######## design 1 ########
===== config.mk =====
export PLATFORM = sky130hd
export DESIGN_NAME = data_mem_bridge
export DESIGN_NICKNAME = d
export VERILOG_FILES = /design/src/rtl/data_mem_bridge.sv
export SDC_FILE = /design/constraint.sdc
export NUM_CORES = 1
export LEC_CHECK = 0
export CORE_MARGIN = 2
export CORE_UTILIZATION = 47
export DETAILED_ROUTE_END_ITERATION = 10
export MAX_ROUTING_LAYER = met4
export PLACE_DENSITY = 0.76
export SKIP_CTS_REPAIR_TIMING = 1
export SYNTH_ARGS = -nofsm -noshare
export SYNTH_HDL_FRONTEND = slang
export SYNTH_SLANG_ARGS = --single-unit

===== constraint.sdc =====
create_clock -name clk -period 5.5 [get_ports clk]
set_input_delay 0.55 -clock clk [delete_from_list [all_inputs] [get_ports clk]]
set_output_delay 0.55 -clock clk [all_outputs]
set_load 0.03 [all_outputs]

===== src/rtl/data_mem_bridge.sv =====
// -----------------------------------------------------------------------------
// data_mem_bridge
//
// Adapts the single-cycle data port of the ArmCpu core to a valid/ready memory
// bus with variable read latency. Stores are posted into a small circular
// write buffer and drained in order in the background. Loads stall the CPU,
// wait until every buffered store has reached the bus, and only then issue
// the read, so a load always sees the data of earlier stores.
//
// Ports
//   clk, reset_n        rising-edge clock, asynchronous active-low reset
//   cpu_req/cpu_we      CPU access valid / 1 = store, 0 = load
//   cpu_addr/cpu_wdata  CPU byte address / store data
//   cpu_rdata           load data, non-zero only in the load-completion cycle
//   cpu_stall           CPU must hold its request stable
//   mem_valid/mem_ready bus request handshake
//   mem_we/mem_addr/mem_wdata   bus request payload (word-aligned address)
//   mem_rvalid/mem_rdata        read response, at least one cycle after accept
//   wb_count            number of stores currently buffered
//   align_err           sticky flag, set by any misaligned access
// -----------------------------------------------------------------------------
module data_mem_bridge #(
  parameter int ADDR_WIDTH = 32,
  parameter int DATA_WIDTH = 32,
  parameter int WB_DEPTH   = 2
) (
  input  logic                      clk,
  input  logic                      reset_n,
  input  logic                      cpu_req,
  input  logic                      cpu_we,
  input  logic [ADDR_WIDTH-1:0]     cpu_addr,
  input  logic [DATA_WIDTH-1:0]     cpu_wdata,
  output logic [DATA_WIDTH-1:0]     cpu_rdata,
  output logic                      cpu_stall,
  output logic                      mem_valid,
  input  logic                      mem_ready,
  output logic                      mem_we,
  output logic [ADDR_WIDTH-1:0]     mem_addr,
  output logic [DATA_WIDTH-1:0]     mem_wdata,
  input  logic                      mem_rvalid,
  input  logic [DATA_WIDTH-1:0]     mem_rdata,
  output logic [$clog2(WB_DEPTH):0] wb_count,
  output logic                      align_err
);

  localparam int CNT_W = $clog2(WB_DEPTH) + 1;
  localparam int PTR_W = (WB_DEPTH > 1) ? $clog2(WB_DEPTH) : 1;
  localparam logic [CNT_W-1:0] FULL_CNT = CNT_W'(WB_DEPTH);
  localparam logic [CNT_W-1:0] ONE_CNT  = CNT_W'(1);
  localparam logic [PTR_W-1:0] LAST_PTR = PTR_W'(WB_DEPTH - 1);

  typedef enum logic [2:0] {
    S_IDLE,
    S_DRAIN,
    S_RD_REQ,
    S_RD_WAIT,
    S_RD_DONE
  } state_e;

  state_e state_q, state_d;

  logic [ADDR_WIDTH-1:0] wb_addr_q [WB_DEPTH];
  logic [DATA_WIDTH-1:0] wb_data_q [WB_DEPTH];

  logic [PTR_W-1:0]      head_q, head_d;
  logic [PTR_W-1:0]      tail_q, tail_d;
  logic [CNT_W-1:0]      count_q, count_d;
  logic [DATA_WIDTH-1:0] rdata_q, rdata_d;
  logic                  align_err_q, align_err_d;

  logic aligned;
  logic wb_empty;
  logic wb_full;
  logic drain_active;
  logic load_req;
  logic accept;
  logic push;
  logic pop;

  assign aligned  = (cpu_addr[1:0] == 2'b00);
  assign wb_empty = (count_q == '0);
  assign wb_full  = (count_q == FULL_CNT);
  assign load_req = cpu_req && !cpu_we && aligned;

  // The buffer drains only while no load owns the bus.
  assign drain_active = ((state_q == S_IDLE) || (state_q == S_DRAIN)) && !wb_empty;

  // Stall is derived from registered state only: a store into a full buffer
  // waits even if the head pops on the same edge.
  always_comb begin
    // NOTE: every output of a combinational block gets a default first, so no
    // path through the block leaves it unassigned and no latch is inferred.
    cpu_stall = 1'b0;
    if (cpu_req && aligned) begin
      if (cpu_we) begin
        cpu_stall = wb_full;
      end else begin
        cpu_stall = (state_q != S_RD_DONE);
      end
    end
  end

  assign accept = cpu_req && !cpu_stall;
  assign push   = accept && cpu_we && aligned;
  assign pop    = drain_active && mem_ready;

  // Bus request mux: buffered writes first, then the pending load.
  always_comb begin
    mem_valid = 1'b0;
    mem_we    = 1'b0;
    mem_addr  = '0;
    mem_wdata = '0;
    if (drain_active) begin
      mem_valid = 1'b1;
      mem_we    = 1'b1;
      mem_addr  = wb_addr_q[head_q];
      mem_wdata = wb_data_q[head_q];
    end else if (state_q == S_RD_REQ) begin
      mem_valid = 1'b1;
      mem_addr  = {cpu_addr[ADDR_WIDTH-1:2], 2'b00};
    end
  end

  assign cpu_rdata = (state_q == S_RD_DONE) ? rdata_q : '0;
  assign wb_count  = count_q;
  assign align_err = align_err_q;

  // Buffer pointer and occupancy update.
  always_comb begin
    head_d  = head_q;
    tail_d  = tail_q;
    count_d = count_q;
    if (pop) begin
      head_d = (head_q == LAST_PTR) ? '0 : head_q + 1'b1;
    end
    if (push) begin
      tail_d = (tail_q == LAST_PTR) ? '0 : tail_q + 1'b1;
    end
    case ({push, pop})
      2'b10:   count_d = count_q + ONE_CNT;
      2'b01:   count_d = count_q - ONE_CNT;
      default: count_d = count_q;
    endcase
  end

  // Load sequencing FSM.
  always_comb begin
    state_d     = state_q;
    rdata_d     = rdata_q;
    align_err_d = align_err_q || (cpu_req && !aligned);
    case (state_q)
      S_IDLE: begin
        if (load_req) begin
          state_d = wb_empty ? S_RD_REQ : S_DRAIN;
        end
      end
      S_DRAIN: begin
        // Leave as soon as the buffer is empty, counting a pop of the last
        // entry on this edge.
        if (wb_empty || ((count_q == ONE_CNT) && pop)) begin
          state_d = S_RD_REQ;
        end
      end
      S_RD_REQ: begin
        if (mem_ready) begin
          state_d = S_RD_WAIT;
        end
      end
      S_RD_WAIT: begin
        if (mem_rvalid) begin
          rdata_d = mem_rdata;
          state_d = S_RD_DONE;
        end
      end
      S_RD_DONE: begin
        state_d = S_IDLE;
      end
      default: begin
        state_d = S_IDLE;
      end
    endcase
  end

  always_ff @(posedge clk or negedge reset_n) begin
    if (!reset_n) begin
      state_q     <= S_IDLE;
      head_q      <= '0;
      tail_q      <= '0;
      count_q     <= '0;
      rdata_q     <= '0;
      align_err_q <= 1'b0;
    end else begin
      // NOTE: state registers use non-blocking assignments so every flop
      // samples pre-edge values regardless of statement order.
      state_q     <= state_d;
      head_q      <= head_d;
      tail_q      <= tail_d;
      count_q     <= count_d;
      rdata_q     <= rdata_d;
      align_err_q <= align_err_d;
    end
  end

  // NOTE: the buffer storage is not reset; occupancy lives in count_q, so an
  // entry is never read before it has been written.
  always_ff @(posedge clk) begin
    if (push) begin
      wb_addr_q[tail_q] <= cpu_addr;
      wb_data_q[tail_q] <= cpu_wdata;
    end
  end

endmodule


### Pin map, design 1

Pins as bars across the die edge, other pins in gray.
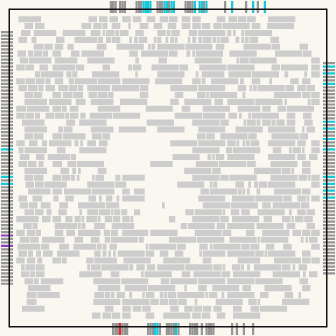
[align_err] red | pins: 1 | direction: output | edge: south
[mem_addr] cyan | pins: 32 | direction: output | edge: 15 north, 11 east, 3 south, 3 west
[wb_count] purple | pins: 2 | direction: output | edge: west

### The metal 3 layer, design 1

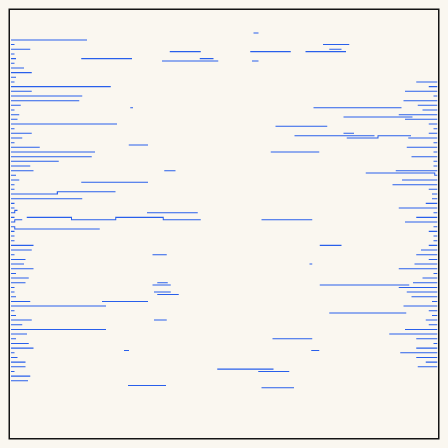
wire length on this layer: 1270 µm
nets with wire on the layer: 156
longest straight run: 30.6 µm
main direction: horizontal
share of all routed wire: 8.2%

==> impl_metrics.tcl <==
# place-and-route summary
set metrics [dict create \
    run_status "finished clean" \
    post-route-min-period_ns 3.85 \
    syn2layout_area_growth_pct 40.3 \
    ys_sh_mux 0.146 \
    worst_clock_skew_ns 0.00985 \
    clock_power_mw 1.12 \
    clk_share 0.0584 \
    final_cells 855 \
    grt_overflow 0 \
    min_path_type "input pin to asynchronous set/reset pin" \
    finalHoldViolCount 0 \
    grt_util_met3 0.0649 \
    antenna_found_initial 0 \
    switchingPower_mw 1.76 \
    met1_length_mm 6.69 \
    p_seq_mw 1.78 \
    p_comb_mw 1.96 \
    fin_crit_sh 0.699 \
]

######## design 2 ########
### Signal wires by layer, design 2

Only two layers are drawn.
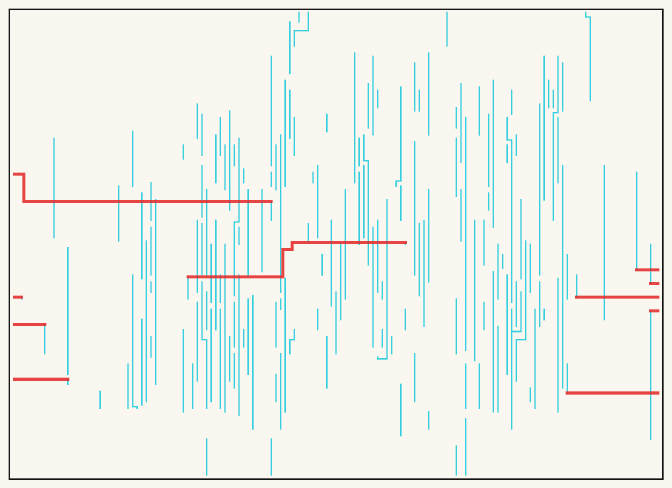
### Where the registers sit, design 2

Other sequential cells in the stronger gray, the rest of the logic in the fainter gray.
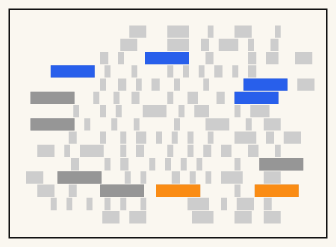
[config.mk]
export PLATFORM = sky130hd
export DESIGN_NAME = down_timer
export DESIGN_NICKNAME = d
export VERILOG_FILES = /design/src/rtl/down_timer.sv
export SDC_FILE = /design/constraint.sdc
export NUM_CORES = 1
export LEC_CHECK = 0
export ABC_AREA = 1
export CAP_MARGIN = 20
export CELL_PAD_IN_SITES_DETAIL_PLACEMENT = 2
export CELL_PAD_IN_SITES_GLOBAL_PLACEMENT = 2
export CORE_ASPECT_RATIO = 0.7
export CORE_MARGIN = 2
export CORE_UTILIZATION = 28
export DETAILED_ROUTE_END_ITERATION = 10
export MAX_ROUTING_LAYER = met4
export PLACE_DENSITY = 0.82
export SLEW_MARGIN = 20
export SYNTH_ARGS = -nofsm -noshare
export SYNTH_HDL_FRONTEND = slang
export SYNTH_SLANG_ARGS = --single-unit
[constraint.sdc]
create_clock -name clk -period 2.7 [get_ports clk]
set_input_delay 0.405 -clock clk [delete_from_list [all_inputs] [get_ports clk]]
set_output_delay 0.405 -clock clk [all_outputs]
set_load 0.02 [all_outputs]
[src/rtl/down_timer.sv]
`timescale 1ns/1ps
// Loadable down-counter/timer: counts a preloaded value to zero, flags terminal count, optional auto-reload.
// Latency: load visible on count one cycle after the load edge; tc high in the cycle after the terminal edge.
// Backpressure: none; enable low pauses the count (HOLD), load always wins over enable.
module down_timer #(
    parameter int WIDTH = 4
) (
    input  logic             clk,
    input  logic             reset,
    input  logic             enable,
    input  logic             load,
    input  logic [WIDTH-1:0] load_val,
    input  logic             auto_reload,
    output logic [WIDTH-1:0] count,
    output logic             tc,
    output logic             done,
    output logic             running,
    output logic             paused
);

    typedef enum logic [1:0] {
        S_IDLE = 2'd0,
        S_HOLD = 2'd1,
        S_RUN  = 2'd2,
        S_DONE = 2'd3
    } state_t;

    localparam logic [WIDTH-1:0] CNT_ZERO = '0;
    localparam logic [WIDTH-1:0] CNT_ONE  = WIDTH'(1);

    state_t           state;
    state_t           state_nxt;
    logic [WIDTH-1:0] count_nxt;
    logic [WIDTH-1:0] reload_q;
    logic [WIDTH-1:0] reload_nxt;
    logic             tc_nxt;

    // Next-state, next-count and terminal-count decision; load overrides everything.
    always_comb begin
        state_nxt  = state;
        count_nxt  = count;
        reload_nxt = reload_q;
        tc_nxt     = 1'b0;

        if (load) begin
            // A zero load parks the timer in IDLE since there is nothing to count.
            count_nxt  = load_val;
            reload_nxt = load_val;
            state_nxt  = (load_val != CNT_ZERO) ? S_HOLD : S_IDLE;
        end else begin
            case (state)
                S_IDLE: begin
                    // Nothing loaded yet: enable alone does nothing.
                    state_nxt = S_IDLE;
                end

                S_HOLD, S_RUN: begin
                    if (enable) begin
                        if (count == CNT_ONE) begin
                            // Terminal edge. HOLD with count=1 is also terminal so
                            // the counter can never sit in RUN at zero.
                            tc_nxt = 1'b1;
                            if (auto_reload && (reload_q != CNT_ZERO)) begin
                                count_nxt = reload_q;
                                state_nxt = S_RUN;
                            end else begin
                                count_nxt = CNT_ZERO;
                                state_nxt = S_DONE;
                            end
                        end else if (count > CNT_ONE) begin
                            count_nxt = count - CNT_ONE;
                            state_nxt = S_RUN;
                        end else begin
                            // Count of zero outside IDLE/DONE is unreachable; recover to IDLE
                            // rather than wrapping.
                            count_nxt = CNT_ZERO;
                            state_nxt = S_IDLE;
                        end
                    end else begin
                        // Pausing keeps the count; HOLD simply stays HOLD.
                        state_nxt = S_HOLD;
                    end
                end

                S_DONE: begin
                    // Sticky until load or reset.
                    count_nxt = CNT_ZERO;
                    state_nxt = S_DONE;
                end

                default: begin
                    count_nxt = CNT_ZERO;
                    state_nxt = S_IDLE;
                end
            endcase
        end
    end

    // State, count, reload value and tc pulse registers with immediate async clear.
    always_ff @(posedge clk or posedge reset) begin
        if (reset) begin
            state    <= S_IDLE;
            count    <= CNT_ZERO;
            reload_q <= CNT_ZERO;
            tc       <= 1'b0;
        end else begin
            state    <= state_nxt;
            count    <= count_nxt;
            reload_q <= reload_nxt;
            tc       <= tc_nxt;
        end
    end

    // Status levels decode straight from the state register, so they are glitch-free.
    assign running = (state == S_RUN);
    assign paused  = (state == S_HOLD);
    assign done    = (state == S_DONE);

endmodule

==> impl_metrics.tcl <==
# place-and-route summary
set metrics [dict create \
    drcViolationCount 0 \
    dp_hpwl_mm 1.71 \
    power_frac_comb 0.484 \
    worst_path_dominant_cell_family "buffers and inverters" \
    tns_ns 0 \
    tightestPinTransition_ns 0.461 \
    p_seq_mw 0.272 \
    run_status "finished clean" \
    async_flop_share 1.00 \
    reg2reg_slack_ns 1.09 \
    grt_pass1_wl_mm 3.77 \
    use_met2 0.313 \
    ys_sh_mux 0 \
    ant_nets 0 \
    cp_num_buf_inv 1 \
    simple_gate_share 0.300 \
]
## Picture notes: 'Signal wires by layer' of design 2
[M2] cyan | wire length: 1100 µm
[M3] red | wire length: 83.0 µm

## Picture notes: 'Where the registers sit' of design 2
[state] orange | placed flops: 2
[count] blue | placed flops: 4


######## design 3 ########
### I/O nets highlighted, design 3

The bar under the picture is 50 µm long.
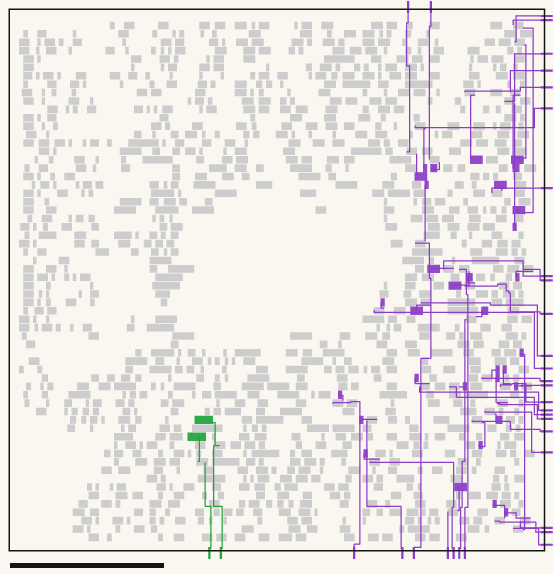
### Signal wires by layer, design 3

Only two layers are drawn.
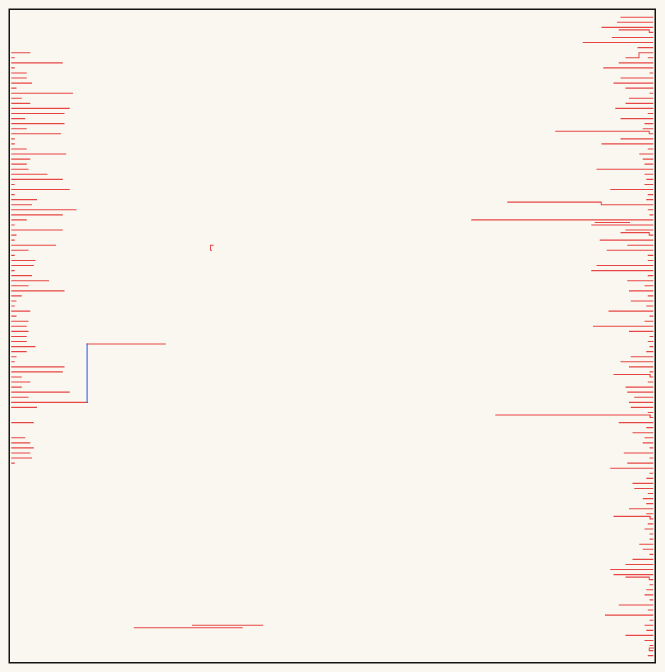
--- config.mk ---
export PLATFORM = sky130hd
export DESIGN_NAME = vga_axil_arbiter
export DESIGN_NICKNAME = d
export VERILOG_FILES = /design/src/rtl/vga_axil_arbiter.sv
export SDC_FILE = /design/constraint.sdc
export NUM_CORES = 1
export LEC_CHECK = 0
export ABC_AREA = 1
export ABC_CLOCK_PERIOD_IN_PS = 1200
export CELL_PAD_IN_SITES_DETAIL_PLACEMENT = 1
export CELL_PAD_IN_SITES_GLOBAL_PLACEMENT = 1
export CORE_AREA = 2 2 171 173
export DETAILED_ROUTE_END_ITERATION = 10
export DIE_AREA = 0 0 173 175
export PLACE_DENSITY_LB_ADDON = 0.1
export SLEW_MARGIN = 10
export SYNTH_ARGS = -nofsm -noshare
export SYNTH_HDL_FRONTEND = slang
export SYNTH_SLANG_ARGS = --single-unit
--- constraint.sdc ---
create_clock -name clk -period 1.2 [get_ports clk]
set_input_delay 0.24 -clock clk [delete_from_list [all_inputs] [get_ports clk]]
set_output_delay 0.24 -clock clk [all_outputs]
set_load 0.01 [all_outputs]
--- src/rtl/vga_axil_arbiter.sv ---
`default_nettype none
// ============================================================================
// Module      : vga_axil_arbiter
// Description : Two-master to one-slave AXI4-Lite arbiter for the VGA
//               register space. Independent read and write paths, each with
//               round-robin arbitration and one outstanding transaction.
// Revision    : 1.0 - initial release
// ============================================================================
module vga_axil_arbiter #(
  parameter int ADDR_WIDTH = 32,
  parameter int DATA_WIDTH = 32
) (
  input  logic                    clk,
  input  logic                    arst_n,
  // master 0
  input  logic [ADDR_WIDTH-1:0]   s0_araddr,
  input  logic                    s0_arvalid,
  output logic                    s0_arready,
  output logic [DATA_WIDTH-1:0]   s0_rdata,
  output logic [1:0]              s0_rresp,
  output logic                    s0_rvalid,
  input  logic                    s0_rready,
  input  logic [ADDR_WIDTH-1:0]   s0_awaddr,
  input  logic                    s0_awvalid,
  output logic                    s0_awready,
  input  logic [DATA_WIDTH-1:0]   s0_wdata,
  input  logic [DATA_WIDTH/8-1:0] s0_wstrb,
  input  logic                    s0_wvalid,
  output logic                    s0_wready,
  output logic [1:0]              s0_bresp,
  output logic                    s0_bvalid,
  input  logic                    s0_bready,
  // master 1
  input  logic [ADDR_WIDTH-1:0]   s1_araddr,
  input  logic                    s1_arvalid,
  output logic                    s1_arready,
  output logic [DATA_WIDTH-1:0]   s1_rdata,
  output logic [1:0]              s1_rresp,
  output logic                    s1_rvalid,
  input  logic                    s1_rready,
  input  logic [ADDR_WIDTH-1:0]   s1_awaddr,
  input  logic                    s1_awvalid,
  output logic                    s1_awready,
  input  logic [DATA_WIDTH-1:0]   s1_wdata,
  input  logic [DATA_WIDTH/8-1:0] s1_wstrb,
  input  logic                    s1_wvalid,
  output logic                    s1_wready,
  output logic [1:0]              s1_bresp,
  output logic                    s1_bvalid,
  input  logic                    s1_bready,
  // downstream slave
  output logic [ADDR_WIDTH-1:0]   m_araddr,
  output logic                    m_arvalid,
  input  logic                    m_arready,
  input  logic [DATA_WIDTH-1:0]   m_rdata,
  input  logic [1:0]              m_rresp,
  input  logic                    m_rvalid,
  output logic                    m_rready,
  output logic [ADDR_WIDTH-1:0]   m_awaddr,
  output logic                    m_awvalid,
  input  logic                    m_awready,
  output logic [DATA_WIDTH-1:0]   m_wdata,
  output logic [DATA_WIDTH/8-1:0] m_wstrb,
  output logic                    m_wvalid,
  input  logic                    m_wready,
  input  logic [1:0]              m_bresp,
  input  logic                    m_bvalid,
  output logic                    m_bready,
  // debug
  output logic                    rd_grant,
  output logic                    wr_grant
);

  typedef enum logic [1:0] {
    R_IDLE = 2'd0,
    R_ADDR = 2'd1,
    R_DATA = 2'd2
  } rd_state_t;

  typedef enum logic [1:0] {
    W_IDLE = 2'd0,
    W_ADDR = 2'd1,
    W_RESP = 2'd2
  } wr_state_t;

  rd_state_t rd_state_q, rd_state_d;
  wr_state_t wr_state_q, wr_state_d;
  logic      rd_grant_q, rd_grant_d;
  logic      rd_last_q,  rd_last_d;
  logic      wr_grant_q, wr_grant_d;
  logic      wr_last_q,  wr_last_d;
  logic      aw_done_q,  aw_done_d;
  logic      w_done_q,   w_done_d;

  logic      wr_req0, wr_req1;

  assign wr_req0  = s0_awvalid | s0_wvalid;
  assign wr_req1  = s1_awvalid | s1_wvalid;
  assign rd_grant = rd_grant_q;
  assign wr_grant = wr_grant_q;

  // Read path next-state: round-robin arbitration in idle, then AR and R phases
  always_comb begin
    rd_state_d = rd_state_q;
    rd_grant_d = rd_grant_q;
    rd_last_d  = rd_last_q;
    case (rd_state_q)
      R_IDLE: begin
        if (s0_arvalid || s1_arvalid) begin
          // On contention the master that did not go last wins
          rd_grant_d = (s0_arvalid && s1_arvalid) ? ~rd_last_q : s1_arvalid;
          rd_state_d = R_ADDR;
        end
      end
      R_ADDR: begin
        if (m_arvalid && m_arready) rd_state_d = R_DATA;
      end
      R_DATA: begin
        if (m_rvalid && m_rready) begin
          rd_last_d  = rd_grant_q;
          rd_state_d = R_IDLE;
        end
      end
      default: rd_state_d = R_IDLE;
    endcase
  end

  // Write path next-state: AW and W complete independently before waiting on B
  always_comb begin
    wr_state_d = wr_state_q;
    wr_grant_d = wr_grant_q;
    wr_last_d  = wr_last_q;
    aw_done_d  = aw_done_q;
    w_done_d   = w_done_q;
    case (wr_state_q)
      W_IDLE: begin
        if (wr_req0 || wr_req1) begin
          wr_grant_d = (wr_req0 && wr_req1) ? ~wr_last_q : wr_req1;
          wr_state_d = W_ADDR;
        end
      end
      W_ADDR: begin
        if (m_awvalid && m_awready) aw_done_d = 1'b1;
        if (m_wvalid && m_wready)   w_done_d  = 1'b1;
        if (aw_done_d && w_done_d)  wr_state_d = W_RESP;
      end
      W_RESP: begin
        if (m_bvalid && m_bready) begin
          wr_last_d  = wr_grant_q;
          aw_done_d  = 1'b0;
          w_done_d   = 1'b0;
          wr_state_d = W_IDLE;
        end
      end
      default: wr_state_d = W_IDLE;
    endcase
  end

  // State registers for both paths; master 0 gets first priority after reset
  always_ff @(posedge clk) begin
    if (!arst_n) begin
      rd_state_q <= R_IDLE;
      rd_grant_q <= 1'b0;
      rd_last_q  <= 1'b1;
      wr_state_q <= W_IDLE;
      wr_grant_q <= 1'b0;
      wr_last_q  <= 1'b1;
      aw_done_q  <= 1'b0;
      w_done_q   <= 1'b0;
    end else begin
      rd_state_q <= rd_state_d;
      rd_grant_q <= rd_grant_d;
      rd_last_q  <= rd_last_d;
      wr_state_q <= wr_state_d;
      wr_grant_q <= wr_grant_d;
      wr_last_q  <= wr_last_d;
      aw_done_q  <= aw_done_d;
      w_done_q   <= w_done_d;
    end
  end

  // Read channel muxes, selected by the registered grant and gated by phase
  always_comb begin
    m_araddr   = '0;
    m_arvalid  = 1'b0;
    m_rready   = 1'b0;
    s0_arready = 1'b0;
    s1_arready = 1'b0;
    s0_rdata   = '0;
    s1_rdata   = '0;
    s0_rresp   = 2'b00;
    s1_rresp   = 2'b00;
    s0_rvalid  = 1'b0;
    s1_rvalid  = 1'b0;
    if (rd_state_q == R_ADDR) begin
      m_araddr  = rd_grant_q ? s1_araddr  : s0_araddr;
      m_arvalid = rd_grant_q ? s1_arvalid : s0_arvalid;
      if (rd_grant_q) s1_arready = m_arready;
      else            s0_arready = m_arready;
    end
    if (rd_state_q == R_DATA) begin
      m_rready = rd_grant_q ? s1_rready : s0_rready;
      if (rd_grant_q) begin
        s1_rdata  = m_rdata;
        s1_rresp  = m_rresp;
        s1_rvalid = m_rvalid;
      end else begin
        s0_rdata  = m_rdata;
        s0_rresp  = m_rresp;
        s0_rvalid = m_rvalid;
      end
    end
  end

  // Write channel muxes; a completed AW or W channel is masked off
  always_comb begin
    m_awaddr   = '0;
    m_awvalid  = 1'b0;
    m_wdata    = '0;
    m_wstrb    = '0;
    m_wvalid   = 1'b0;
    m_bready   = 1'b0;
    s0_awready = 1'b0;
    s1_awready = 1'b0;
    s0_wready  = 1'b0;
    s1_wready  = 1'b0;
    s0_bresp   = 2'b00;
    s1_bresp   = 2'b00;
    s0_bvalid  = 1'b0;
    s1_bvalid  = 1'b0;
    if (wr_state_q == W_ADDR) begin
      m_awaddr  = wr_grant_q ? s1_awaddr : s0_awaddr;
      m_awvalid = (wr_grant_q ? s1_awvalid : s0_awvalid) && !aw_done_q;
      m_wdata   = wr_grant_q ? s1_wdata : s0_wdata;
      m_wstrb   = wr_grant_q ? s1_wstrb : s0_wstrb;
      m_wvalid  = (wr_grant_q ? s1_wvalid : s0_wvalid) && !w_done_q;
      if (wr_grant_q) begin
        s1_awready = m_awready && !aw_done_q;
        s1_wready  = m_wready  && !w_done_q;
      end else begin
        s0_awready = m_awready && !aw_done_q;
        s0_wready  = m_wready  && !w_done_q;
      end
    end
    if (wr_state_q == W_RESP) begin
      m_bready = wr_grant_q ? s1_bready : s0_bready;
      if (wr_grant_q) begin
        s1_bresp  = m_bresp;
        s1_bvalid = m_bvalid;
      end else begin
        s0_bresp  = m_bresp;
        s0_bvalid = m_bvalid;
      end
    end
  end

`ifndef SYNTHESIS
  // Granted master must keep its read request up until the address is taken
  a_ar_held: assert property (@(posedge clk) disable iff (!arst_n)
    (rd_state_q == R_ADDR) |-> (rd_grant_q ? s1_arvalid : s0_arvalid));
  // A forwarded AW or W request must not be withdrawn before acceptance
  a_aw_held: assert property (@(posedge clk) disable iff (!arst_n)
    (m_awvalid && !m_awready) |=> m_awvalid);
  a_w_held: assert property (@(posedge clk) disable iff (!arst_n)
    (m_wvalid && !m_wready) |=> m_wvalid);
`endif

endmodule
`default_nettype wire

==> impl_metrics.tcl <==
# place-and-route summary
set metrics [dict create \
    grt_pass1_wl_mm 37.0 \
    wl_per_cell_um 17.5 \
    violations "setup timing" \
    cp_num_buf_inv 5 \
    timing.critical_path.slowest_cell_delay_ns 0.33 \
    inv_count 51 \
    seq_cells 10 \
    post_cts_buffers 19 \
    power.total_mw 4.63 \
    finalSetupViolCount 197 \
    syn-cell-area_um2 2650 \
    routed-wl-met3_mm 1.37 \
    grt_overflow 0 \
    antenna_found_initial 0 \
    seq_area_frac 0.0211 \
    topCombFamilyByArea "simple AND/OR/NAND/NOR gates" \
    switchingPower_mw 1.83 \
    ys_sh_mux 0 \
    floorplan.nets 811 \
    common_cells "nand2_1, a21oi_1, nor2_1, inv_1, buf_2" \
    r2r_start "wr_grant" \
    dp_hpwl_mm 20.0 \
    layout_setup_ws_ns -0.498 \
    tns_ns -71.96 \
    track_usage 0.155 \
    synthXorXnorAreaFrac 0 \
    viasPerCell 3.84 \
    whs_ns 0.471 \
    yosysUniqueCellTypes 25 \
    run_status "finished with violations" \
    numCtsBuffers 3 \
]
About 'I/O nets highlighted' of design 3:
[s1_bresp] green | bits: 2 | direction: output | edge: south | end cells: 2 | buffers: 2 | wire: 85.9 µm
[s1_wdata] purple | bits: 32 | direction: input | edge: 23 east, 7 south, 2 north | end cells: 32 | buffers: 32 | wire: 1630 µm

About 'Signal wires by layer' of design 3:
[M4] blue | wire length: 15.6 µm
[M3] red | wire length: 1370 µm


######## design 4 ########
`src/rtl/lsu_mem_issue_if.sv`:
```
// lsu_mem_issue_if: bundles the load/store-queue pop handshake, the memory
// request/return port and the writeback result of lsu_mem_issue.
//   master : the issue unit (consumes queue entries, drives the memory port
//            and the writeback result)
//   slave  : its environment (queue, memory subunit, writeback path)
// Signal groups:
//   load_*  / store_* : queue-side requests and the load_pop / store_pop accepts
//   mem_*             : one-entry request register output, ack and read return
//   wb_*              : registered, extended load results
//   ls_idle           : nothing held in the request register, no loads reserved
interface lsu_mem_issue_if #(
    parameter int ID_W = 3
);
    logic            load_valid;
    logic [31:0]     load_addr;
    logic [2:0]      load_fn3;
    logic [ID_W-1:0] load_id;
    logic            load_pop;

    logic            store_valid;
    logic [31:0]     store_addr;
    logic [3:0]      store_be;
    logic [31:0]     store_data;
    logic            store_pop;

    logic            mem_req;
    logic            mem_rnw;
    logic [31:0]     mem_addr;
    logic [3:0]      mem_be;
    logic [31:0]     mem_wdata;
    logic            mem_ack;
    logic            mem_rvalid;
    logic [31:0]     mem_rdata;

    logic            wb_valid;
    logic [ID_W-1:0] wb_id;
    logic [31:0]     wb_data;
    logic            ls_idle;

    modport master (
        input  load_valid, load_addr, load_fn3, load_id,
        input  store_valid, store_addr, store_be, store_data,
        input  mem_ack, mem_rvalid, mem_rdata,
        output load_pop, store_pop,
        output mem_req, mem_rnw, mem_addr, mem_be, mem_wdata,
        output wb_valid, wb_id, wb_data, ls_idle
    );

    modport slave (
        output load_valid, load_addr, load_fn3, load_id,
        output store_valid, store_addr, store_be, store_data,
        output mem_ack, mem_rvalid, mem_rdata,
        input  load_pop, store_pop,
        input  mem_req, mem_rnw, mem_addr, mem_be, mem_wdata,
        input  wb_valid, wb_id, wb_data, ls_idle
    );
endinterface

```
`src/rtl/lsu_mem_issue.sv`:
```
// lsu_mem_issue: consumer end of the load/store queue. Pops one request per
// cycle (loads first) into a one-entry request register held until mem_ack,
// tracks issued loads in order and returns sign/zero-extended load data with
// its instruction ID one cycle after mem_rvalid.
// Ports:
//   clk    : clock
//   rst_n  : asynchronous active-low reset
//   bus    : lsu_mem_issue_if.master (queue pops, memory port, writeback, idle)
module lsu_mem_issue #(
    parameter int MAX_OUTSTANDING = 4,
    parameter int ID_W            = 3
) (
    input  logic              clk,
    input  logic              rst_n,
    lsu_mem_issue_if.master   bus
);
    localparam int PTR_W = $clog2(MAX_OUTSTANDING);
    localparam int CNT_W = PTR_W + 1;
    localparam logic [CNT_W-1:0] MAX_CNT = CNT_W'(MAX_OUTSTANDING);

    logic            slot_free;
    logic            load_pop;
    logic            store_pop;
    logic [CNT_W-1:0] reserved;

    logic            req_q;
    logic            rnw_q;
    logic [31:0]     addr_q;
    logic [3:0]      be_q;
    logic [31:0]     wdata_q;
    logic [ID_W-1:0] id_q;
    logic [2:0]      fn3_q;
    logic [1:0]      lo_q;

    logic [ID_W-1:0] trk_id  [MAX_OUTSTANDING];
    logic [2:0]      trk_fn3 [MAX_OUTSTANDING];
    logic [1:0]      trk_lo  [MAX_OUTSTANDING];
    logic [PTR_W-1:0] wr_ptr;
    logic [PTR_W-1:0] rd_ptr;
    logic [CNT_W-1:0] trk_cnt;
    logic            trk_push;
    logic            trk_pop;

    logic [7:0]      byte_sel;
    logic [15:0]     half_sel;
    logic [31:0]     ext_data;

    logic            wb_valid_q;
    logic [ID_W-1:0] wb_id_q;
    logic [31:0]     wb_data_q;

    // The slot can take a new request in the same cycle its current one is acked.
    assign slot_free = ~req_q | bus.mem_ack;
    assign load_pop  = bus.load_valid & slot_free & (reserved < MAX_CNT);
    assign store_pop = bus.store_valid & slot_free & ~load_pop;

    assign trk_push = req_q & bus.mem_ack & rnw_q;
    // Returns with nothing tracked are protocol errors and are dropped.
    assign trk_pop  = bus.mem_rvalid & (trk_cnt != '0);

    always_ff @(posedge clk or negedge rst_n) begin
        if (!rst_n) begin
            req_q   <= 1'b0;
            rnw_q   <= 1'b0;
            addr_q  <= '0;
            be_q    <= '0;
            wdata_q <= '0;
            id_q    <= '0;
            fn3_q   <= '0;
            lo_q    <= '0;
        end else if (load_pop) begin
            req_q   <= 1'b1;
            rnw_q   <= 1'b1;
            addr_q  <= {bus.load_addr[31:2], 2'b00};
            be_q    <= 4'hF;
            wdata_q <= '0;
            id_q    <= bus.load_id;
            fn3_q   <= bus.load_fn3;
            lo_q    <= bus.load_addr[1:0];
        end else if (store_pop) begin
            req_q   <= 1'b1;
            rnw_q   <= 1'b0;
            addr_q  <= bus.store_addr;
            be_q    <= bus.store_be;
            wdata_q <= bus.store_data;
        end else if (bus.mem_ack) begin
            req_q   <= 1'b0;
        end
    end

    // Counts loads from pop until their data returns, so it also covers the
    // load sitting in the slot and bounds the tracker occupancy.
    always_ff @(posedge clk or negedge rst_n) begin
        if (!rst_n) begin
            reserved <= '0;
        end else begin
            case ({load_pop, trk_pop})
                2'b10:   reserved <= reserved + 1'b1;
                2'b01:   reserved <= reserved - 1'b1;
                default: reserved <= reserved;
            endcase
        end
    end

    always_ff @(posedge clk or negedge rst_n) begin
        if (!rst_n) begin
            wr_ptr  <= '0;
            rd_ptr  <= '0;
            trk_cnt <= '0;
        end else begin
            if (trk_push) wr_ptr <= wr_ptr + 1'b1;
            if (trk_pop)  rd_ptr <= rd_ptr + 1'b1;
            case ({trk_push, trk_pop})
                2'b10:   trk_cnt <= trk_cnt + 1'b1;
                2'b01:   trk_cnt <= trk_cnt - 1'b1;
                default: trk_cnt <= trk_cnt;
            endcase
        end
    end

    always_ff @(posedge clk) begin
        if (trk_push) begin
            trk_id[wr_ptr]  <= id_q;
            trk_fn3[wr_ptr] <= fn3_q;
            trk_lo[wr_ptr]  <= lo_q;
        end
    end

    always_comb begin
        byte_sel = bus.mem_rdata[7:0];
        half_sel = bus.mem_rdata[15:0];
        ext_data = bus.mem_rdata;
        case (trk_lo[rd_ptr])
            2'd0:    byte_sel = bus.mem_rdata[7:0];
            2'd1:    byte_sel = bus.mem_rdata[15:8];
            2'd2:    byte_sel = bus.mem_rdata[23:16];
            default: byte_sel = bus.mem_rdata[31:24];
        endcase
        if (trk_lo[rd_ptr][1]) half_sel = bus.mem_rdata[31:16];
        case (trk_fn3[rd_ptr])
            3'b000:  ext_data = {{24{byte_sel[7]}}, byte_sel};
            3'b001:  ext_data = {{16{half_sel[15]}}, half_sel};
            3'b100:  ext_data = {24'b0, byte_sel};
            3'b101:  ext_data = {16'b0, half_sel};
            default: ext_data = bus.mem_rdata;
        endcase
    end

    always_ff @(posedge clk or negedge rst_n) begin
        if (!rst_n) begin
            wb_valid_q <= 1'b0;
            wb_id_q    <= '0;
            wb_data_q  <= '0;
        end else begin
            wb_valid_q <= trk_pop;
            if (trk_pop) begin
                wb_id_q   <= trk_id[rd_ptr];
                wb_data_q <= ext_data;
            end
        end
    end

    assign bus.load_pop  = load_pop;
    assign bus.store_pop = store_pop;
    assign bus.mem_req   = req_q;
    assign bus.mem_rnw   = rnw_q;
    assign bus.mem_addr  = addr_q;
    assign bus.mem_be    = be_q;
    assign bus.mem_wdata = wdata_q;
    assign bus.wb_valid  = wb_valid_q;
    assign bus.wb_id     = wb_id_q;
    assign bus.wb_data   = wb_data_q;
    assign bus.ls_idle   = ~req_q & (reserved == '0);
endmodule

```
`src/flat_wrapper.sv`:
```
// flat-port wrapper written by rule: the top's interface ports become plain ports
module lsu_mem_issue_flat 
#(
    parameter int MAX_OUTSTANDING = 4,
    parameter int ID_W            = 3
)
  (clk, rst_n, bus_load_valid, bus_load_addr, bus_load_fn3, bus_load_id, bus_store_valid, bus_store_addr, bus_store_be, bus_store_data, bus_mem_ack, bus_mem_rvalid, bus_mem_rdata, bus_load_pop, bus_store_pop, bus_mem_req, bus_mem_rnw, bus_mem_addr, bus_mem_be, bus_mem_wdata, bus_wb_valid, bus_wb_id, bus_wb_data, bus_ls_idle);
  lsu_mem_issue_if #(.ID_W(ID_W)) bus_i ();
  input  logic clk;
  input  logic rst_n;
  input wire logic [$bits(bus_i.load_valid)-1:0] bus_load_valid;
  input wire logic [$bits(bus_i.load_addr)-1:0] bus_load_addr;
  input wire logic [$bits(bus_i.load_fn3)-1:0] bus_load_fn3;
  input wire logic [$bits(bus_i.load_id)-1:0] bus_load_id;
  input wire logic [$bits(bus_i.store_valid)-1:0] bus_store_valid;
  input wire logic [$bits(bus_i.store_addr)-1:0] bus_store_addr;
  input wire logic [$bits(bus_i.store_be)-1:0] bus_store_be;
  input wire logic [$bits(bus_i.store_data)-1:0] bus_store_data;
  input wire logic [$bits(bus_i.mem_ack)-1:0] bus_mem_ack;
  input wire logic [$bits(bus_i.mem_rvalid)-1:0] bus_mem_rvalid;
  input wire logic [$bits(bus_i.mem_rdata)-1:0] bus_mem_rdata;
  output wire logic [$bits(bus_i.load_pop)-1:0] bus_load_pop;
  output wire logic [$bits(bus_i.store_pop)-1:0] bus_store_pop;
  output wire logic [$bits(bus_i.mem_req)-1:0] bus_mem_req;
  output wire logic [$bits(bus_i.mem_rnw)-1:0] bus_mem_rnw;
  output wire logic [$bits(bus_i.mem_addr)-1:0] bus_mem_addr;
  output wire logic [$bits(bus_i.mem_be)-1:0] bus_mem_be;
  output wire logic [$bits(bus_i.mem_wdata)-1:0] bus_mem_wdata;
  output wire logic [$bits(bus_i.wb_valid)-1:0] bus_wb_valid;
  output wire logic [$bits(bus_i.wb_id)-1:0] bus_wb_id;
  output wire logic [$bits(bus_i.wb_data)-1:0] bus_wb_data;
  output wire logic [$bits(bus_i.ls_idle)-1:0] bus_ls_idle;
  assign bus_i.load_valid = bus_load_valid;
  assign bus_i.load_addr = bus_load_addr;
  assign bus_i.load_fn3 = bus_load_fn3;
  assign bus_i.load_id = bus_load_id;
  assign bus_i.store_valid = bus_store_valid;
  assign bus_i.store_addr = bus_store_addr;
  assign bus_i.store_be = bus_store_be;
  assign bus_i.store_data = bus_store_data;
  assign bus_i.mem_ack = bus_mem_ack;
  assign bus_i.mem_rvalid = bus_mem_rvalid;
  assign bus_i.mem_rdata = bus_mem_rdata;
  assign bus_load_pop = bus_i.load_pop;
  assign bus_store_pop = bus_i.store_pop;
  assign bus_mem_req = bus_i.mem_req;
  assign bus_mem_rnw = bus_i.mem_rnw;
  assign bus_mem_addr = bus_i.mem_addr;
  assign bus_mem_be = bus_i.mem_be;
  assign bus_mem_wdata = bus_i.mem_wdata;
  assign bus_wb_valid = bus_i.wb_valid;
  assign bus_wb_id = bus_i.wb_id;
  assign bus_wb_data = bus_i.wb_data;
  assign bus_ls_idle = bus_i.ls_idle;
  lsu_mem_issue #(.MAX_OUTSTANDING(MAX_OUTSTANDING), .ID_W(ID_W)) u_core (.clk(clk), .rst_n(rst_n), .bus(bus_i));
endmodule
```
`config.mk`:
```
export PLATFORM = sky130hd
export DESIGN_NAME = lsu_mem_issue_flat
export DESIGN_NICKNAME = d
export VERILOG_FILES = /design/src/rtl/lsu_mem_issue_if.sv /design/src/rtl/lsu_mem_issue.sv /design/src/flat_wrapper.sv
export SDC_FILE = /design/constraint.sdc
export NUM_CORES = 1
export LEC_CHECK = 0
export CELL_PAD_IN_SITES_DETAIL_PLACEMENT = 1
export CELL_PAD_IN_SITES_GLOBAL_PLACEMENT = 1
export CORE_AREA = 3 3 151 153
export DETAILED_ROUTE_END_ITERATION = 8
export DIE_AREA = 0 0 154 156
export PLACE_DENSITY_LB_ADDON = 0.1
export SLEW_MARGIN = 20
export SYNTH_ARGS = -nofsm -noshare
export SYNTH_HDL_FRONTEND = slang
export SYNTH_SLANG_ARGS = --single-unit
```
`constraint.sdc`:
```
create_clock -name clk -period 2.7 [get_ports clk]
set_input_delay 0.81 -clock clk [delete_from_list [all_inputs] [get_ports clk]]
set_output_delay 0.81 -clock clk [all_outputs]
set_load 0.02 [all_outputs]
```
==> impl_metrics.tcl <==
# place-and-route summary
set metrics [dict create \
    r2r-end "u_core.bus.wb_data[2]" \
    switchingPower_mw 4.28 \
    fp_util 0.307 \
    grt_pass1_vias 6297 \
    ys_sh_mux 0.0651 \
    grt_busiest_layer "met2" \
    finalHoldViolCount 0 \
    power_frac_comb 0.465 \
    power.leakage_nw 4.38 \
    max_freq_ghz 0.380 \
    num_vias 5561 \
    run_status "finished clean" \
    warnings 31 \
    dr.first_iter.drc_count 404 \
    clk_pin_slew_ns 0.06 \
]
### Routing congestion map, design 4

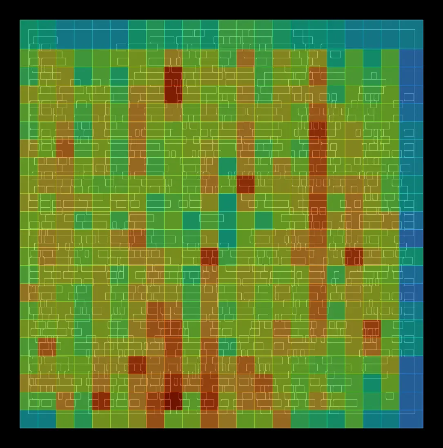
M3 GR Usage: 0.0732
met2 usage: 0.343
Tot GR Track Use: 0.201
routed length per instance: 21.8 µm
met1 GRT Util: 0.234

### Signal wires by layer, design 4

Only two layers are drawn.
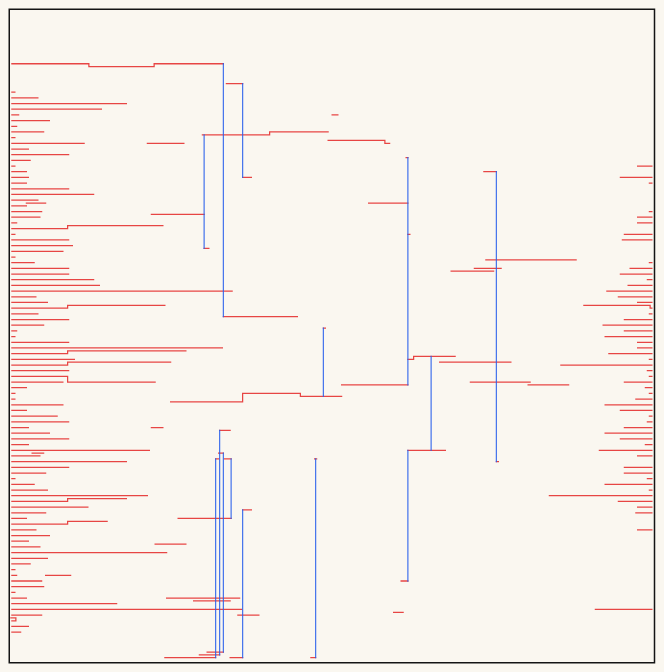
[M3] red | wire length: 1930 µm
[M4] blue | wire length: 550 µm


######## design 5 ########
### Routing congestion map, design 5

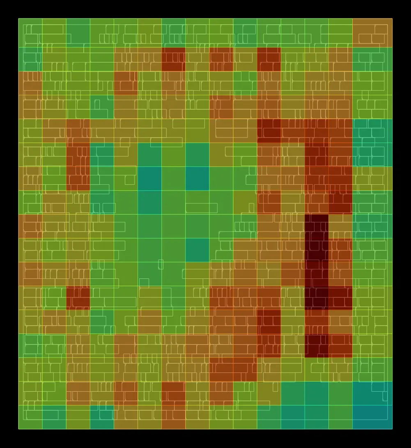
## src/rtl/lsu_pkg.sv

```systemverilog
// Shared types and width encodings for the load/store unit.
// Width codes follow the RV32I funct3 field.
package lsu_pkg;

    localparam logic [2:0] MW_B  = 3'b000;
    localparam logic [2:0] MW_H  = 3'b001;
    localparam logic [2:0] MW_W  = 3'b010;
    localparam logic [2:0] MW_BU = 3'b100;
    localparam logic [2:0] MW_HU = 3'b101;

    typedef enum logic [1:0] {
        IDLE,
        REQ,
        DONE
    } lsu_state_t;

    function automatic logic access_illegal(
        input logic [2:0] width,
        input logic [1:0] lo
    );
        case (width)
            MW_B, MW_BU: return 1'b0;
            MW_H, MW_HU: return lo[0];
            MW_W:        return |lo;
            default:     return 1'b1;
        endcase
    endfunction

endpackage

```

## src/rtl/load_extend.sv

```systemverilog
// Selects the addressed lane of a bus word and extends it
// to 32 bits according to the load width.
module load_extend
    import lsu_pkg::*;
(
    input  logic [31:0] rdata,
    input  logic [1:0]  offset,
    input  logic [2:0]  width,
    output logic [31:0] data
);

    logic [31:0] shifted;

    assign shifted = rdata >> {offset, 3'b000};

    always_comb begin
        data = shifted;
        case (width)
            MW_B:    data = {{24{shifted[7]}}, shifted[7:0]};
            MW_H:    data = {{16{shifted[15]}}, shifted[15:0]};
            MW_BU:   data = {24'b0, shifted[7:0]};
            MW_HU:   data = {16'b0, shifted[15:0]};
            default: data = shifted;
        endcase
    end

endmodule

```

## src/rtl/load_store_unit.sv

```systemverilog
// Multi-cycle data-memory interface: req/ack bus transaction,
// store lane steering, load extension, fault and timeout reporting.
module load_store_unit
    import lsu_pkg::*;
#(
    parameter int MAX_WAIT = 255
) (
    input  logic        clk,
    input  logic        reset,
    input  logic        mem_read,
    input  logic        mem_write,
    input  logic [2:0]  mem_width,
    input  logic [31:0] address,
    input  logic [31:0] store_data,
    output logic [31:0] load_data,
    output logic        stall,
    output logic        access_fault,
    output logic        bus_error,
    output logic        bus_req,
    output logic        bus_we,
    output logic [31:0] bus_addr,
    output logic [31:0] bus_wdata,
    output logic [3:0]  bus_be,
    input  logic [31:0] bus_rdata,
    input  logic        bus_ack
);

    localparam int WW = $clog2(MAX_WAIT + 1);

    lsu_state_t  state;
    logic [2:0]  width_q;
    logic [1:0]  offset_q;
    logic [WW-1:0] wait_cnt;

    logic        pending;
    logic        fault;
    logic [3:0]  be_next;
    logic [31:0] wdata_next;
    logic [31:0] ext_data;

    assign pending = mem_read | mem_write;
    assign fault   = access_illegal(mem_width, address[1:0]);

    assign stall = !reset &&
        ((state == IDLE && pending && !fault) || state == REQ);
    assign access_fault = !reset && state == IDLE && pending && fault;

    always_comb begin
        be_next    = 4'b1111;
        wdata_next = store_data;
        case (mem_width)
            MW_B, MW_BU: begin
                be_next    = 4'b0001 << address[1:0];
                wdata_next = {4{store_data[7:0]}};
            end
            MW_H, MW_HU: begin
                be_next    = 4'b0011 << {address[1], 1'b0};
                wdata_next = {2{store_data[15:0]}};
            end
            default: ;
        endcase
    end

    load_extend u_ext (
        .rdata  (bus_rdata),
        .offset (offset_q),
        .width  (width_q),
        .data   (ext_data)
    );

    always_ff @(posedge clk or posedge reset) begin
        if (reset) begin
            state     <= IDLE;
            bus_req   <= 1'b0;
            bus_we    <= 1'b0;
            bus_be    <= 4'b0;
            bus_addr  <= 32'b0;
            bus_wdata <= 32'b0;
            load_data <= 32'b0;
            bus_error <= 1'b0;
            width_q   <= 3'b0;
            offset_q  <= 2'b0;
            wait_cnt  <= '0;
        end else begin
            bus_error <= 1'b0;
            unique case (state)
                IDLE: begin
                    if (pending && fault) begin
                        load_data <= 32'b0;
                    end else if (pending) begin
                        bus_addr  <= {address[31:2], 2'b00};
                        bus_we    <= mem_write;
                        bus_be    <= be_next;
                        bus_wdata <= wdata_next;
                        width_q   <= mem_width;
                        offset_q  <= address[1:0];
                        wait_cnt  <= '0;
                        bus_req   <= 1'b1;
                        state     <= REQ;
                    end
                end
                REQ: begin
                    if (bus_ack) begin
                        if (!bus_we) load_data <= ext_data;
                        bus_req <= 1'b0;
                        state   <= DONE;
                    end else if (wait_cnt == WW'(MAX_WAIT - 1)) begin
                        bus_req   <= 1'b0;
                        load_data <= 32'b0;
                        bus_error <= 1'b1;
                        state     <= DONE;
                    end else begin
                        wait_cnt <= wait_cnt + 1'b1;
                    end
                end
                // inputs are still held here; skip straight back
                DONE:    state <= IDLE;
                default: state <= IDLE;
            endcase
        end
    end

endmodule

```

## config.mk

```make
export PLATFORM = sky130hd
export DESIGN_NAME = load_store_unit
export DESIGN_NICKNAME = d
export VERILOG_FILES = /design/src/rtl/lsu_pkg.sv /design/src/rtl/load_extend.sv /design/src/rtl/load_store_unit.sv
export SDC_FILE = /design/constraint.sdc
export NUM_CORES = 1
export LEC_CHECK = 0
export CORE_ASPECT_RATIO = 1.1
export CORE_UTILIZATION = 45
export DETAILED_ROUTE_END_ITERATION = 8
export PLACE_DENSITY = 0.91
export REMOVE_ABC_BUFFERS = 1
export SLEW_MARGIN = 20
export SYNTH_ARGS = -nofsm -noshare
export SYNTH_HDL_FRONTEND = slang
export SYNTH_HIERARCHICAL = 1
export SYNTH_SLANG_ARGS = --single-unit
export TNS_END_PERCENT = 30
```

## constraint.sdc

```tcl
create_clock -name clk -period 6 [get_ports clk]
set_input_delay 1.2 -clock clk [delete_from_list [all_inputs] [get_ports clk]]
set_output_delay 1.2 -clock clk [all_outputs]
set_load 0.02 [all_outputs]
```

==> impl_metrics.tcl <==
# place-and-route summary
set metrics [dict create \
    holdBufCountCts 0 \
    maxSlewHeadroom 0.279 \
    power_density_nw_per_um2 458 \
    maxPowerGroup "combinational cells" \
    cts_resized 0 \
    common_cells "nand2_1, dfrtp_1, mux2i_1, nor2_1, o21ai_0" \
    run_status "finished clean" \
    dr.pass1.iters 5 \
    yosysUniqueCellTypes 47 \
    largestRegisters "bus_wdata (32), load_data (32), bus_addr (30)" \
    drive_gt1_frac 0.0658 \
    die_area_um2 12800 \
    grt_max_degree 100 \
    grt_overflow 0 \
    top_cell "nand2_1" \
    seq_area_frac 0.350 \
    finalSetupViolCount 0 \
    ys.flops 116 \
    core.rowCount 42 \
    routed-wl-met3_mm 1.37 \
    crit_cells 7 \
    synthXorXnorAreaFrac 0.00471 \
    syn_area_per_cell_um2 9.56 \
    power_frac_comb 0.401 \
    antenna_found_initial 1 \
    warnings 26 \
    clock_latency_ns 0.41 \
    cp_num_buf_inv 3 \
    port_buffers 206 \
    ys_sh_mux 0.0790 \
    clk_path_buf_depth 2 \
    num_vias 5028 \
]
Notes on 'Routing congestion map' of design 5 above:
routed length per instance: 16.6 µm
Top Usage Layer GRT: met2
M3 GR Usage: 0.0816


######## design 6 ########
<file path="config.mk">
export PLATFORM = sky130hd
export DESIGN_NAME = seg7_capture
export DESIGN_NICKNAME = d
export VERILOG_FILES = /design/src/rtl/seg7_pkg.sv /design/src/rtl/seg7_decode.sv /design/src/rtl/seg7_capture.sv
export SDC_FILE = /design/constraint.sdc
export NUM_CORES = 1
export LEC_CHECK = 0
export ABC_AREA = 0
export CAP_MARGIN = 20
export CORE_MARGIN = 5
export CORE_UTILIZATION = 55
export CTS_CLUSTER_DIAMETER = 120
export CTS_CLUSTER_SIZE = 14
export DETAILED_ROUTE_END_ITERATION = 12
export GPL_ROUTABILITY_DRIVEN = 1
export PLACE_DENSITY = 0.77
export SETUP_SLACK_MARGIN = 0.2
export SYNTH_ARGS = -nofsm -noshare
export SYNTH_HDL_FRONTEND = slang
export SYNTH_SLANG_ARGS = --single-unit
export TNS_END_PERCENT = 100
</file>
<file path="constraint.sdc">
create_clock -name clk -period 7.5 [get_ports clk]
set_clock_uncertainty 0.1 [all_clocks]
set_input_delay 1.875 -clock clk [delete_from_list [all_inputs] [get_ports clk]]
set_output_delay 1.875 -clock clk [all_outputs]
set_load 0.03 [all_outputs]
</file>
<file path="src/rtl/seg7_pkg.sv">
// Shared constants for the active-low 7-segment display bus and the capture FSM.
package seg7_pkg;

  // Segment patterns, bit order {g,f,e,d,c,b,a}, active-low
  localparam logic [6:0] SEG_0 = 7'h40;
  localparam logic [6:0] SEG_1 = 7'h79;
  localparam logic [6:0] SEG_2 = 7'h24;
  localparam logic [6:0] SEG_3 = 7'h30;
  localparam logic [6:0] SEG_4 = 7'h19;
  localparam logic [6:0] SEG_5 = 7'h12;
  localparam logic [6:0] SEG_6 = 7'h02;
  localparam logic [6:0] SEG_7 = 7'h78;
  localparam logic [6:0] SEG_8 = 7'h00;
  localparam logic [6:0] SEG_9 = 7'h10;
  localparam logic [6:0] SEG_A = 7'h08;
  localparam logic [6:0] SEG_B = 7'h03;
  localparam logic [6:0] SEG_C = 7'h46;
  localparam logic [6:0] SEG_D = 7'h21;
  localparam logic [6:0] SEG_E = 7'h06;
  localparam logic [6:0] SEG_F = 7'h0E;

  localparam logic [6:0] SEG_BLANK = 7'h7F;
  localparam logic [3:0] AN_NONE   = 4'hF;

  typedef enum logic {SETTLE = 1'b0, HELD = 1'b1} state_t;

  function automatic logic an_one_hot(input logic [3:0] an);
    logic [3:0] sel;
    sel = ~an;
    return (sel != 4'h0) && ((sel & (sel - 4'h1)) == 4'h0);
  endfunction

  function automatic logic [1:0] an_index(input logic [3:0] an);
    logic [1:0] idx;
    case (an)
      4'hE:    idx = 2'd0;
      4'hD:    idx = 2'd1;
      4'hB:    idx = 2'd2;
      4'h7:    idx = 2'd3;
      default: idx = 2'd0;
    endcase
    return idx;
  endfunction

endpackage

</file>
<file path="src/rtl/seg7_decode.sv">
// Inverse of the display driver table: segment pattern -> nibble, with a
// flag for patterns the driver never produces.
module seg7_decode
  import seg7_pkg::*;
(
  input  logic [6:0] seg,
  output logic       ok,
  output logic [3:0] nib
);

  // Pattern lookup; anything outside the table is reported as not ok
  always_comb begin
    ok  = 1'b1;
    nib = 4'h0;
    case (seg)
      SEG_0:   nib = 4'h0;
      SEG_1:   nib = 4'h1;
      SEG_2:   nib = 4'h2;
      SEG_3:   nib = 4'h3;
      SEG_4:   nib = 4'h4;
      SEG_5:   nib = 4'h5;
      SEG_6:   nib = 4'h6;
      SEG_7:   nib = 4'h7;
      SEG_8:   nib = 4'h8;
      SEG_9:   nib = 4'h9;
      SEG_A:   nib = 4'hA;
      SEG_B:   nib = 4'hB;
      SEG_C:   nib = 4'hC;
      SEG_D:   nib = 4'hD;
      SEG_E:   nib = 4'hE;
      SEG_F:   nib = 4'hF;
      default: begin
        ok  = 1'b0;
        nib = 4'h0;
      end
    endcase
  end

endmodule

</file>
<file path="src/rtl/seg7_capture.sv">
// Watches a multiplexed active-low 4-digit 7-segment bus and publishes the
// 16-bit value once every digit has been seen, sampling each stable dwell once.
module seg7_capture
  import seg7_pkg::*;
#(
  parameter int STABLE_CYCLES = 4
)
(
  input  logic        clk,
  input  logic        rst_n,
  input  logic [3:0]  an,
  input  logic [6:0]  seg,
  output logic [15:0] value,
  output logic        valid,
  output logic        err
);

  localparam int             CW       = $clog2(STABLE_CYCLES + 1);
  localparam logic [CW-1:0]  CNT_MAX  = CW'(STABLE_CYCLES);
  localparam logic [CW-1:0]  CNT_FIRE = CW'(STABLE_CYCLES - 1);

  logic [3:0]    an_s1_r, an_s2_r, an_prev_r;
  logic [6:0]    seg_s1_r, seg_s2_r, seg_prev_r;
  logic [CW-1:0] cnt_r;
  state_t        state_r, state_nxt_s;
  logic          changed_s, sample_s, ok_s;
  logic [3:0]    nib_s, dig_bit_s;
  logic [1:0]    dig_s;
  logic [3:0]    mask_r, mask_nxt_s;
  logic [15:0]   shadow_r, shadow_nxt_s, value_r, value_nxt_s;
  logic          valid_r, valid_nxt_s, err_r, err_nxt_s;

  // Two-flop synchronizer plus previous-cycle copy for change detection
  always_ff @(posedge clk or negedge rst_n) begin
    if (!rst_n) begin
      an_s1_r    <= AN_NONE;
      an_s2_r    <= AN_NONE;
      an_prev_r  <= AN_NONE;
      seg_s1_r   <= SEG_BLANK;
      seg_s2_r   <= SEG_BLANK;
      seg_prev_r <= SEG_BLANK;
    end else begin
      an_s1_r    <= an;
      an_s2_r    <= an_s1_r;
      an_prev_r  <= an_s2_r;
      seg_s1_r   <= seg;
      seg_s2_r   <= seg_s1_r;
      seg_prev_r <= seg_s2_r;
    end
  end

  assign changed_s = (an_s2_r != an_prev_r) || (seg_s2_r != seg_prev_r);

  // Stability counter, saturating
  always_ff @(posedge clk or negedge rst_n) begin
    if (!rst_n) begin
      cnt_r <= '0;
    end else if (changed_s) begin
      cnt_r <= '0;
    end else if (cnt_r != CNT_MAX) begin
      cnt_r <= cnt_r + CW'(1);
    end else begin
      cnt_r <= cnt_r;
    end
  end

  // FSM state register
  always_ff @(posedge clk or negedge rst_n) begin
    if (!rst_n) begin
      state_r <= SETTLE;
    end else begin
      state_r <= state_nxt_s;
    end
  end

  // One sample per dwell: fire in SETTLE, then wait in HELD for the next change
  always_comb begin
    state_nxt_s = state_r;
    sample_s    = 1'b0;
    case (state_r)
      SETTLE: begin
        if (changed_s) begin
          state_nxt_s = SETTLE;
        end else if (cnt_r == CNT_FIRE) begin
          sample_s    = 1'b1;
          state_nxt_s = HELD;
        end else begin
          state_nxt_s = SETTLE;
        end
      end
      HELD: begin
        if (changed_s) begin
          state_nxt_s = SETTLE;
        end else begin
          state_nxt_s = HELD;
        end
      end
      default: state_nxt_s = SETTLE;
    endcase
  end

  seg7_decode u_decode (
    .seg (seg_s2_r),
    .ok  (ok_s),
    .nib (nib_s)
  );

  assign dig_s = an_index(an_s2_r);

  // Sample outcome: ignore blank, error on bad pattern/multi-hot, restart on repeat
  always_comb begin
    mask_nxt_s   = mask_r;
    shadow_nxt_s = shadow_r;
    value_nxt_s  = value_r;
    valid_nxt_s  = 1'b0;
    err_nxt_s    = 1'b0;
    dig_bit_s    = 4'b0001 << dig_s;
    if (!sample_s) begin
      mask_nxt_s = mask_r;
    end else if (an_s2_r == AN_NONE) begin
      mask_nxt_s = mask_r;
    end else if (!an_one_hot(an_s2_r) || !ok_s) begin
      err_nxt_s  = 1'b1;
      mask_nxt_s = 4'h0;
    end else if ((mask_r & dig_bit_s) != 4'h0) begin
      mask_nxt_s                          = dig_bit_s;
      shadow_nxt_s[{dig_s, 2'b00} +: 4] = nib_s;
    end else begin
      shadow_nxt_s[{dig_s, 2'b00} +: 4] = nib_s;
      if ((mask_r | dig_bit_s) == 4'hF) begin
        value_nxt_s = shadow_nxt_s;
        valid_nxt_s = 1'b1;
        mask_nxt_s  = 4'h0;
      end else begin
        mask_nxt_s = mask_r | dig_bit_s;
      end
    end
  end

  // Mask, shadow and registered outputs
  always_ff @(posedge clk or negedge rst_n) begin
    if (!rst_n) begin
      mask_r   <= 4'h0;
      shadow_r <= 16'h0000;
      value_r  <= 16'h0000;
      valid_r  <= 1'b0;
      err_r    <= 1'b0;
    end else begin
      mask_r   <= mask_nxt_s;
      shadow_r <= shadow_nxt_s;
      value_r  <= value_nxt_s;
      valid_r  <= valid_nxt_s;
      err_r    <= err_nxt_s;
    end
  end

  assign value = value_r;
  assign valid = valid_r;
  assign err   = err_r;

endmodule

</file>
### Where the registers sit, design 6

Other sequential cells in the stronger gray, the rest of the logic in the fainter gray.
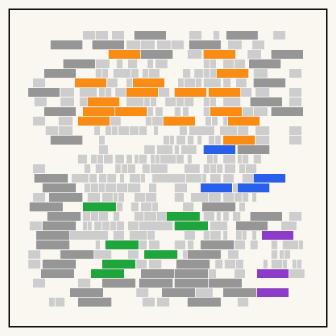
[mask_r] blue | placed flops: 4 | where: east
[shadow_r] orange | placed flops: 16 | where: north
[cnt_r] purple | placed flops: 3
[seg_prev_r] green | placed flops: 7
not colored: 45

### Pin map, design 6

Pins as bars across the die edge, other pins in gray.
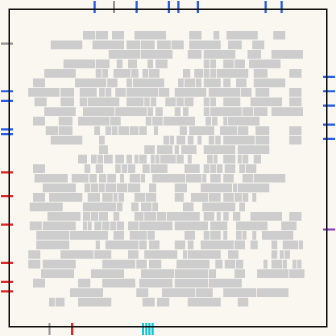
[seg] red | pins: 7 | direction: input | edge: 6 west, 1 south
[value] blue | pins: 16 | direction: output | edge: 7 north, 5 east, 4 west
[err] purple | pins: 1 | direction: output | edge: east
[an] cyan | pins: 4 | direction: input | edge: south

==> impl_metrics.tcl <==
# place-and-route summary
set metrics [dict create \
    fin_nets 353 \
    worstSetupPathType "flop to output port" \
    grt_pass1_vias 2222 \
    run_status "finished clean" \
    crit_chain "clkdlybuf4s50_1" \
    ys_sh_aoi 0.156 \
    critPathLaunchType "flop" \
    ant_nets 0 \
    simple_gate_share 0.133 \
    wl_per_cell_um 15.3 \
    antenna_found_initial 0 \
    core.rowCount 29 \
    yosysTopAreaCell "dfrtp_1" \
    comb_area_frac 0.363 \
    fp_util 0.560 \
    num_tap_cells 77 \
    holdPathStages 0 \
    max_freq_ghz 0.298 \
    power.leakage_nw 1.75 \
    grt_max_degree 76 \
    seq_cells 75 \
    whs_ns 0.256 \
    fin_area_um2 4070 \
    clk_pin_slew_ns 0.08 \
    use_met2 0.230 \
    grt_overflow 0 \
    post_cts_buffers 0 \
    grt_busiest_layer "met1" \
    r2r-end "value[5]" \
    ys_cells 304 \
    postSynthSeqShare 0.543 \
    timing.critical_path.slowest_cell_delay_ns 0.67 \
    synthCells 304 \
    cts-root-buf "clkbuf_8" \
    die_area_um2 8130 \
    final_cells 414 \
    regArea_um2 1920 \
]

######## design 7 ########
### Routing congestion map, design 7

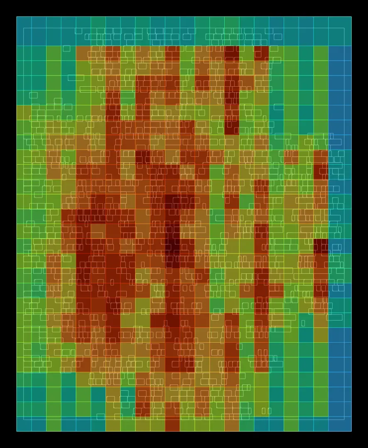
--- src/rtl/bus_pkg.sv ---
// Shared definitions for the internal read-bus multiplexer.
// Holds the lane-format mode encodings, the idle select value and the
// request legality check used by the formatter.
package bus_pkg;

   localparam logic [1:0] MODE_PASS = 2'd0;
   localparam logic [1:0] MODE_HI   = 2'd1;
   localparam logic [1:0] MODE_CAT  = 2'd2;
   localparam logic [1:0] MODE_RSV  = 2'd3;

   localparam int unsigned SEL_IDLE = 0;

   // A request is legal when it names an existing source, uses a defined mode,
   // and, for concatenation, the companion source sel+1 also exists.
   function automatic logic req_legal(input int unsigned sel,
                                      input logic [1:0]  mode,
                                      input int unsigned n_src);
      logic ok;
      ok = (sel >= 1) && (sel <= n_src) && (mode != MODE_RSV);
      if (mode == MODE_CAT) begin
         ok = ok && (sel <= n_src - 1);
      end
      return ok;
   endfunction

endpackage

--- src/rtl/bus_lane_fmt.sv ---
// Combinational source selection and lane formatting.
// Ports:
//   read_en  - 1-based source select (0 = idle)
//   mode     - lane format (pass / high-half / concat / reserved)
//   src_flat - all sources packed, source k at [k*W-1 : (k-1)*W]
//   word     - formatted bus word
//   legal    - request is legal (idle and illegal selects both give 0)
module bus_lane_fmt
   import bus_pkg::*;
#(
   parameter int unsigned W     = 16,
   parameter int unsigned N_SRC = 17,
   parameter int unsigned SEL_W = 5
) (
   input  logic [SEL_W-1:0]   read_en,
   input  logic [1:0]         mode,
   input  logic [N_SRC*W-1:0] src_flat,
   output logic [W-1:0]       word,
   output logic               legal
);

   logic [W-1:0] s_word;
   logic [W-1:0] t_word;

   // Decode by loop so out-of-range selects never form an out-of-range slice.
   always_comb begin
      s_word = '0;
      t_word = '0;
      for (int k = 1; k <= N_SRC; k++) begin
         if (read_en == SEL_W'(k)) begin
            s_word = src_flat[(k-1)*W +: W];
            if (k < N_SRC) begin
               t_word = src_flat[k*W +: W];
            end
         end
      end
   end

   always_comb begin
      legal = req_legal(32'(read_en), mode, N_SRC);
      unique case (mode)
         MODE_HI:  word = {{(W/2){1'b0}}, s_word[W-1:W/2]};
         MODE_CAT: word = {s_word[W/2-1:0], t_word[W/2-1:0]};
         default:  word = s_word;
      endcase
   end

endmodule

--- src/rtl/bus_mux_reg.sv ---
// Registered internal read-bus multiplexer.
// Selects one of N_SRC sources, formats it and registers it onto the bus with
// one cycle of latency. Idle and illegal requests hold the bus value.
// Ports:
//   clk, rst   - clock and synchronous active-high reset
//   read_en    - 1-based source select, 0 = no driver
//   mode       - 0 pass, 1 high-half, 2 concat with source read_en+1, 3 reserved
//   src_flat   - packed sources
//   err_clr    - clears sel_err (an illegal request on the same edge wins)
//   busIn      - registered bus value
//   bus_valid  - busIn was loaded by the previous cycle's request
//   sel_err    - sticky illegal-select flag
//   xfer_cnt   - saturating count of legal transfers
module bus_mux_reg
   import bus_pkg::*;
#(
   parameter int unsigned W     = 16,
   parameter int unsigned N_SRC = 17,
   parameter int unsigned SEL_W = 5,
   parameter int unsigned CNT_W = 16
) (
   input  logic               clk,
   input  logic               rst,
   input  logic [SEL_W-1:0]   read_en,
   input  logic [1:0]         mode,
   input  logic [N_SRC*W-1:0] src_flat,
   input  logic               err_clr,
   output logic [W-1:0]       busIn,
   output logic               bus_valid,
   output logic               sel_err,
   output logic [CNT_W-1:0]   xfer_cnt
);

   logic [W-1:0] fmt_word;
   logic         fmt_legal;
   logic         req_idle;

   bus_lane_fmt #(
      .W     (W),
      .N_SRC (N_SRC),
      .SEL_W (SEL_W)
   ) u_fmt (
      .read_en  (read_en),
      .mode     (mode),
      .src_flat (src_flat),
      .word     (fmt_word),
      .legal    (fmt_legal)
   );

   assign req_idle = (read_en == SEL_W'(SEL_IDLE));

   always_ff @(posedge clk) begin
      if (rst) begin
         busIn     <= '0;
         bus_valid <= 1'b0;
         sel_err   <= 1'b0;
         xfer_cnt  <= '0;
      end else begin
         bus_valid <= fmt_legal;
         if (fmt_legal) begin
            busIn <= fmt_word;
            if (xfer_cnt != {CNT_W{1'b1}}) begin
               xfer_cnt <= xfer_cnt + 1'b1;
            end
         end
         if (!fmt_legal && !req_idle) begin
            sel_err <= 1'b1;
         end else if (err_clr) begin
            sel_err <= 1'b0;
         end
      end
   end

endmodule

--- config.mk ---
export PLATFORM = sky130hd
export DESIGN_NAME = bus_mux_reg
export DESIGN_NICKNAME = d
export VERILOG_FILES = /design/src/rtl/bus_pkg.sv /design/src/rtl/bus_lane_fmt.sv /design/src/rtl/bus_mux_reg.sv
export SDC_FILE = /design/constraint.sdc
export NUM_CORES = 1
export LEC_CHECK = 0
export ABC_AREA = 0
export CELL_PAD_IN_SITES_DETAIL_PLACEMENT = 0
export CELL_PAD_IN_SITES_GLOBAL_PLACEMENT = 2
export CORE_ASPECT_RATIO = 1.25
export CORE_MARGIN = 3
export CORE_UTILIZATION = 20
export DETAILED_ROUTE_END_ITERATION = 16
export PLACE_DENSITY = 0.8
export RECOVER_POWER = 25
export SETUP_SLACK_MARGIN = 0.02
export SLEW_MARGIN = 0
export SYNTH_ARGS = -nofsm -noshare
export SYNTH_HDL_FRONTEND = slang
export SYNTH_SLANG_ARGS = --single-unit
--- constraint.sdc ---
create_clock -name clk -period 2.8 [get_ports clk]
set_input_delay 0.56 -clock clk [delete_from_list [all_inputs] [get_ports clk]]
set_output_delay 0.56 -clock clk [all_outputs]
set_load 0.1 [all_outputs]
==> impl_metrics.tcl <==
# place-and-route summary
set metrics [dict create \
    r2r-end "xfer_cnt[4]" \
    final_common_cell "clkdlybuf4s50_1" \
    ys.flops 34 \
    largest_class "buffers" \
    power.leakage_nw 4.18 \
    cp_num_buf_inv 5 \
    peakVddDrop_v 0.000314 \
    ys_sh_aoi 0.462 \
    ant_nets 0 \
    fp_util 0.206 \
    hold_end "busIn[1]" \
    grt_util_met1 0.337 \
    crit_chain "dlygate4sd2_1 > buf_12 > or3_1 > buf_4 > nor2_2 > buf_4 > a222oi_1 > a21oi_1 > buf_4 > o21a_1 > nand2_1 > a32oi_1" \
    h-tree-depth 2 \
    synthXorXnorAreaFrac 0.0110 \
    simple_gate_share 0.281 \
    grt_busiest_layer "met2" \
    n_antenna_cell 3 \
    coreArea_um2 27200 \
    die_area_um2 30000 \
    holdPathStages 2 \
    core.rowCount 67 \
    numCtsBuffers 5 \
    largestRegisters "busIn (16), xfer_cnt (16)" \
    drive_gt1_frac 0.241 \
    required_ns 3.00 \
    fin_crit_sh 0.978 \
    num_vias 9197 \
    comb_area_frac 0.424 \
    critPathLaunchType "input pin" \
    post_cts_buffers 4 \
    clock_latency_ns 0.28 \
    path_max_fanout 13 \
    met1_length_mm 16.9 \
    run_status "finished clean" \
    min_path_type "flop to flop" \
    highest_layer "met5" \
    dp_hpwl_mm 37.9 \
    tightestPinTransition_ns 1.22 \
    async_flop_share 0 \
    r2r_start "xfer_cnt[5]" \
    pre_cts_ws_ns -0.593 \
    layout_setup_ws_ns 0.0630 \
    use_met2 0.479 \
]
## Picture notes: 'Routing congestion map' of design 7
M3 GR Usage: 0.0388
routed length per instance: 26.9 µm


######## design 8 ########
**src/rtl/reg_file_sb.sv**
```systemverilog
// reg_file_sb -- parametrised multi-read-port register file with busy scoreboard.
//
// Purpose:
//   MIPS datapath register file sitting between decode (read/issue) and
//   writeback (write). Reads are registered with a write-first bypass. A
//   per-register busy bit lets decode detect RAW hazards. After every reset
//   the array is swept to zero, one entry per cycle, before 'ready' rises.
//
// Parameters:
//   DATA_W  width of each register
//   ADDR_W  register address width (DEPTH = 2**ADDR_W)
//   NUM_RD  number of read ports (1..4)
//
// Ports:
//   clk         clock, all state updates on the rising edge
//   rst_n       asynchronous active-low reset
//   rd_addr     packed read addresses, port i = [i*ADDR_W +: ADDR_W]
//   rd_data     packed registered read data, port i = [i*DATA_W +: DATA_W]
//   rd_busy     registered busy flag of each read address
//   wr_en       writeback write enable
//   wr_addr     writeback register
//   wr_data     writeback data
//   issue_en    mark issue_addr busy
//   issue_addr  destination register being issued
//   ready       high once the clear sweep has completed
//
// Optional feature (macro RF_WRITE_TRACE_EN): when defined, every accepted
// write and the end of the clear sweep are printed. State and timing are
// unaffected by the macro.

module reg_file_sb #(
    parameter int DATA_W = 32,
    parameter int ADDR_W = 5,
    parameter int NUM_RD = 2
) (
    input  logic                       clk,
    input  logic                       rst_n,
    input  logic [NUM_RD*ADDR_W-1:0]   rd_addr,
    output logic [NUM_RD*DATA_W-1:0]   rd_data,
    output logic [NUM_RD-1:0]          rd_busy,
    input  logic                       wr_en,
    input  logic [ADDR_W-1:0]          wr_addr,
    input  logic [DATA_W-1:0]          wr_data,
    input  logic                       issue_en,
    input  logic [ADDR_W-1:0]          issue_addr,
    output logic                       ready
);

    localparam int DEPTH = 1 << ADDR_W;

    localparam logic [0:0] ST_INIT = 1'b0;
    localparam logic [0:0] ST_RUN  = 1'b1;

    logic [0:0]               state_q, state_d;
    logic [ADDR_W-1:0]        cnt_q, cnt_d;
    logic                     ready_q, ready_d;
    logic [DEPTH-1:0]         busy_q, busy_d;
    logic [NUM_RD*DATA_W-1:0] rd_data_q, rd_data_d;
    logic [NUM_RD-1:0]        rd_busy_q, rd_busy_d;

    // Array storage is never reset; the INIT sweep zeroes it instead.
    logic [DATA_W-1:0]        mem_q [DEPTH];
    logic                     mem_we;
    logic [ADDR_W-1:0]        mem_waddr;
    logic [DATA_W-1:0]        mem_wdata;

    logic [ADDR_W-1:0]        ra;
    logic                     hit;

    always_comb begin
        state_d   = state_q;
        cnt_d     = cnt_q;
        ready_d   = ready_q;
        busy_d    = busy_q;
        rd_data_d = '0;
        rd_busy_d = '0;
        mem_we    = 1'b0;
        mem_waddr = wr_addr;
        mem_wdata = wr_data;
        ra        = '0;
        hit       = 1'b0;

        if (state_q == ST_INIT) begin
            // Sweep: the write port belongs to the counter; writeback and
            // issue are ignored and the read outputs stay zero.
            mem_we    = 1'b1;
            mem_waddr = cnt_q;
            mem_wdata = '0;
            cnt_d     = cnt_q + 1'b1;
            if (cnt_q == '1) begin
                state_d = ST_RUN;
                ready_d = 1'b1;
            end
        end else begin
            mem_we = wr_en && (wr_addr != '0);

            // Clear first, then set: a same-cycle issue to the register being
            // written is the newer producer and must stay busy.
            if (wr_en) begin
                busy_d[wr_addr] = 1'b0;
            end
            if (issue_en && (issue_addr != '0)) begin
                busy_d[issue_addr] = 1'b1;
            end
            busy_d[0] = 1'b0;

            for (int i = 0; i < NUM_RD; i++) begin
                ra  = rd_addr[i*ADDR_W +: ADDR_W];
                hit = wr_en && (wr_addr == ra);
                if (ra != '0) begin
                    // Write-first bypass: the landing write both supplies the
                    // data and retires the pending producer.
                    rd_data_d[i*DATA_W +: DATA_W] = hit ? wr_data : mem_q[ra];
                    rd_busy_d[i]                  = busy_q[ra] && !hit;
                end
            end
        end
    end

    always_ff @(posedge clk or negedge rst_n) begin
        if (!rst_n) begin
            state_q   <= ST_INIT;
            cnt_q     <= '0;
            ready_q   <= 1'b0;
            busy_q    <= '0;
            rd_data_q <= '0;
            rd_busy_q <= '0;
        end else begin
            state_q   <= state_d;
            cnt_q     <= cnt_d;
            ready_q   <= ready_d;
            busy_q    <= busy_d;
            rd_data_q <= rd_data_d;
            rd_busy_q <= rd_busy_d;
        end
    end

    always_ff @(posedge clk) begin
        if (mem_we) begin
            mem_q[mem_waddr] <= mem_wdata;
        end
    end

    assign rd_data = rd_data_q;
    assign rd_busy = rd_busy_q;
    assign ready   = ready_q;

`ifdef RF_WRITE_TRACE_EN
    always @(posedge clk) begin
        if (rst_n) begin
            if ((state_q == ST_RUN) && wr_en && (wr_addr != '0)) begin
                $display("RF W t=%0t r=%0d d=%0h", $time, wr_addr, wr_data);
            end
            if ((state_q == ST_INIT) && (state_d == ST_RUN)) begin
                $display("RF READY");
            end
        end
    end
`else
    // Trace disabled: no simulation output.
`endif

endmodule
```
**config.mk**
```make
export PLATFORM = sky130hd
export DESIGN_NAME = reg_file_sb
export DESIGN_NICKNAME = d
export VERILOG_FILES = /design/src/rtl/reg_file_sb.sv
export SDC_FILE = /design/constraint.sdc
export NUM_CORES = 2
export LEC_CHECK = 0
export CORE_UTILIZATION = 60
export DETAILED_ROUTE_END_ITERATION = 7
export GPL_TIMING_DRIVEN = 0
export PLACE_DENSITY = 0.78
export SETUP_SLACK_MARGIN = 0.05
export SYNTH_ARGS = -nofsm -noshare
export SYNTH_HDL_FRONTEND = slang
export SYNTH_SLANG_ARGS = --single-unit
```
**constraint.sdc**
```tcl
create_clock -name clk -period 4.5 [get_ports clk]
set_input_delay 1.35 -clock clk [delete_from_list [all_inputs] [get_ports clk]]
set_output_delay 1.35 -clock clk [all_outputs]
set_load 0.02 [all_outputs]
```
### Routing congestion map, design 8

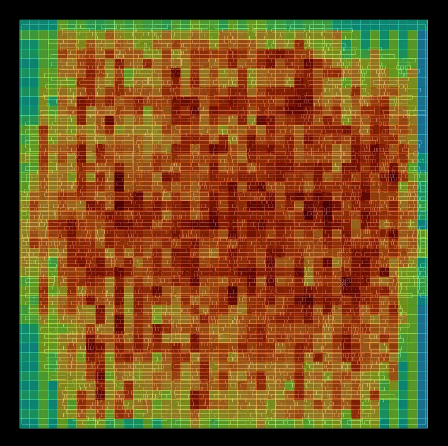
Top Usage Layer GRT: met2
fin util: 0.696
met1 GRT Util: 0.544
met2 usage: 0.596
M3 GR Usage: 0.139

==> impl_metrics.tcl <==
# place-and-route summary
set metrics [dict create \
    synthCells 2823 \
    min_from "ready" \
    maxPowerGroup "sequential cells" \
    p_comb_mw 2.53 \
    violations "DRC, capacitance limit, slew limit" \
    clock_power_mw 9.73 \
    max-cap-violations 1 \
    async_flop_share 0.0922 \
    ys_sh_mux 0.248 \
    dr.pass1.iters 8 \
    cts.sink_count 1128 \
    adder_share 0.000479 \
    ys_cells 2823 \
    sequentialPowerShare 0.487 \
    grt_max_degree 70 \
    logic_area_um2 17800 \
    nFillCells 5290 \
    common_cells "edfxtp_1, mux4_2, mux2i_1, dfrtp_1, o21ai_0" \
    ys.flops 1128 \
    timing.final.max_slew_violations 33 \
    drcViolationCount 2 \
    finalSetupViolCount 0 \
    rsz0062_at_grt "false" \
    warnings 27 \
    grt_pass1_vias 33283 \
    core.rowCount 107 \
    simple_gate_share 0.0225 \
    run_status "finished with violations" \
    cp_num_buf_inv 2 \
    ys_chip_area_um2 52300 \
    power.leakage_nw 19.8 \
    nNonClkBuffers 373 \
    slowest_stage "o31ai_1" \
    floorplan.nets 2881 \
    placed_cells 4112 \
    r2r-end "mem_q[23][13]" \
    final_cells 4333 \
]

######## design 9 ########
## src/rtl/div_sequencer_pkg.sv

```systemverilog
// Shared definitions for the multi-cycle divider: state encoding and width constants.
package div_sequencer_pkg;

    localparam int DIV_WIDTH = 32;
    localparam logic [DIV_WIDTH-1:0] DIV_ZERO_QUO = '1;

    typedef enum logic [2:0] {
        S_IDLE = 3'd0,
        S_PREP = 3'd1,
        S_ITER = 3'd2,
        S_FIX  = 3'd3,
        S_DONE = 3'd4
    } state_t;

endpackage

```

## src/rtl/div_step.sv

```systemverilog
// One restoring-division step: shift {rem,quo} left, trial-subtract the divisor, restore on borrow.
module div_step #(
    parameter int WIDTH = 32
) (
    input  logic [WIDTH-1:0] rem,
    input  logic [WIDTH-1:0] quo,
    input  logic [WIDTH-1:0] divisor_mag,
    output logic [WIDTH-1:0] rem_next,
    output logic [WIDTH-1:0] quo_next
);

    logic [WIDTH:0] shifted;
    logic [WIDTH:0] diff;
    logic           borrow;

    // rem < divisor always holds, so the extra top bit of diff is exactly the borrow.
    assign shifted  = {rem, quo[WIDTH-1]};
    assign diff     = shifted - {1'b0, divisor_mag};
    assign borrow   = diff[WIDTH];
    assign rem_next = borrow ? shifted[WIDTH-1:0] : diff[WIDTH-1:0];
    assign quo_next = {quo[WIDTH-2:0], ~borrow};

endmodule

```

## src/rtl/div_sequencer.sv

```systemverilog
// Multi-cycle signed/unsigned divider sequencer: quotient on lo, remainder on hi, start/done handshake.
module div_sequencer
    import div_sequencer_pkg::*;
#(
    parameter int WIDTH = DIV_WIDTH
) (
    input  logic             clock,
    input  logic             clear,
    input  logic             start,
    input  logic             signed_op,
    input  logic [WIDTH-1:0] dividend,
    input  logic [WIDTH-1:0] divisor,
    output logic             busy,
    output logic             done,
    output logic             div_by_zero,
    output logic [WIDTH-1:0] hi,
    output logic [WIDTH-1:0] lo
);

    localparam int CW = $clog2(WIDTH);

    state_t           state_reg, state_next;
    logic [WIDTH-1:0] dividend_reg, divisor_reg;
    logic             sgn_reg;
    logic [WIDTH-1:0] rem_reg, quo_reg, dmag_reg;
    logic             q_neg_reg, r_neg_reg;
    logic [CW-1:0]    count_reg;
    logic [WIDTH-1:0] hi_reg, lo_reg;
    logic             dbz_reg;
    logic [WIDTH-1:0] rem_next, quo_next;
    logic             dividend_neg, divisor_neg;

    assign dividend_neg = sgn_reg & dividend_reg[WIDTH-1];
    assign divisor_neg  = sgn_reg & divisor_reg[WIDTH-1];

    div_step #(.WIDTH(WIDTH)) u_step (
        .rem         (rem_reg),
        .quo         (quo_reg),
        .divisor_mag (dmag_reg),
        .rem_next    (rem_next),
        .quo_next    (quo_next)
    );

    always_comb begin
        state_next = state_reg;
        case (state_reg)
            S_IDLE:  if (start) state_next = S_PREP;
            S_PREP:  state_next = (divisor_reg == '0) ? S_DONE : S_ITER;
            S_ITER:  if (count_reg == '0) state_next = S_FIX;
            S_FIX:   state_next = S_DONE;
            S_DONE:  state_next = S_IDLE;
            default: state_next = S_IDLE;
        endcase
    end

    always_ff @(posedge clock) begin
        if (clear) begin
            state_reg    <= S_IDLE;
            dividend_reg <= '0;
            divisor_reg  <= '0;
            sgn_reg      <= 1'b0;
            rem_reg      <= '0;
            quo_reg      <= '0;
            dmag_reg     <= '0;
            q_neg_reg    <= 1'b0;
            r_neg_reg    <= 1'b0;
            count_reg    <= '0;
            hi_reg       <= '0;
            lo_reg       <= '0;
            dbz_reg      <= 1'b0;
        end else begin
            state_reg <= state_next;
            case (state_reg)
                S_IDLE: begin
                    if (start) begin
                        dividend_reg <= dividend;
                        divisor_reg  <= divisor;
                        sgn_reg      <= signed_op;
                        dbz_reg      <= 1'b0;
                    end
                end
                S_PREP: begin
                    quo_reg   <= dividend_neg ? -dividend_reg : dividend_reg;
                    dmag_reg  <= divisor_neg ? -divisor_reg : divisor_reg;
                    q_neg_reg <= dividend_neg ^ divisor_neg;
                    r_neg_reg <= dividend_neg;
                    rem_reg   <= '0;
                    count_reg <= CW'(WIDTH - 1);
                    if (divisor_reg == '0) begin
                        dbz_reg <= 1'b1;
                        lo_reg  <= {WIDTH{1'b1}};
                        hi_reg  <= dividend_reg;
                    end
                end
                S_ITER: begin
                    rem_reg   <= rem_next;
                    quo_reg   <= quo_next;
                    count_reg <= count_reg - 1'b1;
                end
                S_FIX: begin
                    // Remainder takes the dividend's sign, so the quotient truncates toward zero.
                    lo_reg <= q_neg_reg ? -quo_reg : quo_reg;
                    hi_reg <= r_neg_reg ? -rem_reg : rem_reg;
                end
                default: ;
            endcase
        end
    end

    assign busy        = (state_reg != S_IDLE);
    assign done        = (state_reg == S_DONE);
    assign div_by_zero = dbz_reg;
    assign hi          = hi_reg;
    assign lo          = lo_reg;

endmodule

```

## config.mk

```make
export PLATFORM = sky130hd
export DESIGN_NAME = div_sequencer
export DESIGN_NICKNAME = d
export VERILOG_FILES = /design/src/rtl/div_sequencer_pkg.sv /design/src/rtl/div_step.sv /design/src/rtl/div_sequencer.sv
export SDC_FILE = /design/constraint.sdc
export NUM_CORES = 1
export LEC_CHECK = 0
export CORE_AREA = 10 10 165 167
export DETAILED_ROUTE_END_ITERATION = 10
export DIE_AREA = 0 0 175 177
export PLACE_DENSITY = 0.88
export SLEW_MARGIN = 15
export SYNTH_ARGS = -nofsm -noshare
export SYNTH_HDL_FRONTEND = slang
export SYNTH_HIERARCHICAL = 1
export SYNTH_SLANG_ARGS = --single-unit
```

## constraint.sdc

```tcl
create_clock -name clock -period 4 [get_ports clock]
set_input_delay 0.6 -clock clock [delete_from_list [all_inputs] [get_ports clock]]
set_output_delay 0.6 -clock clock [all_outputs]
set_load 0.05 [all_outputs]
```

### I/O nets highlighted, design 9

The bar under the picture is 50 µm long.
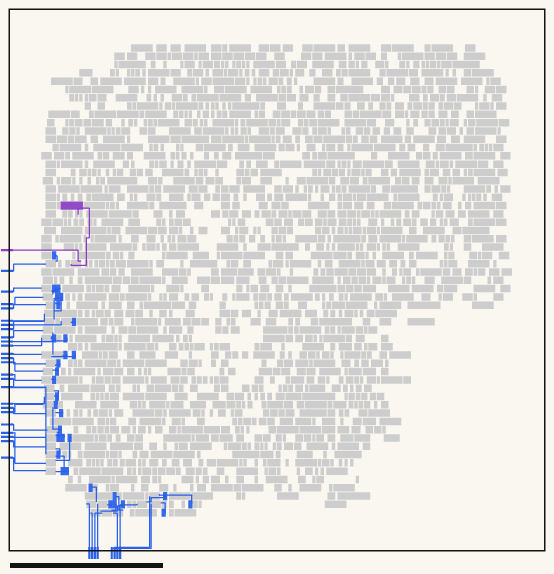
[div_by_zero] purple | bits: 1 | direction: output | edge: west | end cells: 1 | buffers: 1 | wire: 57.1 µm
[divisor] blue | bits: 32 | direction: input | edge: 24 west, 8 south | end cells: 32 | buffers: 32 | wire: 656 µm

==> impl_metrics.tcl <==
# place-and-route summary
set metrics [dict create \
    dp_hpwl_mm 28.4 \
    endpoint "rem_reg[14]" \
    final_util 0.658 \
    cts-root-buf "clkbuf_16" \
    seq_cells 236 \
    slowest_stage "dfxtp_1" \
    clk_share 0.0572 \
    nonClkBufAreaFrac 0.0983 \
    final_cells 2085 \
    post-route-min-period_ns 3.70 \
    netSwitchingFraction 0.335 \
    floorplan.nets 1803 \
    drive_gt1_frac 0.0738 \
    rr_worst_depth 15 \
    ys.flops 236 \
    n_antenna_cell 0 \
    synthCells 1697 \
    worst_path_dominant_cell_family "AND-OR/OR-AND gates" \
    coreArea_um2 24000 \
    regArea_um2 4720 \
    power.total_mw 7.42 \
    pre_cts_ws_ns 0.343 \
    warnings 28 \
    cts.sink_count 236 \
    run_status "finished clean" \
    switchingPower_mw 2.49 \
    worst_clock_skew_ns 0.0193 \
    num_tap_cells 324 \
    fin_crit_sh 0.926 \
]

######## design 10 ########
### Pin map, design 10

Pins as bars across the die edge, other pins in gray.
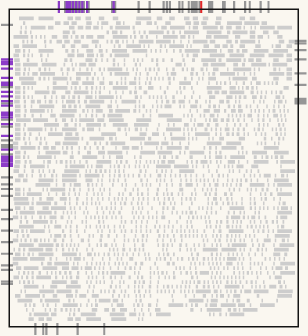
## src/rtl/fp_pkg.sv

```systemverilog
// Shared constants and FSM state type for the sequential single-precision multiplier.
package fp_pkg;

    localparam int unsigned BIAS    = 127;
    localparam logic [7:0]  EXP_INF = 8'hFF;
    localparam int unsigned MANT_W  = 24;
    localparam int unsigned PROD_W  = 48;
    localparam int unsigned EXP_W   = 10;

    typedef enum logic [1:0] {
        IDLE = 2'd0,
        MUL  = 2'd1,
        NORM = 2'd2,
        DONE = 2'd3
    } state_t;

endpackage

```

## src/rtl/fp_round.sv

```systemverilog
// Combinational normalise + round-to-nearest-even of a 48-bit significand product,
// with overflow to infinity and flush of exponent underflow to signed zero.
module fp_round
    import fp_pkg::*;
(
    input  logic [PROD_W-1:0]       i_prod,
    input  logic signed [EXP_W-1:0] i_exp,
    input  logic                    i_sign,
    output logic [31:0]             o_result_c,
    output logic                    o_ovf_c
);

    logic [22:0]             w_mant;
    logic                    w_guard;
    logic                    w_sticky;
    logic                    w_up;
    logic [MANT_W-1:0]       w_rnd;
    logic signed [EXP_W-1:0] w_exp_n;
    logic signed [EXP_W-1:0] w_exp_f;

    always_comb begin
        w_mant     = '0;
        w_guard    = 1'b0;
        w_sticky   = 1'b0;
        o_result_c = {i_sign, 31'd0};
        o_ovf_c    = 1'b0;

        // Product of two [1,2) significands lies in [1,4); bit 47 set means one extra shift
        w_exp_n = i_exp + $signed(EXP_W'(i_prod[PROD_W-1]));
        if (i_prod[PROD_W-1]) begin
            w_mant   = i_prod[46:24];
            w_guard  = i_prod[23];
            w_sticky = |i_prod[22:0];
        end else begin
            w_mant   = i_prod[45:23];
            w_guard  = i_prod[22];
            w_sticky = |i_prod[21:0];
        end

        w_up    = w_guard & (w_sticky | w_mant[0]);
        w_rnd   = {1'b0, w_mant} + MANT_W'(w_up);
        // A rounding carry leaves the fraction at zero and bumps the exponent
        w_exp_f = w_exp_n + $signed(EXP_W'(w_rnd[MANT_W-1]));

        // A product with no hidden bit only arises from subnormal operands when flushing is off
        if (!i_prod[PROD_W-1] && !i_prod[PROD_W-2]) begin
            o_result_c = {i_sign, 31'd0};
        end else if (w_exp_f >= 10'sd255) begin
            o_result_c = {i_sign, EXP_INF, 23'd0};
            o_ovf_c    = 1'b1;
        end else if (w_exp_f <= 10'sd0) begin
            o_result_c = {i_sign, 31'd0};
        end else begin
            o_result_c = {i_sign, w_exp_f[7:0], w_rnd[22:0]};
        end
    end

endmodule

```

## src/rtl/seq_fp_multiplier.sv

```systemverilog
// Sequential IEEE-754 single-precision multiplier: 24-cycle LSB-first shift-add significand
// product, then one normalise/round cycle; fixed 26-cycle latency for every operand class.
module seq_fp_multiplier
    import fp_pkg::*;
#(
    parameter bit FTZ = 1'b1
) (
    input  logic        clk,
    input  logic        rst,
    input  logic        start,
    input  logic [31:0] X,
    input  logic [31:0] Y,
    output logic        busy,
    output logic        done,
    output logic [31:0] Result,
    output logic        inf
);

    logic [7:0]              w_ex;
    logic [7:0]              w_ey;
    logic                    w_x_sub;
    logic                    w_y_sub;
    logic                    w_x_zero;
    logic                    w_y_zero;
    logic                    w_x_inf;
    logic                    w_y_inf;
    logic [MANT_W-1:0]       w_mx;
    logic [MANT_W-1:0]       w_my;
    logic [7:0]              w_ex_eff;
    logic [7:0]              w_ey_eff;
    logic signed [EXP_W-1:0] w_exp_sum;
    logic [31:0]             w_round_res;
    logic                    w_round_ovf;

    state_t                  r_state;
    logic [4:0]              r_cnt;
    logic [PROD_W-1:0]       r_acc;
    logic [PROD_W-1:0]       r_mcand;
    logic [MANT_W-1:0]       r_mplier;
    logic signed [EXP_W-1:0] r_exp;
    logic                    r_sign;
    logic                    r_inf_op;
    logic                    r_zero_op;

    // Operand classification; without flushing a subnormal enters as {0,frac} with exponent 1
    assign w_ex      = X[30:23];
    assign w_ey      = Y[30:23];
    assign w_x_sub   = (w_ex == 8'd0);
    assign w_y_sub   = (w_ey == 8'd0);
    assign w_x_zero  = w_x_sub && (FTZ || (X[22:0] == 23'd0));
    assign w_y_zero  = w_y_sub && (FTZ || (Y[22:0] == 23'd0));
    assign w_x_inf   = (w_ex == EXP_INF);
    assign w_y_inf   = (w_ey == EXP_INF);
    assign w_mx      = w_x_zero ? '0 : {~w_x_sub, X[22:0]};
    assign w_my      = w_y_zero ? '0 : {~w_y_sub, Y[22:0]};
    assign w_ex_eff  = w_x_sub ? 8'd1 : w_ex;
    assign w_ey_eff  = w_y_sub ? 8'd1 : w_ey;
    assign w_exp_sum = $signed({2'b00, w_ex_eff}) + $signed({2'b00, w_ey_eff})
                     - $signed(EXP_W'(BIAS));

    fp_round u_round (
        .i_prod     (r_acc),
        .i_exp      (r_exp),
        .i_sign     (r_sign),
        .o_result_c (w_round_res),
        .o_ovf_c    (w_round_ovf)
    );

    // Control FSM and shift-add datapath
    always_ff @(posedge clk or posedge rst) begin
        if (rst) begin
            r_state   <= IDLE;
            r_cnt     <= '0;
            r_acc     <= '0;
            r_mcand   <= '0;
            r_mplier  <= '0;
            r_exp     <= '0;
            r_sign    <= 1'b0;
            r_inf_op  <= 1'b0;
            r_zero_op <= 1'b0;
            busy      <= 1'b0;
            done      <= 1'b0;
            Result    <= '0;
            inf       <= 1'b0;
        end else begin
            case (r_state)
                IDLE: begin
                    if (start) begin
                        r_state   <= MUL;
                        busy      <= 1'b1;
                        r_cnt     <= '0;
                        r_acc     <= '0;
                        r_mcand   <= PROD_W'(w_mx);
                        r_mplier  <= w_my;
                        r_exp     <= w_exp_sum;
                        r_sign    <= X[31] ^ Y[31];
                        r_inf_op  <= w_x_inf | w_y_inf;
                        r_zero_op <= w_x_zero | w_y_zero;
                    end
                end
                MUL: begin
                    if (r_mplier[0]) begin
                        r_acc <= r_acc + r_mcand;
                    end
                    r_mcand  <= r_mcand << 1;
                    r_mplier <= r_mplier >> 1;
                    r_cnt    <= r_cnt + 5'd1;
                    if (r_cnt == 5'(MANT_W - 1)) begin
                        r_state <= NORM;
                    end
                end
                NORM: begin
                    r_state <= DONE;
                    done    <= 1'b1;
                    // Infinity/NaN operands dominate zero operands
                    if (r_inf_op) begin
                        Result <= {r_sign, EXP_INF, 23'd0};
                        inf    <= 1'b1;
                    end else if (r_zero_op) begin
                        Result <= {r_sign, 31'd0};
                        inf    <= 1'b0;
                    end else begin
                        Result <= w_round_res;
                        inf    <= w_round_ovf;
                    end
                end
                DONE: begin
                    r_state <= IDLE;
                    done    <= 1'b0;
                    busy    <= 1'b0;
                end
                default: r_state <= IDLE;
            endcase
        end
    end

endmodule

```

## config.mk

```make
export PLATFORM = sky130hd
export DESIGN_NAME = seq_fp_multiplier
export DESIGN_NICKNAME = d
export VERILOG_FILES = /design/src/rtl/fp_pkg.sv /design/src/rtl/fp_round.sv /design/src/rtl/seq_fp_multiplier.sv
export SDC_FILE = /design/constraint.sdc
export NUM_CORES = 1
export LEC_CHECK = 0
export ABC_AREA = 1
export CELL_PAD_IN_SITES_DETAIL_PLACEMENT = 1
export CELL_PAD_IN_SITES_GLOBAL_PLACEMENT = 1
export CORE_ASPECT_RATIO = 1.1
export CORE_MARGIN = 1
export CORE_UTILIZATION = 43
export DETAILED_ROUTE_END_ITERATION = 16
export PLACE_DENSITY_LB_ADDON = 0.1
export REMOVE_ABC_BUFFERS = 1
export SYNTH_ARGS = -nofsm -noshare
export SYNTH_HDL_FRONTEND = slang
export SYNTH_HIERARCHICAL = 1
export SYNTH_SLANG_ARGS = --single-unit
```

## constraint.sdc

```tcl
create_clock -name clk -period 7.65 [get_ports clk]
set_input_delay 1.1475 -clock clk [delete_from_list [all_inputs] [get_ports clk]]
set_output_delay 1.1475 -clock clk [all_outputs]
set_load 0.02 [all_outputs]
```

==> impl_metrics.tcl <==
# place-and-route summary
set metrics [dict create \
    final_cells 2521 \
    dieWidth_um 169 \
    crit_top_cell "nand2_1" \
    nonClkBufAreaFrac 0.0706 \
    die_area_um2 31400 \
    crit_cells 26 \
    timing.critical_path.slowest_cell_delay_ns 0.47 \
    syn-cell-area_um2 13200 \
    worstPathArrival_ns 4.96 \
    synth_top_area_share 0.332 \
    rsz0062_at_grt "false" \
    cts_resized 0 \
    clk_pin_slew_ns 0.07 \
    async_flop_share 1.00 \
    maxPowerGroup "combinational cells" \
    worst_path_dominant_cell_family "simple AND/OR/NAND/NOR gates" \
    flop_cell "dfrtp_1" \
    rr_worst_depth 26 \
    met1_length_mm 19.6 \
    simple_gate_share 0.358 \
    grt_util_met3 0.0276 \
    critPathLaunchType "flop" \
    wl_met2_mm 20.7 \
    cts.sink_count 175 \
    place.gp.congestion 0.927 \
    netSwitchingFraction 0.517 \
    ant_nets 0 \
    synth-edff-count 0 \
    holdPathStages 1 \
    path_max_fanout 36 \
    min_path_type "flop to flop" \
    adder_share 0.0699 \
    run_status "finished clean" \
    timing.final.max_slew_violations 0 \
    grt_overflow 0 \
]
## Picture notes: 'Pin map' of design 10
[Y] purple | pins: 32 | direction: input | edge: 22 west, 10 north
[inf] red | pins: 1 | direction: output | edge: north
all pins by edge: 44 west, 43 north, 9 east, 6 south


######## design 11 ########
### Signal wires by layer, design 11

Only two layers are drawn.
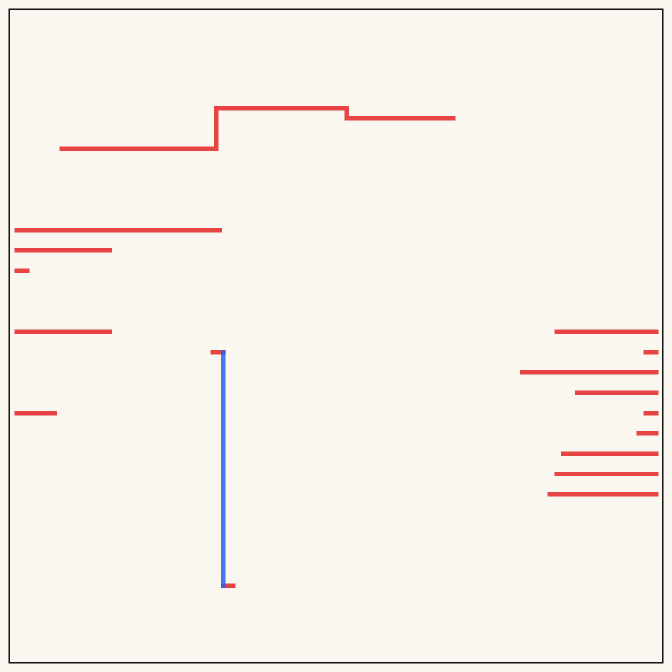
### The metal 3 layer, design 11

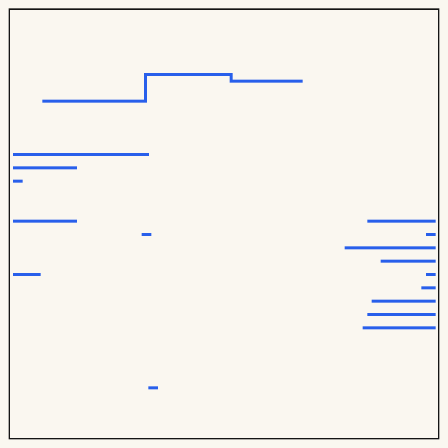
File: src/rtl/noc_pkg.sv
// Shared NoC definitions: flit id encodings, port indices, arbiter states,
// and small helpers for decoding the flit id field.
package noc_pkg;

  localparam logic [2:0] HEADER  = 3'b001;
  localparam logic [2:0] PAYLOAD = 3'b010;
  localparam logic [2:0] TAIL    = 3'b100;

  typedef enum logic [2:0] {
    PORT_N = 3'd0,
    PORT_E = 3'd1,
    PORT_W = 3'd2,
    PORT_S = 3'd3,
    PORT_L = 3'd4
  } port_idx_e;

  typedef enum logic [0:0] {
    ARB_IDLE   = 1'b0,
    ARB_LOCKED = 1'b1
  } arb_state_e;

  // A single-flit packet carries HEADER|TAIL, so test the bits individually.
  function automatic logic is_header(input logic [2:0] id);
    return (id & HEADER) != 3'b000;
  endfunction

  function automatic logic is_tail(input logic [2:0] id);
    return (id & TAIL) != 3'b000;
  endfunction

endpackage

File: src/rtl/out_port_arbiter_if.sv
// Bundle between the input channels and one output port arbiter.
// master: router side (FIFOs, LBDR, downstream credits); slave: the arbiter.
interface out_port_arbiter_if #(
  parameter int NUM_REQ  = 5,
  parameter int CREDIT_W = 3
);
  logic [NUM_REQ-1:0]   req;
  logic [NUM_REQ-1:0]   empty;
  logic [3*NUM_REQ-1:0] flit_id;
  logic                 credit_in;
  logic [NUM_REQ-1:0]   grant;
  logic                 valid_out;
  logic [CREDIT_W-1:0]  credit_cnt;
  logic                 busy;

  modport master (
    output req, empty, flit_id, credit_in,
    input  grant, valid_out, credit_cnt, busy
  );

  modport slave (
    input  req, empty, flit_id, credit_in,
    output grant, valid_out, credit_cnt, busy
  );
endinterface

File: src/rtl/rr_picker.sv
// Combinational rotating-priority picker: returns the first eligible index
// after ptr in circular order as a one-hot vector. Tie ptr to NUM_REQ-1 for
// plain lowest-index-wins priority.
module rr_picker #(
  parameter int NUM_REQ = 5,
  parameter int IDX_W   = (NUM_REQ > 1) ? $clog2(NUM_REQ) : 1
) (
  input  logic [NUM_REQ-1:0] eligible,
  input  logic [IDX_W-1:0]   ptr,
  output logic [NUM_REQ-1:0] winner,
  output logic               valid
);

  // Smallest circular distance from ptr+1 wins.
  always_comb begin
    int best_d;
    int best_i;
    int d;
    // NOTE: every variable gets a value before any branch so no latch is inferred.
    best_d = NUM_REQ;
    best_i = 0;
    d      = 0;
    for (int i = 0; i < NUM_REQ; i++) begin
      if (eligible[i]) begin
        d = (i - int'(ptr) - 1 + 2 * NUM_REQ) % NUM_REQ;
        if (d < best_d) begin
          best_d = d;
          best_i = i;
        end
      end
    end
    winner = '0;
    for (int i = 0; i < NUM_REQ; i++) begin
      winner[i] = eligible[i] && (i == best_i);
    end
  end

  assign valid = |eligible;

endmodule

File: src/rtl/out_port_arbiter.sv
// Per-output-port packet arbiter with wormhole lock and downstream credits.
// Build option ARB_ROUND_ROBIN_EN: rotating priority, pointer advances on
// each TAIL. Without it: fixed priority N>E>W>S>L and no pointer register.
module out_port_arbiter
  import noc_pkg::*;
#(
  parameter int NUM_REQ    = 5,
  parameter int CREDIT_MAX = 4,
  parameter int CREDIT_W   = 3
) (
  input logic              clk,
  input logic              rst,
  out_port_arbiter_if.slave bus
);

  localparam int                  IDX_W       = (NUM_REQ > 1) ? $clog2(NUM_REQ) : 1;
  localparam logic [IDX_W-1:0]    LAST_IDX    = IDX_W'(NUM_REQ - 1);
  localparam logic [CREDIT_W-1:0] CREDIT_FULL = CREDIT_W'(CREDIT_MAX);
  localparam logic [0:0]          IDLE        = ARB_IDLE;
  localparam logic [0:0]          LOCKED      = ARB_LOCKED;

  logic [0:0]          state;
  logic [IDX_W-1:0]    owner;
  logic [CREDIT_W-1:0] credit_q;
  logic [NUM_REQ-1:0]  eligible;
  logic [NUM_REQ-1:0]  winner;
  logic                any_eligible;
  logic [IDX_W-1:0]    winner_idx;
  logic [IDX_W-1:0]    pick_ptr;
  logic [2:0]          owner_fid;
  logic                owner_empty;
  logic [NUM_REQ-1:0]  grant_w;
  logic                locked;
  logic                xfer;
  logic                pkt_end;

  assign locked  = (state == LOCKED);
  assign xfer    = |grant_w;
  assign pkt_end = xfer && is_tail(owner_fid);

  // An input competes only with a HEADER at the head of a non-empty FIFO.
  always_comb begin
    eligible = '0;
    for (int i = 0; i < NUM_REQ; i++) begin
      eligible[i] = bus.req[i] && !bus.empty[i] && is_header(bus.flit_id[3*i +: 3]);
    end
  end

`ifdef ARB_ROUND_ROBIN_EN
  logic [IDX_W-1:0] ptr;

  // Last-served pointer moves to the owner when its packet ends.
  always_ff @(posedge clk) begin
    // NOTE: non-blocking so every register samples pre-edge values.
    if (rst)          ptr <= LAST_IDX;
    else if (pkt_end) ptr <= owner;
  end

  assign pick_ptr = ptr;
`else
  assign pick_ptr = LAST_IDX;
`endif

  rr_picker #(
    .NUM_REQ (NUM_REQ),
    .IDX_W   (IDX_W)
  ) u_picker (
    .eligible (eligible),
    .ptr      (pick_ptr),
    .winner   (winner),
    .valid    (any_eligible)
  );

  // Encode the winner and select the owner's head-of-FIFO status.
  always_comb begin
    winner_idx  = '0;
    owner_fid   = '0;
    owner_empty = 1'b1;
    for (int i = 0; i < NUM_REQ; i++) begin
      if (winner[i]) winner_idx = IDX_W'(i);
      if (owner == IDX_W'(i)) begin
        owner_fid   = bus.flit_id[3*i +: 3];
        owner_empty = bus.empty[i];
      end
    end
  end

  // Read enable to the owner whenever it has a flit and downstream has room.
  always_comb begin
    grant_w = '0;
    for (int i = 0; i < NUM_REQ; i++) begin
      grant_w[i] = locked && (owner == IDX_W'(i)) && !owner_empty && (credit_q != '0);
    end
  end

  // Lock on a winning HEADER, release after the TAIL transfers.
  always_ff @(posedge clk) begin
    if (rst) begin
      state <= IDLE;
      owner <= '0;
    end else begin
      case (state)
        IDLE: begin
          if (any_eligible) begin
            state <= LOCKED;
            owner <= winner_idx;
          end
        end
        LOCKED:  if (pkt_end) state <= IDLE;
        default: state <= IDLE;
      endcase
    end
  end

  // Free downstream slots: spend on transfer, refund on credit_in, saturate.
  always_ff @(posedge clk) begin
    if (rst)                                                 credit_q <= CREDIT_FULL;
    else if (xfer && !bus.credit_in)                         credit_q <= credit_q - CREDIT_W'(1);
    else if (!xfer && bus.credit_in && credit_q != CREDIT_FULL) credit_q <= credit_q + CREDIT_W'(1);
  end

  assign bus.grant      = grant_w;
  assign bus.valid_out  = xfer;
  assign bus.credit_cnt = credit_q;
  assign bus.busy       = locked;

endmodule

File: src/flat_wrapper.sv
// flat-port wrapper written by rule: the top's interface ports become plain ports
module out_port_arbiter_flat import noc_pkg::*;
#(
  parameter int NUM_REQ    = 5,
  parameter int CREDIT_MAX = 4,
  parameter int CREDIT_W   = 3
)
  (clk, rst, bus_req, bus_empty, bus_flit_id, bus_credit_in, bus_grant, bus_valid_out, bus_credit_cnt, bus_busy);
  out_port_arbiter_if #(.NUM_REQ(NUM_REQ), .CREDIT_W(CREDIT_W)) bus_i ();
  input logic clk;
  input logic rst;
  input wire logic [$bits(bus_i.req)-1:0] bus_req;
  input wire logic [$bits(bus_i.empty)-1:0] bus_empty;
  input wire logic [$bits(bus_i.flit_id)-1:0] bus_flit_id;
  input wire logic [$bits(bus_i.credit_in)-1:0] bus_credit_in;
  output wire logic [$bits(bus_i.grant)-1:0] bus_grant;
  output wire logic [$bits(bus_i.valid_out)-1:0] bus_valid_out;
  output wire logic [$bits(bus_i.credit_cnt)-1:0] bus_credit_cnt;
  output wire logic [$bits(bus_i.busy)-1:0] bus_busy;
  assign bus_i.req = bus_req;
  assign bus_i.empty = bus_empty;
  assign bus_i.flit_id = bus_flit_id;
  assign bus_i.credit_in = bus_credit_in;
  assign bus_grant = bus_i.grant;
  assign bus_valid_out = bus_i.valid_out;
  assign bus_credit_cnt = bus_i.credit_cnt;
  assign bus_busy = bus_i.busy;
  out_port_arbiter #(.NUM_REQ(NUM_REQ), .CREDIT_MAX(CREDIT_MAX), .CREDIT_W(CREDIT_W)) u_core (.clk(clk), .rst(rst), .bus(bus_i));
endmodule
File: config.mk
export PLATFORM = sky130hd
export DESIGN_NAME = out_port_arbiter_flat
export DESIGN_NICKNAME = d
export VERILOG_FILES = /design/src/rtl/noc_pkg.sv /design/src/rtl/out_port_arbiter_if.sv /design/src/rtl/rr_picker.sv /design/src/rtl/out_port_arbiter.sv /design/src/flat_wrapper.sv
export SDC_FILE = /design/constraint.sdc
export NUM_CORES = 1
export LEC_CHECK = 0
export ABC_CLOCK_PERIOD_IN_PS = 3600
export CAP_MARGIN = 25
export CORE_MARGIN = 2
export CORE_UTILIZATION = 38
export DETAILED_ROUTE_END_ITERATION = 12
export HOLD_SLACK_MARGIN = 0.1
export PLACE_DENSITY = 0.8
export SLEW_MARGIN = 25
export SYNTH_ARGS = -nofsm -noshare
export SYNTH_HDL_FRONTEND = slang
export SYNTH_SLANG_ARGS = --single-unit
export TNS_END_PERCENT = 50
File: constraint.sdc
create_clock -name clk -period 3.6 [get_ports clk]
set_clock_uncertainty 0.05 [all_clocks]
set_input_delay 0.72 -clock clk [delete_from_list [all_inputs] [get_ports clk]]
set_output_delay 0.72 -clock clk [all_outputs]
set_load 0.05 [all_outputs]
==> impl_metrics.tcl <==
# place-and-route summary
set metrics [dict create \
    syn2layout_area_growth_pct 64.8 \
    place.gp.congestion 0.718 \
    topCombFamilyByArea "simple AND/OR/NAND/NOR gates" \
    postSynthSeqShare 0.235 \
    clk_path_buf_depth 2 \
    final_util 0.661 \
    ys.flops 7 \
    grt_util_met1 0.213 \
    holdBufCountCts 0 \
    power.leakage_nw 0.376 \
    required_ns 2.83 \
    dr.pass1.iters 4 \
    r2r-end "u_core.bus.credit_cnt[2]" \
    run_status "finished clean" \
    grt_pass1_vias 596 \
    seq_area_frac 0.142 \
    cts_resized 0 \
    r2r_start "u_core.owner[0]" \
    num_tap_cells 16 \
    path_max_fanout 6 \
    finalSetupViolCount 0 \
    clock_power_mw 0.0714 \
    max_freq_ghz 0.313 \
    worst_path_dominant_cell_family "buffers and inverters" \
    crit_cells 8 \
    n_antenna_cell 0 \
    simple_gate_share 0.327 \
    fin_nets 135 \
    syn-cell-area_um2 597 \
]
Notes on 'Signal wires by layer' of design 11 above:
[M3] red | wire length: 104 µm
[M4] blue | wire length: 15.6 µm

Notes on 'The metal 3 layer' of design 11 above:
main direction: horizontal
longest straight run: 13.6 µm


######## design 12 ########
### Where the registers sit, design 12

Other sequential cells in the stronger gray, the rest of the logic in the fainter gray.
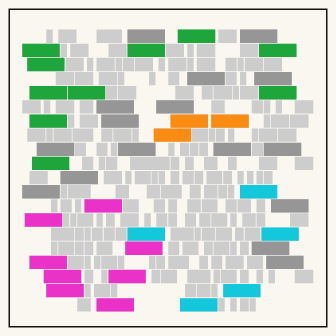
### Routing congestion map, design 12

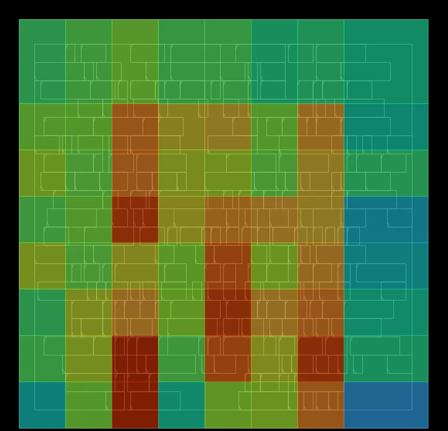
[src/rtl/spi2adc.sv]
// spi2adc: SPI master that reads one 10-bit sample from an MCP3002 ADC per
// start pulse, then presents it with a one-cycle valid strobe.
// Every pin is a register loaded from the current state and counters, so the
// pins change one sysclk after the state that produces them. This is why CS
// falls one edge after start is accepted.
module spi2adc #(
    parameter int unsigned CLK_DIV = 25
) (
    input  logic       sysclk,
    input  logic       reset,
    input  logic       start,
    input  logic       channel,
    input  logic       adc_dout,
    output logic       adc_cs,
    output logic       adc_sck,
    output logic       adc_din,
    output logic [9:0] data_from_adc,
    output logic       data_valid,
    output logic       busy
);

    typedef enum logic [2:0] {
        S_IDLE,
        S_SETUP,
        S_SHIFT,
        S_HOLD,
        S_RECOVER
    } state_e;

    // Last count of one SCK half-period.
    localparam logic [7:0] CNT_LAST        = 8'(CLK_DIV - 1);
    // SHIFT covers half-periods 0..30. HOLD is the low half of clock 16.
    localparam logic [4:0] HALF_LAST       = 5'd30;
    // Half-periods whose rising edge carries D9 (edge 6) and D0 (edge 15).
    localparam logic [4:0] HALF_FIRST_DATA = 5'd10;
    localparam logic [4:0] HALF_LAST_DATA  = 5'd28;

    state_e     state_q, state_d;
    logic [7:0] cnt_q, cnt_d;
    logic [4:0] half_q, half_d;
    logic       chan_q, chan_d;
    logic [9:0] rx_q, rx_d;
    logic [9:0] data_q, data_d;
    logic       cs_q, cs_d;
    logic       sck_q, sck_d;
    logic       din_q, din_d;
    logic       valid_q, valid_d;
    logic       busy_q, busy_d;

    logic       phase_done;
    logic [5:0] half_p1;
    logic [4:0] clk_idx;
    logic       sample_edge;

    // MOSI bit for SCK clock idx (1..16): start, SGL, ODD, MSBF, then zeros.
    function automatic logic mosi_bit(input logic [4:0] idx, input logic ch);
        logic b;
        case (idx)
            5'd1, 5'd2, 5'd4: b = 1'b1;
            5'd3:             b = ch;
            default:          b = 1'b0;
        endcase
        return b;
    endfunction

    assign phase_done = (cnt_q == CNT_LAST);
    // Clock number whose MOSI bit is on the wire in this half-period.
    // It advances on each falling edge.
    assign half_p1    = {1'b0, half_q} + 6'd1;
    assign clk_idx    = half_p1[5:1] + 5'd1;
    // This is the cycle whose edge raises SCK, and the edge falls within D9..D0.
    assign sample_edge = (state_q == S_SHIFT) && !half_q[0] && (cnt_q == 8'd0) &&
                         (half_q >= HALF_FIRST_DATA) && (half_q <= HALF_LAST_DATA);

    // Next-state logic for the frame sequencer and the registered pin drivers.
    always_comb begin
        // NOTE: every signal gets a default first so no path through the case can infer a latch.
        state_d = state_q;
        cnt_d   = phase_done ? 8'd0 : cnt_q + 8'd1;
        half_d  = half_q;
        chan_d  = chan_q;
        rx_d    = rx_q;

        case (state_q)
            S_IDLE: begin
                cnt_d = 8'd0;
                if (start) begin
                    state_d = S_SETUP;
                    chan_d  = channel;
                    rx_d    = '0;
                    half_d  = 5'd0;
                end
            end
            S_SETUP: begin
                if (phase_done) begin
                    state_d = S_SHIFT;
                    half_d  = 5'd0;
                end
            end
            S_SHIFT: begin
                if (sample_edge) begin
                    rx_d = {rx_q[8:0], adc_dout};
                end
                if (phase_done) begin
                    if (half_q == HALF_LAST) begin
                        state_d = S_HOLD;
                    end else begin
                        half_d = half_q + 5'd1;
                    end
                end
            end
            S_HOLD: begin
                if (phase_done) begin
                    state_d = S_RECOVER;
                end
            end
            S_RECOVER: begin
                if (phase_done) begin
                    state_d = S_IDLE;
                end
            end
            default: begin
                state_d = S_IDLE;
            end
        endcase

        // The pins follow the current state. CS is low from SETUP through HOLD.
        cs_d    = !((state_q == S_SETUP) || (state_q == S_SHIFT) || (state_q == S_HOLD));
        sck_d   = (state_q == S_SHIFT) && !half_q[0];
        busy_d  = (state_q != S_IDLE);
        din_d   = 1'b0;
        if (state_q == S_SETUP) begin
            din_d = mosi_bit(5'd1, chan_q);
        end else if (state_q == S_SHIFT) begin
            din_d = mosi_bit(clk_idx, chan_q);
        end
        // The sample publishes on the edge where CS returns high.
        valid_d = cs_d && !cs_q;
        data_d  = valid_d ? rx_q : data_q;
    end

    // State and pin registers. A synchronous reset returns every pin to idle.
    always_ff @(posedge sysclk) begin
        // NOTE: sequential state uses non-blocking assignments so all registers update together.
        if (reset) begin
            state_q <= S_IDLE;
            cnt_q   <= 8'd0;
            half_q  <= 5'd0;
            chan_q  <= 1'b0;
            rx_q    <= '0;
            data_q  <= '0;
            cs_q    <= 1'b1;
            sck_q   <= 1'b0;
            din_q   <= 1'b0;
            valid_q <= 1'b0;
            busy_q  <= 1'b0;
        end else begin
            state_q <= state_d;
            cnt_q   <= cnt_d;
            half_q  <= half_d;
            chan_q  <= chan_d;
            rx_q    <= rx_d;
            data_q  <= data_d;
            cs_q    <= cs_d;
            sck_q   <= sck_d;
            din_q   <= din_d;
            valid_q <= valid_d;
            busy_q  <= busy_d;
        end
    end

    assign adc_cs        = cs_q;
    assign adc_sck       = sck_q;
    assign adc_din       = din_q;
    assign data_from_adc = data_q;
    assign data_valid    = valid_q;
    assign busy          = busy_q;

endmodule

[config.mk]
export PLATFORM = sky130hd
export DESIGN_NAME = spi2adc
export DESIGN_NICKNAME = d
export VERILOG_FILES = /design/src/rtl/spi2adc.sv
export SDC_FILE = /design/constraint.sdc
export NUM_CORES = 1
export LEC_CHECK = 0
export CORE_MARGIN = 2
export CORE_UTILIZATION = 59
export CTS_CLUSTER_SIZE = 40
export DETAILED_ROUTE_END_ITERATION = 8
export GPL_TIMING_DRIVEN = 0
export MAX_ROUTING_LAYER = met4
export PLACE_DENSITY = 0.8
export SLEW_MARGIN = 10
export SYNTH_ARGS = -nofsm -noshare
export SYNTH_HDL_FRONTEND = slang
export SYNTH_SLANG_ARGS = --single-unit
[constraint.sdc]
create_clock -name sysclk -period 5.2 [get_ports sysclk]
set_input_delay 1.3 -clock sysclk [delete_from_list [all_inputs] [get_ports sysclk]]
set_output_delay 1.3 -clock sysclk [all_outputs]
set_load 0.01 [all_outputs]
==> impl_metrics.tcl <==
# place-and-route summary
set metrics [dict create \
    num-clock-buffers 6 \
    worst_clock_skew_ns 0.0110 \
    warnings 28 \
    use_met2 0.327 \
    netSwitchingFraction 0.244 \
    reg2reg_slack_ns 2.93 \
    power_frac_comb 0.074 \
    worstSetupPathType "flop to output port" \
    min_from "cnt_q[0]" \
    simple_gate_share 0.265 \
    coreArea_um2 3050 \
    startpoint "data_from_adc[0]" \
    grt_util_met3 0.0576 \
    timing.final.max_slew_violations 0 \
    nonClkBufAreaFrac 0.105 \
    routed-wl-met3_um 231 \
    ys_cells 210 \
    holdBufCountCts 0 \
    run_status "finished clean" \
    required_ns 3.90 \
    maxPowerGroup "sequential cells" \
    cts.sink_count 42 \
    r2r-end "rx_q[1]" \
    syn-cell-area_um2 1900 \
]
## Picture notes: 'Where the registers sit' of design 12
[data_from_adc] green | placed flops: 10
[cnt_q] magenta | placed flops: 8 | where: south-west
[state_q] orange | placed flops: 3
[half_q] cyan | placed flops: 5

## Picture notes: 'Routing congestion map' of design 12
fin util: 0.722
Top Usage Layer GRT: met2
routed length per instance: 12.9 µm
met1 GRT Util: 0.296


######## design 13 ########
===== config.mk =====
export PLATFORM = sky130hd
export DESIGN_NAME = instruction_fetch
export DESIGN_NICKNAME = d
export VERILOG_FILES = /design/src/rtl/fetch_pkg.sv /design/src/rtl/fetch_fifo.sv /design/src/rtl/instruction_fetch.sv
export SDC_FILE = /design/constraint.sdc
export NUM_CORES = 1
export LEC_CHECK = 0
export CAP_MARGIN = 20
export CORE_MARGIN = 2
export CORE_UTILIZATION = 60
export CTS_BUF_LIST = sky130_fd_sc_hd__clkbuf_8
export DETAILED_ROUTE_END_ITERATION = 12
export PLACE_DENSITY = 0.87
export SKIP_LAST_GASP = 1
export SYNTH_ARGS = -nofsm -noshare
export SYNTH_HDL_FRONTEND = slang
export SYNTH_SLANG_ARGS = --single-unit

===== constraint.sdc =====
create_clock -name clk -period 4.6 [get_ports clk]
set_input_delay 0.92 -clock clk [delete_from_list [all_inputs] [get_ports clk]]
set_output_delay 0.92 -clock clk [all_outputs]
set_load 0.01 [all_outputs]

===== src/rtl/fetch_pkg.sv =====
// rtl/fetch_pkg.sv - shared types and default widths for the instruction fetch stage
package fetch_pkg;

    // Default widths; the fetch_entry_t layout is fixed by these values.
    localparam int FETCH_ADDR_W  = 8;
    localparam int FETCH_INSTR_W = 16;

    // One buffered fetch: the address it came from and the returned word.
    typedef struct packed {
        logic [FETCH_ADDR_W-1:0]  addr;
        logic [FETCH_INSTR_W-1:0] data;
    } fetch_entry_t;

endpackage


===== src/rtl/fetch_fifo.sv =====
// rtl/fetch_fifo.sv - synchronous FIFO of fetch entries with flush
module fetch_fifo
    import fetch_pkg::*;
#(
    parameter int DEPTH = 4,
    parameter int CNT_W = $clog2(DEPTH) + 1
) (
    input  logic              clk_i,
    input  logic              rst_ni,
    input  logic              flush_i,
    input  logic              push_i,
    input  fetch_entry_t      push_entry_i,
    input  logic              pop_i,
    output fetch_entry_t      head_o,
    output logic [CNT_W-1:0]  count_o,
    output logic              empty_o,
    output logic              full_o
);

    localparam int PTR_W = $clog2(DEPTH);
    localparam logic [CNT_W-1:0] DEPTH_C = CNT_W'(DEPTH);

    fetch_entry_t     mem_q [DEPTH];
    logic [PTR_W-1:0] wr_ptr_q, wr_ptr_d;
    logic [PTR_W-1:0] rd_ptr_q, rd_ptr_d;
    logic [CNT_W-1:0] count_q, count_d;

    // Next pointers and occupancy; flush wins over push/pop, pointers wrap mod DEPTH.
    always_comb begin
        wr_ptr_d = wr_ptr_q;
        rd_ptr_d = rd_ptr_q;
        count_d  = count_q;
        if (flush_i) begin
            wr_ptr_d = '0;
            rd_ptr_d = '0;
            count_d  = '0;
        end else begin
            if (push_i) begin
                wr_ptr_d = wr_ptr_q + 1'b1;
            end
            if (pop_i) begin
                rd_ptr_d = rd_ptr_q + 1'b1;
            end
            case ({push_i, pop_i})
                2'b10:   count_d = count_q + 1'b1;
                2'b01:   count_d = count_q - 1'b1;
                default: count_d = count_q;
            endcase
        end
    end

    // Pointer and occupancy registers.
    always_ff @(posedge clk_i or negedge rst_ni) begin
        if (!rst_ni) begin
            wr_ptr_q <= '0;
            rd_ptr_q <= '0;
            count_q  <= '0;
        end else begin
            wr_ptr_q <= wr_ptr_d;
            rd_ptr_q <= rd_ptr_d;
            count_q  <= count_d;
        end
    end

    // Entry storage; contents are don't-care while unoccupied so it carries no reset.
    always_ff @(posedge clk_i) begin
        if (push_i && !flush_i) begin
            mem_q[wr_ptr_q] <= push_entry_i;
        end
    end

    assign head_o  = mem_q[rd_ptr_q];
    assign count_o = count_q;
    assign empty_o = (count_q == '0);
    assign full_o  = (count_q == DEPTH_C);

    // The credit scheme upstream must never overfill or underflow the buffer.
    a_no_overflow : assert property (@(posedge clk_i) disable iff (!rst_ni)
        !(push_i && !pop_i && !flush_i && full_o));
    a_no_underflow : assert property (@(posedge clk_i) disable iff (!rst_ni)
        !(pop_i && !flush_i && empty_o));

endmodule


===== src/rtl/instruction_fetch.sv =====
// rtl/instruction_fetch.sv - fetch stage: issue/credit, in-flight tracking, redirect flush
module instruction_fetch
    import fetch_pkg::*;
#(
    parameter int ADDR_W  = FETCH_ADDR_W,
    parameter int INSTR_W = FETCH_INSTR_W,
    parameter int DEPTH   = 4
) (
    input  logic               clk,
    input  logic               async_rst_n,
    input  logic [ADDR_W-1:0]  pc,
    input  logic               redirect_en,
    output logic               pc_clk_en,
    output logic               mem_rd_en,
    output logic [ADDR_W-1:0]  mem_addr,
    input  logic [INSTR_W-1:0] mem_rd_data,
    output logic               instr_valid,
    input  logic               instr_ready,
    output logic [INSTR_W-1:0] instr_data,
    output logic [ADDR_W-1:0]  instr_addr
);

    localparam int CNT_W = $clog2(DEPTH) + 1;
    localparam logic [CNT_W-1:0] DEPTH_C = CNT_W'(DEPTH);

    logic              inflight_q, inflight_d;
    logic [ADDR_W-1:0] inflight_addr_q, inflight_addr_d;

    logic [CNT_W-1:0]  count;
    logic [CNT_W-1:0]  credit_used;
    logic              fifo_empty;
    logic              fifo_full;
    logic              issue;
    logic              push;
    logic              pop;
    fetch_entry_t      push_entry;
    fetch_entry_t      head;

    // Issue only from registered occupancy: a pop this cycle frees its slot next cycle.
    always_comb begin
        credit_used = count + {{(CNT_W-1){1'b0}}, inflight_q};
        issue       = async_rst_n && !redirect_en && (credit_used < DEPTH_C);
        mem_rd_en   = issue;
        mem_addr    = pc;
        pc_clk_en   = issue || (async_rst_n && redirect_en);
    end

    // Response capture and decoder handshake; a redirect drops the returning word.
    always_comb begin
        push            = inflight_q && !redirect_en;
        push_entry.addr = inflight_addr_q;
        push_entry.data = mem_rd_data;
        instr_valid     = !fifo_empty && !redirect_en;
        pop             = instr_valid && instr_ready;
        instr_data      = head.data;
        instr_addr      = head.addr;
    end

    // In-flight tracking: set by an issue, otherwise cleared once the response lands.
    always_comb begin
        inflight_d      = issue;
        inflight_addr_d = issue ? pc : inflight_addr_q;
    end

    // In-flight registers.
    always_ff @(posedge clk or negedge async_rst_n) begin
        if (!async_rst_n) begin
            inflight_q      <= 1'b0;
            inflight_addr_q <= '0;
        end else begin
            inflight_q      <= inflight_d;
            inflight_addr_q <= inflight_addr_d;
        end
    end

    fetch_fifo #(
        .DEPTH (DEPTH),
        .CNT_W (CNT_W)
    ) u_fifo (
        .clk_i        (clk),
        .rst_ni       (async_rst_n),
        .flush_i      (redirect_en),
        .push_i       (push),
        .push_entry_i (push_entry),
        .pop_i        (pop),
        .head_o       (head),
        .count_o      (count),
        .empty_o      (fifo_empty),
        .full_o       (fifo_full)
    );

    // A full buffer must never coexist with an outstanding fetch.
    a_full_no_inflight : assert property (@(posedge clk) disable iff (!async_rst_n)
        !(fifo_full && inflight_q));

endmodule


### Routing congestion map, design 13

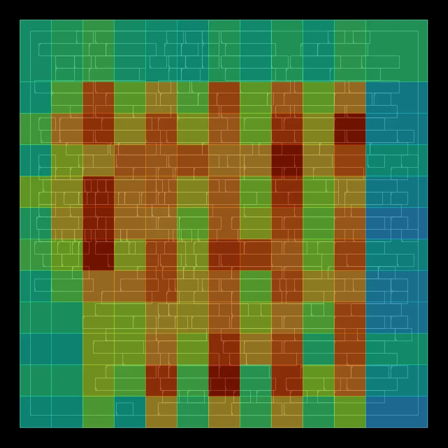
met2 usage: 0.364
Top Usage Layer GRT: met2
Tot GR Track Use: 0.203

### Where the registers sit, design 13

Other sequential cells in the stronger gray, the rest of the logic in the fainter gray.
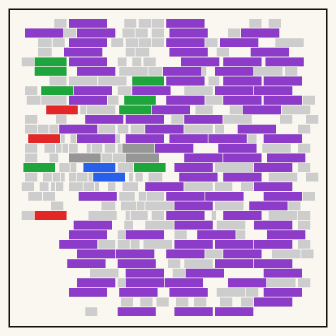
[u_fifo.wr_ptr_q] blue | placed flops: 2
[inflight_addr_q] green | placed flops: 8
[u_fifo.count_o] red | placed flops: 3
[u_fifo.mem_q] purple | placed flops: 96
not colored: 3

### Signal wires by layer, design 13

Only two layers are drawn.
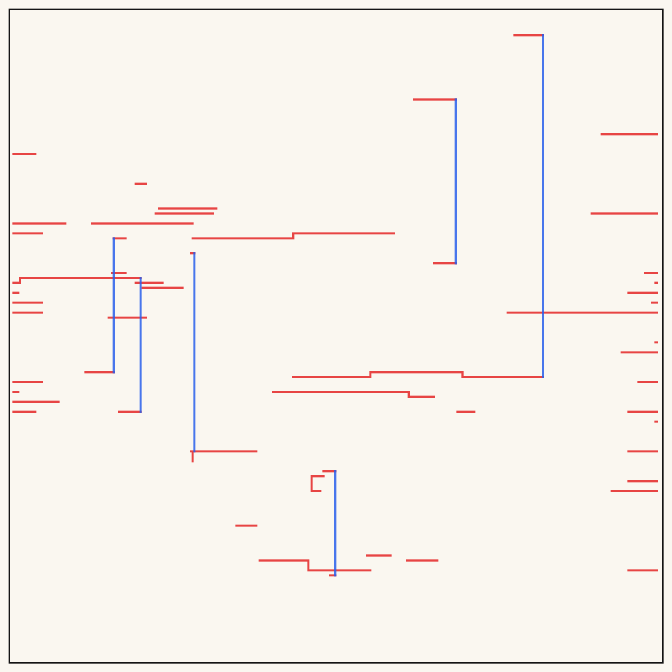
[M3] red | wire length: 329 µm
[M4] blue | wire length: 148 µm

==> impl_metrics.tcl <==
# place-and-route summary
set metrics [dict create \
    endpoint "mem_rd_en" \
    required_ns 3.68 \
    final_common_cell "edfxtp_1" \
    rsz0062_at_grt "false" \
    cts_tree "built" \
    topCombFamilyByArea "multiplexers" \
    maxSlewHeadroom 0.420 \
    holdBufCountCts 0 \
    warnings 29 \
    viasPerCell 5.75 \
    max_freq_ghz 0.285 \
    regArea_um2 3280 \
    worstSetupPathType "input pin to output port" \
    routed_wl_mm 7.53 \
    yosysUniqueCellTypes 32 \
    coreArea_um2 7180 \
    synthCells 208 \
    postSynthSeqShare 0.749 \
    run_status "finished clean" \
    adder_share 0.0160 \
    r2r_start "u_fifo.count_o[1]" \
    whs_ns 0.526 \
    core.rowCount 31 \
    slowest_stage "clkdlybuf4s50_1" \
    synth_top_area_share 0.658 \
    clk_pin_slew_ns 0.10 \
    timing.final.max_slew_violations 0 \
    ys_chip_area_um2 4380 \
    comb_area_frac 0.187 \
    crit_chain "clkdlybuf4s50_1 > or3b_4 > mux2i_4 > clkdlybuf4s50_1" \
    nFillCells 417 \
    p_comb_mw 0.539 \
    largest-register "u_fifo.mem_q" \
    ys_warn_count 0 \
    netSwitchingFraction 0.261 \
    tns_ns 0 \
    min_path_type "flop to flop" \
]

######## design 14 ########
### src/rtl/triple_pulse_stretcher.sv
// Three-channel pulse stretcher: turns single-cycle event pulses into
// mutually exclusive level outputs held for HOLD heartbeat ticks.
//
//   state | meaning
//   IDLE  | no channel active, all levels low
//   CH0   | channel 0 holding, L0 high
//   CH1   | channel 1 holding, L1 high
//   CH2   | channel 2 holding, L2 high
module triple_pulse_stretcher #(
  parameter int HB_WIDTH = 21,
  parameter int HOLD     = 3
) (
  input  logic sysclk,
  input  logic reset,
  input  logic P0,
  input  logic P1,
  input  logic P2,
  output logic L0,
  output logic L1,
  output logic L2,
  output logic busy,
  output logic collide
);

  typedef enum logic [1:0] {
    IDLE = 2'd0,
    CH0  = 2'd1,
    CH1  = 2'd2,
    CH2  = 2'd3
  } act_t;

  localparam logic [3:0]          HOLD_CNT = HOLD[3:0];
  localparam logic [HB_WIDTH-1:0] PRE_ONE  = {{(HB_WIDTH-1){1'b0}}, 1'b1};

  logic [HB_WIDTH-1:0] pre;
  logic                tick;
  act_t                act, act_next;
  logic [3:0]          cnt, cnt_next;
  logic [1:0]          pulse_sum;
  logic                accept;
  logic                collide_next;
  logic [2:0]          lvl_next;

  assign tick         = &pre;
  assign pulse_sum    = {1'b0, P0} + {1'b0, P1} + {1'b0, P2};
  assign accept       = (pulse_sum == 2'd1);
  assign collide_next = (pulse_sum >= 2'd2);
  assign busy         = L0 | L1 | L2;

  // Free-running heartbeat prescaler; only reset clears it, never a pulse.
  always_ff @(posedge sysclk) begin
    if (reset) pre <= '0;
    else       pre <= pre + PRE_ONE;
  end

  // Next channel/hold count: an accepted pulse always wins over a tick.
  always_comb begin
    act_next = act;
    cnt_next = cnt;
    if (accept) begin
      cnt_next = HOLD_CNT;
      if (P0)      act_next = CH0;
      else if (P1) act_next = CH1;
      else         act_next = CH2;
    end else if (tick && (cnt != 4'd0)) begin
      cnt_next = cnt - 4'd1;
      if (cnt == 4'd1) act_next = IDLE;
    end
  end

  // Levels are decoded from the next state so they rise one cycle after the pulse.
  always_comb begin
    lvl_next    = 3'b000;
    lvl_next[0] = (act_next == CH0) && (cnt_next != 4'd0);
    lvl_next[1] = (act_next == CH1) && (cnt_next != 4'd0);
    lvl_next[2] = (act_next == CH2) && (cnt_next != 4'd0);
  end

  // Channel, counter and registered outputs; reset dominates everything.
  always_ff @(posedge sysclk) begin
    if (reset) begin
      act     <= IDLE;
      cnt     <= 4'd0;
      L0      <= 1'b0;
      L1      <= 1'b0;
      L2      <= 1'b0;
      collide <= 1'b0;
    end else begin
      act     <= act_next;
      cnt     <= cnt_next;
      L0      <= lvl_next[0];
      L1      <= lvl_next[1];
      L2      <= lvl_next[2];
      collide <= collide_next;
    end
  end

endmodule

### config.mk
export PLATFORM = sky130hd
export DESIGN_NAME = triple_pulse_stretcher
export DESIGN_NICKNAME = d
export VERILOG_FILES = /design/src/rtl/triple_pulse_stretcher.sv
export SDC_FILE = /design/constraint.sdc
export NUM_CORES = 1
export LEC_CHECK = 0
export ABC_AREA = 1
export CORE_MARGIN = 2
export CORE_UTILIZATION = 61
export CTS_CLUSTER_DIAMETER = 30
export DETAILED_ROUTE_END_ITERATION = 8
export HOLD_SLACK_MARGIN = 0.03
export PLACE_DENSITY_LB_ADDON = 0.25
export SLEW_MARGIN = 20
export SYNTH_ARGS = -nofsm -noshare
export SYNTH_HDL_FRONTEND = slang
export SYNTH_SLANG_ARGS = --single-unit
export TNS_END_PERCENT = 100
### constraint.sdc
create_clock -name sysclk -period 2.8 [get_ports sysclk]
set_clock_uncertainty 0.2 [all_clocks]
set_input_delay 0.7 -clock sysclk [delete_from_list [all_inputs] [get_ports sysclk]]
set_output_delay 0.7 -clock sysclk [all_outputs]
set_load 0.02 [all_outputs]
### The metal 3 layer, design 14

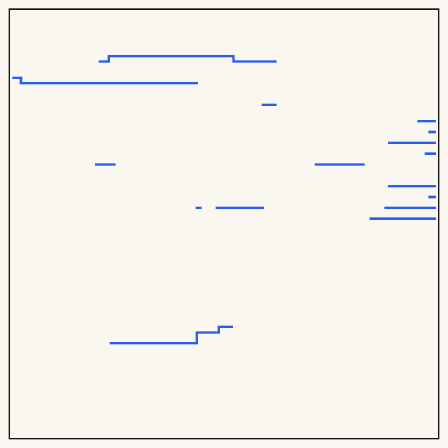
nets with wire on the layer: 12
share of all routed wire: 4.2%
main direction: horizontal
wire length on this layer: 110 µm

==> impl_metrics.tcl <==
# place-and-route summary
set metrics [dict create \
    grt_pass1_wl_mm 4.37 \
    switchingPower_mw 0.221 \
    ys_sh_mux 0 \
    wl_met2_mm 1.28 \
    fin_crit_sh 0.877 \
    num_vias 1225 \
    largestRegisters "pre (21), cnt (4), act (2)" \
    p_clk_frac 0.396 \
    synth_top_area_share 0.411 \
    seq_area_frac 0.361 \
    tns_ns 0 \
    grt_util_met1 0.235 \
    ys_sh_aoi 0.104 \
    run_status "finished clean" \
    max-cap-violations 0 \
    worstSetupPathType "input pin to flop" \
    topCombFamilyByArea "simple AND/OR/NAND/NOR gates" \
    peakVddDrop_v 0.000690 \
    coreArea_um2 2410 \
    worst_path_dominant_cell_family "buffers and inverters" \
    post-route-min-period_ns 2.46 \
    topCellsByArea "dfxtp_1, nand2_1, nor2_1" \
    slowest_stage "fa_1" \
    largest_class "logic gates" \
    cp_num_buf_inv 3 \
    min_path_type "flop to flop" \
    required_ns 2.88 \
    holdBufCountCts 0 \
]

######## design 15 ########
### Pin map, design 15

Pins as bars across the die edge, other pins in gray.
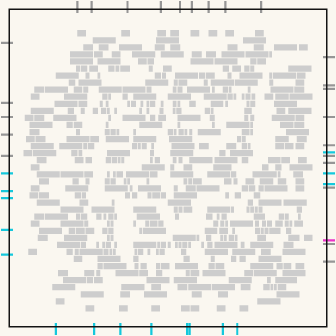
### Signal wires by layer, design 15

Only two layers are drawn.
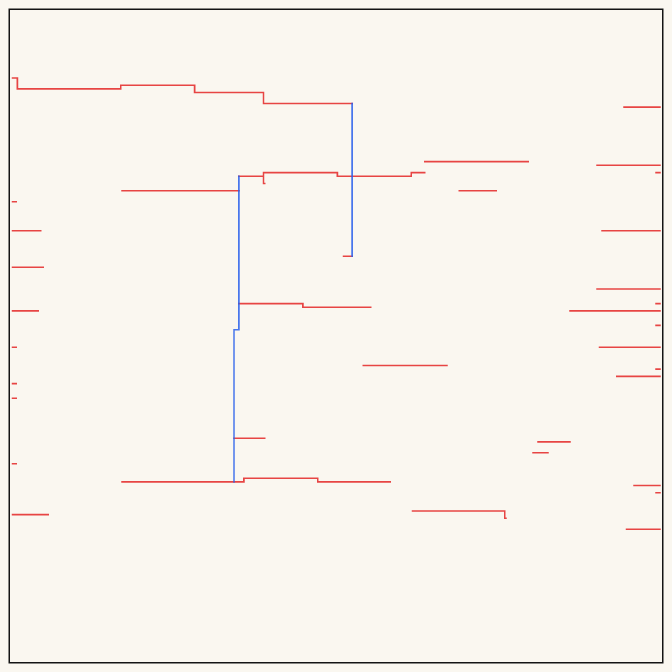
File: src/rtl/audio_pkg.sv
// Shared constants for the codec audio path (playback and capture).
//
// Contents:
//   XCK_HZ               master clock frequency the defaults are tuned for
//   BCK_HALF_DEFAULT     XCK cycles per BCK half-period (BCK = XCK/12)
//   BITS_PER_CH_DEFAULT  BCK slots per channel, also the sample width
//   SLOTS_PER_FRAME      BCK slots per LRCK frame
//   lrck_e               LRCK polarity (LEFT = 0)
//   bck_hz()             helper that derives the bit clock rate
package audio_pkg;

  localparam int unsigned XCK_HZ              = 18_432_000;
  localparam int          BCK_HALF_DEFAULT    = 6;
  localparam int          BITS_PER_CH_DEFAULT = 16;
  localparam int          SLOTS_PER_FRAME     = 2 * BITS_PER_CH_DEFAULT;

  typedef enum logic {
    LRCK_LEFT  = 1'b0,
    LRCK_RIGHT = 1'b1
  } lrck_e;

  function automatic int unsigned bck_hz(input int unsigned bck_half);
    return XCK_HZ / (2 * bck_half);
  endfunction

endpackage

File: src/rtl/i2s_clkgen.sv
// I2S bit/word clock generator, entirely in the AUD_XCK domain.
// BCK and LRCK are plain registers toggled by clock-enable events, so no
// derived clock ever reaches a clock pin.
//
// Ports:
//   AUD_XCK   in   master clock
//   reset     in   asynchronous active-high reset
//   bck       out  bit clock (register)
//   lrck      out  word clock, slot_cnt MSB half (0 = left)
//   fall_evt  out  one-XCK strobe on the cycle BCK falls
//   slot_cnt  out  current BCK slot within the frame
module i2s_clkgen
  import audio_pkg::*;
#(
  parameter int BCK_HALF    = BCK_HALF_DEFAULT,
  parameter int BITS_PER_CH = BITS_PER_CH_DEFAULT,
  localparam int SLOTS      = 2 * BITS_PER_CH,
  localparam int SLOT_W     = $clog2(SLOTS)
) (
  input  logic              AUD_XCK,
  input  logic              reset,
  output logic              bck,
  output logic              lrck,
  output logic              fall_evt,
  output logic [SLOT_W-1:0] slot_cnt
);

  localparam int DIV_W = (BCK_HALF > 1) ? $clog2(BCK_HALF) : 1;

  logic [DIV_W-1:0]  div_cnt;
  logic              div_wrap;
  logic [SLOT_W-1:0] slot_next;

  assign div_wrap  = (div_cnt == DIV_W'(BCK_HALF - 1));
  // The wrap that takes BCK from high to low is the fall event; data and
  // counters move here so the codec samples stable data on the next rise.
  assign fall_evt  = div_wrap && bck;
  assign slot_next = (slot_cnt == SLOT_W'(SLOTS - 1)) ? '0
                                                      : slot_cnt + SLOT_W'(1);

  // NOTE: state registers use non-blocking assignments so every update in
  // this block sees the values from before the clock edge.
  always_ff @(posedge AUD_XCK or posedge reset) begin
    if (reset) begin
      div_cnt  <= '0;
      bck      <= 1'b0;
      slot_cnt <= '0;
      lrck     <= LRCK_LEFT;
    end else begin
      div_cnt <= div_wrap ? '0 : div_cnt + DIV_W'(1);
      if (div_wrap) begin
        bck <= !bck;
      end
      if (fall_evt) begin
        slot_cnt <= slot_next;
        lrck     <= (slot_next < SLOT_W'(BITS_PER_CH)) ? LRCK_LEFT : LRCK_RIGHT;
      end
    end
  end

endmodule

File: src/rtl/i2s_audioout.sv
// I2S transmitter toward the codec DAC.
// Accepts stereo sample pairs over valid/ready into a one-deep holding
// register, loads a frame shift register at every frame boundary and
// serialises {left, right} MSB-first on AUD_DACDAT. When no new pair is
// waiting at a boundary, the previous frame is repeated and underrun pulses.
//
// Ports:
//   AUD_XCK       in   master clock, the only clock
//   reset         in   asynchronous active-high reset
//   left_in       in   left sample, two's complement
//   right_in      in   right sample, two's complement
//   sample_valid  in   pair presented
//   sample_ready  out  holding register empty
//   underrun      out  1-cycle pulse: frame started without a new pair
//   frame_start   out  1-cycle pulse: frame loaded
//   AUD_BCK       out  bit clock
//   AUD_LRCK      out  word clock, 0 = left
//   AUD_DACDAT    out  serial data, changes only on BCK fall
module i2s_audioout
  import audio_pkg::*;
#(
  parameter int BCK_HALF    = BCK_HALF_DEFAULT,
  parameter int BITS_PER_CH = BITS_PER_CH_DEFAULT,
  parameter int DATA_DELAY  = 1
) (
  input  logic                   AUD_XCK,
  input  logic                   reset,
  input  logic [BITS_PER_CH-1:0] left_in,
  input  logic [BITS_PER_CH-1:0] right_in,
  input  logic                   sample_valid,
  output logic                   sample_ready,
  output logic                   underrun,
  output logic                   frame_start,
  output logic                   AUD_BCK,
  output logic                   AUD_LRCK,
  output logic                   AUD_DACDAT
);

  localparam int FRAME_W = 2 * BITS_PER_CH;
  localparam int SLOT_W  = $clog2(FRAME_W);

  logic               fall_evt;
  logic [SLOT_W-1:0]  slot_cnt;
  logic               frame_load;
  logic               accept;
  logic               full;
  logic [FRAME_W-1:0] hold_frame;
  logic [FRAME_W-1:0] last_frame;
  logic [FRAME_W-1:0] shift_reg;
  logic [FRAME_W-1:0] next_frame;
  logic [FRAME_W-1:0] shift_src;

  i2s_clkgen #(
    .BCK_HALF    (BCK_HALF),
    .BITS_PER_CH (BITS_PER_CH)
  ) u_clkgen (
    .AUD_XCK  (AUD_XCK),
    .reset    (reset),
    .bck      (AUD_BCK),
    .lrck     (AUD_LRCK),
    .fall_evt (fall_evt),
    .slot_cnt (slot_cnt)
  );

  // The load happens on the fall event that wraps slot_cnt back to 0.
  assign frame_load   = fall_evt && (slot_cnt == SLOT_W'(FRAME_W - 1));
  assign sample_ready = !full;
  assign accept       = sample_valid && sample_ready;
  // Decision uses the registered full: a pair accepted on the load edge
  // itself is too late for this frame and waits in holding for the next.
  assign next_frame   = full ? hold_frame : last_frame;

  // NOTE: always_comb assigns a default first so no path can infer a latch.
  always_comb begin
    shift_src = shift_reg;
    if (frame_load) begin
      shift_src = next_frame;
    end
  end

  always_ff @(posedge AUD_XCK or posedge reset) begin
    if (reset) begin
      // NOTE: the data registers are cleared as well, so the frame running
      // at reset release and any repeated frame before the first pair are
      // guaranteed silent rather than stale.
      full        <= 1'b0;
      hold_frame  <= '0;
      last_frame  <= '0;
      shift_reg   <= '0;
      AUD_DACDAT  <= 1'b0;
      underrun    <= 1'b0;
      frame_start <= 1'b0;
    end else begin
      frame_start <= 1'b0;
      underrun    <= 1'b0;

      // accept only happens while full is low, so it never competes with
      // the clear below.
      if (accept) begin
        hold_frame <= {left_in, right_in};
        full       <= 1'b1;
      end else if (frame_load && full) begin
        full <= 1'b0;
      end

      if (frame_load) begin
        frame_start <= 1'b1;
        underrun    <= !full;
        if (full) begin
          last_frame <= hold_frame;
        end
      end

      if (fall_evt) begin
        if (DATA_DELAY != 0) begin
          // Output lags the register by one slot: at the load edge the
          // outgoing frame's last bit (right LSB) is still at the top.
          AUD_DACDAT <= shift_reg[FRAME_W-1];
          shift_reg  <= frame_load ? next_frame : (shift_reg << 1);
        end else begin
          AUD_DACDAT <= shift_src[FRAME_W-1];
          shift_reg  <= shift_src << 1;
        end
      end
    end
  end

endmodule
File: config.mk
export PLATFORM = sky130hd
export DESIGN_NAME = i2s_audioout
export DESIGN_NICKNAME = d
export VERILOG_FILES = /design/src/rtl/audio_pkg.sv /design/src/rtl/i2s_clkgen.sv /design/src/rtl/i2s_audioout.sv
export SDC_FILE = /design/constraint.sdc
export NUM_CORES = 1
export LEC_CHECK = 0
export CELL_PAD_IN_SITES_DETAIL_PLACEMENT = 0
export CELL_PAD_IN_SITES_GLOBAL_PLACEMENT = 1
export CORE_MARGIN = 5
export CORE_UTILIZATION = 40
export DETAILED_ROUTE_END_ITERATION = 10
export PLACE_DENSITY_LB_ADDON = 0.1
export SYNTH_ARGS = -nofsm -noshare
export SYNTH_HDL_FRONTEND = slang
export SYNTH_HIERARCHICAL = 1
export SYNTH_SLANG_ARGS = --single-unit
File: constraint.sdc
create_clock -name AUD_XCK -period 3.3 [get_ports AUD_XCK]
set_input_delay 0.33 -clock AUD_XCK [delete_from_list [all_inputs] [get_ports AUD_XCK]]
set_output_delay 0.33 -clock AUD_XCK [all_outputs]
set_load 0.02 [all_outputs]
==> impl_metrics.tcl <==
# place-and-route summary
set metrics [dict create \
    run_status "finished clean" \
    max_freq_ghz 0.484 \
    internal_power_mw 2.02 \
    dr.first_iter.drc_count 181 \
    post-route-min-period_ns 2.07 \
    p_comb_mw 0.148 \
    coreArea_um2 12200 \
    regArea_um2 2730 \
    largest_class "flip-flops and latches" \
    num-clock-buffers 12 \
    ys.flops 109 \
    worstSetupPathType "flop to output port" \
    ys_cells 458 \
    warnings 26 \
    pre_cts_ws_ns 1.22 \
    rr_worst_depth 4 \
    fin_area_um2 5830 \
    grt_max_degree 53 \
    comb_cells 283 \
    viasPerCell 5.14 \
    synth-edff-count 0 \
    track_usage 0.145 \
]
## Picture notes: 'Pin map' of design 15
[AUD_LRCK] magenta | pins: 1 | direction: output | edge: east
[left_in] cyan | pins: 16 | direction: input | edge: 8 south, 5 west, 3 east

## Picture notes: 'Signal wires by layer' of design 15
[M4] blue | wire length: 86.6 µm
[M3] red | wire length: 401 µm


######## design 16 ########
### Pin map, design 16

Pins as bars across the die edge, other pins in gray.
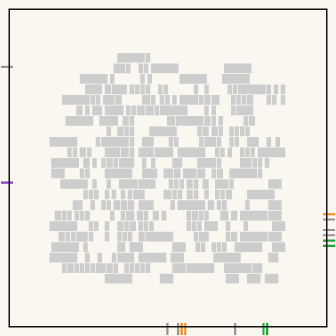
### Where the registers sit, design 16

Other sequential cells in the stronger gray, the rest of the logic in the fainter gray.
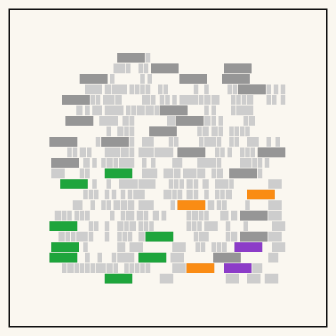
### The metal 3 layer, design 16

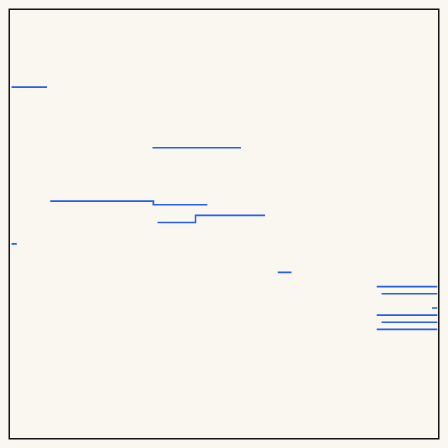
$ cat src/rtl/lpf_ctrl_pkg.sv
// Shared types for the PLL loop-filter / charge-pump lock sequencer.
package lpf_ctrl_pkg;

  localparam int ICP_W = 4;

  typedef logic [ICP_W-1:0] icp_t;

  typedef enum logic [2:0] {
    ST_IDLE   = 3'd0,
    ST_PRECHG = 3'd1,
    ST_FAST   = 3'd2,
    ST_SETTLE = 3'd3,
    ST_LOCKED = 3'd4
  } lpf_state_e;

  typedef enum logic {
    DET_ALT = 1'b0,
    DET_RUN = 1'b1
  } det_mode_e;

endpackage

$ cat src/rtl/lpf_lock_det.sv
// Bang-bang PD lock detector: counts sign alternations (acquire) or
// same-sign runs (loss-of-lock watch) from consecutive valid decisions.
module lpf_lock_det
  import lpf_ctrl_pkg::*;
#(
  parameter int LOCK_CNT   = 16,
  parameter int UNLOCK_RUN = 8,
  parameter int CNT_W      = 8
) (
  input  logic      clk,
  input  logic      rst,
  input  logic      clr,
  input  det_mode_e mode,
  input  logic      pd_valid,
  input  logic      pd_up,
  output logic      lock_hit,
  output logic      unlock_hit
);

  logic             sign_vld;
  logic             last_sign;
  logic [CNT_W-1:0] alt_cnt;
  logic [CNT_W-1:0] run_cnt;
  logic             alt;
  logic             same;

  always_comb begin
    alt        = pd_valid && sign_vld && (pd_up != last_sign);
    same       = pd_valid && sign_vld && (pd_up == last_sign);
    lock_hit   = (mode == DET_ALT) && alt  && (alt_cnt >= CNT_W'(LOCK_CNT - 1));
    unlock_hit = (mode == DET_RUN) && same && (run_cnt >= CNT_W'(UNLOCK_RUN - 1));
  end

  // The first decision after a clear only seeds last_sign.
  always_ff @(posedge clk) begin
    if (rst || clr) begin
      sign_vld  <= 1'b0;
      last_sign <= 1'b0;
      alt_cnt   <= '0;
      run_cnt   <= '0;
    end else if (pd_valid) begin
      sign_vld  <= 1'b1;
      last_sign <= pd_up;
      if (sign_vld) begin
        if (mode == DET_ALT) begin
          alt_cnt <= alt ? alt_cnt + CNT_W'(1) : '0;
        end else if (same) begin
          if (run_cnt != CNT_W'(UNLOCK_RUN)) run_cnt <= run_cnt + CNT_W'(1);
        end else begin
          run_cnt <= CNT_W'(1);
        end
      end
    end
  end

endmodule

$ cat src/rtl/lpf_lock_ctrl.sv
// Loop-filter precharge / fast-lock / gear-down sequencer with PD lock detect.
// Optional icp gear-shift during SETTLE: define LPF_CTRL_GEARSHIFT_EN.
//   state  | meaning
//   IDLE   | waiting for start, CP off
//   PRECHG | precharge switch closed for PRECHG_CYC cycles
//   FAST   | boosted icp, reduced R, counting PD alternations
//   SETTLE | nominal R, icp gearing down, PD ignored
//   LOCKED | nominal loop, watching for same-sign runs
module lpf_lock_ctrl
  import lpf_ctrl_pkg::*;
#(
  parameter int PRECHG_CYC    = 64,
  parameter int LOCK_CNT      = 16,
  parameter int SETTLE_CYC    = 32,
  parameter int UNLOCK_RUN    = 8,
  parameter int ICP_FAST      = 12,
  parameter int ICP_NORM      = 3,
`ifdef LPF_CTRL_GEARSHIFT_EN
  parameter int GEAR_STEP_CYC = 8,
`endif
  parameter int CNT_W         = 8
) (
  input  logic             clk,
  input  logic             rst,
  input  logic             start,
  input  logic             pd_valid,
  input  logic             pd_up,
  output logic             prechg_en,
  output logic [ICP_W-1:0] icp_code,
  output logic             r_sel,
  output logic             locked,
  output logic [2:0]       state
);

  lpf_state_e       state_q, state_d;
  logic [CNT_W-1:0] cnt_q, cnt_d;
  logic             entry;
  logic             settle_done;
  logic             lock_hit, unlock_hit;
  logic             det_valid;
  det_mode_e        det_mode;
  logic             prechg_d, r_sel_d, locked_d;
  icp_t             icp_d;
  icp_t             icp_settle;

`ifdef LPF_CTRL_GEARSHIFT_EN
  localparam icp_t ICP_SETTLE_INIT = ICP_W'(ICP_FAST);
  logic [CNT_W-1:0] gear_cnt_q;
  logic             gear_tick;

  // icp_settle is the code SETTLE will show next cycle, so the exit test
  // fires on the cycle the final step lands.
  always_comb begin
    gear_tick  = (state_q == ST_SETTLE) && (gear_cnt_q == CNT_W'(GEAR_STEP_CYC - 1));
    icp_settle = (gear_tick && (icp_code > ICP_W'(ICP_NORM))) ? icp_code - ICP_W'(1) : icp_code;
  end

  always_ff @(posedge clk) begin
    if (rst || entry || gear_tick) gear_cnt_q <= '0;
    else if (state_q == ST_SETTLE) gear_cnt_q <= gear_cnt_q + CNT_W'(1);
  end
`else
  localparam icp_t ICP_SETTLE_INIT = ICP_W'(ICP_NORM);
  assign icp_settle = ICP_W'(ICP_NORM);
`endif

  assign det_valid   = pd_valid && ((state_q == ST_FAST) || (state_q == ST_LOCKED));
  assign det_mode    = (state_q == ST_LOCKED) ? DET_RUN : DET_ALT;
  assign settle_done = (cnt_q >= CNT_W'(SETTLE_CYC - 1)) && (icp_settle == ICP_W'(ICP_NORM));

  lpf_lock_det #(
    .LOCK_CNT  (LOCK_CNT),
    .UNLOCK_RUN(UNLOCK_RUN),
    .CNT_W     (CNT_W)
  ) u_lock_det (
    .clk       (clk),
    .rst       (rst),
    .clr       (entry),
    .mode      (det_mode),
    .pd_valid  (det_valid),
    .pd_up     (pd_up),
    .lock_hit  (lock_hit),
    .unlock_hit(unlock_hit)
  );

  always_comb begin
    state_d = state_q;
    unique case (state_q)
      ST_IDLE:   if (start) state_d = ST_PRECHG;
      ST_PRECHG: if (cnt_q == CNT_W'(PRECHG_CYC - 1)) state_d = ST_FAST;
      ST_FAST:   if (lock_hit) state_d = ST_SETTLE;
      ST_SETTLE: if (settle_done) state_d = ST_LOCKED;
      ST_LOCKED: if (unlock_hit) state_d = ST_FAST;
      default:   state_d = ST_IDLE;
    endcase

    entry = (state_d != state_q);
    if (entry || !((state_q == ST_PRECHG) || (state_q == ST_SETTLE))) cnt_d = '0;
    else if (&cnt_q) cnt_d = cnt_q;
    else cnt_d = cnt_q + CNT_W'(1);

    // Outputs decode the next state so they register alongside it.
    prechg_d = 1'b0;
    icp_d    = '0;
    r_sel_d  = 1'b0;
    locked_d = 1'b0;
    unique case (state_d)
      ST_PRECHG: prechg_d = 1'b1;
      ST_FAST: begin
        icp_d   = ICP_W'(ICP_FAST);
        r_sel_d = 1'b1;
      end
      ST_SETTLE: icp_d = entry ? ICP_SETTLE_INIT : icp_settle;
      ST_LOCKED: begin
        icp_d    = ICP_W'(ICP_NORM);
        locked_d = 1'b1;
      end
      default: ;
    endcase
  end

  always_ff @(posedge clk) begin
    if (rst) begin
      state_q   <= ST_IDLE;
      cnt_q     <= '0;
      prechg_en <= 1'b0;
      icp_code  <= '0;
      r_sel     <= 1'b0;
      locked    <= 1'b0;
    end else begin
      state_q   <= state_d;
      cnt_q     <= cnt_d;
      prechg_en <= prechg_d;
      icp_code  <= icp_d;
      r_sel     <= r_sel_d;
      locked    <= locked_d;
    end
  end

  assign state = state_q;

endmodule

$ cat config.mk
export PLATFORM = sky130hd
export DESIGN_NAME = lpf_lock_ctrl
export DESIGN_NICKNAME = d
export VERILOG_FILES = /design/src/rtl/lpf_ctrl_pkg.sv /design/src/rtl/lpf_lock_det.sv /design/src/rtl/lpf_lock_ctrl.sv
export SDC_FILE = /design/constraint.sdc
export NUM_CORES = 1
export LEC_CHECK = 0
export ABC_AREA = 1
export ABC_CLOCK_PERIOD_IN_PS = 5800
export CORE_MARGIN = 10
export CORE_UTILIZATION = 48
export CTS_BUF_LIST = sky130_fd_sc_hd__clkbuf_2 sky130_fd_sc_hd__clkbuf_4 sky130_fd_sc_hd__clkbuf_8
export DETAILED_ROUTE_END_ITERATION = 6
export GPL_TIMING_DRIVEN = 0
export PLACE_DENSITY = 0.68
export SYNTH_ARGS = -nofsm -noshare
export SYNTH_HDL_FRONTEND = slang
export SYNTH_HIERARCHICAL = 1
export SYNTH_SLANG_ARGS = --single-unit
$ cat constraint.sdc
create_clock -name clk -period 5.8 [get_ports clk]
set_input_delay 1.16 -clock clk [delete_from_list [all_inputs] [get_ports clk]]
set_output_delay 1.16 -clock clk [all_outputs]
set_load 0.01 [all_outputs]
==> impl_metrics.tcl <==
# place-and-route summary
set metrics [dict create \
    run_status "finished clean" \
    syn2layout_area_growth_pct 16.2 \
    slowest_stage "a21boi_0" \
    dp_hpwl_mm 2.68 \
    crit_top_cell "nand2_1" \
    power_frac_comb 0.053 \
    routed-wl-met3_um 133 \
    critPathLaunchType "input pin" \
    timing.final.max_slew_violations 0 \
    switchingPower_mw 0.0991 \
    tightestPinTransition_ns 0.654 \
    syn_area_per_cell_um2 6.65 \
    min_path_type "flop to flop" \
    fp_util 0.499 \
    grt_busiest_layer "met2" \
    simple_gate_share 0.411 \
    grt_pass1_wl_mm 6.00 \
    place_area_um2 2030 \
    whs_ns 0.489 \
    viasPerCell 4.72 \
    fin_area_um2 2120 \
    post-route-min-period_ns 4.19 \
    n_antenna_cell 0 \
    grt_util_met3 0.0360 \
    largestRegisters "cnt_q (8), u_lock_det/alt_cnt (8), u_lock_det/run_cnt (8)" \
]
Notes on 'Pin map' of design 16 above:
[icp_code] green | pins: 4 | direction: output | edge: 2 south, 2 east
[state] orange | pins: 3 | direction: output | edge: 2 south, 1 east
[pd_up] purple | pins: 1 | direction: input | edge: west
all pins by edge: 7 south, 6 east, 2 west

Notes on 'Where the registers sit' of design 16 above:
[u_lock_det/run_cnt] green | placed flops: 8
[icp_code] purple | placed flops: 2
[state] orange | placed flops: 3
not colored: 21

Notes on 'The metal 3 layer' of design 16 above:
longest straight run: 19.6 µm
nets with wire on the layer: 10


######## design 17 ########
--- src/rtl/index_mask_builder.sv ---
// index_mask_builder
//   Sequential inverse of a lowest-set-bit encoder. Accepts a stream of bit
//   indices, decodes each to one-hot, ORs them into an accumulating mask and
//   presents the completed mask as one frame when the last index arrives.
//
// Parameters
//   MASKBITWIDTH   width of the assembled mask (>= 2)
//   INDEXBITWIDTH  index width, derived from MASKBITWIDTH; do not override
//
// Ports
//   clk, rst_n     single clock, synchronous active-low reset
//   idx_valid/idx_ready/idx_data/idx_null/idx_last   index token input
//   mask_valid/mask_ready/mask_data/mask_count       completed frame output
//   dup_err        frame set an index that was already set in that frame
//   range_err      frame carried an index >= MASKBITWIDTH (sets no bit)
//
// Handshake: a transfer happens on a rising edge where valid & ready are both
//   high. valid never depends on ready; once mask_valid is high it and the
//   frame data hold until accepted. idx_ready is a pure register output.
//
// Build option
//   INDEX_MASK_BUILDER_DBUF_EN: when defined, a hold buffer lets collection of
//   the next frame continue while a completed frame waits for acceptance.
//   Undefined (default): single accumulator, one idx_ready bubble per frame.
module index_mask_builder #(
  parameter int MASKBITWIDTH  = 16,
  parameter int INDEXBITWIDTH = $clog2(MASKBITWIDTH)
) (
  input  logic                     clk,
  input  logic                     rst_n,
  input  logic                     idx_valid,
  output logic                     idx_ready,
  input  logic [INDEXBITWIDTH-1:0] idx_data,
  input  logic                     idx_null,
  input  logic                     idx_last,
  output logic                     mask_valid,
  input  logic                     mask_ready,
  output logic [MASKBITWIDTH-1:0]  mask_data,
  output logic [INDEXBITWIDTH:0]   mask_count,
  output logic                     dup_err,
  output logic                     range_err
);

  localparam int CW = INDEXBITWIDTH + 1;

  // COLLECT: no frame on the output. PRESENT: mask_valid high.
  localparam logic [0:0] COLLECT = 1'b0;
  localparam logic [0:0] PRESENT = 1'b1;

  localparam logic [CW-1:0] MASK_LIM = CW'(MASKBITWIDTH);
  localparam logic [CW-1:0] CNT_MAX  = {CW{1'b1}};

  logic [0:0]              state;
  logic [MASKBITWIDTH-1:0] acc;
  logic [CW-1:0]           cnt;
  logic                    dup;
  logic                    rng;

  logic                    in_range;
  logic [MASKBITWIDTH-1:0] onehot;
  logic [MASKBITWIDTH-1:0] next_acc;
  logic [CW-1:0]           next_cnt;
  logic                    next_dup;
  logic                    next_rng;

  logic                    tok_acc;
  logic                    out_acc;

`ifdef INDEX_MASK_BUILDER_DBUF_EN
  // Second completed frame parked while the presented one is unaccepted.
  logic                    hold_valid;
  logic [MASKBITWIDTH-1:0] hold_data;
  logic [CW-1:0]           hold_count;
  logic                    hold_dup;
  logic                    hold_rng;

  assign idx_ready = ~hold_valid;
`else
  assign idx_ready = (state == COLLECT);
`endif

  assign mask_valid = (state == PRESENT);
  assign tok_acc    = idx_valid & idx_ready;
  assign out_acc    = mask_valid & mask_ready;

  // Effect of the current token on the frame being collected.
  always_comb begin
    in_range = ({1'b0, idx_data} < MASK_LIM);
    onehot   = '0;
    if (in_range) begin
      onehot[idx_data] = 1'b1;
    end
    next_acc = acc;
    next_cnt = cnt;
    next_dup = dup;
    next_rng = rng;
    if (!idx_null) begin
      if (in_range) begin
        next_acc = acc | onehot;
        if (cnt != CNT_MAX) begin
          next_cnt = cnt + CW'(1);
        end
        if ((acc & onehot) != '0) begin
          next_dup = 1'b1;
        end
      end else begin
        next_rng = 1'b1;
      end
    end
  end

  always_ff @(posedge clk) begin
    if (!rst_n) begin
      state      <= COLLECT;
      acc        <= '0;
      cnt        <= '0;
      dup        <= 1'b0;
      rng        <= 1'b0;
      mask_data  <= '0;
      mask_count <= '0;
      dup_err    <= 1'b0;
      range_err  <= 1'b0;
`ifdef INDEX_MASK_BUILDER_DBUF_EN
      hold_valid <= 1'b0;
      hold_data  <= '0;
      hold_count <= '0;
      hold_dup   <= 1'b0;
      hold_rng   <= 1'b0;
`endif
    end else begin
      // Accumulator: a last token hands its result off and restarts empty.
      if (tok_acc) begin
        if (idx_last) begin
          acc <= '0;
          cnt <= '0;
          dup <= 1'b0;
          rng <= 1'b0;
        end else begin
          acc <= next_acc;
          cnt <= next_cnt;
          dup <= next_dup;
          rng <= next_rng;
        end
      end

`ifdef INDEX_MASK_BUILDER_DBUF_EN
      if (tok_acc && idx_last && (state == COLLECT || out_acc)) begin
        // Output slot free now (or freed this cycle): present directly.
        mask_data  <= next_acc;
        mask_count <= next_cnt;
        dup_err    <= next_dup;
        range_err  <= next_rng;
        state      <= PRESENT;
      end else if (tok_acc && idx_last) begin
        // Output still occupied: park the frame and stall the input.
        hold_data  <= next_acc;
        hold_count <= next_cnt;
        hold_dup   <= next_dup;
        hold_rng   <= next_rng;
        hold_valid <= 1'b1;
      end else if (out_acc && hold_valid) begin
        mask_data  <= hold_data;
        mask_count <= hold_count;
        dup_err    <= hold_dup;
        range_err  <= hold_rng;
        hold_valid <= 1'b0;
      end else if (out_acc) begin
        state <= COLLECT;
      end
`else
      if (tok_acc && idx_last) begin
        mask_data  <= next_acc;
        mask_count <= next_cnt;
        dup_err    <= next_dup;
        range_err  <= next_rng;
        state      <= PRESENT;
      end else if (out_acc) begin
        state <= COLLECT;
      end
`endif
    end
  end

endmodule

--- config.mk ---
export PLATFORM = sky130hd
export DESIGN_NAME = index_mask_builder
export DESIGN_NICKNAME = d
export VERILOG_FILES = /design/src/rtl/index_mask_builder.sv
export SDC_FILE = /design/constraint.sdc
export NUM_CORES = 1
export LEC_CHECK = 0
export ABC_AREA = 0
export CORE_MARGIN = 3
export CORE_UTILIZATION = 55
export CTS_CLUSTER_SIZE = 12
export DETAILED_ROUTE_END_ITERATION = 8
export GPL_ROUTABILITY_DRIVEN = 1
export HOLD_SLACK_MARGIN = 0.15
export PLACE_DENSITY = 0.87
export SLEW_MARGIN = 5
export SYNTH_ARGS = -nofsm -noshare
export SYNTH_HDL_FRONTEND = slang
export SYNTH_SLANG_ARGS = --single-unit
--- constraint.sdc ---
create_clock -name clk -period 3.8 [get_ports clk]
set_input_delay 0.76 -clock clk [delete_from_list [all_inputs] [get_ports clk]]
set_output_delay 0.76 -clock clk [all_outputs]
set_load 0.05 [all_outputs]
### Routing congestion map, design 17

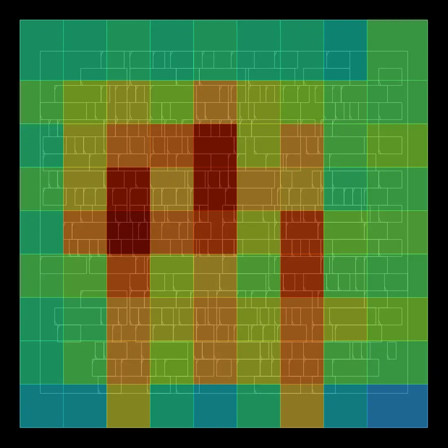
met2 usage: 0.332
fin util: 0.721
M3 GR Usage: 0.0589
met1 GRT Util: 0.301

### The metal 3 layer, design 17

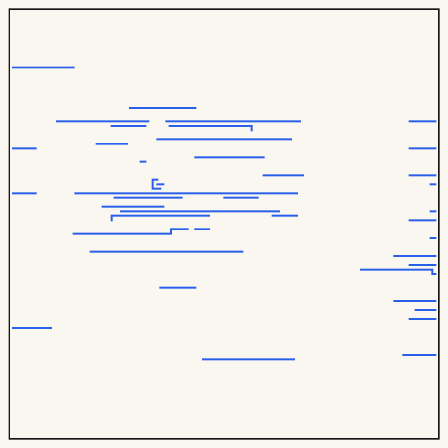
share of all routed wire: 8.2%
main direction: horizontal
longest straight run: 33.6 µm

==> impl_metrics.tcl <==
# place-and-route summary
set metrics [dict create \
    clk_share 0.0306 \
    power.leakage_nw 0.793 \
    nonClkBufAreaFrac 0.144 \
    cts_tree "built" \
    flop_cell "dfxtp_1" \
    holdPathStages 2 \
    maxSlewHeadroom 0.462 \
    ys_warn_count 0 \
    viasPerCell 5.81 \
    required_ns 4.02 \
    post-route-min-period_ns 2.38 \
    synthXorXnorAreaFrac 0.00461 \
    seq_area_frac 0.393 \
    r2r-end "dup_err" \
    tightestPinTransition_ns 0.807 \
    ys_chip_area_um2 1900 \
    dr.pass1.iters 5 \
    timing.final.max_slew_violations 0 \
    crit_cells 6 \
    hold_end "mask_data[3]" \
    startpoint "idx_data[3]" \
    final_cells 298 \
    dr.first_iter.drc_count 123 \
    slowest_stage "clkdlybuf4s50_1" \
    run_status "finished clean" \
    highest_layer "met4" \
    power_density_nw_per_um2 361 \
    grt_busiest_layer "met2" \
    syn-cell-area_um2 1900 \
    warnings 26 \
    min_from "mask_data[3]" \
    holdBufCountCts 0 \
    routed_wl_mm 4.28 \
    tns_ns 0 \
    drive_gt1_frac 0.0669 \
    wl_met2_mm 1.98 \
    place_area_um2 2220 \
    nNonClkBuffers 33 \
    finalHoldViolCount 0 \
    reg2reg_slack_ns 2.07 \
    io_pins 35 \
    critPathCaptureType "flop" \
    dieWidth_um 64.8 \
]
### Signal wires by layer, design 17

Only two layers are drawn.
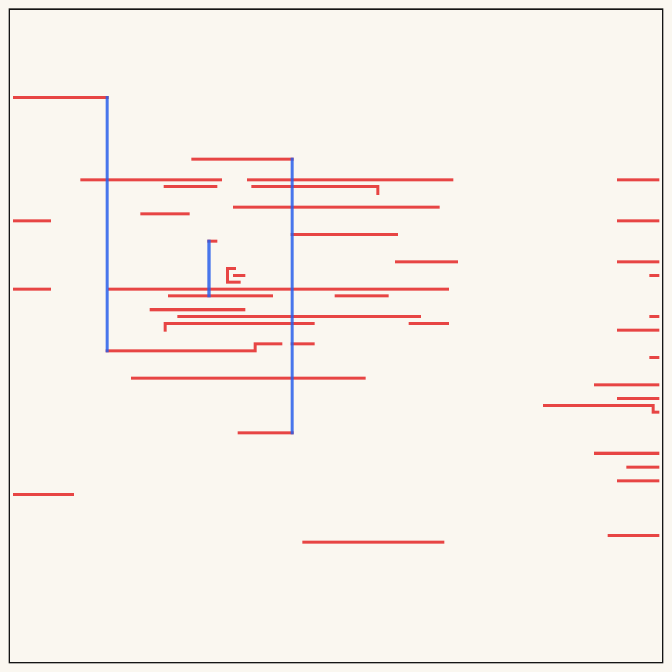
[M3] red | wire length: 351 µm
[M4] blue | wire length: 57.8 µm


######## design 18 ########
### Signal wires by layer, design 18

Only two layers are drawn.
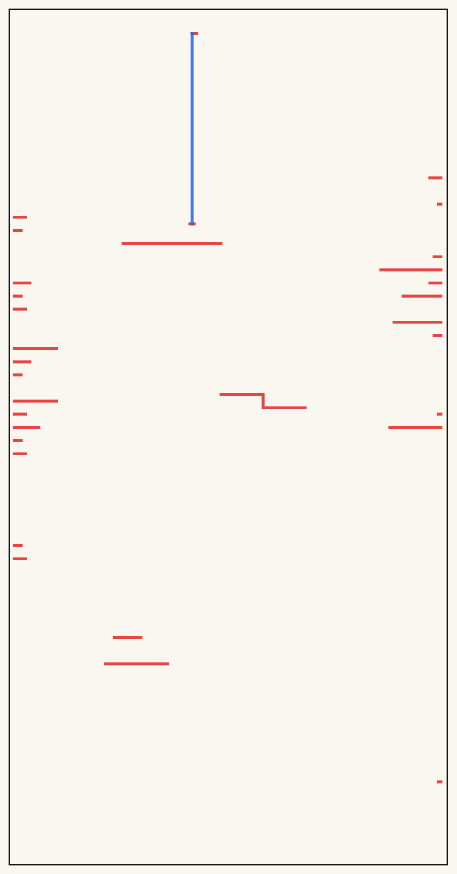
--- config.mk ---
export PLATFORM = sky130hd
export DESIGN_NAME = stack_arbiter_flat
export DESIGN_NICKNAME = d
export VERILOG_FILES = /design/src/rtl/stack_arbiter_pkg.sv /design/src/rtl/stack_arbiter_if.sv /design/src/rtl/stack_arbiter_rr_arbiter.sv /design/src/rtl/stack_arbiter.sv /design/src/flat_wrapper.sv
export SDC_FILE = /design/constraint.sdc
export NUM_CORES = 1
export LEC_CHECK = 0
export CORE_ASPECT_RATIO = 2
export CORE_UTILIZATION = 45
export DETAILED_ROUTE_END_ITERATION = 8
export GPL_ROUTABILITY_DRIVEN = 0
export GPL_TIMING_DRIVEN = 0
export PLACE_DENSITY = 0.83
export REMOVE_ABC_BUFFERS = 1
export SYNTH_ARGS = -nofsm -noshare
export SYNTH_HDL_FRONTEND = slang
export SYNTH_SLANG_ARGS = --single-unit
--- constraint.sdc ---
create_clock -name clk -period 3.85 [get_ports clk]
set_input_delay 0.385 -clock clk [delete_from_list [all_inputs] [get_ports clk]]
set_output_delay 0.385 -clock clk [all_outputs]
set_load 0.01 [all_outputs]
--- src/rtl/stack_arbiter_pkg.sv ---
// Shared types and constants for the stack arbiter: FSM states, opcodes,
// response codes and a helper for index widths.
package stack_arbiter_pkg;

    // Arbiter FSM states.
    typedef enum logic [2:0] {
        IDLE,
        ISSUE,
        WAIT,
        RESP,
        FLUSH
    } state_e;

    // Operation latched for the granted requester.
    typedef enum logic {
        OP_PUSH,
        OP_POP
    } op_e;

    // Values carried on rsp_err alongside rsp_valid.
    localparam logic RSP_OK  = 1'b0;
    localparam logic RSP_ERR = 1'b1;

    // Width of a binary index into n items; a single item still needs one bit.
    function automatic int idx_width(input int n);
        return (n > 1) ? $clog2(n) : 1;
    endfunction

endpackage

--- src/rtl/stack_arbiter_if.sv ---
// Client-side request/response bus shared by all requesters of the stack.
// master = client logic, slave = stack_arbiter.
interface stack_arbiter_if #(
    parameter int NUM_REQ = 2,
    parameter int DATA_W  = 8
);

    logic [NUM_REQ-1:0]        req_push;
    logic [NUM_REQ-1:0]        req_pop;
    logic [NUM_REQ*DATA_W-1:0] req_data;
    logic                      flush;
    logic [NUM_REQ-1:0]        rsp_valid;
    logic [DATA_W-1:0]         rsp_data;
    logic                      rsp_err;

    modport master (
        output req_push,
        output req_pop,
        output req_data,
        output flush,
        input  rsp_valid,
        input  rsp_data,
        input  rsp_err
    );

    modport slave (
        input  req_push,
        input  req_pop,
        input  req_data,
        input  flush,
        output rsp_valid,
        output rsp_data,
        output rsp_err
    );

endinterface

--- src/rtl/stack_arbiter_rr_arbiter.sv ---
// Combinational round-robin picker: grants the first requester at or after
// rr_ptr, wrapping around. The pointer itself lives in the caller.
module rr_arbiter
    import stack_arbiter_pkg::*;
#(
    parameter int NUM_REQ = 2,
    parameter int IDX_W   = idx_width(NUM_REQ)
) (
    input  logic [NUM_REQ-1:0] req,
    input  logic [IDX_W-1:0]   rr_ptr,
    input  logic               enable,
    output logic [NUM_REQ-1:0] grant,
    output logic [IDX_W-1:0]   idx,
    output logic               any
);

    int               pos;
    logic [IDX_W-1:0] pos_idx;

    // Scan requesters starting at rr_ptr and keep the first one found.
    always_comb begin
        // NOTE: every signal written here gets a default first, so no path leaves it unassigned and no latch is inferred.
        grant   = '0;
        idx     = '0;
        any     = 1'b0;
        pos     = 0;
        pos_idx = '0;
        if (enable) begin
            for (int i = 0; i < NUM_REQ; i++) begin
                pos = int'(rr_ptr) + i;
                if (pos >= NUM_REQ) begin
                    pos = pos - NUM_REQ;
                end
                pos_idx = IDX_W'(pos);
                if (!any && req[pos_idx]) begin
                    any          = 1'b1;
                    grant[pos_idx] = 1'b1;
                    idx          = pos_idx;
                end
            end
        end
    end

endmodule

--- src/rtl/stack_arbiter.sv ---
// Round-robin front end for a single LIFO stack shared by NUM_REQ clients.
// Runs one stack operation at a time, tracks occupancy so overflow and
// underflow are refused before the stack sees them, and returns pop data
// plus a status to the requester that was served.
module stack_arbiter
    import stack_arbiter_pkg::*;
#(
    parameter int NUM_REQ   = 2,
    parameter int DEPTH     = 16,
    parameter int DATA_W    = 8,
    parameter int STACK_LAT = 1,
    parameter int CNT_W     = $clog2(DEPTH + 1)
) (
    input  logic              clk,
    input  logic              reset,
    stack_arbiter_if.slave    cli,
    output logic              stk_push,
    output logic              stk_pop,
    output logic [DATA_W-1:0] stk_data_in,
    output logic              stk_clear,
    input  logic [DATA_W-1:0] stk_data_out,
    input  logic              stk_error,
    output logic [CNT_W-1:0]  count,
    output logic              full,
    output logic              empty,
    output logic              busy,
    output logic              fault
);

    localparam int               IDX_W   = idx_width(NUM_REQ);
    localparam int               LAT_W   = (STACK_LAT > 1) ? $clog2(STACK_LAT) : 1;
    localparam logic [CNT_W-1:0] DEPTH_C = CNT_W'(DEPTH);

    // FSM and transaction context.
    state_e            state_q,       state_d;
    op_e               op_q,          op_d;
    logic [IDX_W-1:0]  winner_q,      winner_d;
    logic [IDX_W-1:0]  rr_ptr_q,      rr_ptr_d;
    logic [LAT_W-1:0]  wait_cnt_q,    wait_cnt_d;
    logic [CNT_W-1:0]  count_q,       count_d;
    logic              issued_q,      issued_d;
    logic              fault_q,       fault_d;

    // Registered outputs.
    logic              stk_push_q,    stk_push_d;
    logic              stk_pop_q,     stk_pop_d;
    logic [DATA_W-1:0] stk_data_in_q, stk_data_in_d;
    logic              flush_pulse_q, flush_pulse_d;
    logic [NUM_REQ-1:0] rsp_valid_q,  rsp_valid_d;
    logic [DATA_W-1:0] rsp_data_q,    rsp_data_d;
    logic              rsp_err_q,     rsp_err_d;

    // Arbitration.
    logic [NUM_REQ-1:0] req_any;
    logic               arb_en;
    logic [NUM_REQ-1:0] arb_grant;
    logic [IDX_W-1:0]   arb_idx;
    logic               arb_any;
    logic               win_push;
    logic               win_pop;
    logic [DATA_W-1:0]  win_data;
    logic               full_w;
    logic               empty_w;

    // Arbitration only matters in IDLE, and flush outranks every request.
    assign req_any = cli.req_push | cli.req_pop;
    assign arb_en  = (state_q == IDLE) && !cli.flush;

    rr_arbiter #(
        .NUM_REQ (NUM_REQ),
        .IDX_W   (IDX_W)
    ) u_rr_arbiter (
        .req    (req_any),
        .rr_ptr (rr_ptr_q),
        .enable (arb_en),
        .grant  (arb_grant),
        .idx    (arb_idx),
        .any    (arb_any)
    );

    assign win_push = cli.req_push[arb_idx];
    assign win_pop  = cli.req_pop[arb_idx];
    assign win_data = cli.req_data[int'(arb_idx) * DATA_W +: DATA_W];

    assign full_w  = (count_q == DEPTH_C);
    assign empty_w = (count_q == '0);

    // Next-state and output logic for the one-operation-at-a-time FSM.
    always_comb begin
        state_d       = state_q;
        op_d          = op_q;
        winner_d      = winner_q;
        rr_ptr_d      = rr_ptr_q;
        wait_cnt_d    = wait_cnt_q;
        count_d       = count_q;
        // The stack legitimately reports errors only in the cycle after ISSUE.
        issued_d      = (state_q == ISSUE);
        fault_d       = fault_q | (stk_error & ~issued_q);
        stk_push_d    = 1'b0;
        stk_pop_d     = 1'b0;
        stk_data_in_d = '0;
        flush_pulse_d = 1'b0;
        rsp_valid_d   = '0;
        rsp_data_d    = '0;
        rsp_err_d     = RSP_OK;

        unique case (state_q)
            IDLE: begin
                if (cli.flush) begin
                    flush_pulse_d = 1'b1;
                    state_d       = FLUSH;
                end else if (arb_any) begin
                    winner_d = arb_idx;
                    op_d     = win_pop ? OP_POP : OP_PUSH;
                    if ((win_push && win_pop) ||
                        (win_push && full_w)  ||
                        (win_pop  && empty_w)) begin
                        // Refused without touching the stack.
                        rsp_valid_d = arb_grant;
                        rsp_err_d   = RSP_ERR;
                        state_d     = RESP;
                    end else if (win_push) begin
                        stk_push_d    = 1'b1;
                        stk_data_in_d = win_data;
                        state_d       = ISSUE;
                    end else begin
                        stk_pop_d = 1'b1;
                        state_d   = ISSUE;
                    end
                end
            end

            ISSUE: begin
                if (op_q == OP_PUSH) begin
                    count_d               = count_q + 1'b1;
                    rsp_valid_d[winner_q] = 1'b1;
                    state_d               = RESP;
                end else begin
                    count_d    = count_q - 1'b1;
                    wait_cnt_d = LAT_W'(STACK_LAT - 1);
                    state_d    = WAIT;
                end
            end

            WAIT: begin
                if (wait_cnt_q == '0) begin
                    rsp_valid_d[winner_q] = 1'b1;
                    rsp_data_d            = stk_data_out;
                    state_d               = RESP;
                end else begin
                    wait_cnt_d = wait_cnt_q - 1'b1;
                end
            end

            RESP: begin
                rr_ptr_d = (winner_q == IDX_W'(NUM_REQ - 1)) ? '0 : winner_q + 1'b1;
                state_d  = IDLE;
            end

            FLUSH: begin
                count_d = '0;
                state_d = IDLE;
            end

            default: begin
                state_d = IDLE;
            end
        endcase
    end

    // State and output registers; reset aborts any transaction in flight.
    always_ff @(posedge clk or posedge reset) begin
        if (reset) begin
            state_q       <= IDLE;
            op_q          <= OP_PUSH;
            winner_q      <= '0;
            rr_ptr_q      <= '0;
            wait_cnt_q    <= '0;
            count_q       <= '0;
            issued_q      <= 1'b0;
            fault_q       <= 1'b0;
            stk_push_q    <= 1'b0;
            stk_pop_q     <= 1'b0;
            stk_data_in_q <= '0;
            flush_pulse_q <= 1'b0;
            rsp_valid_q   <= '0;
            rsp_data_q    <= '0;
            rsp_err_q     <= RSP_OK;
        end else begin
            // NOTE: non-blocking assignments make every register take its new value together at the edge.
            state_q       <= state_d;
            op_q          <= op_d;
            winner_q      <= winner_d;
            rr_ptr_q      <= rr_ptr_d;
            wait_cnt_q    <= wait_cnt_d;
            count_q       <= count_d;
            issued_q      <= issued_d;
            fault_q       <= fault_d;
            stk_push_q    <= stk_push_d;
            stk_pop_q     <= stk_pop_d;
            stk_data_in_q <= stk_data_in_d;
            flush_pulse_q <= flush_pulse_d;
            rsp_valid_q   <= rsp_valid_d;
            rsp_data_q    <= rsp_data_d;
            rsp_err_q     <= rsp_err_d;
        end
    end

    assign stk_push      = stk_push_q;
    assign stk_pop       = stk_pop_q;
    assign stk_data_in   = stk_data_in_q;
    assign stk_clear     = reset | flush_pulse_q;
    assign cli.rsp_valid = rsp_valid_q;
    assign cli.rsp_data  = rsp_data_q;
    assign cli.rsp_err   = rsp_err_q;
    assign count         = count_q;
    assign full          = full_w;
    assign empty         = empty_w;
    assign busy          = (state_q != IDLE);
    assign fault         = fault_q;

endmodule

--- src/flat_wrapper.sv ---
// flat-port wrapper written by rule: the top's interface ports become plain ports
module stack_arbiter_flat import stack_arbiter_pkg::*;
#(
    parameter int NUM_REQ   = 2,
    parameter int DEPTH     = 16,
    parameter int DATA_W    = 8,
    parameter int STACK_LAT = 1,
    parameter int CNT_W     = $clog2(DEPTH + 1)
)
  (clk, reset, stk_push, stk_pop, stk_data_in, stk_clear, stk_data_out, stk_error, count, full, empty, busy, fault, cli_req_push, cli_req_pop, cli_req_data, cli_flush, cli_rsp_valid, cli_rsp_data, cli_rsp_err);
  stack_arbiter_if #(.NUM_REQ(NUM_REQ), .DATA_W(DATA_W)) cli_i ();
  input  logic clk;
  input  logic reset;
  output logic stk_push;
  output logic stk_pop;
  output logic [DATA_W-1:0] stk_data_in;
  output logic stk_clear;
  input  logic [DATA_W-1:0] stk_data_out;
  input  logic stk_error;
  output logic [CNT_W-1:0] count;
  output logic full;
  output logic empty;
  output logic busy;
  output logic fault;
  input wire logic [$bits(cli_i.req_push)-1:0] cli_req_push;
  input wire logic [$bits(cli_i.req_pop)-1:0] cli_req_pop;
  input wire logic [$bits(cli_i.req_data)-1:0] cli_req_data;
  input wire logic [$bits(cli_i.flush)-1:0] cli_flush;
  output wire logic [$bits(cli_i.rsp_valid)-1:0] cli_rsp_valid;
  output wire logic [$bits(cli_i.rsp_data)-1:0] cli_rsp_data;
  output wire logic [$bits(cli_i.rsp_err)-1:0] cli_rsp_err;
  assign cli_i.req_push = cli_req_push;
  assign cli_i.req_pop = cli_req_pop;
  assign cli_i.req_data = cli_req_data;
  assign cli_i.flush = cli_flush;
  assign cli_rsp_valid = cli_i.rsp_valid;
  assign cli_rsp_data = cli_i.rsp_data;
  assign cli_rsp_err = cli_i.rsp_err;
  stack_arbiter #(.NUM_REQ(NUM_REQ), .DEPTH(DEPTH), .DATA_W(DATA_W), .STACK_LAT(STACK_LAT), .CNT_W(CNT_W)) u_core (.clk(clk), .reset(reset), .cli(cli_i), .stk_push(stk_push), .stk_pop(stk_pop), .stk_data_in(stk_data_in), .stk_clear(stk_clear), .stk_data_out(stk_data_out), .stk_error(stk_error), .count(count), .full(full), .empty(empty), .busy(busy), .fault(fault));
endmodule
==> impl_metrics.tcl <==
# place-and-route summary
set metrics [dict create \
    final_common_cell "clkdlybuf4s50_1" \
    finalSetupViolCount 0 \
    power_density_nw_per_um2 647 \
    dr.pass1.iters 4 \
    run_status "finished clean" \
    synthCells 165 \
    ant_nets 0 \
    ys_sh_aoi 0.162 \
    post-route-min-period_ns 2.49 \
    clk_pin_slew_ns 0.07 \
    clk_path_buf_depth 2 \
    ys_chip_area_um2 1680 \
    place_area_um2 2320 \
    min_path_type "flop to flop" \
    fp_util 0.466 \
    top_cell "dfrtp_1" \
    drcViolationCount 0 \
    holdBufCountCts 0 \
    holdPathStages 1 \
    pre_cts_ws_ns 1.47 \
    routed-wl-met3_um 78 \
    power_frac_comb 0.470 \
    num_vias 1396 \
    clock_power_mw 0.254 \
    nNonClkBuffers 62 \
    regArea_um2 876 \
    worst_clock_skew_ns 0.00586 \
    netSwitchingFraction 0.369 \
    comb_area_frac 0.300 \
    timing.final.max_slew_violations 0 \
    sequentialPowerShare 0.367 \
    async_flop_share 1.00 \
    maxSlewHeadroom 0.529 \
    path_max_fanout 7 \
    core.rowCount 31 \
    adder_share 0.0342 \
    num_tap_cells 49 \
    comb_cells 115 \
    fin_crit_sh 0.646 \
    min_from "u_core.fault" \
    largest_class "flip-flops and latches" \
    yosysTopAreaCell "dfrtp_1" \
    cts_tree "built" \
]
## Picture notes: 'Signal wires by layer' of design 18
[M3] red | wire length: 78.2 µm
[M4] blue | wire length: 19.7 µm


######## design 19 ########
File: config.mk
export PLATFORM = sky130hd
export DESIGN_NAME = m68k_bus_responder
export DESIGN_NICKNAME = d
export VERILOG_FILES = /design/src/rtl/m68k_bus_responder.sv
export SDC_FILE = /design/constraint.sdc
export NUM_CORES = 1
export LEC_CHECK = 0
export ABC_AREA = 1
export CORE_UTILIZATION = 40
export CTS_CLUSTER_SIZE = 30
export DETAILED_ROUTE_END_ITERATION = 16
export PLACE_DENSITY = 0.71
export SYNTH_ARGS = -nofsm -noshare
export SYNTH_HDL_FRONTEND = slang
export SYNTH_SLANG_ARGS = --single-unit
File: constraint.sdc
create_clock -name i_CLOCK -period 3.7 [get_ports i_CLOCK]
set_input_delay 0.37 -clock i_CLOCK [delete_from_list [all_inputs] [get_ports i_CLOCK]]
set_output_delay 0.37 -clock i_CLOCK [all_outputs]
set_load 0.005 [all_outputs]
File: src/rtl/m68k_bus_responder.sv
// 68000-bus target for the fx68k: window decode, programmable wait states, valid/ready
// backend handshake, DTACKn generation, and the system bus-error watchdog.
module m68k_bus_responder #(
   parameter logic [23:0] BASE_ADDR      = 24'h000000,
   parameter logic [23:0] ADDR_MASK      = 24'hFF0000,
   parameter int unsigned WAIT_STATES    = 0,
   parameter int unsigned TIMEOUT_CYCLES = 64
) (
   input  logic        i_CLOCK,
   input  logic        i_RESET,
   input  logic [22:0] i_ADDR,
   input  logic        i_AS,
   input  logic        i_UDS,
   input  logic        i_LDS,
   input  logic        i_RW,
   input  logic [2:0]  i_FC,
   input  logic [15:0] i_DATA,
   input  logic        i_DTACK_BUS,
   output logic [15:0] o_DATA,
   output logic        o_DATA_OE,
   output logic        o_DTACK,
   output logic        o_BERR,
   output logic        o_MEM_REQ,
   output logic        o_MEM_WE,
   output logic [1:0]  o_MEM_BE,
   output logic [22:0] o_MEM_ADDR,
   output logic [2:0]  o_MEM_FC,
   output logic [15:0] o_MEM_WDATA,
   input  logic [15:0] i_MEM_RDATA,
   input  logic        i_MEM_READY
);

   typedef enum logic [2:0] {ST_IDLE, ST_WAIT, ST_ACCESS, ST_ACK, ST_DONE} state_t;

   localparam logic [3:0]  WAIT_INIT = WAIT_STATES[3:0];
   localparam logic [15:0] TIMEOUT   = TIMEOUT_CYCLES[15:0];

   state_t      state_q, state_d;
   logic [3:0]  cnt_q, cnt_d;
   logic [15:0] wd_cnt_q, wd_cnt_d, wd_inc;
   logic        rw_q, rw_d, abort_q, abort_d;
   logic        dtack_q, dtack_d, berr_q, berr_d;
   logic        data_oe_q, data_oe_d, req_q, req_d, we_q, we_d;
   logic [15:0] data_q, data_d, wdata_q, wdata_d;
   logic [1:0]  be_q, be_d;
   logic [22:0] addr_q, addr_d;
   logic [2:0]  fc_q, fc_d;

   logic strobe_valid, addr_hit, ds_idle, dtack_set;

   assign strobe_valid = !i_AS && (!i_UDS || !i_LDS);
   assign addr_hit     = ((({i_ADDR, 1'b0} ^ BASE_ADDR) & ADDR_MASK & 24'hFFFFFE) == 24'h0);
   assign ds_idle      = i_AS || (i_UDS && i_LDS);
   // A cycle abandoned by the CPU still completes the backend handshake, silently.
   assign dtack_set    = (state_q == ST_ACCESS) && i_MEM_READY && !(abort_q || i_AS);

   // NOTE: sequential state uses non-blocking assignments so every register samples
   // the pre-edge values, independent of statement order.
   always_ff @(posedge i_CLOCK or negedge i_RESET) begin
      if (!i_RESET) begin
         state_q   <= ST_IDLE;
         cnt_q     <= '0;
         wd_cnt_q  <= '0;
         rw_q      <= 1'b1;
         abort_q   <= 1'b0;
         dtack_q   <= 1'b1;
         berr_q    <= 1'b1;
         data_oe_q <= 1'b0;
         req_q     <= 1'b0;
         we_q      <= 1'b0;
         data_q    <= '0;
         wdata_q   <= '0;
         be_q      <= '0;
         addr_q    <= '0;
         fc_q      <= '0;
      end else begin
         state_q   <= state_d;
         cnt_q     <= cnt_d;
         wd_cnt_q  <= wd_cnt_d;
         rw_q      <= rw_d;
         abort_q   <= abort_d;
         dtack_q   <= dtack_d;
         berr_q    <= berr_d;
         data_oe_q <= data_oe_d;
         req_q     <= req_d;
         we_q      <= we_d;
         data_q    <= data_d;
         wdata_q   <= wdata_d;
         be_q      <= be_d;
         addr_q    <= addr_d;
         fc_q      <= fc_d;
      end
   end

   always_comb begin
      state_d = state_q;
      unique case (state_q)
         ST_IDLE:   if (strobe_valid && addr_hit) state_d = ST_WAIT;
         ST_WAIT:   if (i_AS) state_d = ST_IDLE;
                    else if (cnt_q == 4'd0) state_d = ST_ACCESS;
         ST_ACCESS: if (i_MEM_READY) state_d = dtack_set ? ST_ACK : ST_IDLE;
         ST_ACK:    if (ds_idle) state_d = ST_DONE;
         ST_DONE:   if (ds_idle) state_d = ST_IDLE;
         default:   state_d = ST_IDLE;
      endcase
   end

   // NOTE: every signal gets a hold default first, so no path can infer a latch.
   always_comb begin
      cnt_d     = cnt_q;
      rw_d      = rw_q;
      abort_d   = abort_q;
      dtack_d   = dtack_q;
      berr_d    = berr_q;
      data_oe_d = data_oe_q;
      req_d     = req_q;
      we_d      = we_q;
      data_d    = data_q;
      wdata_d   = wdata_q;
      be_d      = be_q;
      addr_d    = addr_q;
      fc_d      = fc_q;
      unique case (state_q)
         ST_IDLE: if (strobe_valid && addr_hit) begin
            addr_d  = i_ADDR;
            fc_d    = i_FC;
            rw_d    = i_RW;
            be_d    = {~i_UDS, ~i_LDS};
            wdata_d = i_DATA;
            cnt_d   = WAIT_INIT;
            abort_d = 1'b0;
         end
         ST_WAIT: if (!i_AS) begin
            if (cnt_q == 4'd0) begin
               req_d = 1'b1;
               we_d  = ~rw_q;
            end else begin
               cnt_d = cnt_q - 4'd1;
            end
         end
         ST_ACCESS: begin
            if (i_AS) abort_d = 1'b1;
            if (i_MEM_READY) begin
               req_d = 1'b0;
               if (dtack_set) begin
                  dtack_d = 1'b0;
                  if (rw_q) begin
                     data_d    = i_MEM_RDATA;
                     data_oe_d = 1'b1;
                  end
               end
            end
         end
         ST_ACK: if (ds_idle) begin
            dtack_d   = 1'b1;
            data_oe_d = 1'b0;
         end
         default: ;
      endcase

      // Watchdog frozen while local memory is busy, so a slow backend never raises BERRn.
      wd_inc = (wd_cnt_q == 16'hFFFF) ? wd_cnt_q : wd_cnt_q + 16'd1;
      if (i_AS || !i_DTACK_BUS)
         wd_cnt_d = '0;
      else if (state_q == ST_WAIT || state_q == ST_ACCESS)
         wd_cnt_d = wd_cnt_q;
      else
         wd_cnt_d = wd_inc;

      if (i_AS)
         berr_d = 1'b1;
      else if (TIMEOUT != 16'd0 && wd_cnt_d >= TIMEOUT && !dtack_set)
         berr_d = 1'b0;
   end

   assign o_DATA      = data_q;
   assign o_DATA_OE   = data_oe_q;
   assign o_DTACK     = dtack_q;
   assign o_BERR      = berr_q;
   assign o_MEM_REQ   = req_q;
   assign o_MEM_WE    = we_q;
   assign o_MEM_BE    = be_q;
   assign o_MEM_ADDR  = addr_q;
   assign o_MEM_FC    = fc_q;
   assign o_MEM_WDATA = wdata_q;

endmodule

### Routing congestion map, design 19

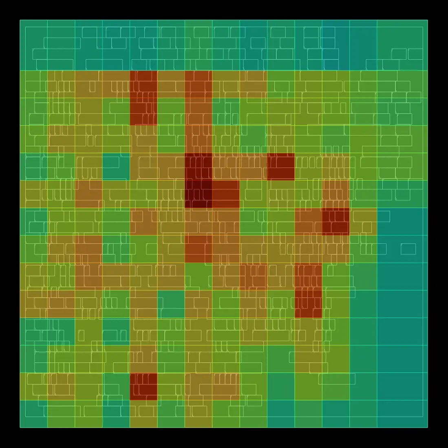
routed length per instance: 12.7 µm
Tot GR Track Use: 0.187
M3 GR Usage: 0.0554
met2 usage: 0.305
fin util: 0.577

### Where the registers sit, design 19

Other sequential cells in the stronger gray, the rest of the logic in the fainter gray.
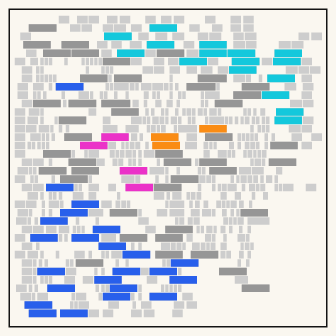
[cnt_q] magenta | placed flops: 4
[o_DATA] cyan | placed flops: 16
[state_q] orange | placed flops: 3
[o_MEM_ADDR] blue | placed flops: 23
not colored: 44

### Pin map, design 19

Pins as bars across the die edge, other pins in gray.
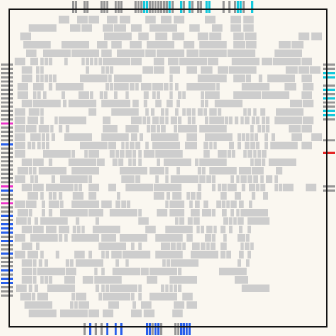
[o_MEM_ADDR] blue | pins: 23 | direction: output | edge: 12 south, 11 west
[i_FC] magenta | pins: 3 | direction: input | edge: west
[o_DATA] cyan | pins: 16 | direction: output | edge: 10 north, 6 east
[i_DTACK_BUS] red | pins: 1 | direction: input | edge: east
all pins by edge: 56 west, 39 north, 19 south, 17 east

==> impl_metrics.tcl <==
# place-and-route summary
set metrics [dict create \
    maxSlewHeadroom 0.473 \
    ys_chip_area_um2 4030 \
    place_area_um2 5470 \
    clk_path_buf_depth 2 \
    simple_gate_share 0.279 \
    yosysTopAreaCell "dfrtp_1" \
    p_comb_mw 0.601 \
    critPathCaptureType "flop" \
    cts-root-buf "clkbuf_8" \
    drcViolationCount 0 \
    h-tree-depth 3 \
    ys_cells 461 \
    dp_hpwl_mm 7.00 \
    ys_warn_count 0 \
    comb_cells 305 \
    flop_cell "dfrtp_1" \
    postSynthSeqShare 0.560 \
    ys_sh_aoi 0.0354 \
    largest_class "flip-flops and latches" \
    ys_sh_mux 0.0447 \
    wl_met2_mm 4.53 \
    worst_path_dominant_cell_family "buffers and inverters" \
    topCombFamilyByArea "simple AND/OR/NAND/NOR gates" \
    seq_area_frac 0.400 \
    post-route-min-period_ns 2.37 \
    largest_reg_flops 23 \
    run_status "finished clean" \
    timing.final.max_slew_violations 0 \
    synth_top_area_share 0.540 \
    min_path_type "input pin to asynchronous set/reset pin" \
    pre_cts_ws_ns 0.939 \
    yosysUniqueCellTypes 36 \
    nonClkBufAreaFrac 0.234 \
    nNonClkBuffers 133 \
    syn-cell-area_um2 4030 \
    grt_util_met1 0.241 \
    startpoint "i_ADDR[22]" \
    top_cell "nand2_1" \
    cp_num_buf_inv 3 \
    fin_area_um2 5640 \
    maxPowerGroup "sequential cells" \
    grt_max_degree 66 \
    core.rowCount 36 \
]

######## design 20 ########
`src/rtl/dmem_arbiter_pkg.sv`:
```
// Shared encodings for the data-memory arbiter: FSM states and one-hot grant constants.
// State encoding equals the grant encoding, so the grant output is the state register itself.
package dmem_arbiter_pkg;

    typedef enum logic [1:0] {
        ST_IDLE = 2'b00,
        ST_OWN0 = 2'b01,
        ST_OWN1 = 2'b10
    } state_t;

    localparam logic [1:0] GRANT_NONE = 2'b00;
    localparam logic [1:0] GRANT_P0   = 2'b01;
    localparam logic [1:0] GRANT_P1   = 2'b10;

endpackage

```
`src/rtl/dmem_arbiter_pick.sv`:
```
// Next-owner decision used when the arbiter leaves IDLE.
// DMEM_ARB_RR_EN selects round-robin tie-breaking; otherwise port 0 wins ties.
module dmem_arbiter_pick (
    input  logic i_req0,
    input  logic i_req1,
    input  logic i_last_owner,
    output logic o_pick1
);

`ifdef DMEM_ARB_RR_EN
    // Tie goes to the port that did not own last.
    assign o_pick1 = i_req1 & (~i_req0 | ~i_last_owner);
`else
    logic w_unused_last;
    assign w_unused_last = i_last_owner;
    assign o_pick1       = i_req1 & ~i_req0;
`endif

endmodule

```
`src/rtl/dmem_arbiter.sv`:
```
// Two-port arbiter for the single-port data memory (port 0 = CPU, port 1 = loader/DMA).
// Registered grant, combinational mux to memory, burst-bounded ownership; DMEM_ARB_RR_EN enables round-robin ties.
module dmem_arbiter
    import dmem_arbiter_pkg::*;
#(
    parameter int ADDR_W    = 32,
    parameter int DATA_W    = 32,
    parameter int BURST_MAX = 4
) (
    input  logic              clk,
    input  logic              reset,
    input  logic              i_req0,
    input  logic              i_we0,
    input  logic [ADDR_W-1:0] i_addr0,
    input  logic [DATA_W-1:0] i_wdata0,
    input  logic              i_req1,
    input  logic              i_we1,
    input  logic [ADDR_W-1:0] i_addr1,
    input  logic [DATA_W-1:0] i_wdata1,
    output logic              o_ack0,
    output logic [DATA_W-1:0] o_rdata0,
    output logic              o_ack1,
    output logic [DATA_W-1:0] o_rdata1,
    output logic [1:0]        o_grant,
    output logic              o_mem_read,
    output logic              o_mem_write,
    output logic [ADDR_W-1:0] o_mem_addr,
    output logic [DATA_W-1:0] o_mem_wdata,
    input  logic [DATA_W-1:0] i_mem_rdata
);

    localparam int              CNT_W    = (BURST_MAX > 1) ? $clog2(BURST_MAX) : 1;
    localparam logic [CNT_W-1:0] CNT_LAST = CNT_W'(BURST_MAX - 1);

    state_t           r_state;
    logic [CNT_W-1:0] r_cnt;
    logic             r_last_owner;

    logic   w_pick1;
    logic   w_own_req;
    logic   w_oth_req;
    state_t w_other_st;

    dmem_arbiter_pick u_pick (
        .i_req0       (i_req0),
        .i_req1       (i_req1),
        .i_last_owner (r_last_owner),
        .o_pick1      (w_pick1)
    );

    assign w_own_req  = (r_state == ST_OWN0) ? i_req0 : (r_state == ST_OWN1) ? i_req1 : 1'b0;
    assign w_oth_req  = (r_state == ST_OWN0) ? i_req1 : (r_state == ST_OWN1) ? i_req0 : 1'b0;
    assign w_other_st = (r_state == ST_OWN0) ? ST_OWN1 : ST_OWN0;

    always_ff @(posedge clk or posedge reset) begin
        if (reset) begin
            r_state      <= ST_IDLE;
            r_cnt        <= '0;
            r_last_owner <= 1'b1;
        end else begin
            case (r_state)
                ST_OWN0, ST_OWN1: begin
                    if (w_own_req) begin
                        // Burst limit only yields when the other port is waiting.
                        if (r_cnt == CNT_LAST) begin
                            r_cnt <= '0;
                            if (w_oth_req) begin
                                r_state      <= w_other_st;
                                r_last_owner <= (w_other_st == ST_OWN1);
                            end
                        end else begin
                            r_cnt <= r_cnt + 1'b1;
                        end
                    end else begin
                        r_cnt <= '0;
                        if (w_oth_req) begin
                            r_state      <= w_other_st;
                            r_last_owner <= (w_other_st == ST_OWN1);
                        end else begin
                            r_state <= ST_IDLE;
                        end
                    end
                end
                default: begin
                    r_cnt <= '0;
                    if (i_req0 | i_req1) begin
                        r_state      <= w_pick1 ? ST_OWN1 : ST_OWN0;
                        r_last_owner <= w_pick1;
                    end else begin
                        r_state <= ST_IDLE;
                    end
                end
            endcase
        end
    end

    assign o_grant = reset ? GRANT_NONE : r_state;

    // Outputs gated by reset so a write in flight is dropped before the edge.
    always_comb begin
        o_ack0      = 1'b0;
        o_ack1      = 1'b0;
        o_rdata0    = '0;
        o_rdata1    = '0;
        o_mem_read  = 1'b0;
        o_mem_write = 1'b0;
        o_mem_addr  = '0;
        o_mem_wdata = '0;
        if (!reset) begin
            if (r_state == ST_OWN0) begin
                o_ack0      = i_req0;
                o_mem_read  = i_req0 & ~i_we0;
                o_mem_write = i_req0 & i_we0;
                o_mem_addr  = i_addr0;
                o_mem_wdata = i_wdata0;
                o_rdata0    = (i_req0 & ~i_we0) ? i_mem_rdata : '0;
            end else if (r_state == ST_OWN1) begin
                o_ack1      = i_req1;
                o_mem_read  = i_req1 & ~i_we1;
                o_mem_write = i_req1 & i_we1;
                o_mem_addr  = i_addr1;
                o_mem_wdata = i_wdata1;
                o_rdata1    = (i_req1 & ~i_we1) ? i_mem_rdata : '0;
            end
        end
    end

endmodule

```
`config.mk`:
```
export PLATFORM = sky130hd
export DESIGN_NAME = dmem_arbiter
export DESIGN_NICKNAME = d
export VERILOG_FILES = /design/src/rtl/dmem_arbiter_pkg.sv /design/src/rtl/dmem_arbiter_pick.sv /design/src/rtl/dmem_arbiter.sv
export SDC_FILE = /design/constraint.sdc
export NUM_CORES = 1
export LEC_CHECK = 0
export CORE_AREA = 2 2 117 119
export DETAILED_ROUTE_END_ITERATION = 8
export DIE_AREA = 0 0 119 121
export GPL_TIMING_DRIVEN = 0
export PLACE_DENSITY = 0.58
export SYNTH_ARGS = -nofsm -noshare
export SYNTH_HDL_FRONTEND = slang
export SYNTH_SLANG_ARGS = --single-unit
```
`constraint.sdc`:
```
create_clock -name clk -period 3 [get_ports clk]
set_input_delay 0.3 -clock clk [delete_from_list [all_inputs] [get_ports clk]]
set_output_delay 0.3 -clock clk [all_outputs]
set_load 0.01 [all_outputs]
```
### Signal wires by layer, design 20

Only two layers are drawn.
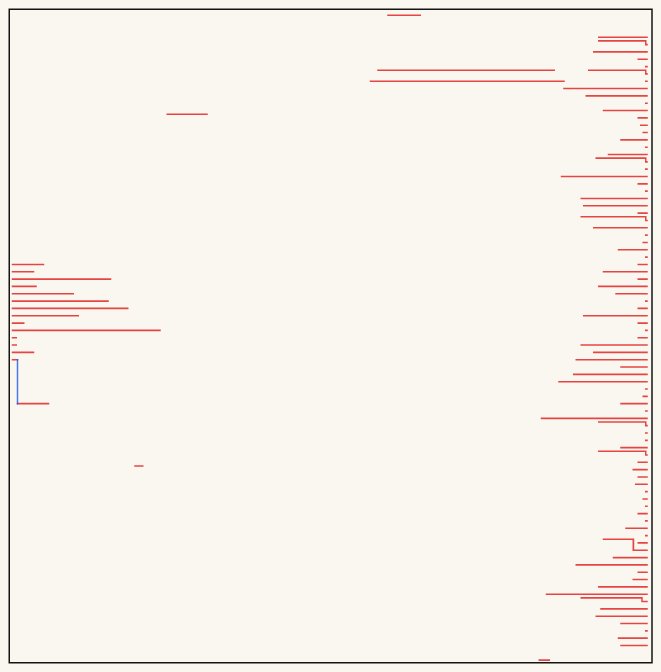
[M4] blue | wire length: 8.20 µm
[M3] red | wire length: 684 µm

==> impl_metrics.tcl <==
# place-and-route summary
set metrics [dict create \
    synthCells 184 \
    run_status "finished clean" \
    finalHoldViolCount 0 \
    cts.sink_count 4 \
    timing.final.max_slew_violations 0 \
    grt_pass1_vias 2604 \
    core.rowCount 42 \
    p_clk_frac 0.110 \
    topCellsByArea "a22o_1, and2_1, dfrtp_1" \
    max_freq_ghz 0.354 \
    syn-cell-area_um2 1420 \
    dr.first_iter.drc_count 81 \
    rsz0062_at_grt "false" \
    final_util 0.360 \
    layout.cells.most_common_list "clkdlybuf4s50_1, and2_1, a22o_1" \
    yosysTopAreaCell "a22o_1" \
    nNonClkBuffers 319 \
    ys_sh_aoi 0.441 \
    post-route-min-period_ns 2.83 \
    nFillCells 1347 \
    drcViolationCount 0 \
    max-cap-violations 0 \
]
### Pin map, design 20

Pins as bars across the die edge, other pins in gray.
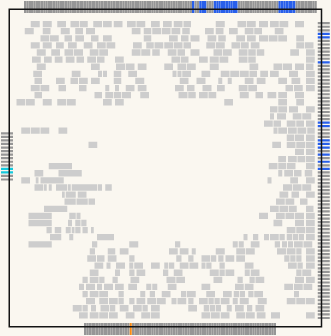
[i_req0] orange | pins: 1 | direction: input | edge: south
[o_mem_addr] blue | pins: 32 | direction: output | edge: 21 north, 11 east
[o_grant] cyan | pins: 2 | direction: output | edge: west


######## design 21 ########
### src/rtl/spike_collector.sv
// spike_collector
//   Clocked sink for the last neuron layer. Each request line is synchronised and
//   acknowledged with a 4-phase handshake. While the counting window is open, every
//   new request increments a saturating per-neuron counter. When the window closes,
//   the counters are scanned in order and the index of the largest one is reported.
//
// Ports
//   clk          system clock
//   rst          synchronous, active-high reset
//   req_in       asynchronous 4-phase spike requests, one per neuron
//   ack_in       registered acknowledges back to the layer
//   start        pulse: clear counters and open the counting window (aborts a window or scan)
//   stop         pulse: close the window and start the argmax scan
//   busy         high while counting or scanning
//   done         one-cycle pulse when class_out is updated
//   class_valid  high from done until the next start or rst
//   class_out    winning neuron index (lowest index on ties)
//   overflow     sticky: a counter saturated in the current window
//   rd_idx       counter readout select
//   rd_count     count[rd_idx]; out-of-range indices read 0
//
// Top FSM
//   state | meaning
//   IDLE  | window closed; spikes are acknowledged but not counted
//   COUNT | window open; new spikes increment their counters
//   SCAN  | stepping scan_idx over the counters, tracking the running maximum
//
// Channel FSM (one per neuron, state bit drives ack_in directly)
//   state    | meaning
//   WAIT_REQ | ack low, waiting for the synchronised request to rise
//   WAIT_REL | ack high, waiting for the synchronised request to fall

module spike_collector #(
  parameter int neurons     = 8,
  parameter int cnt_bits    = 8,
  parameter int sync_stages = 2,
  localparam int idx_bits   = $clog2(neurons)
) (
  input  logic                clk,
  input  logic                rst,
  input  logic [neurons-1:0]  req_in,
  output logic [neurons-1:0]  ack_in,
  input  logic                start,
  input  logic                stop,
  output logic                busy,
  output logic                done,
  output logic                class_valid,
  output logic [idx_bits-1:0] class_out,
  output logic                overflow,
  input  logic [idx_bits-1:0] rd_idx,
  output logic [cnt_bits-1:0] rd_count
);

  typedef enum logic [1:0] {IDLE, COUNT, SCAN} top_state_t;
  typedef enum logic {WAIT_REQ = 1'b0, WAIT_REL = 1'b1} ch_state_t;

  localparam logic [cnt_bits-1:0] cnt_max  = '1;
  localparam logic [idx_bits-1:0] last_idx = idx_bits'(neurons - 1);

  logic [neurons-1:0]  sync_q [sync_stages];
  logic [neurons-1:0]  rs;
  ch_state_t           ch_state [neurons];
  ch_state_t           ch_next  [neurons];
  logic [neurons-1:0]  inc;

  top_state_t          state, state_next;
  logic                clear, load_scan, finish, counting;

  logic [cnt_bits-1:0] count [neurons];
  logic [cnt_bits-1:0] best;
  logic [idx_bits-1:0] best_idx;
  logic [idx_bits-1:0] scan_idx;
  logic [cnt_bits-1:0] scan_val;
  logic                greater;
  logic [idx_bits-1:0] win_idx;

  // request synchronisers; reset so a request held across reset is seen as new
  always_ff @(posedge clk) begin
    if (rst) begin
      for (int s = 0; s < sync_stages; s++) sync_q[s] <= '0;
    end else begin
      sync_q[0] <= req_in;
      for (int s = 1; s < sync_stages; s++) sync_q[s] <= sync_q[s-1];
    end
  end

  assign rs = sync_q[sync_stages-1];

  // per-channel handshake FSMs
  always_ff @(posedge clk) begin
    if (rst) begin
      for (int i = 0; i < neurons; i++) ch_state[i] <= WAIT_REQ;
    end else begin
      for (int i = 0; i < neurons; i++) ch_state[i] <= ch_next[i];
    end
  end

  // a clearing start takes precedence over a same-cycle increment
  assign counting = (state == COUNT) && !start;

  always_comb begin
    ack_in = '0;
    inc    = '0;
    for (int i = 0; i < neurons; i++) begin
      ch_next[i] = ch_state[i];
      ack_in[i]  = (ch_state[i] == WAIT_REL);
      case (ch_state[i])
        WAIT_REQ: begin
          if (rs[i]) begin
            ch_next[i] = WAIT_REL;
            inc[i]     = counting;
          end
        end
        WAIT_REL: begin
          if (!rs[i]) ch_next[i] = WAIT_REQ;
        end
        default: ch_next[i] = WAIT_REQ;
      endcase
    end
  end

  // top FSM
  always_ff @(posedge clk) begin
    if (rst) state <= IDLE;
    else     state <= state_next;
  end

  always_comb begin
    state_next = state;
    clear      = 1'b0;
    load_scan  = 1'b0;
    finish     = 1'b0;
    case (state)
      IDLE: begin
        if (start) begin
          clear      = 1'b1;
          state_next = COUNT;
        end
      end
      COUNT: begin
        if (start) begin
          clear = 1'b1;
        end else if (stop) begin
          if (neurons == 1) begin
            finish     = 1'b1;
            state_next = IDLE;
          end else begin
            load_scan  = 1'b1;
            state_next = SCAN;
          end
        end
      end
      SCAN: begin
        if (start) begin
          clear      = 1'b1;
          state_next = COUNT;
        end else if (scan_idx == last_idx) begin
          finish     = 1'b1;
          state_next = IDLE;
        end
      end
      default: state_next = IDLE;
    endcase
  end

  assign busy = (state != IDLE);

  // saturating counters
  always_ff @(posedge clk) begin
    if (rst || clear) begin
      for (int i = 0; i < neurons; i++) count[i] <= '0;
      overflow <= 1'b0;
    end else begin
      for (int i = 0; i < neurons; i++) begin
        if (inc[i]) begin
          if (count[i] == cnt_max) overflow <= 1'b1;
          else                     count[i] <= count[i] + cnt_bits'(1);
        end
      end
    end
  end

  // argmax scan; strict compare keeps the lowest index on ties
  assign scan_val = count[scan_idx];
  assign greater  = (scan_val > best);
  assign win_idx  = ((state == SCAN) && greater) ? scan_idx : best_idx;

  always_ff @(posedge clk) begin
    if (rst) begin
      best        <= '0;
      best_idx    <= '0;
      scan_idx    <= '0;
      class_out   <= '0;
      class_valid <= 1'b0;
      done        <= 1'b0;
    end else begin
      done <= finish;
      if (load_scan) begin
        best     <= count[0];
        best_idx <= '0;
        scan_idx <= idx_bits'(1);
      end else if (state == SCAN) begin
        if (greater) begin
          best     <= scan_val;
          best_idx <= scan_idx;
        end
        scan_idx <= scan_idx + idx_bits'(1);
      end
      if (finish) begin
        class_out   <= win_idx;
        class_valid <= 1'b1;
      end
      if (clear) class_valid <= 1'b0;
    end
  end

  always_comb begin
    rd_count = '0;
    if ({1'b0, rd_idx} < (idx_bits + 1)'(neurons)) rd_count = count[rd_idx];
  end

endmodule

### config.mk
export PLATFORM = sky130hd
export DESIGN_NAME = spike_collector
export DESIGN_NICKNAME = d
export VERILOG_FILES = /design/src/rtl/spike_collector.sv
export SDC_FILE = /design/constraint.sdc
export NUM_CORES = 1
export LEC_CHECK = 0
export ABC_AREA = 1
export CELL_PAD_IN_SITES_DETAIL_PLACEMENT = 1
export CELL_PAD_IN_SITES_GLOBAL_PLACEMENT = 2
export CORE_ASPECT_RATIO = 2
export CORE_MARGIN = 4
export CORE_UTILIZATION = 25
export CTS_CLUSTER_DIAMETER = 100
export DETAILED_ROUTE_END_ITERATION = 16
export HOLD_SLACK_MARGIN = 0.08
export PLACE_DENSITY_LB_ADDON = 0.25
export SETUP_SLACK_MARGIN = 0.1
export SYNTH_ARGS = -nofsm -noshare
export SYNTH_HDL_FRONTEND = slang
export SYNTH_SLANG_ARGS = --single-unit
### constraint.sdc
create_clock -name clk -period 3 [get_ports clk]
set_input_delay 0.6 -clock clk [delete_from_list [all_inputs] [get_ports clk]]
set_output_delay 0.6 -clock clk [all_outputs]
set_load 0.02 [all_outputs]
==> impl_metrics.tcl <==
# place-and-route summary
set metrics [dict create \
    highest_layer "met4" \
    logic_area_um2 3060 \
    cp_num_buf_inv 4 \
    whs_ns 0.400 \
    fin_nets 938 \
    required_ns 2.40 \
    dr.pass1.iters 4 \
    run_status "finished clean" \
    p_comb_mw 0.508 \
    post_cts_buffers 0 \
    final_cells 1250 \
    numCtsBuffers 9 \
    topCellsByArea "edfxtp_1, dfxtp_1, nand2_1" \
    crit_chain "clkdlybuf4s50_1 > inv_1 > buf_4 > a21oi_1 > o21ai_0 > nand2_1 > nor2_1 > a31oi_1 > clkbuf_2" \
    yosysUniqueCellTypes 36 \
    grt_busiest_layer "met2" \
    fp_util 0.253 \
    yosysTopAreaCell "edfxtp_1" \
    clock_power_mw 1.25 \
    slowest_stage "clkdlybuf4s50_1" \
    clk_pin_slew_ns 0.08 \
    dp_hpwl_mm 18.6 \
    common_cells "nand2_1, nor2_1, inv_1, a21oi_1, edfxtp_1" \
    largest_reg_flops 64 \
    ys.flops 110 \
    ys_sh_mux 0 \
    grt_util_met1 0.164 \
]
### Signal wires by layer, design 21

Only two layers are drawn.
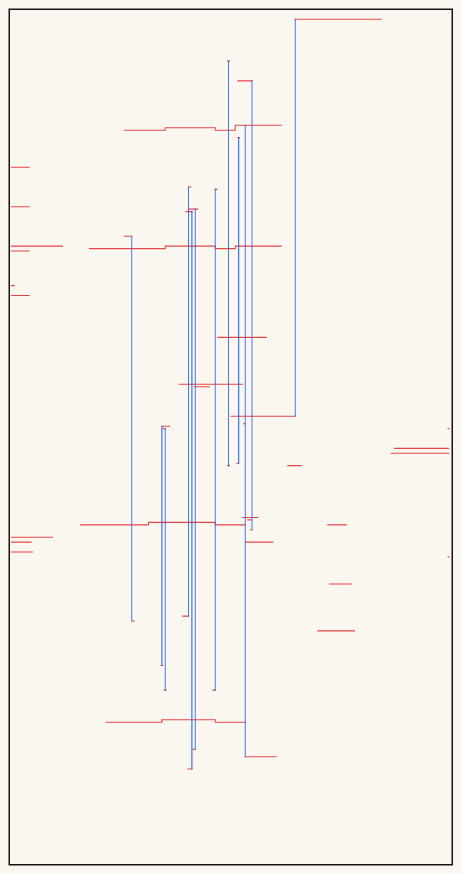
[M3] red | wire length: 417 µm
[M4] blue | wire length: 1410 µm


######## design 22 ########
**src/rtl/bus_xfer_pkg.sv**
```systemverilog
// Shared types and defaults for the half-duplex bus transfer controller.
// Holds the FSM state encoding and a small state-decode helper.
package bus_xfer_pkg;

    localparam int DEFAULT_WIDTH   = 32;
    localparam int DEFAULT_TIMEOUT = 15;

    typedef enum logic [2:0] {
        IDLE  = 3'd0,
        REQ   = 3'd1,
        DRIVE = 3'd2,
        RECV  = 3'd3,
        TURN  = 3'd4
    } xfer_state_e;

    // The bus request is held from arbitration until the beat finishes or aborts.
    function automatic logic holds_bus(input xfer_state_e st);
        return (st == REQ) || (st == DRIVE) || (st == RECV);
    endfunction

endpackage

```
**src/rtl/bus_ack_timer.sv**
```systemverilog
// Saturating wait counter for the ack phase of a bus beat.
// expired flags the TIMEOUT-th enabled cycle so the FSM can abort on that edge.
module bus_ack_timer #(
    parameter int TIMEOUT = 15
) (
    input  logic clk,
    input  logic rst,
    input  logic clear,
    input  logic enable,
    output logic expired
);

    localparam int CW = (TIMEOUT < 1) ? 1 : $clog2(TIMEOUT + 1);
    localparam logic [CW-1:0] CNT_MAX  = CW'(TIMEOUT);
    localparam logic [CW-1:0] CNT_LAST = CW'(TIMEOUT - 1);

    logic [CW-1:0] cnt_r;

    // Count enabled cycles since the last clear, holding at TIMEOUT.
    always_ff @(posedge clk or posedge rst) begin
        if (rst) begin
            cnt_r <= {CW{1'b0}};
        end else if (clear) begin
            cnt_r <= {CW{1'b0}};
        end else if (enable && (cnt_r != CNT_MAX)) begin
            cnt_r <= cnt_r + CW'(1);
        end
    end

    // cnt_r counts completed wait cycles, so the current cycle is number cnt_r+1.
    assign expired = enable && (cnt_r >= CNT_LAST);

endmodule

```
**src/rtl/bus_xfer_ctrl.sv**
```systemverilog
// Master-side sequencer for a half-duplex tri-state bus: arbitrates, drives or
// receives one beat per command, and always inserts a one-cycle turnaround.
module bus_xfer_ctrl
    import bus_xfer_pkg::*;
#(
    parameter int WIDTH   = DEFAULT_WIDTH,
    parameter int TIMEOUT = DEFAULT_TIMEOUT
) (
    input  logic             clk,
    input  logic             rst,
    input  logic             cmd_valid,
    output logic             cmd_ready,
    input  logic             cmd_write,
    input  logic [WIDTH-1:0] cmd_wdata,
    output logic             rsp_valid,
    output logic             rsp_err,
    output logic [WIDTH-1:0] rsp_rdata,
    output logic             bus_req,
    input  logic             bus_gnt,
    input  logic             bus_ack,
    output logic             send_data,
    output logic             rcv_data,
    output logic [WIDTH-1:0] ckt_to_bus,
    input  logic [WIDTH-1:0] data_from_bus
);

    xfer_state_e      state_r;
    xfer_state_e      state_nxt_s;
    logic             cmd_write_r;
    logic [WIDTH-1:0] ckt_to_bus_r;
    logic [WIDTH-1:0] rsp_rdata_r;
    logic             bus_req_r;
    logic             send_data_r;
    logic             rcv_data_r;
    logic             rsp_valid_r;
    logic             rsp_err_r;
    logic             accept_s;
    logic             capture_s;
    logic             rsp_err_nxt_s;
    logic             tmr_clear_s;
    logic             tmr_en_s;
    logic             tmr_expired_s;

    bus_ack_timer #(
        .TIMEOUT (TIMEOUT)
    ) u_ack_timer (
        .clk     (clk),
        .rst     (rst),
        .clear   (tmr_clear_s),
        .enable  (tmr_en_s),
        .expired (tmr_expired_s)
    );

    // Next-state logic; an ack in the same cycle as timeout or grant loss still completes the beat.
    always_comb begin
        state_nxt_s   = state_r;
        accept_s      = 1'b0;
        capture_s     = 1'b0;
        rsp_err_nxt_s = 1'b0;
        tmr_clear_s   = 1'b0;
        tmr_en_s      = 1'b0;
        case (state_r)
            IDLE: begin
                tmr_clear_s = 1'b1;
                if (cmd_valid) begin
                    accept_s    = 1'b1;
                    state_nxt_s = REQ;
                end else begin
                    state_nxt_s = IDLE;
                end
            end
            REQ: begin
                tmr_clear_s = 1'b1;
                if (bus_gnt) begin
                    state_nxt_s = cmd_write_r ? DRIVE : RECV;
                end else begin
                    state_nxt_s = REQ;
                end
            end
            DRIVE, RECV: begin
                tmr_en_s = 1'b1;
                if (bus_ack) begin
                    state_nxt_s = TURN;
                    capture_s   = (state_r == RECV);
                end else if (!bus_gnt || tmr_expired_s) begin
                    state_nxt_s   = TURN;
                    rsp_err_nxt_s = 1'b1;
                end else begin
                    state_nxt_s = state_r;
                end
            end
            TURN: begin
                state_nxt_s = IDLE;
            end
            default: begin
                state_nxt_s = IDLE;
            end
        endcase
    end

    // State and bus/response strobes, registered from the next state so reset releases the bus at once.
    always_ff @(posedge clk or posedge rst) begin
        if (rst) begin
            state_r     <= IDLE;
            bus_req_r   <= 1'b0;
            send_data_r <= 1'b0;
            rcv_data_r  <= 1'b0;
            rsp_valid_r <= 1'b0;
            rsp_err_r   <= 1'b0;
        end else begin
            state_r     <= state_nxt_s;
            bus_req_r   <= holds_bus(state_nxt_s);
            send_data_r <= (state_nxt_s == DRIVE);
            rcv_data_r  <= (state_nxt_s == RECV);
            rsp_valid_r <= (state_nxt_s == TURN);
            rsp_err_r   <= rsp_err_nxt_s;
        end
    end

    // Command latch and read-data capture; rsp_rdata only changes on a successful read beat.
    always_ff @(posedge clk or posedge rst) begin
        if (rst) begin
            cmd_write_r  <= 1'b0;
            ckt_to_bus_r <= {WIDTH{1'b0}};
            rsp_rdata_r  <= {WIDTH{1'b0}};
        end else begin
            if (accept_s) begin
                cmd_write_r  <= cmd_write;
                ckt_to_bus_r <= cmd_wdata;
            end
            if (capture_s) begin
                rsp_rdata_r <= data_from_bus;
            end
        end
    end

    assign cmd_ready  = (state_r == IDLE);
    assign bus_req    = bus_req_r;
    assign send_data  = send_data_r;
    assign rcv_data   = rcv_data_r;
    assign ckt_to_bus = ckt_to_bus_r;
    assign rsp_valid  = rsp_valid_r;
    assign rsp_err    = rsp_err_r;
    assign rsp_rdata  = rsp_rdata_r;

endmodule

```
**config.mk**
```make
export PLATFORM = sky130hd
export DESIGN_NAME = bus_xfer_ctrl
export DESIGN_NICKNAME = d
export VERILOG_FILES = /design/src/rtl/bus_xfer_pkg.sv /design/src/rtl/bus_ack_timer.sv /design/src/rtl/bus_xfer_ctrl.sv
export SDC_FILE = /design/constraint.sdc
export NUM_CORES = 1
export LEC_CHECK = 0
export ABC_AREA = 1
export ABC_CLOCK_PERIOD_IN_PS = 3900
export CAP_MARGIN = 20
export CORE_ASPECT_RATIO = 1.2
export CORE_MARGIN = 2
export CORE_UTILIZATION = 30
export DETAILED_ROUTE_END_ITERATION = 10
export PLACE_DENSITY = 0.59
export SYNTH_ARGS = -nofsm -noshare
export SYNTH_HDL_FRONTEND = slang
export SYNTH_SLANG_ARGS = --single-unit
```
**constraint.sdc**
```tcl
create_clock -name clk -period 3.9 [get_ports clk]
set_input_delay 1.17 -clock clk [delete_from_list [all_inputs] [get_ports clk]]
set_output_delay 1.17 -clock clk [all_outputs]
set_load 0.01 [all_outputs]
```
### Pin map, design 22

Pins as bars across the die edge, other pins in gray.
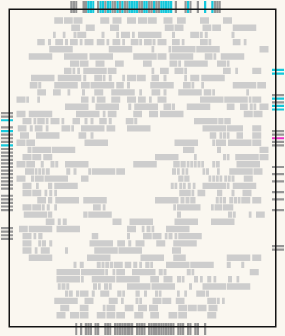
[rsp_err] magenta | pins: 1 | direction: output | edge: east
[rsp_rdata] cyan | pins: 32 | direction: output | edge: 24 north, 5 east, 3 west

==> impl_metrics.tcl <==
# place-and-route summary
set metrics [dict create \
    grt_busiest_layer "met2" \
    dr.pass1.iters 4 \
    p_comb_mw 1.65 \
    r2r-end "ckt_to_bus[20]" \
    floorplan.nets 423 \
    nFillCells 1082 \
    fp.dieH_um 120 \
    cp_num_buf_inv 2 \
    seq_cells 77 \
    netSwitchingFraction 0.336 \
    warnings 27 \
    dr.first_iter.drc_count 90 \
    regArea_um2 1930 \
    tns_ns 0 \
    r2r_start "state_r[2]" \
    clk_path_buf_depth 2 \
    ys_warn_count 0 \
    die_area_um2 12000 \
    timing.critical_path.slowest_cell_delay_ns 0.54 \
    ys_sh_mux 0 \
    fp_util 0.306 \
    synth-edff-count 0 \
    cts-root-buf "clkbuf_16" \
    grt_pass1_wl_mm 12.3 \
    rr_worst_depth 5 \
    run_status "finished clean" \
    numCtsBuffers 9 \
    maxSlewHeadroom 0.485 \
    ys_sh_aoi 0.155 \
    slowest_stage "clkdlybuf4s50_1" \
    place.gp.congestion 0.708 \
    common_cells "nand2_1, inv_1, dfrtp_1, o21ai_2, o21ai_1" \
    crit_chain "nor2_2 > inv_1 > nor2_1 > clkdlybuf4s50_1" \
    post_cts_buffers 0 \
    power.total_mw 3.78 \
    topCellsByArea "dfrtp_1, o21ai_2, nand2_1" \
    final_util 0.464 \
    seq_area_frac 0.380 \
    finalSetupViolCount 0 \
    num_tap_cells 132 \
    reg2reg_slack_ns 2.11 \
    critPathLaunchType "flop" \
]
### Signal wires by layer, design 22

Only two layers are drawn.
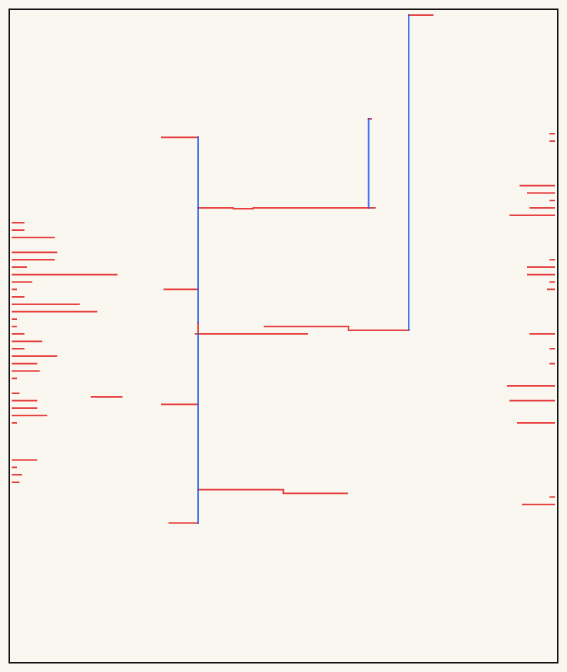
[M4] blue | wire length: 143 µm
[M3] red | wire length: 354 µm


######## design 23 ########
### Where the registers sit, design 23

Other sequential cells in the stronger gray, the rest of the logic in the fainter gray.
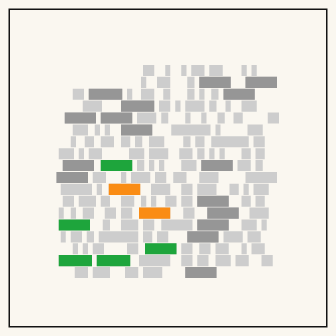
### The metal 3 layer, design 23

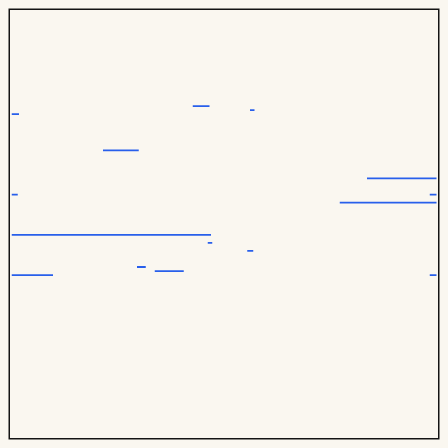
### Signal wires by layer, design 23

Only two layers are drawn.
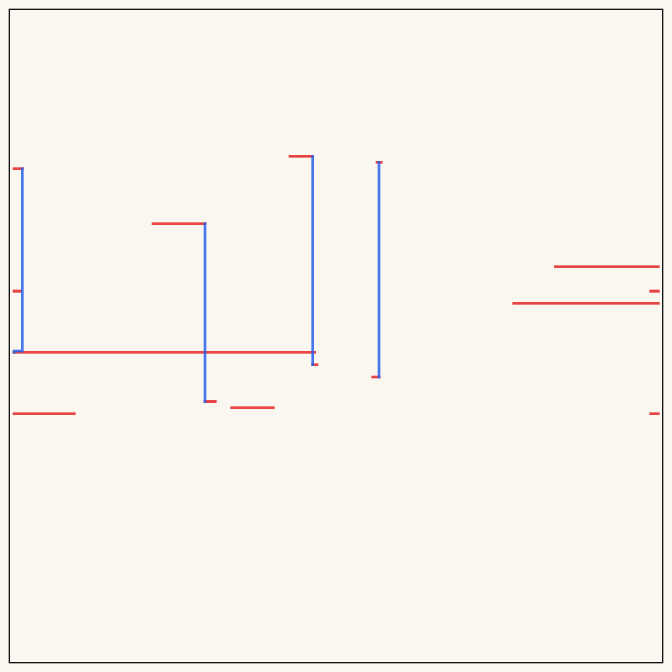
--- config.mk ---
export PLATFORM = sky130hd
export DESIGN_NAME = hvac_actuator_guard
export DESIGN_NICKNAME = d
export VERILOG_FILES = /design/src/rtl/hvac_pkg.sv /design/src/rtl/hvac_down_counter.sv /design/src/rtl/hvac_actuator_guard.sv
export SDC_FILE = /design/constraint.sdc
export NUM_CORES = 1
export LEC_CHECK = 0
export ABC_CLOCK_PERIOD_IN_PS = 2100
export CELL_PAD_IN_SITES_DETAIL_PLACEMENT = 1
export CELL_PAD_IN_SITES_GLOBAL_PLACEMENT = 1
export CORE_MARGIN = 10
export CORE_UTILIZATION = 44
export DETAILED_ROUTE_END_ITERATION = 16
export PLACE_DENSITY = 0.88
export REMOVE_ABC_BUFFERS = 1
export SYNTH_ARGS = -nofsm -noshare
export SYNTH_HDL_FRONTEND = slang
export SYNTH_SLANG_ARGS = --single-unit
export TNS_END_PERCENT = 30
--- constraint.sdc ---
create_clock -name clk -period 2.1 [get_ports clk]
set_clock_uncertainty 0.1 [all_clocks]
set_input_delay 0.525 -clock clk [delete_from_list [all_inputs] [get_ports clk]]
set_output_delay 0.525 -clock clk [all_outputs]
set_load 0.1 [all_outputs]
--- src/rtl/hvac_pkg.sv ---
// hvac_pkg: state encodings and default timing constants for the actuator guard
package hvac_pkg;
  typedef enum logic [1:0] {
    IDLE = 2'd0,
    HEAT = 2'd1,
    COOL = 2'd2,
    DEAD = 2'd3
  } state_t;
  localparam int DEF_MIN_ON = 8;
  localparam int DEF_MIN_OFF = 16;
  localparam int DEF_DEAD = 4;
  localparam int DEF_FAN_TAIL = 6;
  localparam int DEF_CW = 5;
endpackage

--- src/rtl/hvac_down_counter.sv ---
// hvac_down_counter: loadable counter that decrements to zero and holds there
module hvac_down_counter #(
  parameter int CW = 5
) (
  input  logic          clk,
  input  logic          rst,
  input  logic          load,
  input  logic [CW-1:0] load_value,
  output logic          zero
);
  logic [CW-1:0] value;
  assign zero = (value == '0);
  always_ff @(posedge clk)
    value <= rst ? '0 : load ? load_value : zero ? value : value - 1'b1;
endmodule

--- src/rtl/hvac_actuator_guard.sv ---
// hvac_actuator_guard: enforces min-on, dead time, anti-short-cycle and fan run-on for HVAC actuators
module hvac_actuator_guard
  import hvac_pkg::*;
#(
  parameter int MIN_ON   = DEF_MIN_ON,
  parameter int MIN_OFF  = DEF_MIN_OFF,
  parameter int DEAD_LEN = DEF_DEAD,
  parameter int FAN_TAIL = DEF_FAN_TAIL,
  parameter int CW       = DEF_CW
) (
  input  logic clk,
  input  logic rst,
  input  logic heat_req,
  input  logic cool_req,
  output logic heater_on,
  output logic compressor_on,
  output logic fan_on,
  output logic lockout,
  output logic fault
);
  localparam logic [CW-1:0] RUN_END = CW'(MIN_ON - 1);
  localparam logic [CW-1:0] DEAD_END = CW'(DEAD_LEN - 1);
  localparam logic [CW-1:0] OFF_LOAD = CW'(MIN_OFF);
  localparam logic [CW-1:0] TAIL_LOAD = CW'(FAN_TAIL);
  state_t state, state_n, pick;
  logic [CW-1:0] run, dead;
  logic hreq, creq, leave, lock_zero, tail_zero;
  assign hreq = heat_req & ~cool_req;
  assign creq = cool_req & ~heat_req;
  always_comb begin
    pick = hreq ? HEAT : (creq && lock_zero) ? COOL : IDLE;
    leave = (((state == HEAT) && !hreq) || ((state == COOL) && !creq)) && (run >= RUN_END);
    state_n = (state == IDLE) ? pick
            : (state == DEAD) ? ((dead == DEAD_END) ? pick : DEAD)
            : leave ? DEAD : state;
  end
  always_ff @(posedge clk) begin
    if (rst) begin
      state <= IDLE;
      run <= '0;
      dead <= '0;
      fault <= 1'b0;
    end else begin
      state <= state_n;
      run <= (state_n != state) ? '0 : ((state == HEAT || state == COOL) && !(&run)) ? run + 1'b1 : run;
      dead <= leave ? '0 : (state == DEAD && !(&dead)) ? dead + 1'b1 : dead;
      fault <= heat_req & cool_req;
    end
  end
  hvac_down_counter #(.CW(CW)) u_lock (
    .clk(clk),
    .rst(rst),
    .load(leave && state == COOL),
    .load_value(OFF_LOAD),
    .zero(lock_zero)
  );
  hvac_down_counter #(.CW(CW)) u_tail (
    .clk(clk),
    .rst(rst),
    .load(leave),
    .load_value(TAIL_LOAD),
    .zero(tail_zero)
  );
  assign heater_on = (state == HEAT);
  assign compressor_on = (state == COOL);
  assign fan_on = heater_on | compressor_on | ~tail_zero;
  assign lockout = ~lock_zero;
endmodule

==> impl_metrics.tcl <==
# place-and-route summary
set metrics [dict create \
    run_status "finished with violations" \
    violations "setup timing" \
    seq_cells 23 \
    final_util 0.596 \
    yosysUniqueCellTypes 33 \
    topCellsByArea "dfxtp_1, ha_1, nor2_1" \
    holdPathStages 2 \
    cts-root-buf "clkbuf_4" \
    io_pins 9 \
    grt_util_met1 0.141 \
    placed_cells 174 \
    maxSlewHeadroom 0.638 \
    num_tap_cells 30 \
    fin_crit_sh 1.16 \
    min_from "u_tail.value[4]" \
    finalSetupViolCount 2 \
    syn-cell-area_um2 1200 \
    place.gp.congestion 0.823 \
    layout_setup_ws_ns -0.326 \
    maxPowerGroup "combinational cells" \
    final_cells 182 \
    tns_ns -0.375 \
    num-clock-buffers 4 \
    grt_pass1_vias 1148 \
    common_cells "dfxtp_1, nor2_1, ha_1, inv_1, nor3_1" \
    adder_share 0.114 \
    clock_power_mw 0.210 \
    top_cell "dfxtp_1" \
    worst_path_dominant_cell_family "simple AND/OR/NAND/NOR gates" \
    crit_chain "inv_2 > ha_4 > or3b_4 > or3_4 > buf_12" \
    grt_util_met3 0.0218 \
    grt_max_degree 13 \
    power_frac_comb 0.677 \
    switchingPower_mw 1.24 \
]
About 'Where the registers sit' of design 23:
[state] orange | placed flops: 2
[u_tail.value] green | placed flops: 5

About 'The metal 3 layer' of design 23:
main direction: horizontal
longest straight run: 33.4 µm

About 'Signal wires by layer' of design 23:
[M4] blue | wire length: 88.0 µm
[M3] red | wire length: 86.0 µm


######## design 24 ########
### Pin map, design 24

Pins as bars across the die edge, other pins in gray.
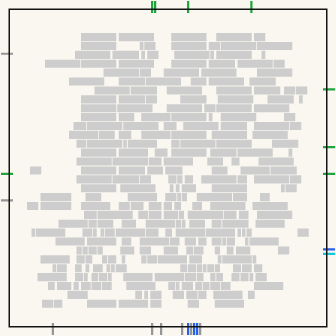
### Routing congestion map, design 24

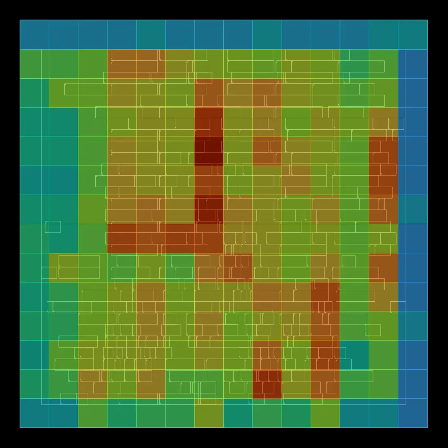
--- config.mk ---
export PLATFORM = sky130hd
export DESIGN_NAME = uart_rx_buffered
export DESIGN_NICKNAME = d
export VERILOG_FILES = /design/src/rtl/uart_rx_buffered.sv
export SDC_FILE = /design/constraint.sdc
export NUM_CORES = 1
export LEC_CHECK = 0
export ABC_CLOCK_PERIOD_IN_PS = 4900
export CORE_MARGIN = 5
export CORE_UTILIZATION = 55
export CTS_CLUSTER_SIZE = 14
export DETAILED_ROUTE_END_ITERATION = 16
export PLACE_DENSITY = 0.78
export SLEW_MARGIN = 0
export SYNTH_ARGS = -nofsm -noshare
export SYNTH_HDL_FRONTEND = slang
export SYNTH_SLANG_ARGS = --single-unit
--- constraint.sdc ---
create_clock -name clk -period 4.9 [get_ports clk]
set_clock_uncertainty 0.2 [all_clocks]
set_input_delay 0.735 -clock clk [delete_from_list [all_inputs] [get_ports clk]]
set_output_delay 0.735 -clock clk [all_outputs]
set_load 0.05 [all_outputs]
--- src/rtl/uart_rx_buffered.sv ---
// 8N1 UART receiver feeding a first-word-fall-through byte FIFO; a byte shows on rd_data one cycle after its stop sample.
// The serial line cannot be stalled: a byte arriving at a full FIFO with no pop is dropped and overrun is flagged.
module uart_rx_buffered #(
  parameter int CLKS_PER_BIT = 16,
  parameter int DEPTH_LOG2   = 3
) (
  input  logic                  clk,
  input  logic                  rst,
  input  logic                  RxD,
  input  logic                  rd_en,
  input  logic                  clr_err,
  output logic [7:0]            rd_data,
  output logic                  empty,
  output logic                  full,
  output logic [DEPTH_LOG2:0]   count,
  output logic                  overrun,
  output logic                  frame_err
);

  localparam int DEPTH = 1 << DEPTH_LOG2;
  localparam int CW    = $clog2(CLKS_PER_BIT);
  localparam logic [CW-1:0]       BIT_LAST  = CW'(CLKS_PER_BIT - 1);
  localparam logic [CW-1:0]       HALF_LAST = CW'(CLKS_PER_BIT / 2 - 1);
  localparam logic [DEPTH_LOG2:0] DEPTH_CNT = {1'b1, {DEPTH_LOG2{1'b0}}};

  typedef enum logic [1:0] {IDLE, START, DATA, STOP} state_t;

  state_t          state_q, state_d;
  logic [CW-1:0]   cyc_q, cyc_d;
  logic [2:0]      bit_q, bit_d;
  logic [7:0]      shift_q, shift_d;
  logic            armed_q, armed_d;
  logic            rx_s1, rx_s2;
  logic [1:0]      flush_q;
  logic            push, ferr_evt;

  logic [7:0]            mem [DEPTH];
  logic [DEPTH_LOG2-1:0] wr_ptr, rd_ptr;
  logic [DEPTH_LOG2:0]   count_q;
  logic                  do_push, do_pop, ovr_evt;

  // flush_q masks the reset value still sitting in the synchronizer, so a
  // line that is low at release is not mistaken for a start edge
  always_ff @(posedge clk or negedge rst) begin
    if (!rst) begin
      rx_s1   <= 1'b1;
      rx_s2   <= 1'b1;
      flush_q <= 2'b00;
    end else begin
      rx_s1   <= RxD;
      rx_s2   <= rx_s1;
      flush_q <= {flush_q[0], 1'b1};
    end
  end

  always_ff @(posedge clk or negedge rst) begin
    if (!rst) begin
      state_q <= IDLE;
      cyc_q   <= '0;
      bit_q   <= '0;
      shift_q <= '0;
      armed_q <= 1'b0;
    end else begin
      state_q <= state_d;
      cyc_q   <= cyc_d;
      bit_q   <= bit_d;
      shift_q <= shift_d;
      armed_q <= armed_d;
    end
  end

  // armed_q records that the line has been seen high since the last frame,
  // which turns "line low while armed" into a genuine 1->0 transition
  always_comb begin
    state_d  = state_q;
    cyc_d    = cyc_q + CW'(1);
    bit_d    = bit_q;
    shift_d  = shift_q;
    armed_d  = armed_q;
    push     = 1'b0;
    ferr_evt = 1'b0;
    case (state_q)
      IDLE: begin
        cyc_d = '0;
        bit_d = '0;
        if (flush_q[1] && rx_s2) armed_d = 1'b1;
        if (armed_q && !rx_s2) begin
          state_d = START;
          armed_d = 1'b0;
        end
      end
      START: begin
        if (cyc_q == HALF_LAST) begin
          cyc_d   = '0;
          state_d = rx_s2 ? IDLE : DATA;
        end
      end
      DATA: begin
        if (cyc_q == BIT_LAST) begin
          cyc_d   = '0;
          shift_d = {rx_s2, shift_q[7:1]};
          bit_d   = bit_q + 3'(1);
          if (bit_q == 3'd7) state_d = STOP;
        end
      end
      STOP: begin
        if (cyc_q == BIT_LAST) begin
          cyc_d    = '0;
          state_d  = IDLE;
          armed_d  = rx_s2;
          push     = rx_s2;
          ferr_evt = !rx_s2;
        end
      end
      default: state_d = IDLE;
    endcase
  end

  assign empty   = (count_q == '0);
  assign full    = (count_q == DEPTH_CNT);
  assign count   = count_q;
  assign do_pop  = rd_en && !empty;
  assign do_push = push && (!full || do_pop);
  assign ovr_evt = push && full && !do_pop;
  assign rd_data = empty ? 8'h00 : mem[rd_ptr];

  always_ff @(posedge clk) begin
    if (do_push) mem[wr_ptr] <= shift_q;
  end

  always_ff @(posedge clk or negedge rst) begin
    if (!rst) begin
      wr_ptr  <= '0;
      rd_ptr  <= '0;
      count_q <= '0;
    end else begin
      if (do_push) wr_ptr <= wr_ptr + DEPTH_LOG2'(1);
      if (do_pop)  rd_ptr <= rd_ptr + DEPTH_LOG2'(1);
      case ({do_push, do_pop})
        2'b10:   count_q <= count_q + (DEPTH_LOG2+1)'(1);
        2'b01:   count_q <= count_q - (DEPTH_LOG2+1)'(1);
        default: count_q <= count_q;
      endcase
    end
  end

  // a new error in the same cycle as clr_err wins
  always_ff @(posedge clk or negedge rst) begin
    if (!rst) begin
      overrun   <= 1'b0;
      frame_err <= 1'b0;
    end else begin
      if (ovr_evt)      overrun <= 1'b1;
      else if (clr_err) overrun <= 1'b0;
      if (ferr_evt)     frame_err <= 1'b1;
      else if (clr_err) frame_err <= 1'b0;
    end
  end

endmodule

==> impl_metrics.tcl <==
# place-and-route summary
set metrics [dict create \
    run_status "finished clean" \
    use_met2 0.251 \
    seq_cells 98 \
    clock_latency_ns 0.35 \
    dieWidth_um 96.7 \
    seq_area_frac 0.596 \
    antenna_found_initial 0 \
    cts.sink_count 98 \
    dp_hpwl_mm 4.67 \
    holdPathStages 0 \
    slowest_stage "clkdlybuf4s50_1" \
    grt_overflow 0 \
    final_common_cell "edfxtp_1" \
    path_max_fanout 10 \
    yosysTopAreaCell "edfxtp_1" \
    dr.first_iter.drc_count 102 \
    synth_top_area_share 0.465 \
    highest_layer "met4" \
    nFillCells 551 \
    startpoint "rd_ptr[0]" \
    comb_cells 141 \
    topCombFamilyByArea "multiplexers" \
    r2r_start "state_q[0]" \
    ys.flops 98 \
    rr_worst_depth 5 \
    max_freq_ghz 0.264 \
    hold_end "rx_s2" \
    largest_class "flip-flops and latches" \
    num_vias 2225 \
    largestRegisters "mem (64), shift_q (8)" \
]
## Picture notes: 'Pin map' of design 24
[count] blue | pins: 4 | direction: output | edge: 3 south, 1 east
[empty] cyan | pins: 1 | direction: output | edge: east
[rd_data] green | pins: 8 | direction: output | edge: 4 north, 3 east, 1 west

## Picture notes: 'Routing congestion map' of design 24
M3 GR Usage: 0.0273
fin util: 0.639
met1 GRT Util: 0.239
routed length per instance: 18.5 µm


######## design 25 ########
`src/rtl/lsu_pkg.sv`:
```
// Shared encodings for the load/store path: op fields, entry states, exception bits.
package lsu_pkg;

  localparam int OP_W      = 4;
  localparam int OP_STORE  = 3;
  localparam int OP_SIGNED = 2;

  localparam logic [1:0] SZ_B = 2'd0;
  localparam logic [1:0] SZ_H = 2'd1;
  localparam logic [1:0] SZ_W = 2'd2;

  typedef enum logic [1:0] {
    WAIT_REQ  = 2'd0,
    WAIT_RESP = 2'd1,
    DONE      = 2'd2
  } ent_state_e;

  localparam int EXCP_W        = 4;
  localparam int EXCP_LD_MIS   = 0;
  localparam int EXCP_ST_MIS   = 1;
  localparam int EXCP_LD_FAULT = 2;
  localparam int EXCP_ST_FAULT = 3;

  localparam int RESP_FAULT = 1;

  function automatic logic misaligned(input logic [1:0] size, input logic [1:0] off);
    case (size)
      SZ_B:    return 1'b0;
      SZ_H:    return off[0];
      default: return off != 2'b00;
    endcase
  endfunction

  // Byte strobe for an access at lane 0; shifted by the address offset later.
  function automatic logic [3:0] size_mask(input logic [1:0] size);
    case (size)
      SZ_B:    return 4'b0001;
      SZ_H:    return 4'b0011;
      default: return 4'b1111;
    endcase
  endfunction

endpackage

```
`src/rtl/lsu_load_align.sv`:
```
// Load data alignment: selects byte/half at the address offset and extends it.
module lsu_load_align
  import lsu_pkg::*;
#(
  parameter int XLEN = 32
) (
  input  logic [XLEN-1:0] rdata,
  input  logic [1:0]      off,
  input  logic [OP_W-1:0] op,
  output logic [XLEN-1:0] result
);

  logic [XLEN-1:0] shifted;
  logic            sext;
  logic            unused_op;

  assign unused_op = op[OP_STORE];
  assign sext      = op[OP_SIGNED];

  always_comb begin
    shifted = rdata >> {off, 3'b000};
    result  = shifted;
    case (op[1:0])
      SZ_B:    result = {{(XLEN-8){sext & shifted[7]}}, shifted[7:0]};
      SZ_H:    result = {{(XLEN-16){sext & shifted[15]}}, shifted[15:0]};
      default: ;
    endcase
  end

endmodule

```
`src/rtl/lsu_oq.sv`:
```
// In-order load/store queue between EXU and WBU with up to DEPTH outstanding bus requests.
// Optional perf counters are enabled by defining LSU_OQ_PERF_EN.
module lsu_oq
  import lsu_pkg::*;
#(
  parameter int DEPTH     = 2,
  parameter int PAYLOAD_W = 86,
  parameter int XLEN      = 32
) (
  input  logic                 clock,
  input  logic                 reset,
  input  logic                 flush_i,
  input  logic                 in_valid_i,
  output logic                 in_ready_o,
  input  logic [PAYLOAD_W-1:0] in_payload_i,
  input  logic [OP_W-1:0]      in_op_i,
  input  logic                 in_mem_i,
  input  logic [XLEN-1:0]      in_addr_i,
  input  logic [XLEN-1:0]      in_data_i,
  output logic                 req_valid_o,
  input  logic                 req_ready_i,
  output logic [XLEN-1:0]      req_addr_o,
  output logic                 req_we_o,
  output logic [XLEN-1:0]      req_wdata_o,
  output logic [3:0]           req_wstrb_o,
  input  logic                 resp_valid_i,
  output logic                 resp_ready_o,
  input  logic [XLEN-1:0]      resp_rdata_i,
  input  logic [1:0]           resp_err_i,
  output logic                 out_valid_o,
  input  logic                 out_ready_i,
  output logic [PAYLOAD_W-1:0] out_payload_o,
  output logic [XLEN-1:0]      out_result_o,
  output logic [EXCP_W-1:0]    out_excp_o
`ifdef LSU_OQ_PERF_EN
  ,
  output logic [31:0]          perf_load_o,
  output logic [31:0]          perf_store_o,
  output logic [31:0]          perf_stall_o
`endif
);

  localparam int AW = $clog2(DEPTH);
  localparam int PW = AW + 1;

  typedef struct packed {
    logic [OP_W-1:0]   op;
    logic [XLEN-1:0]   addr;
    logic [XLEN-1:0]   data;
    logic [EXCP_W-1:0] excp;
  } ent_t;

  ent_t                 ent_q [DEPTH];
  logic [PAYLOAD_W-1:0] pay_q [DEPTH];
  ent_state_e           st_q  [DEPTH];

  logic [PW-1:0] head_q, iss_q, tail_q, drain_q;
  logic          active_q;

  logic [AW-1:0] hidx, iidx, tidx, rsp_idx;
  logic [PW-1:0] cnt, nwait;
  logic          full, iss_pend, iss_skip;
  logic          accept, acc_mis;
  logic [XLEN-1:0]   acc_data;
  logic [EXCP_W-1:0] acc_excp;
  logic          req_fire, resp_fire, drop, rsp_hit, rsp_done, resp_used;
  logic [XLEN-1:0] ld_result;
  logic            unused_err;

  assign unused_err = resp_err_i[0];

  assign hidx = head_q[AW-1:0];
  assign iidx = iss_q[AW-1:0];
  assign tidx = tail_q[AW-1:0];
  assign cnt  = tail_q - head_q;
  assign full = cnt == PW'(DEPTH);

  assign in_ready_o   = active_q && !full;
  assign resp_ready_o = active_q;
  assign accept       = in_valid_i && in_ready_o && !flush_i;

  // Misaligned and non-memory ops are complete on arrival and never reach the bus.
  assign acc_mis = in_mem_i && misaligned(in_op_i[1:0], in_addr_i[1:0]);
  always_comb begin
    acc_excp = '0;
    if (acc_mis) begin
      if (in_op_i[OP_STORE]) acc_excp[EXCP_ST_MIS] = 1'b1;
      else                   acc_excp[EXCP_LD_MIS] = 1'b1;
    end
    acc_data = (!in_mem_i || (in_op_i[OP_STORE] && !acc_mis)) ? in_data_i : '0;
  end

  assign iss_pend    = iss_q != tail_q;
  assign iss_skip    = iss_pend && st_q[iidx] == DONE;
  // Stale responses from before a flush must drain before any new request goes out.
  assign req_valid_o = active_q && drain_q == '0 && iss_pend && st_q[iidx] == WAIT_REQ;
  assign req_fire    = req_valid_o && req_ready_i;

  assign req_addr_o  = req_valid_o ? {ent_q[iidx].addr[XLEN-1:2], 2'b00} : '0;
  assign req_we_o    = req_valid_o && ent_q[iidx].op[OP_STORE];
  assign req_wdata_o = req_we_o ? ent_q[iidx].data << {ent_q[iidx].addr[1:0], 3'b000} : '0;
  assign req_wstrb_o = req_we_o ? size_mask(ent_q[iidx].op[1:0]) << ent_q[iidx].addr[1:0] : '0;

  always_comb begin
    rsp_hit = 1'b0;
    rsp_idx = '0;
    nwait   = '0;
    for (int k = 0; k < DEPTH; k++) begin
      if (!rsp_hit && (PW'(k) < cnt) && st_q[hidx + AW'(k)] == WAIT_RESP) begin
        rsp_hit = 1'b1;
        rsp_idx = hidx + AW'(k);
      end
      if (st_q[k] == WAIT_RESP) nwait = nwait + PW'(1);
    end
  end

  assign resp_fire = resp_valid_i && resp_ready_o;
  assign drop      = resp_fire && drain_q != '0;
  assign rsp_done  = resp_fire && drain_q == '0 && rsp_hit;
  assign resp_used = drop || rsp_done;

  lsu_load_align #(.XLEN(XLEN)) u_align (
    .rdata  (resp_rdata_i),
    .off    (ent_q[rsp_idx].addr[1:0]),
    .op     (ent_q[rsp_idx].op),
    .result (ld_result)
  );

  assign out_valid_o   = (head_q != tail_q) && st_q[hidx] == DONE;
  assign out_payload_o = out_valid_o ? pay_q[hidx] : '0;
  assign out_result_o  = out_valid_o ? ent_q[hidx].data : '0;
  assign out_excp_o    = out_valid_o ? ent_q[hidx].excp : '0;

  always_ff @(posedge clock or posedge reset) begin
    if (reset) begin
      head_q   <= '0;
      iss_q    <= '0;
      tail_q   <= '0;
      drain_q  <= '0;
      active_q <= 1'b0;
      for (int k = 0; k < DEPTH; k++) st_q[k] <= DONE;
    end else begin
      active_q <= 1'b1;
      if (flush_i) begin
        head_q  <= '0;
        iss_q   <= '0;
        tail_q  <= '0;
        // Everything already on the bus (including a same-cycle handshake) must be drained.
        drain_q <= drain_q + nwait + PW'(req_fire) - PW'(resp_used);
        for (int k = 0; k < DEPTH; k++) st_q[k] <= DONE;
      end else begin
        if (drop) drain_q <= drain_q - PW'(1);
        if (accept) begin
          st_q[tidx] <= (!in_mem_i || acc_mis) ? DONE : WAIT_REQ;
          tail_q     <= tail_q + PW'(1);
        end
        if (req_fire) begin
          st_q[iidx] <= WAIT_RESP;
          iss_q      <= iss_q + PW'(1);
        end else if (iss_skip) begin
          iss_q <= iss_q + PW'(1);
        end
        if (rsp_done) st_q[rsp_idx] <= DONE;
        if (out_valid_o && out_ready_i) head_q <= head_q + PW'(1);
      end
    end
  end

  always_ff @(posedge clock) begin
    if (accept) begin
      ent_q[tidx] <= '{op: in_op_i, addr: in_addr_i, data: acc_data, excp: acc_excp};
      pay_q[tidx] <= in_payload_i;
    end
    if (rsp_done) begin
      if (ent_q[rsp_idx].op[OP_STORE]) begin
        ent_q[rsp_idx].data                <= '0;
        ent_q[rsp_idx].excp[EXCP_ST_FAULT] <= resp_err_i[RESP_FAULT];
      end else begin
        ent_q[rsp_idx].data                <= ld_result;
        ent_q[rsp_idx].excp[EXCP_LD_FAULT] <= resp_err_i[RESP_FAULT];
      end
    end
  end

`ifdef LSU_OQ_PERF_EN
  always_ff @(posedge clock or posedge reset) begin
    if (reset) begin
      perf_load_o  <= '0;
      perf_store_o <= '0;
      perf_stall_o <= '0;
    end else begin
      if (rsp_done && !flush_i) begin
        if (ent_q[rsp_idx].op[OP_STORE]) perf_store_o <= perf_store_o + 32'd1;
        else                             perf_load_o  <= perf_load_o + 32'd1;
      end
      if (req_valid_o && !req_ready_i) perf_stall_o <= perf_stall_o + 32'd1;
    end
  end
`endif

endmodule
```
`config.mk`:
```
export PLATFORM = sky130hd
export DESIGN_NAME = lsu_oq
export DESIGN_NICKNAME = d
export VERILOG_FILES = /design/src/rtl/lsu_pkg.sv /design/src/rtl/lsu_load_align.sv /design/src/rtl/lsu_oq.sv
export SDC_FILE = /design/constraint.sdc
export NUM_CORES = 1
export LEC_CHECK = 0
export CAP_MARGIN = 20
export CORE_MARGIN = 5
export CORE_UTILIZATION = 40
export DETAILED_ROUTE_END_ITERATION = 16
export PLACE_DENSITY = 0.66
export REMOVE_ABC_BUFFERS = 1
export SLEW_MARGIN = 20
export SYNTH_ARGS = -nofsm -noshare
export SYNTH_HDL_FRONTEND = slang
export SYNTH_HIERARCHICAL = 1
export SYNTH_SLANG_ARGS = --single-unit
```
`constraint.sdc`:
```
create_clock -name clock -period 12.6 [get_ports clock]
set_input_delay 1.26 -clock clock [delete_from_list [all_inputs] [get_ports clock]]
set_output_delay 1.26 -clock clock [all_outputs]
set_load 0.01 [all_outputs]
```
### Pin map, design 25

Pins as bars across the die edge, other pins in gray.
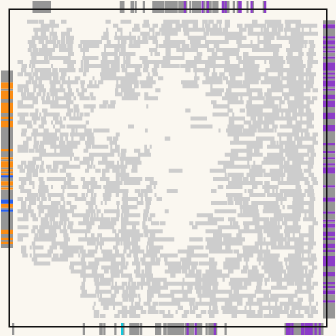
[req_wstrb_o] blue | pins: 4 | direction: output | edge: west
[in_mem_i] cyan | pins: 1 | direction: input | edge: south
[resp_rdata_i] orange | pins: 32 | direction: input | edge: west
[out_payload_o] purple | pins: 86 | direction: output | edge: 61 east, 16 south, 9 north

### The metal 3 layer, design 25

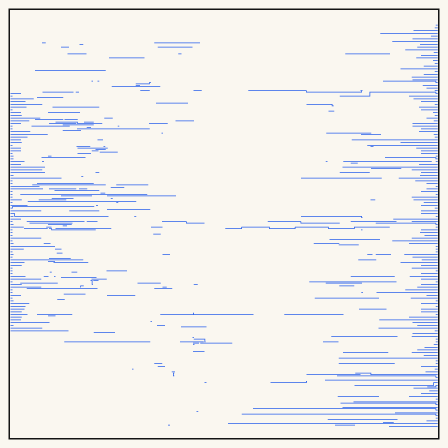
longest straight run: 104 µm
main direction: horizontal
nets with wire on the layer: 322

==> impl_metrics.tcl <==
# place-and-route summary
set metrics [dict create \
    cts.sink_count 329 \
    dr.pass1.iters 6 \
    placed_cells 2177 \
    rsz0062_at_grt "false" \
    run_status "finished clean" \
    dp_hpwl_mm 34.6 \
    core.rowCount 74 \
    fp_util 0.405 \
    worstSetupPathType "flop to output port" \
    final_util 0.540 \
    critPathCaptureType "output port" \
    switchingPower_mw 0.919 \
    seq_cells 329 \
    drive_gt1_frac 0.0701 \
    grt_busiest_layer "met2" \
    io_pins 391 \
    cts_tree "built" \
    timing.critical_path.slowest_cell_delay_ns 0.85 \
    timing.final.max_slew_violations 0 \
    p_comb_mw 0.823 \
    hold_end "drain_q[1]" \
    largest-register "pay_q" \
    final_common_cell "clkdlybuf4s50_1" \
    worst_path_dominant_cell_family "buffers and inverters" \
    internal_power_mw 2.30 \
    power_density_nw_per_um2 146 \
    syn_area_per_cell_um2 12.4 \
    slowest_stage "dfrtp_4" \
    cp_num_buf_inv 2 \
    warnings 26 \
    r2r-end "ent_q[1][20]" \
    grt_pass1_vias 11988 \
    p_seq_mw 1.28 \
]
### Where the registers sit, design 25

Other sequential cells in the stronger gray, the rest of the logic in the fainter gray.
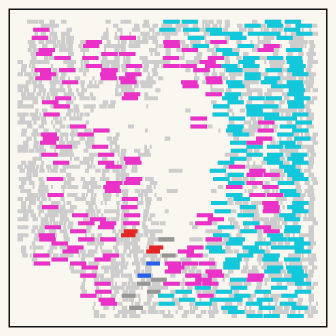
[ent_q] magenta | placed flops: 144 | where: spread over the die
[pay_q] cyan | placed flops: 172
[tail_q] blue | placed flops: 2
[st_q] red | placed flops: 4 | where: south
not colored: 7


######## design 26 ########
### The metal 3 layer, design 26

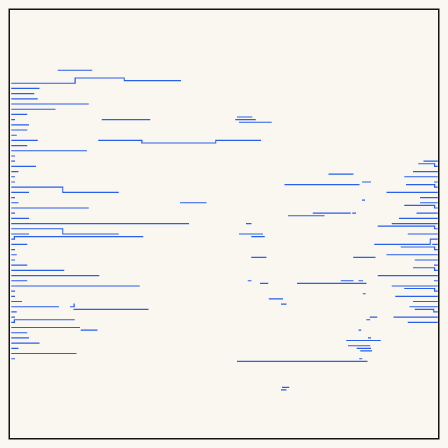
### Where the registers sit, design 26

Other sequential cells in the stronger gray, the rest of the logic in the fainter gray.
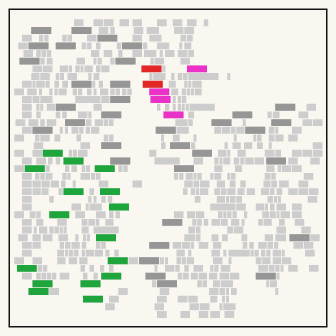
`config.mk`:
```
export PLATFORM = sky130hd
export DESIGN_NAME = mul_operand_sequencer
export DESIGN_NICKNAME = d
export VERILOG_FILES = /design/src/rtl/mul_operand_sequencer.sv
export SDC_FILE = /design/constraint.sdc
export NUM_CORES = 1
export LEC_CHECK = 0
export ABC_AREA = 0
export CORE_UTILIZATION = 30
export CTS_CLUSTER_DIAMETER = 80
export DETAILED_ROUTE_END_ITERATION = 8
export HOLD_SLACK_MARGIN = 0.12
export PLACE_DENSITY = 0.62
export SLEW_MARGIN = 20
export SYNTH_ARGS = -nofsm -noshare
export SYNTH_HDL_FRONTEND = slang
export SYNTH_SLANG_ARGS = --single-unit
```
`constraint.sdc`:
```
create_clock -name clk -period 6.7 [get_ports clk]
set_input_delay 1.34 -clock clk [delete_from_list [all_inputs] [get_ports clk]]
set_output_delay 1.34 -clock clk [all_outputs]
set_load 0.005 [all_outputs]
```
`src/rtl/mul_operand_sequencer.sv`:
```
// rtl/mul_operand_sequencer.sv - operand/sign sequencer around a 16x16 unsigned multiplier array
//
// Purpose: accepts one multiply request at a time, drives the operand
// magnitudes to the array, waits MUL_LATENCY edges, sign-corrects the
// unsigned product and holds the selected 16-bit half until writeback takes it.
//
// Ports:
//   clk, rst_n           clock, synchronous active-low reset
//   req_valid/req_ready  request handshake
//   req_op               00 MUL, 01 MULH, 10 MULHSU, 11 MULHU
//   req_a, req_b         operands, port bit 0 carries the MSB
//   mul_m1, mul_m2       operand magnitudes to the array (conventional order)
//   mul_product          unsigned array product, port bit 0 carries the MSB
//   rsp_valid/rsp_ready  response handshake
//   rsp_result           selected, sign-corrected result half
//   busy                 high while a request is in flight or held
module mul_operand_sequencer #(
  parameter int MUL_LATENCY = 1
) (
  input  logic        clk,
  input  logic        rst_n,
  input  logic        req_valid,
  output logic        req_ready,
  input  logic [1:0]  req_op,
  input  logic [15:0] req_a,
  input  logic [15:0] req_b,
  output logic [15:0] mul_m1,
  output logic [15:0] mul_m2,
  input  logic [31:0] mul_product,
  output logic        rsp_valid,
  input  logic        rsp_ready,
  output logic [15:0] rsp_result,
  output logic        busy
);

  typedef enum logic [1:0] {
    S_IDLE = 2'd0,
    S_WAIT = 2'd1,
    S_DONE = 2'd2
  } state_t;

  state_t      r_state;
  state_t      w_next_state;
  logic [3:0]  r_cnt;
  logic [15:0] r_m1;
  logic [15:0] r_m2;
  logic [15:0] r_result;
  logic        r_neg;
  logic        r_low;

  logic [15:0] w_a;
  logic [15:0] w_b;
  logic [15:0] w_mag_a;
  logic [15:0] w_mag_b;
  logic [31:0] w_prod;
  logic [31:0] w_corr;
  logic        w_sign_a;
  logic        w_sign_b;
  logic        w_accept;

  // The ALU numbers bits MSB-first; flip into conventional LSB-at-0 order.
  function automatic logic [15:0] rev16(input logic [15:0] v);
    logic [15:0] r;
    for (int i = 0; i < 16; i++) r[i] = v[15-i];
    return r;
  endfunction

  function automatic logic [31:0] rev32(input logic [31:0] v);
    logic [31:0] r;
    for (int i = 0; i < 32; i++) r[i] = v[31-i];
    return r;
  endfunction

  assign w_a    = rev16(req_a);
  assign w_b    = rev16(req_b);
  assign w_prod = rev32(mul_product);

  // A is signed for every op except MULHU; B only for MUL and MULH.
  // MUL uses signed magnitudes too: the low half is signedness-independent.
  assign w_sign_a = (req_op != 2'b11) & w_a[15];
  assign w_sign_b = ~req_op[1] & w_b[15];
  // 0x8000 negates to itself, which is the correct unsigned magnitude.
  assign w_mag_a  = w_sign_a ? (~w_a + 16'd1) : w_a;
  assign w_mag_b  = w_sign_b ? (~w_b + 16'd1) : w_b;
  assign w_accept = req_valid & req_ready;
  // Two's-complement negation of zero wraps back to zero.
  assign w_corr   = r_neg ? (~w_prod + 32'd1) : w_prod;

  // State register
  always_ff @(posedge clk) begin
    if (!rst_n) r_state <= S_IDLE;
    else        r_state <= w_next_state;
  end

  // Next-state logic
  always_comb begin
    w_next_state = r_state;
    case (r_state)
      S_IDLE:  if (w_accept)      w_next_state = S_WAIT;
      S_WAIT:  if (r_cnt == 4'd1) w_next_state = S_DONE;
      S_DONE:  if (rsp_ready)     w_next_state = S_IDLE;
      default: w_next_state = S_IDLE;
    endcase
  end

  // Output decode
  always_comb begin
    req_ready = 1'b0;
    rsp_valid = 1'b0;
    busy      = 1'b0;
    case (r_state)
      S_IDLE:  req_ready = rst_n;
      S_WAIT:  busy = 1'b1;
      S_DONE:  begin
        rsp_valid = 1'b1;
        busy      = 1'b1;
      end
      default: ;
    endcase
  end

  // Datapath: operand capture on accept, product capture on the last wait edge
  always_ff @(posedge clk) begin
    if (!rst_n) begin
      r_cnt    <= 4'd0;
      r_m1     <= 16'd0;
      r_m2     <= 16'd0;
      r_result <= 16'd0;
      r_neg    <= 1'b0;
      r_low    <= 1'b0;
    end else begin
      case (r_state)
        S_IDLE: begin
          if (w_accept) begin
            r_m1  <= w_mag_a;
            r_m2  <= w_mag_b;
            r_neg <= w_sign_a ^ w_sign_b;
            r_low <= (req_op == 2'b00);
            r_cnt <= 4'(MUL_LATENCY);
          end
        end
        S_WAIT: begin
          r_cnt <= r_cnt - 4'd1;
          if (r_cnt == 4'd1) r_result <= r_low ? w_corr[15:0] : w_corr[31:16];
        end
        default: ;
      endcase
    end
  end

  assign mul_m1     = r_m1;
  assign mul_m2     = r_m2;
  assign rsp_result = r_result;

endmodule
```
==> impl_metrics.tcl <==
# place-and-route summary
set metrics [dict create \
    run_status "finished with violations" \
    violations "DRC" \
    syn_area_per_cell_um2 7.70 \
    met1_length_mm 4.88 \
    clock_power_mw 0.310 \
    inv_count 18 \
    ys_chip_area_um2 3630 \
    rsz0062_at_grt "false" \
    tns_ns 0 \
    num_tap_cells 143 \
    ys_sh_aoi 0.228 \
    power.leakage_nw 1.75 \
    drcViolationCount 8 \
    startpoint "rst_n" \
    timing.critical_path.slowest_cell_delay_ns 0.71 \
    placed_cells 712 \
    timing.final.max_slew_violations 0 \
    cts_tree "built" \
    holdPathStages 2 \
    ys_cells 471 \
    final_common_cell "clkdlybuf4s50_1" \
    yosysUniqueCellTypes 52 \
    topCellsByArea "dfxtp_1, o21ai_0, nand3_1" \
    p_clk_frac 0.258 \
    comb_area_frac 0.460 \
    numCtsBuffers 5 \
    dr.first_iter.drc_count 172 \
    max_freq_ghz 0.240 \
    common_cells "dfxtp_1, o21ai_0, nand3_1, nor2_1, nand2_1" \
    power.total_mw 1.20 \
    h-tree-depth 2 \
    layout.cells.most_common_list "clkdlybuf4s50_1, o21ai_0, dfxtp_1" \
    path_max_fanout 49 \
    adder_share 0.0345 \
    grt_max_degree 70 \
    hold_end "rsp_result[5]" \
    flop_cell "dfxtp_1" \
    switchingPower_mw 0.386 \
    dp_hpwl_mm 8.20 \
    synth-edff-count 0 \
]
## Picture notes: 'The metal 3 layer' of design 26
longest straight run: 46.2 µm
nets with wire on the layer: 108

## Picture notes: 'Where the registers sit' of design 26
[mul_m1] green | placed flops: 16
[r_state] red | placed flops: 2
[r_cnt] magenta | placed flops: 4 | where: north
not colored: 34



## Gallery

I/O nets highlighted.
Plate I
The bar under the picture is 20 µm long.
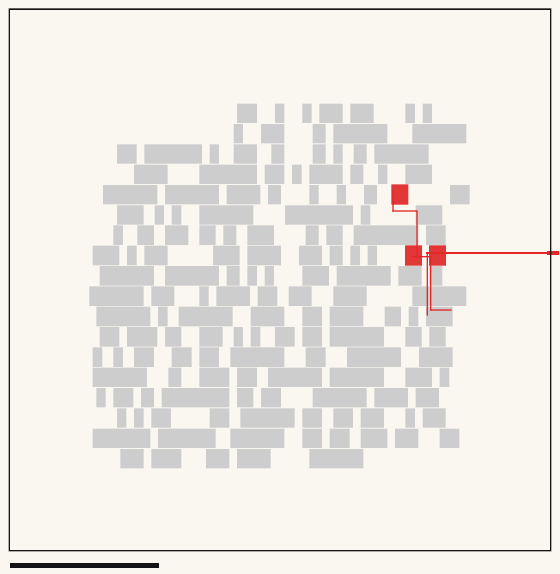
Plate II
The bar under the picture is 10 µm long.
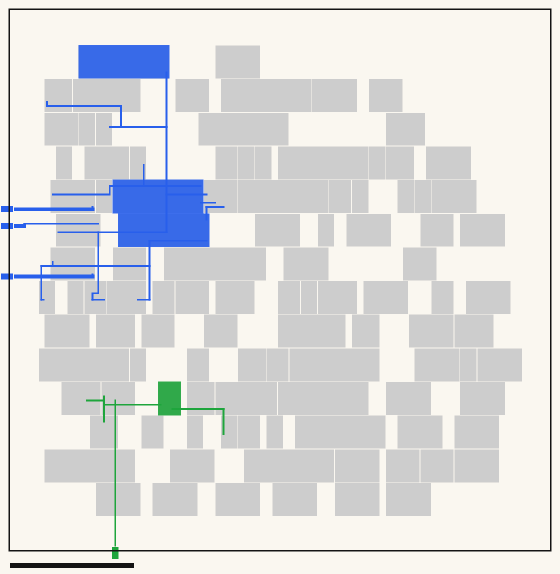
Plate III
The bar under the picture is 20 µm long.
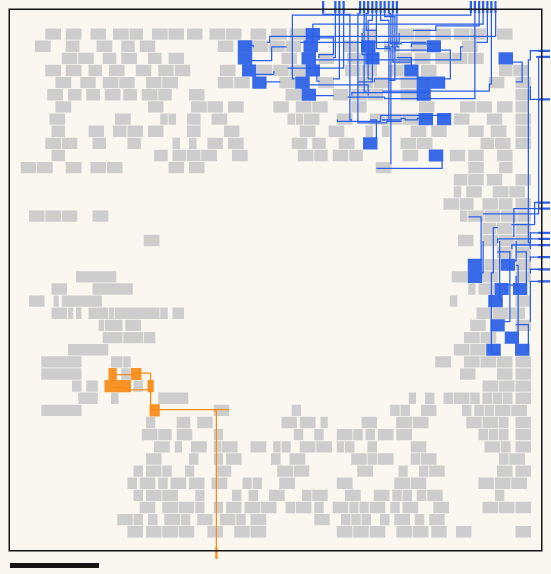
Plate IV
The bar under the picture is 50 µm long.
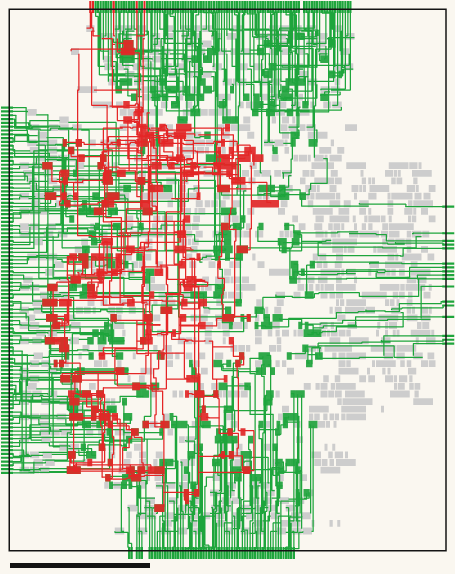
Plate V
The bar under the picture is 20 µm long.
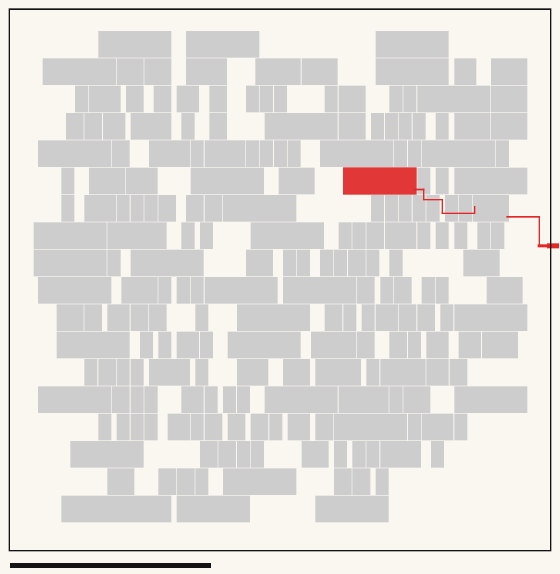
- largest die: Plate IV
design 23 -> Plate I
design 20 -> Plate III
design 14 -> Plate V
design 11 -> Plate II
design 7 -> Plate IV

Key to Plate IV:
[src_flat] green | bits: 272 | direction: input | edge: 97 west, 96 north, 62 south, 17 east | end cells: 310 | buffers: 272 | wire: 13100 µm
[read_en] red | bits: 5 | direction: input | edge: north | end cells: 172 | buffers: 44 | wire: 3990 µm


==> screenshots <==
Routing congestion map.
(a)
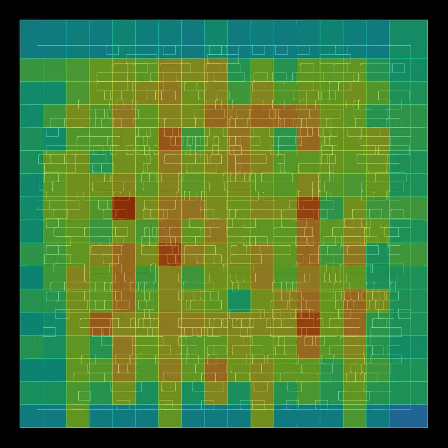
(b)
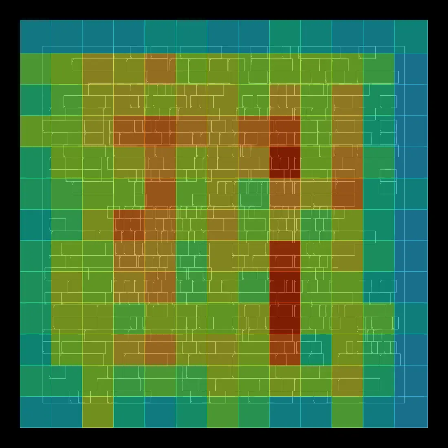
(c)
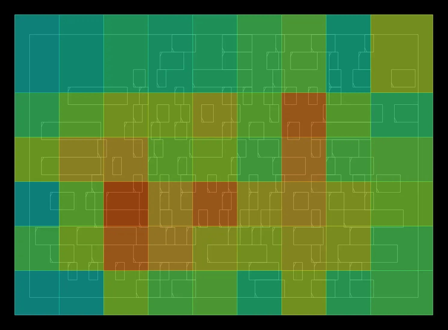
(d)
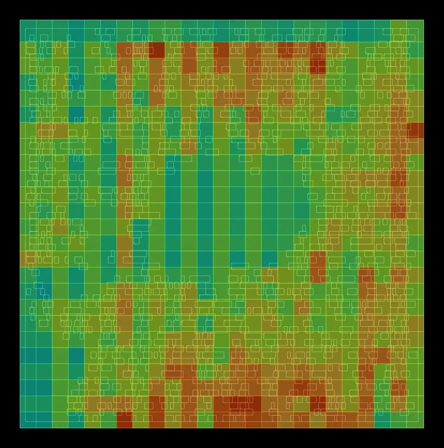
(e)
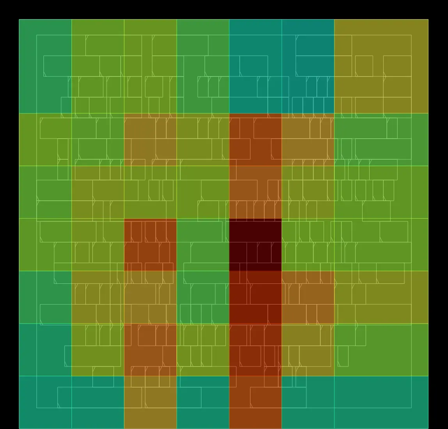
(f)
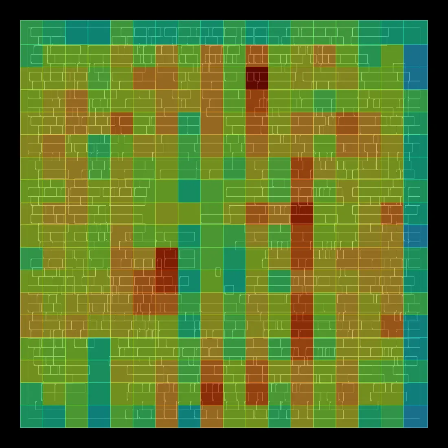
- least wire per cell: (e)
design 15: (a)
design 3: (d)
design 6: (b)
design 14: (e)
design 1: (f)
design 2: (c)

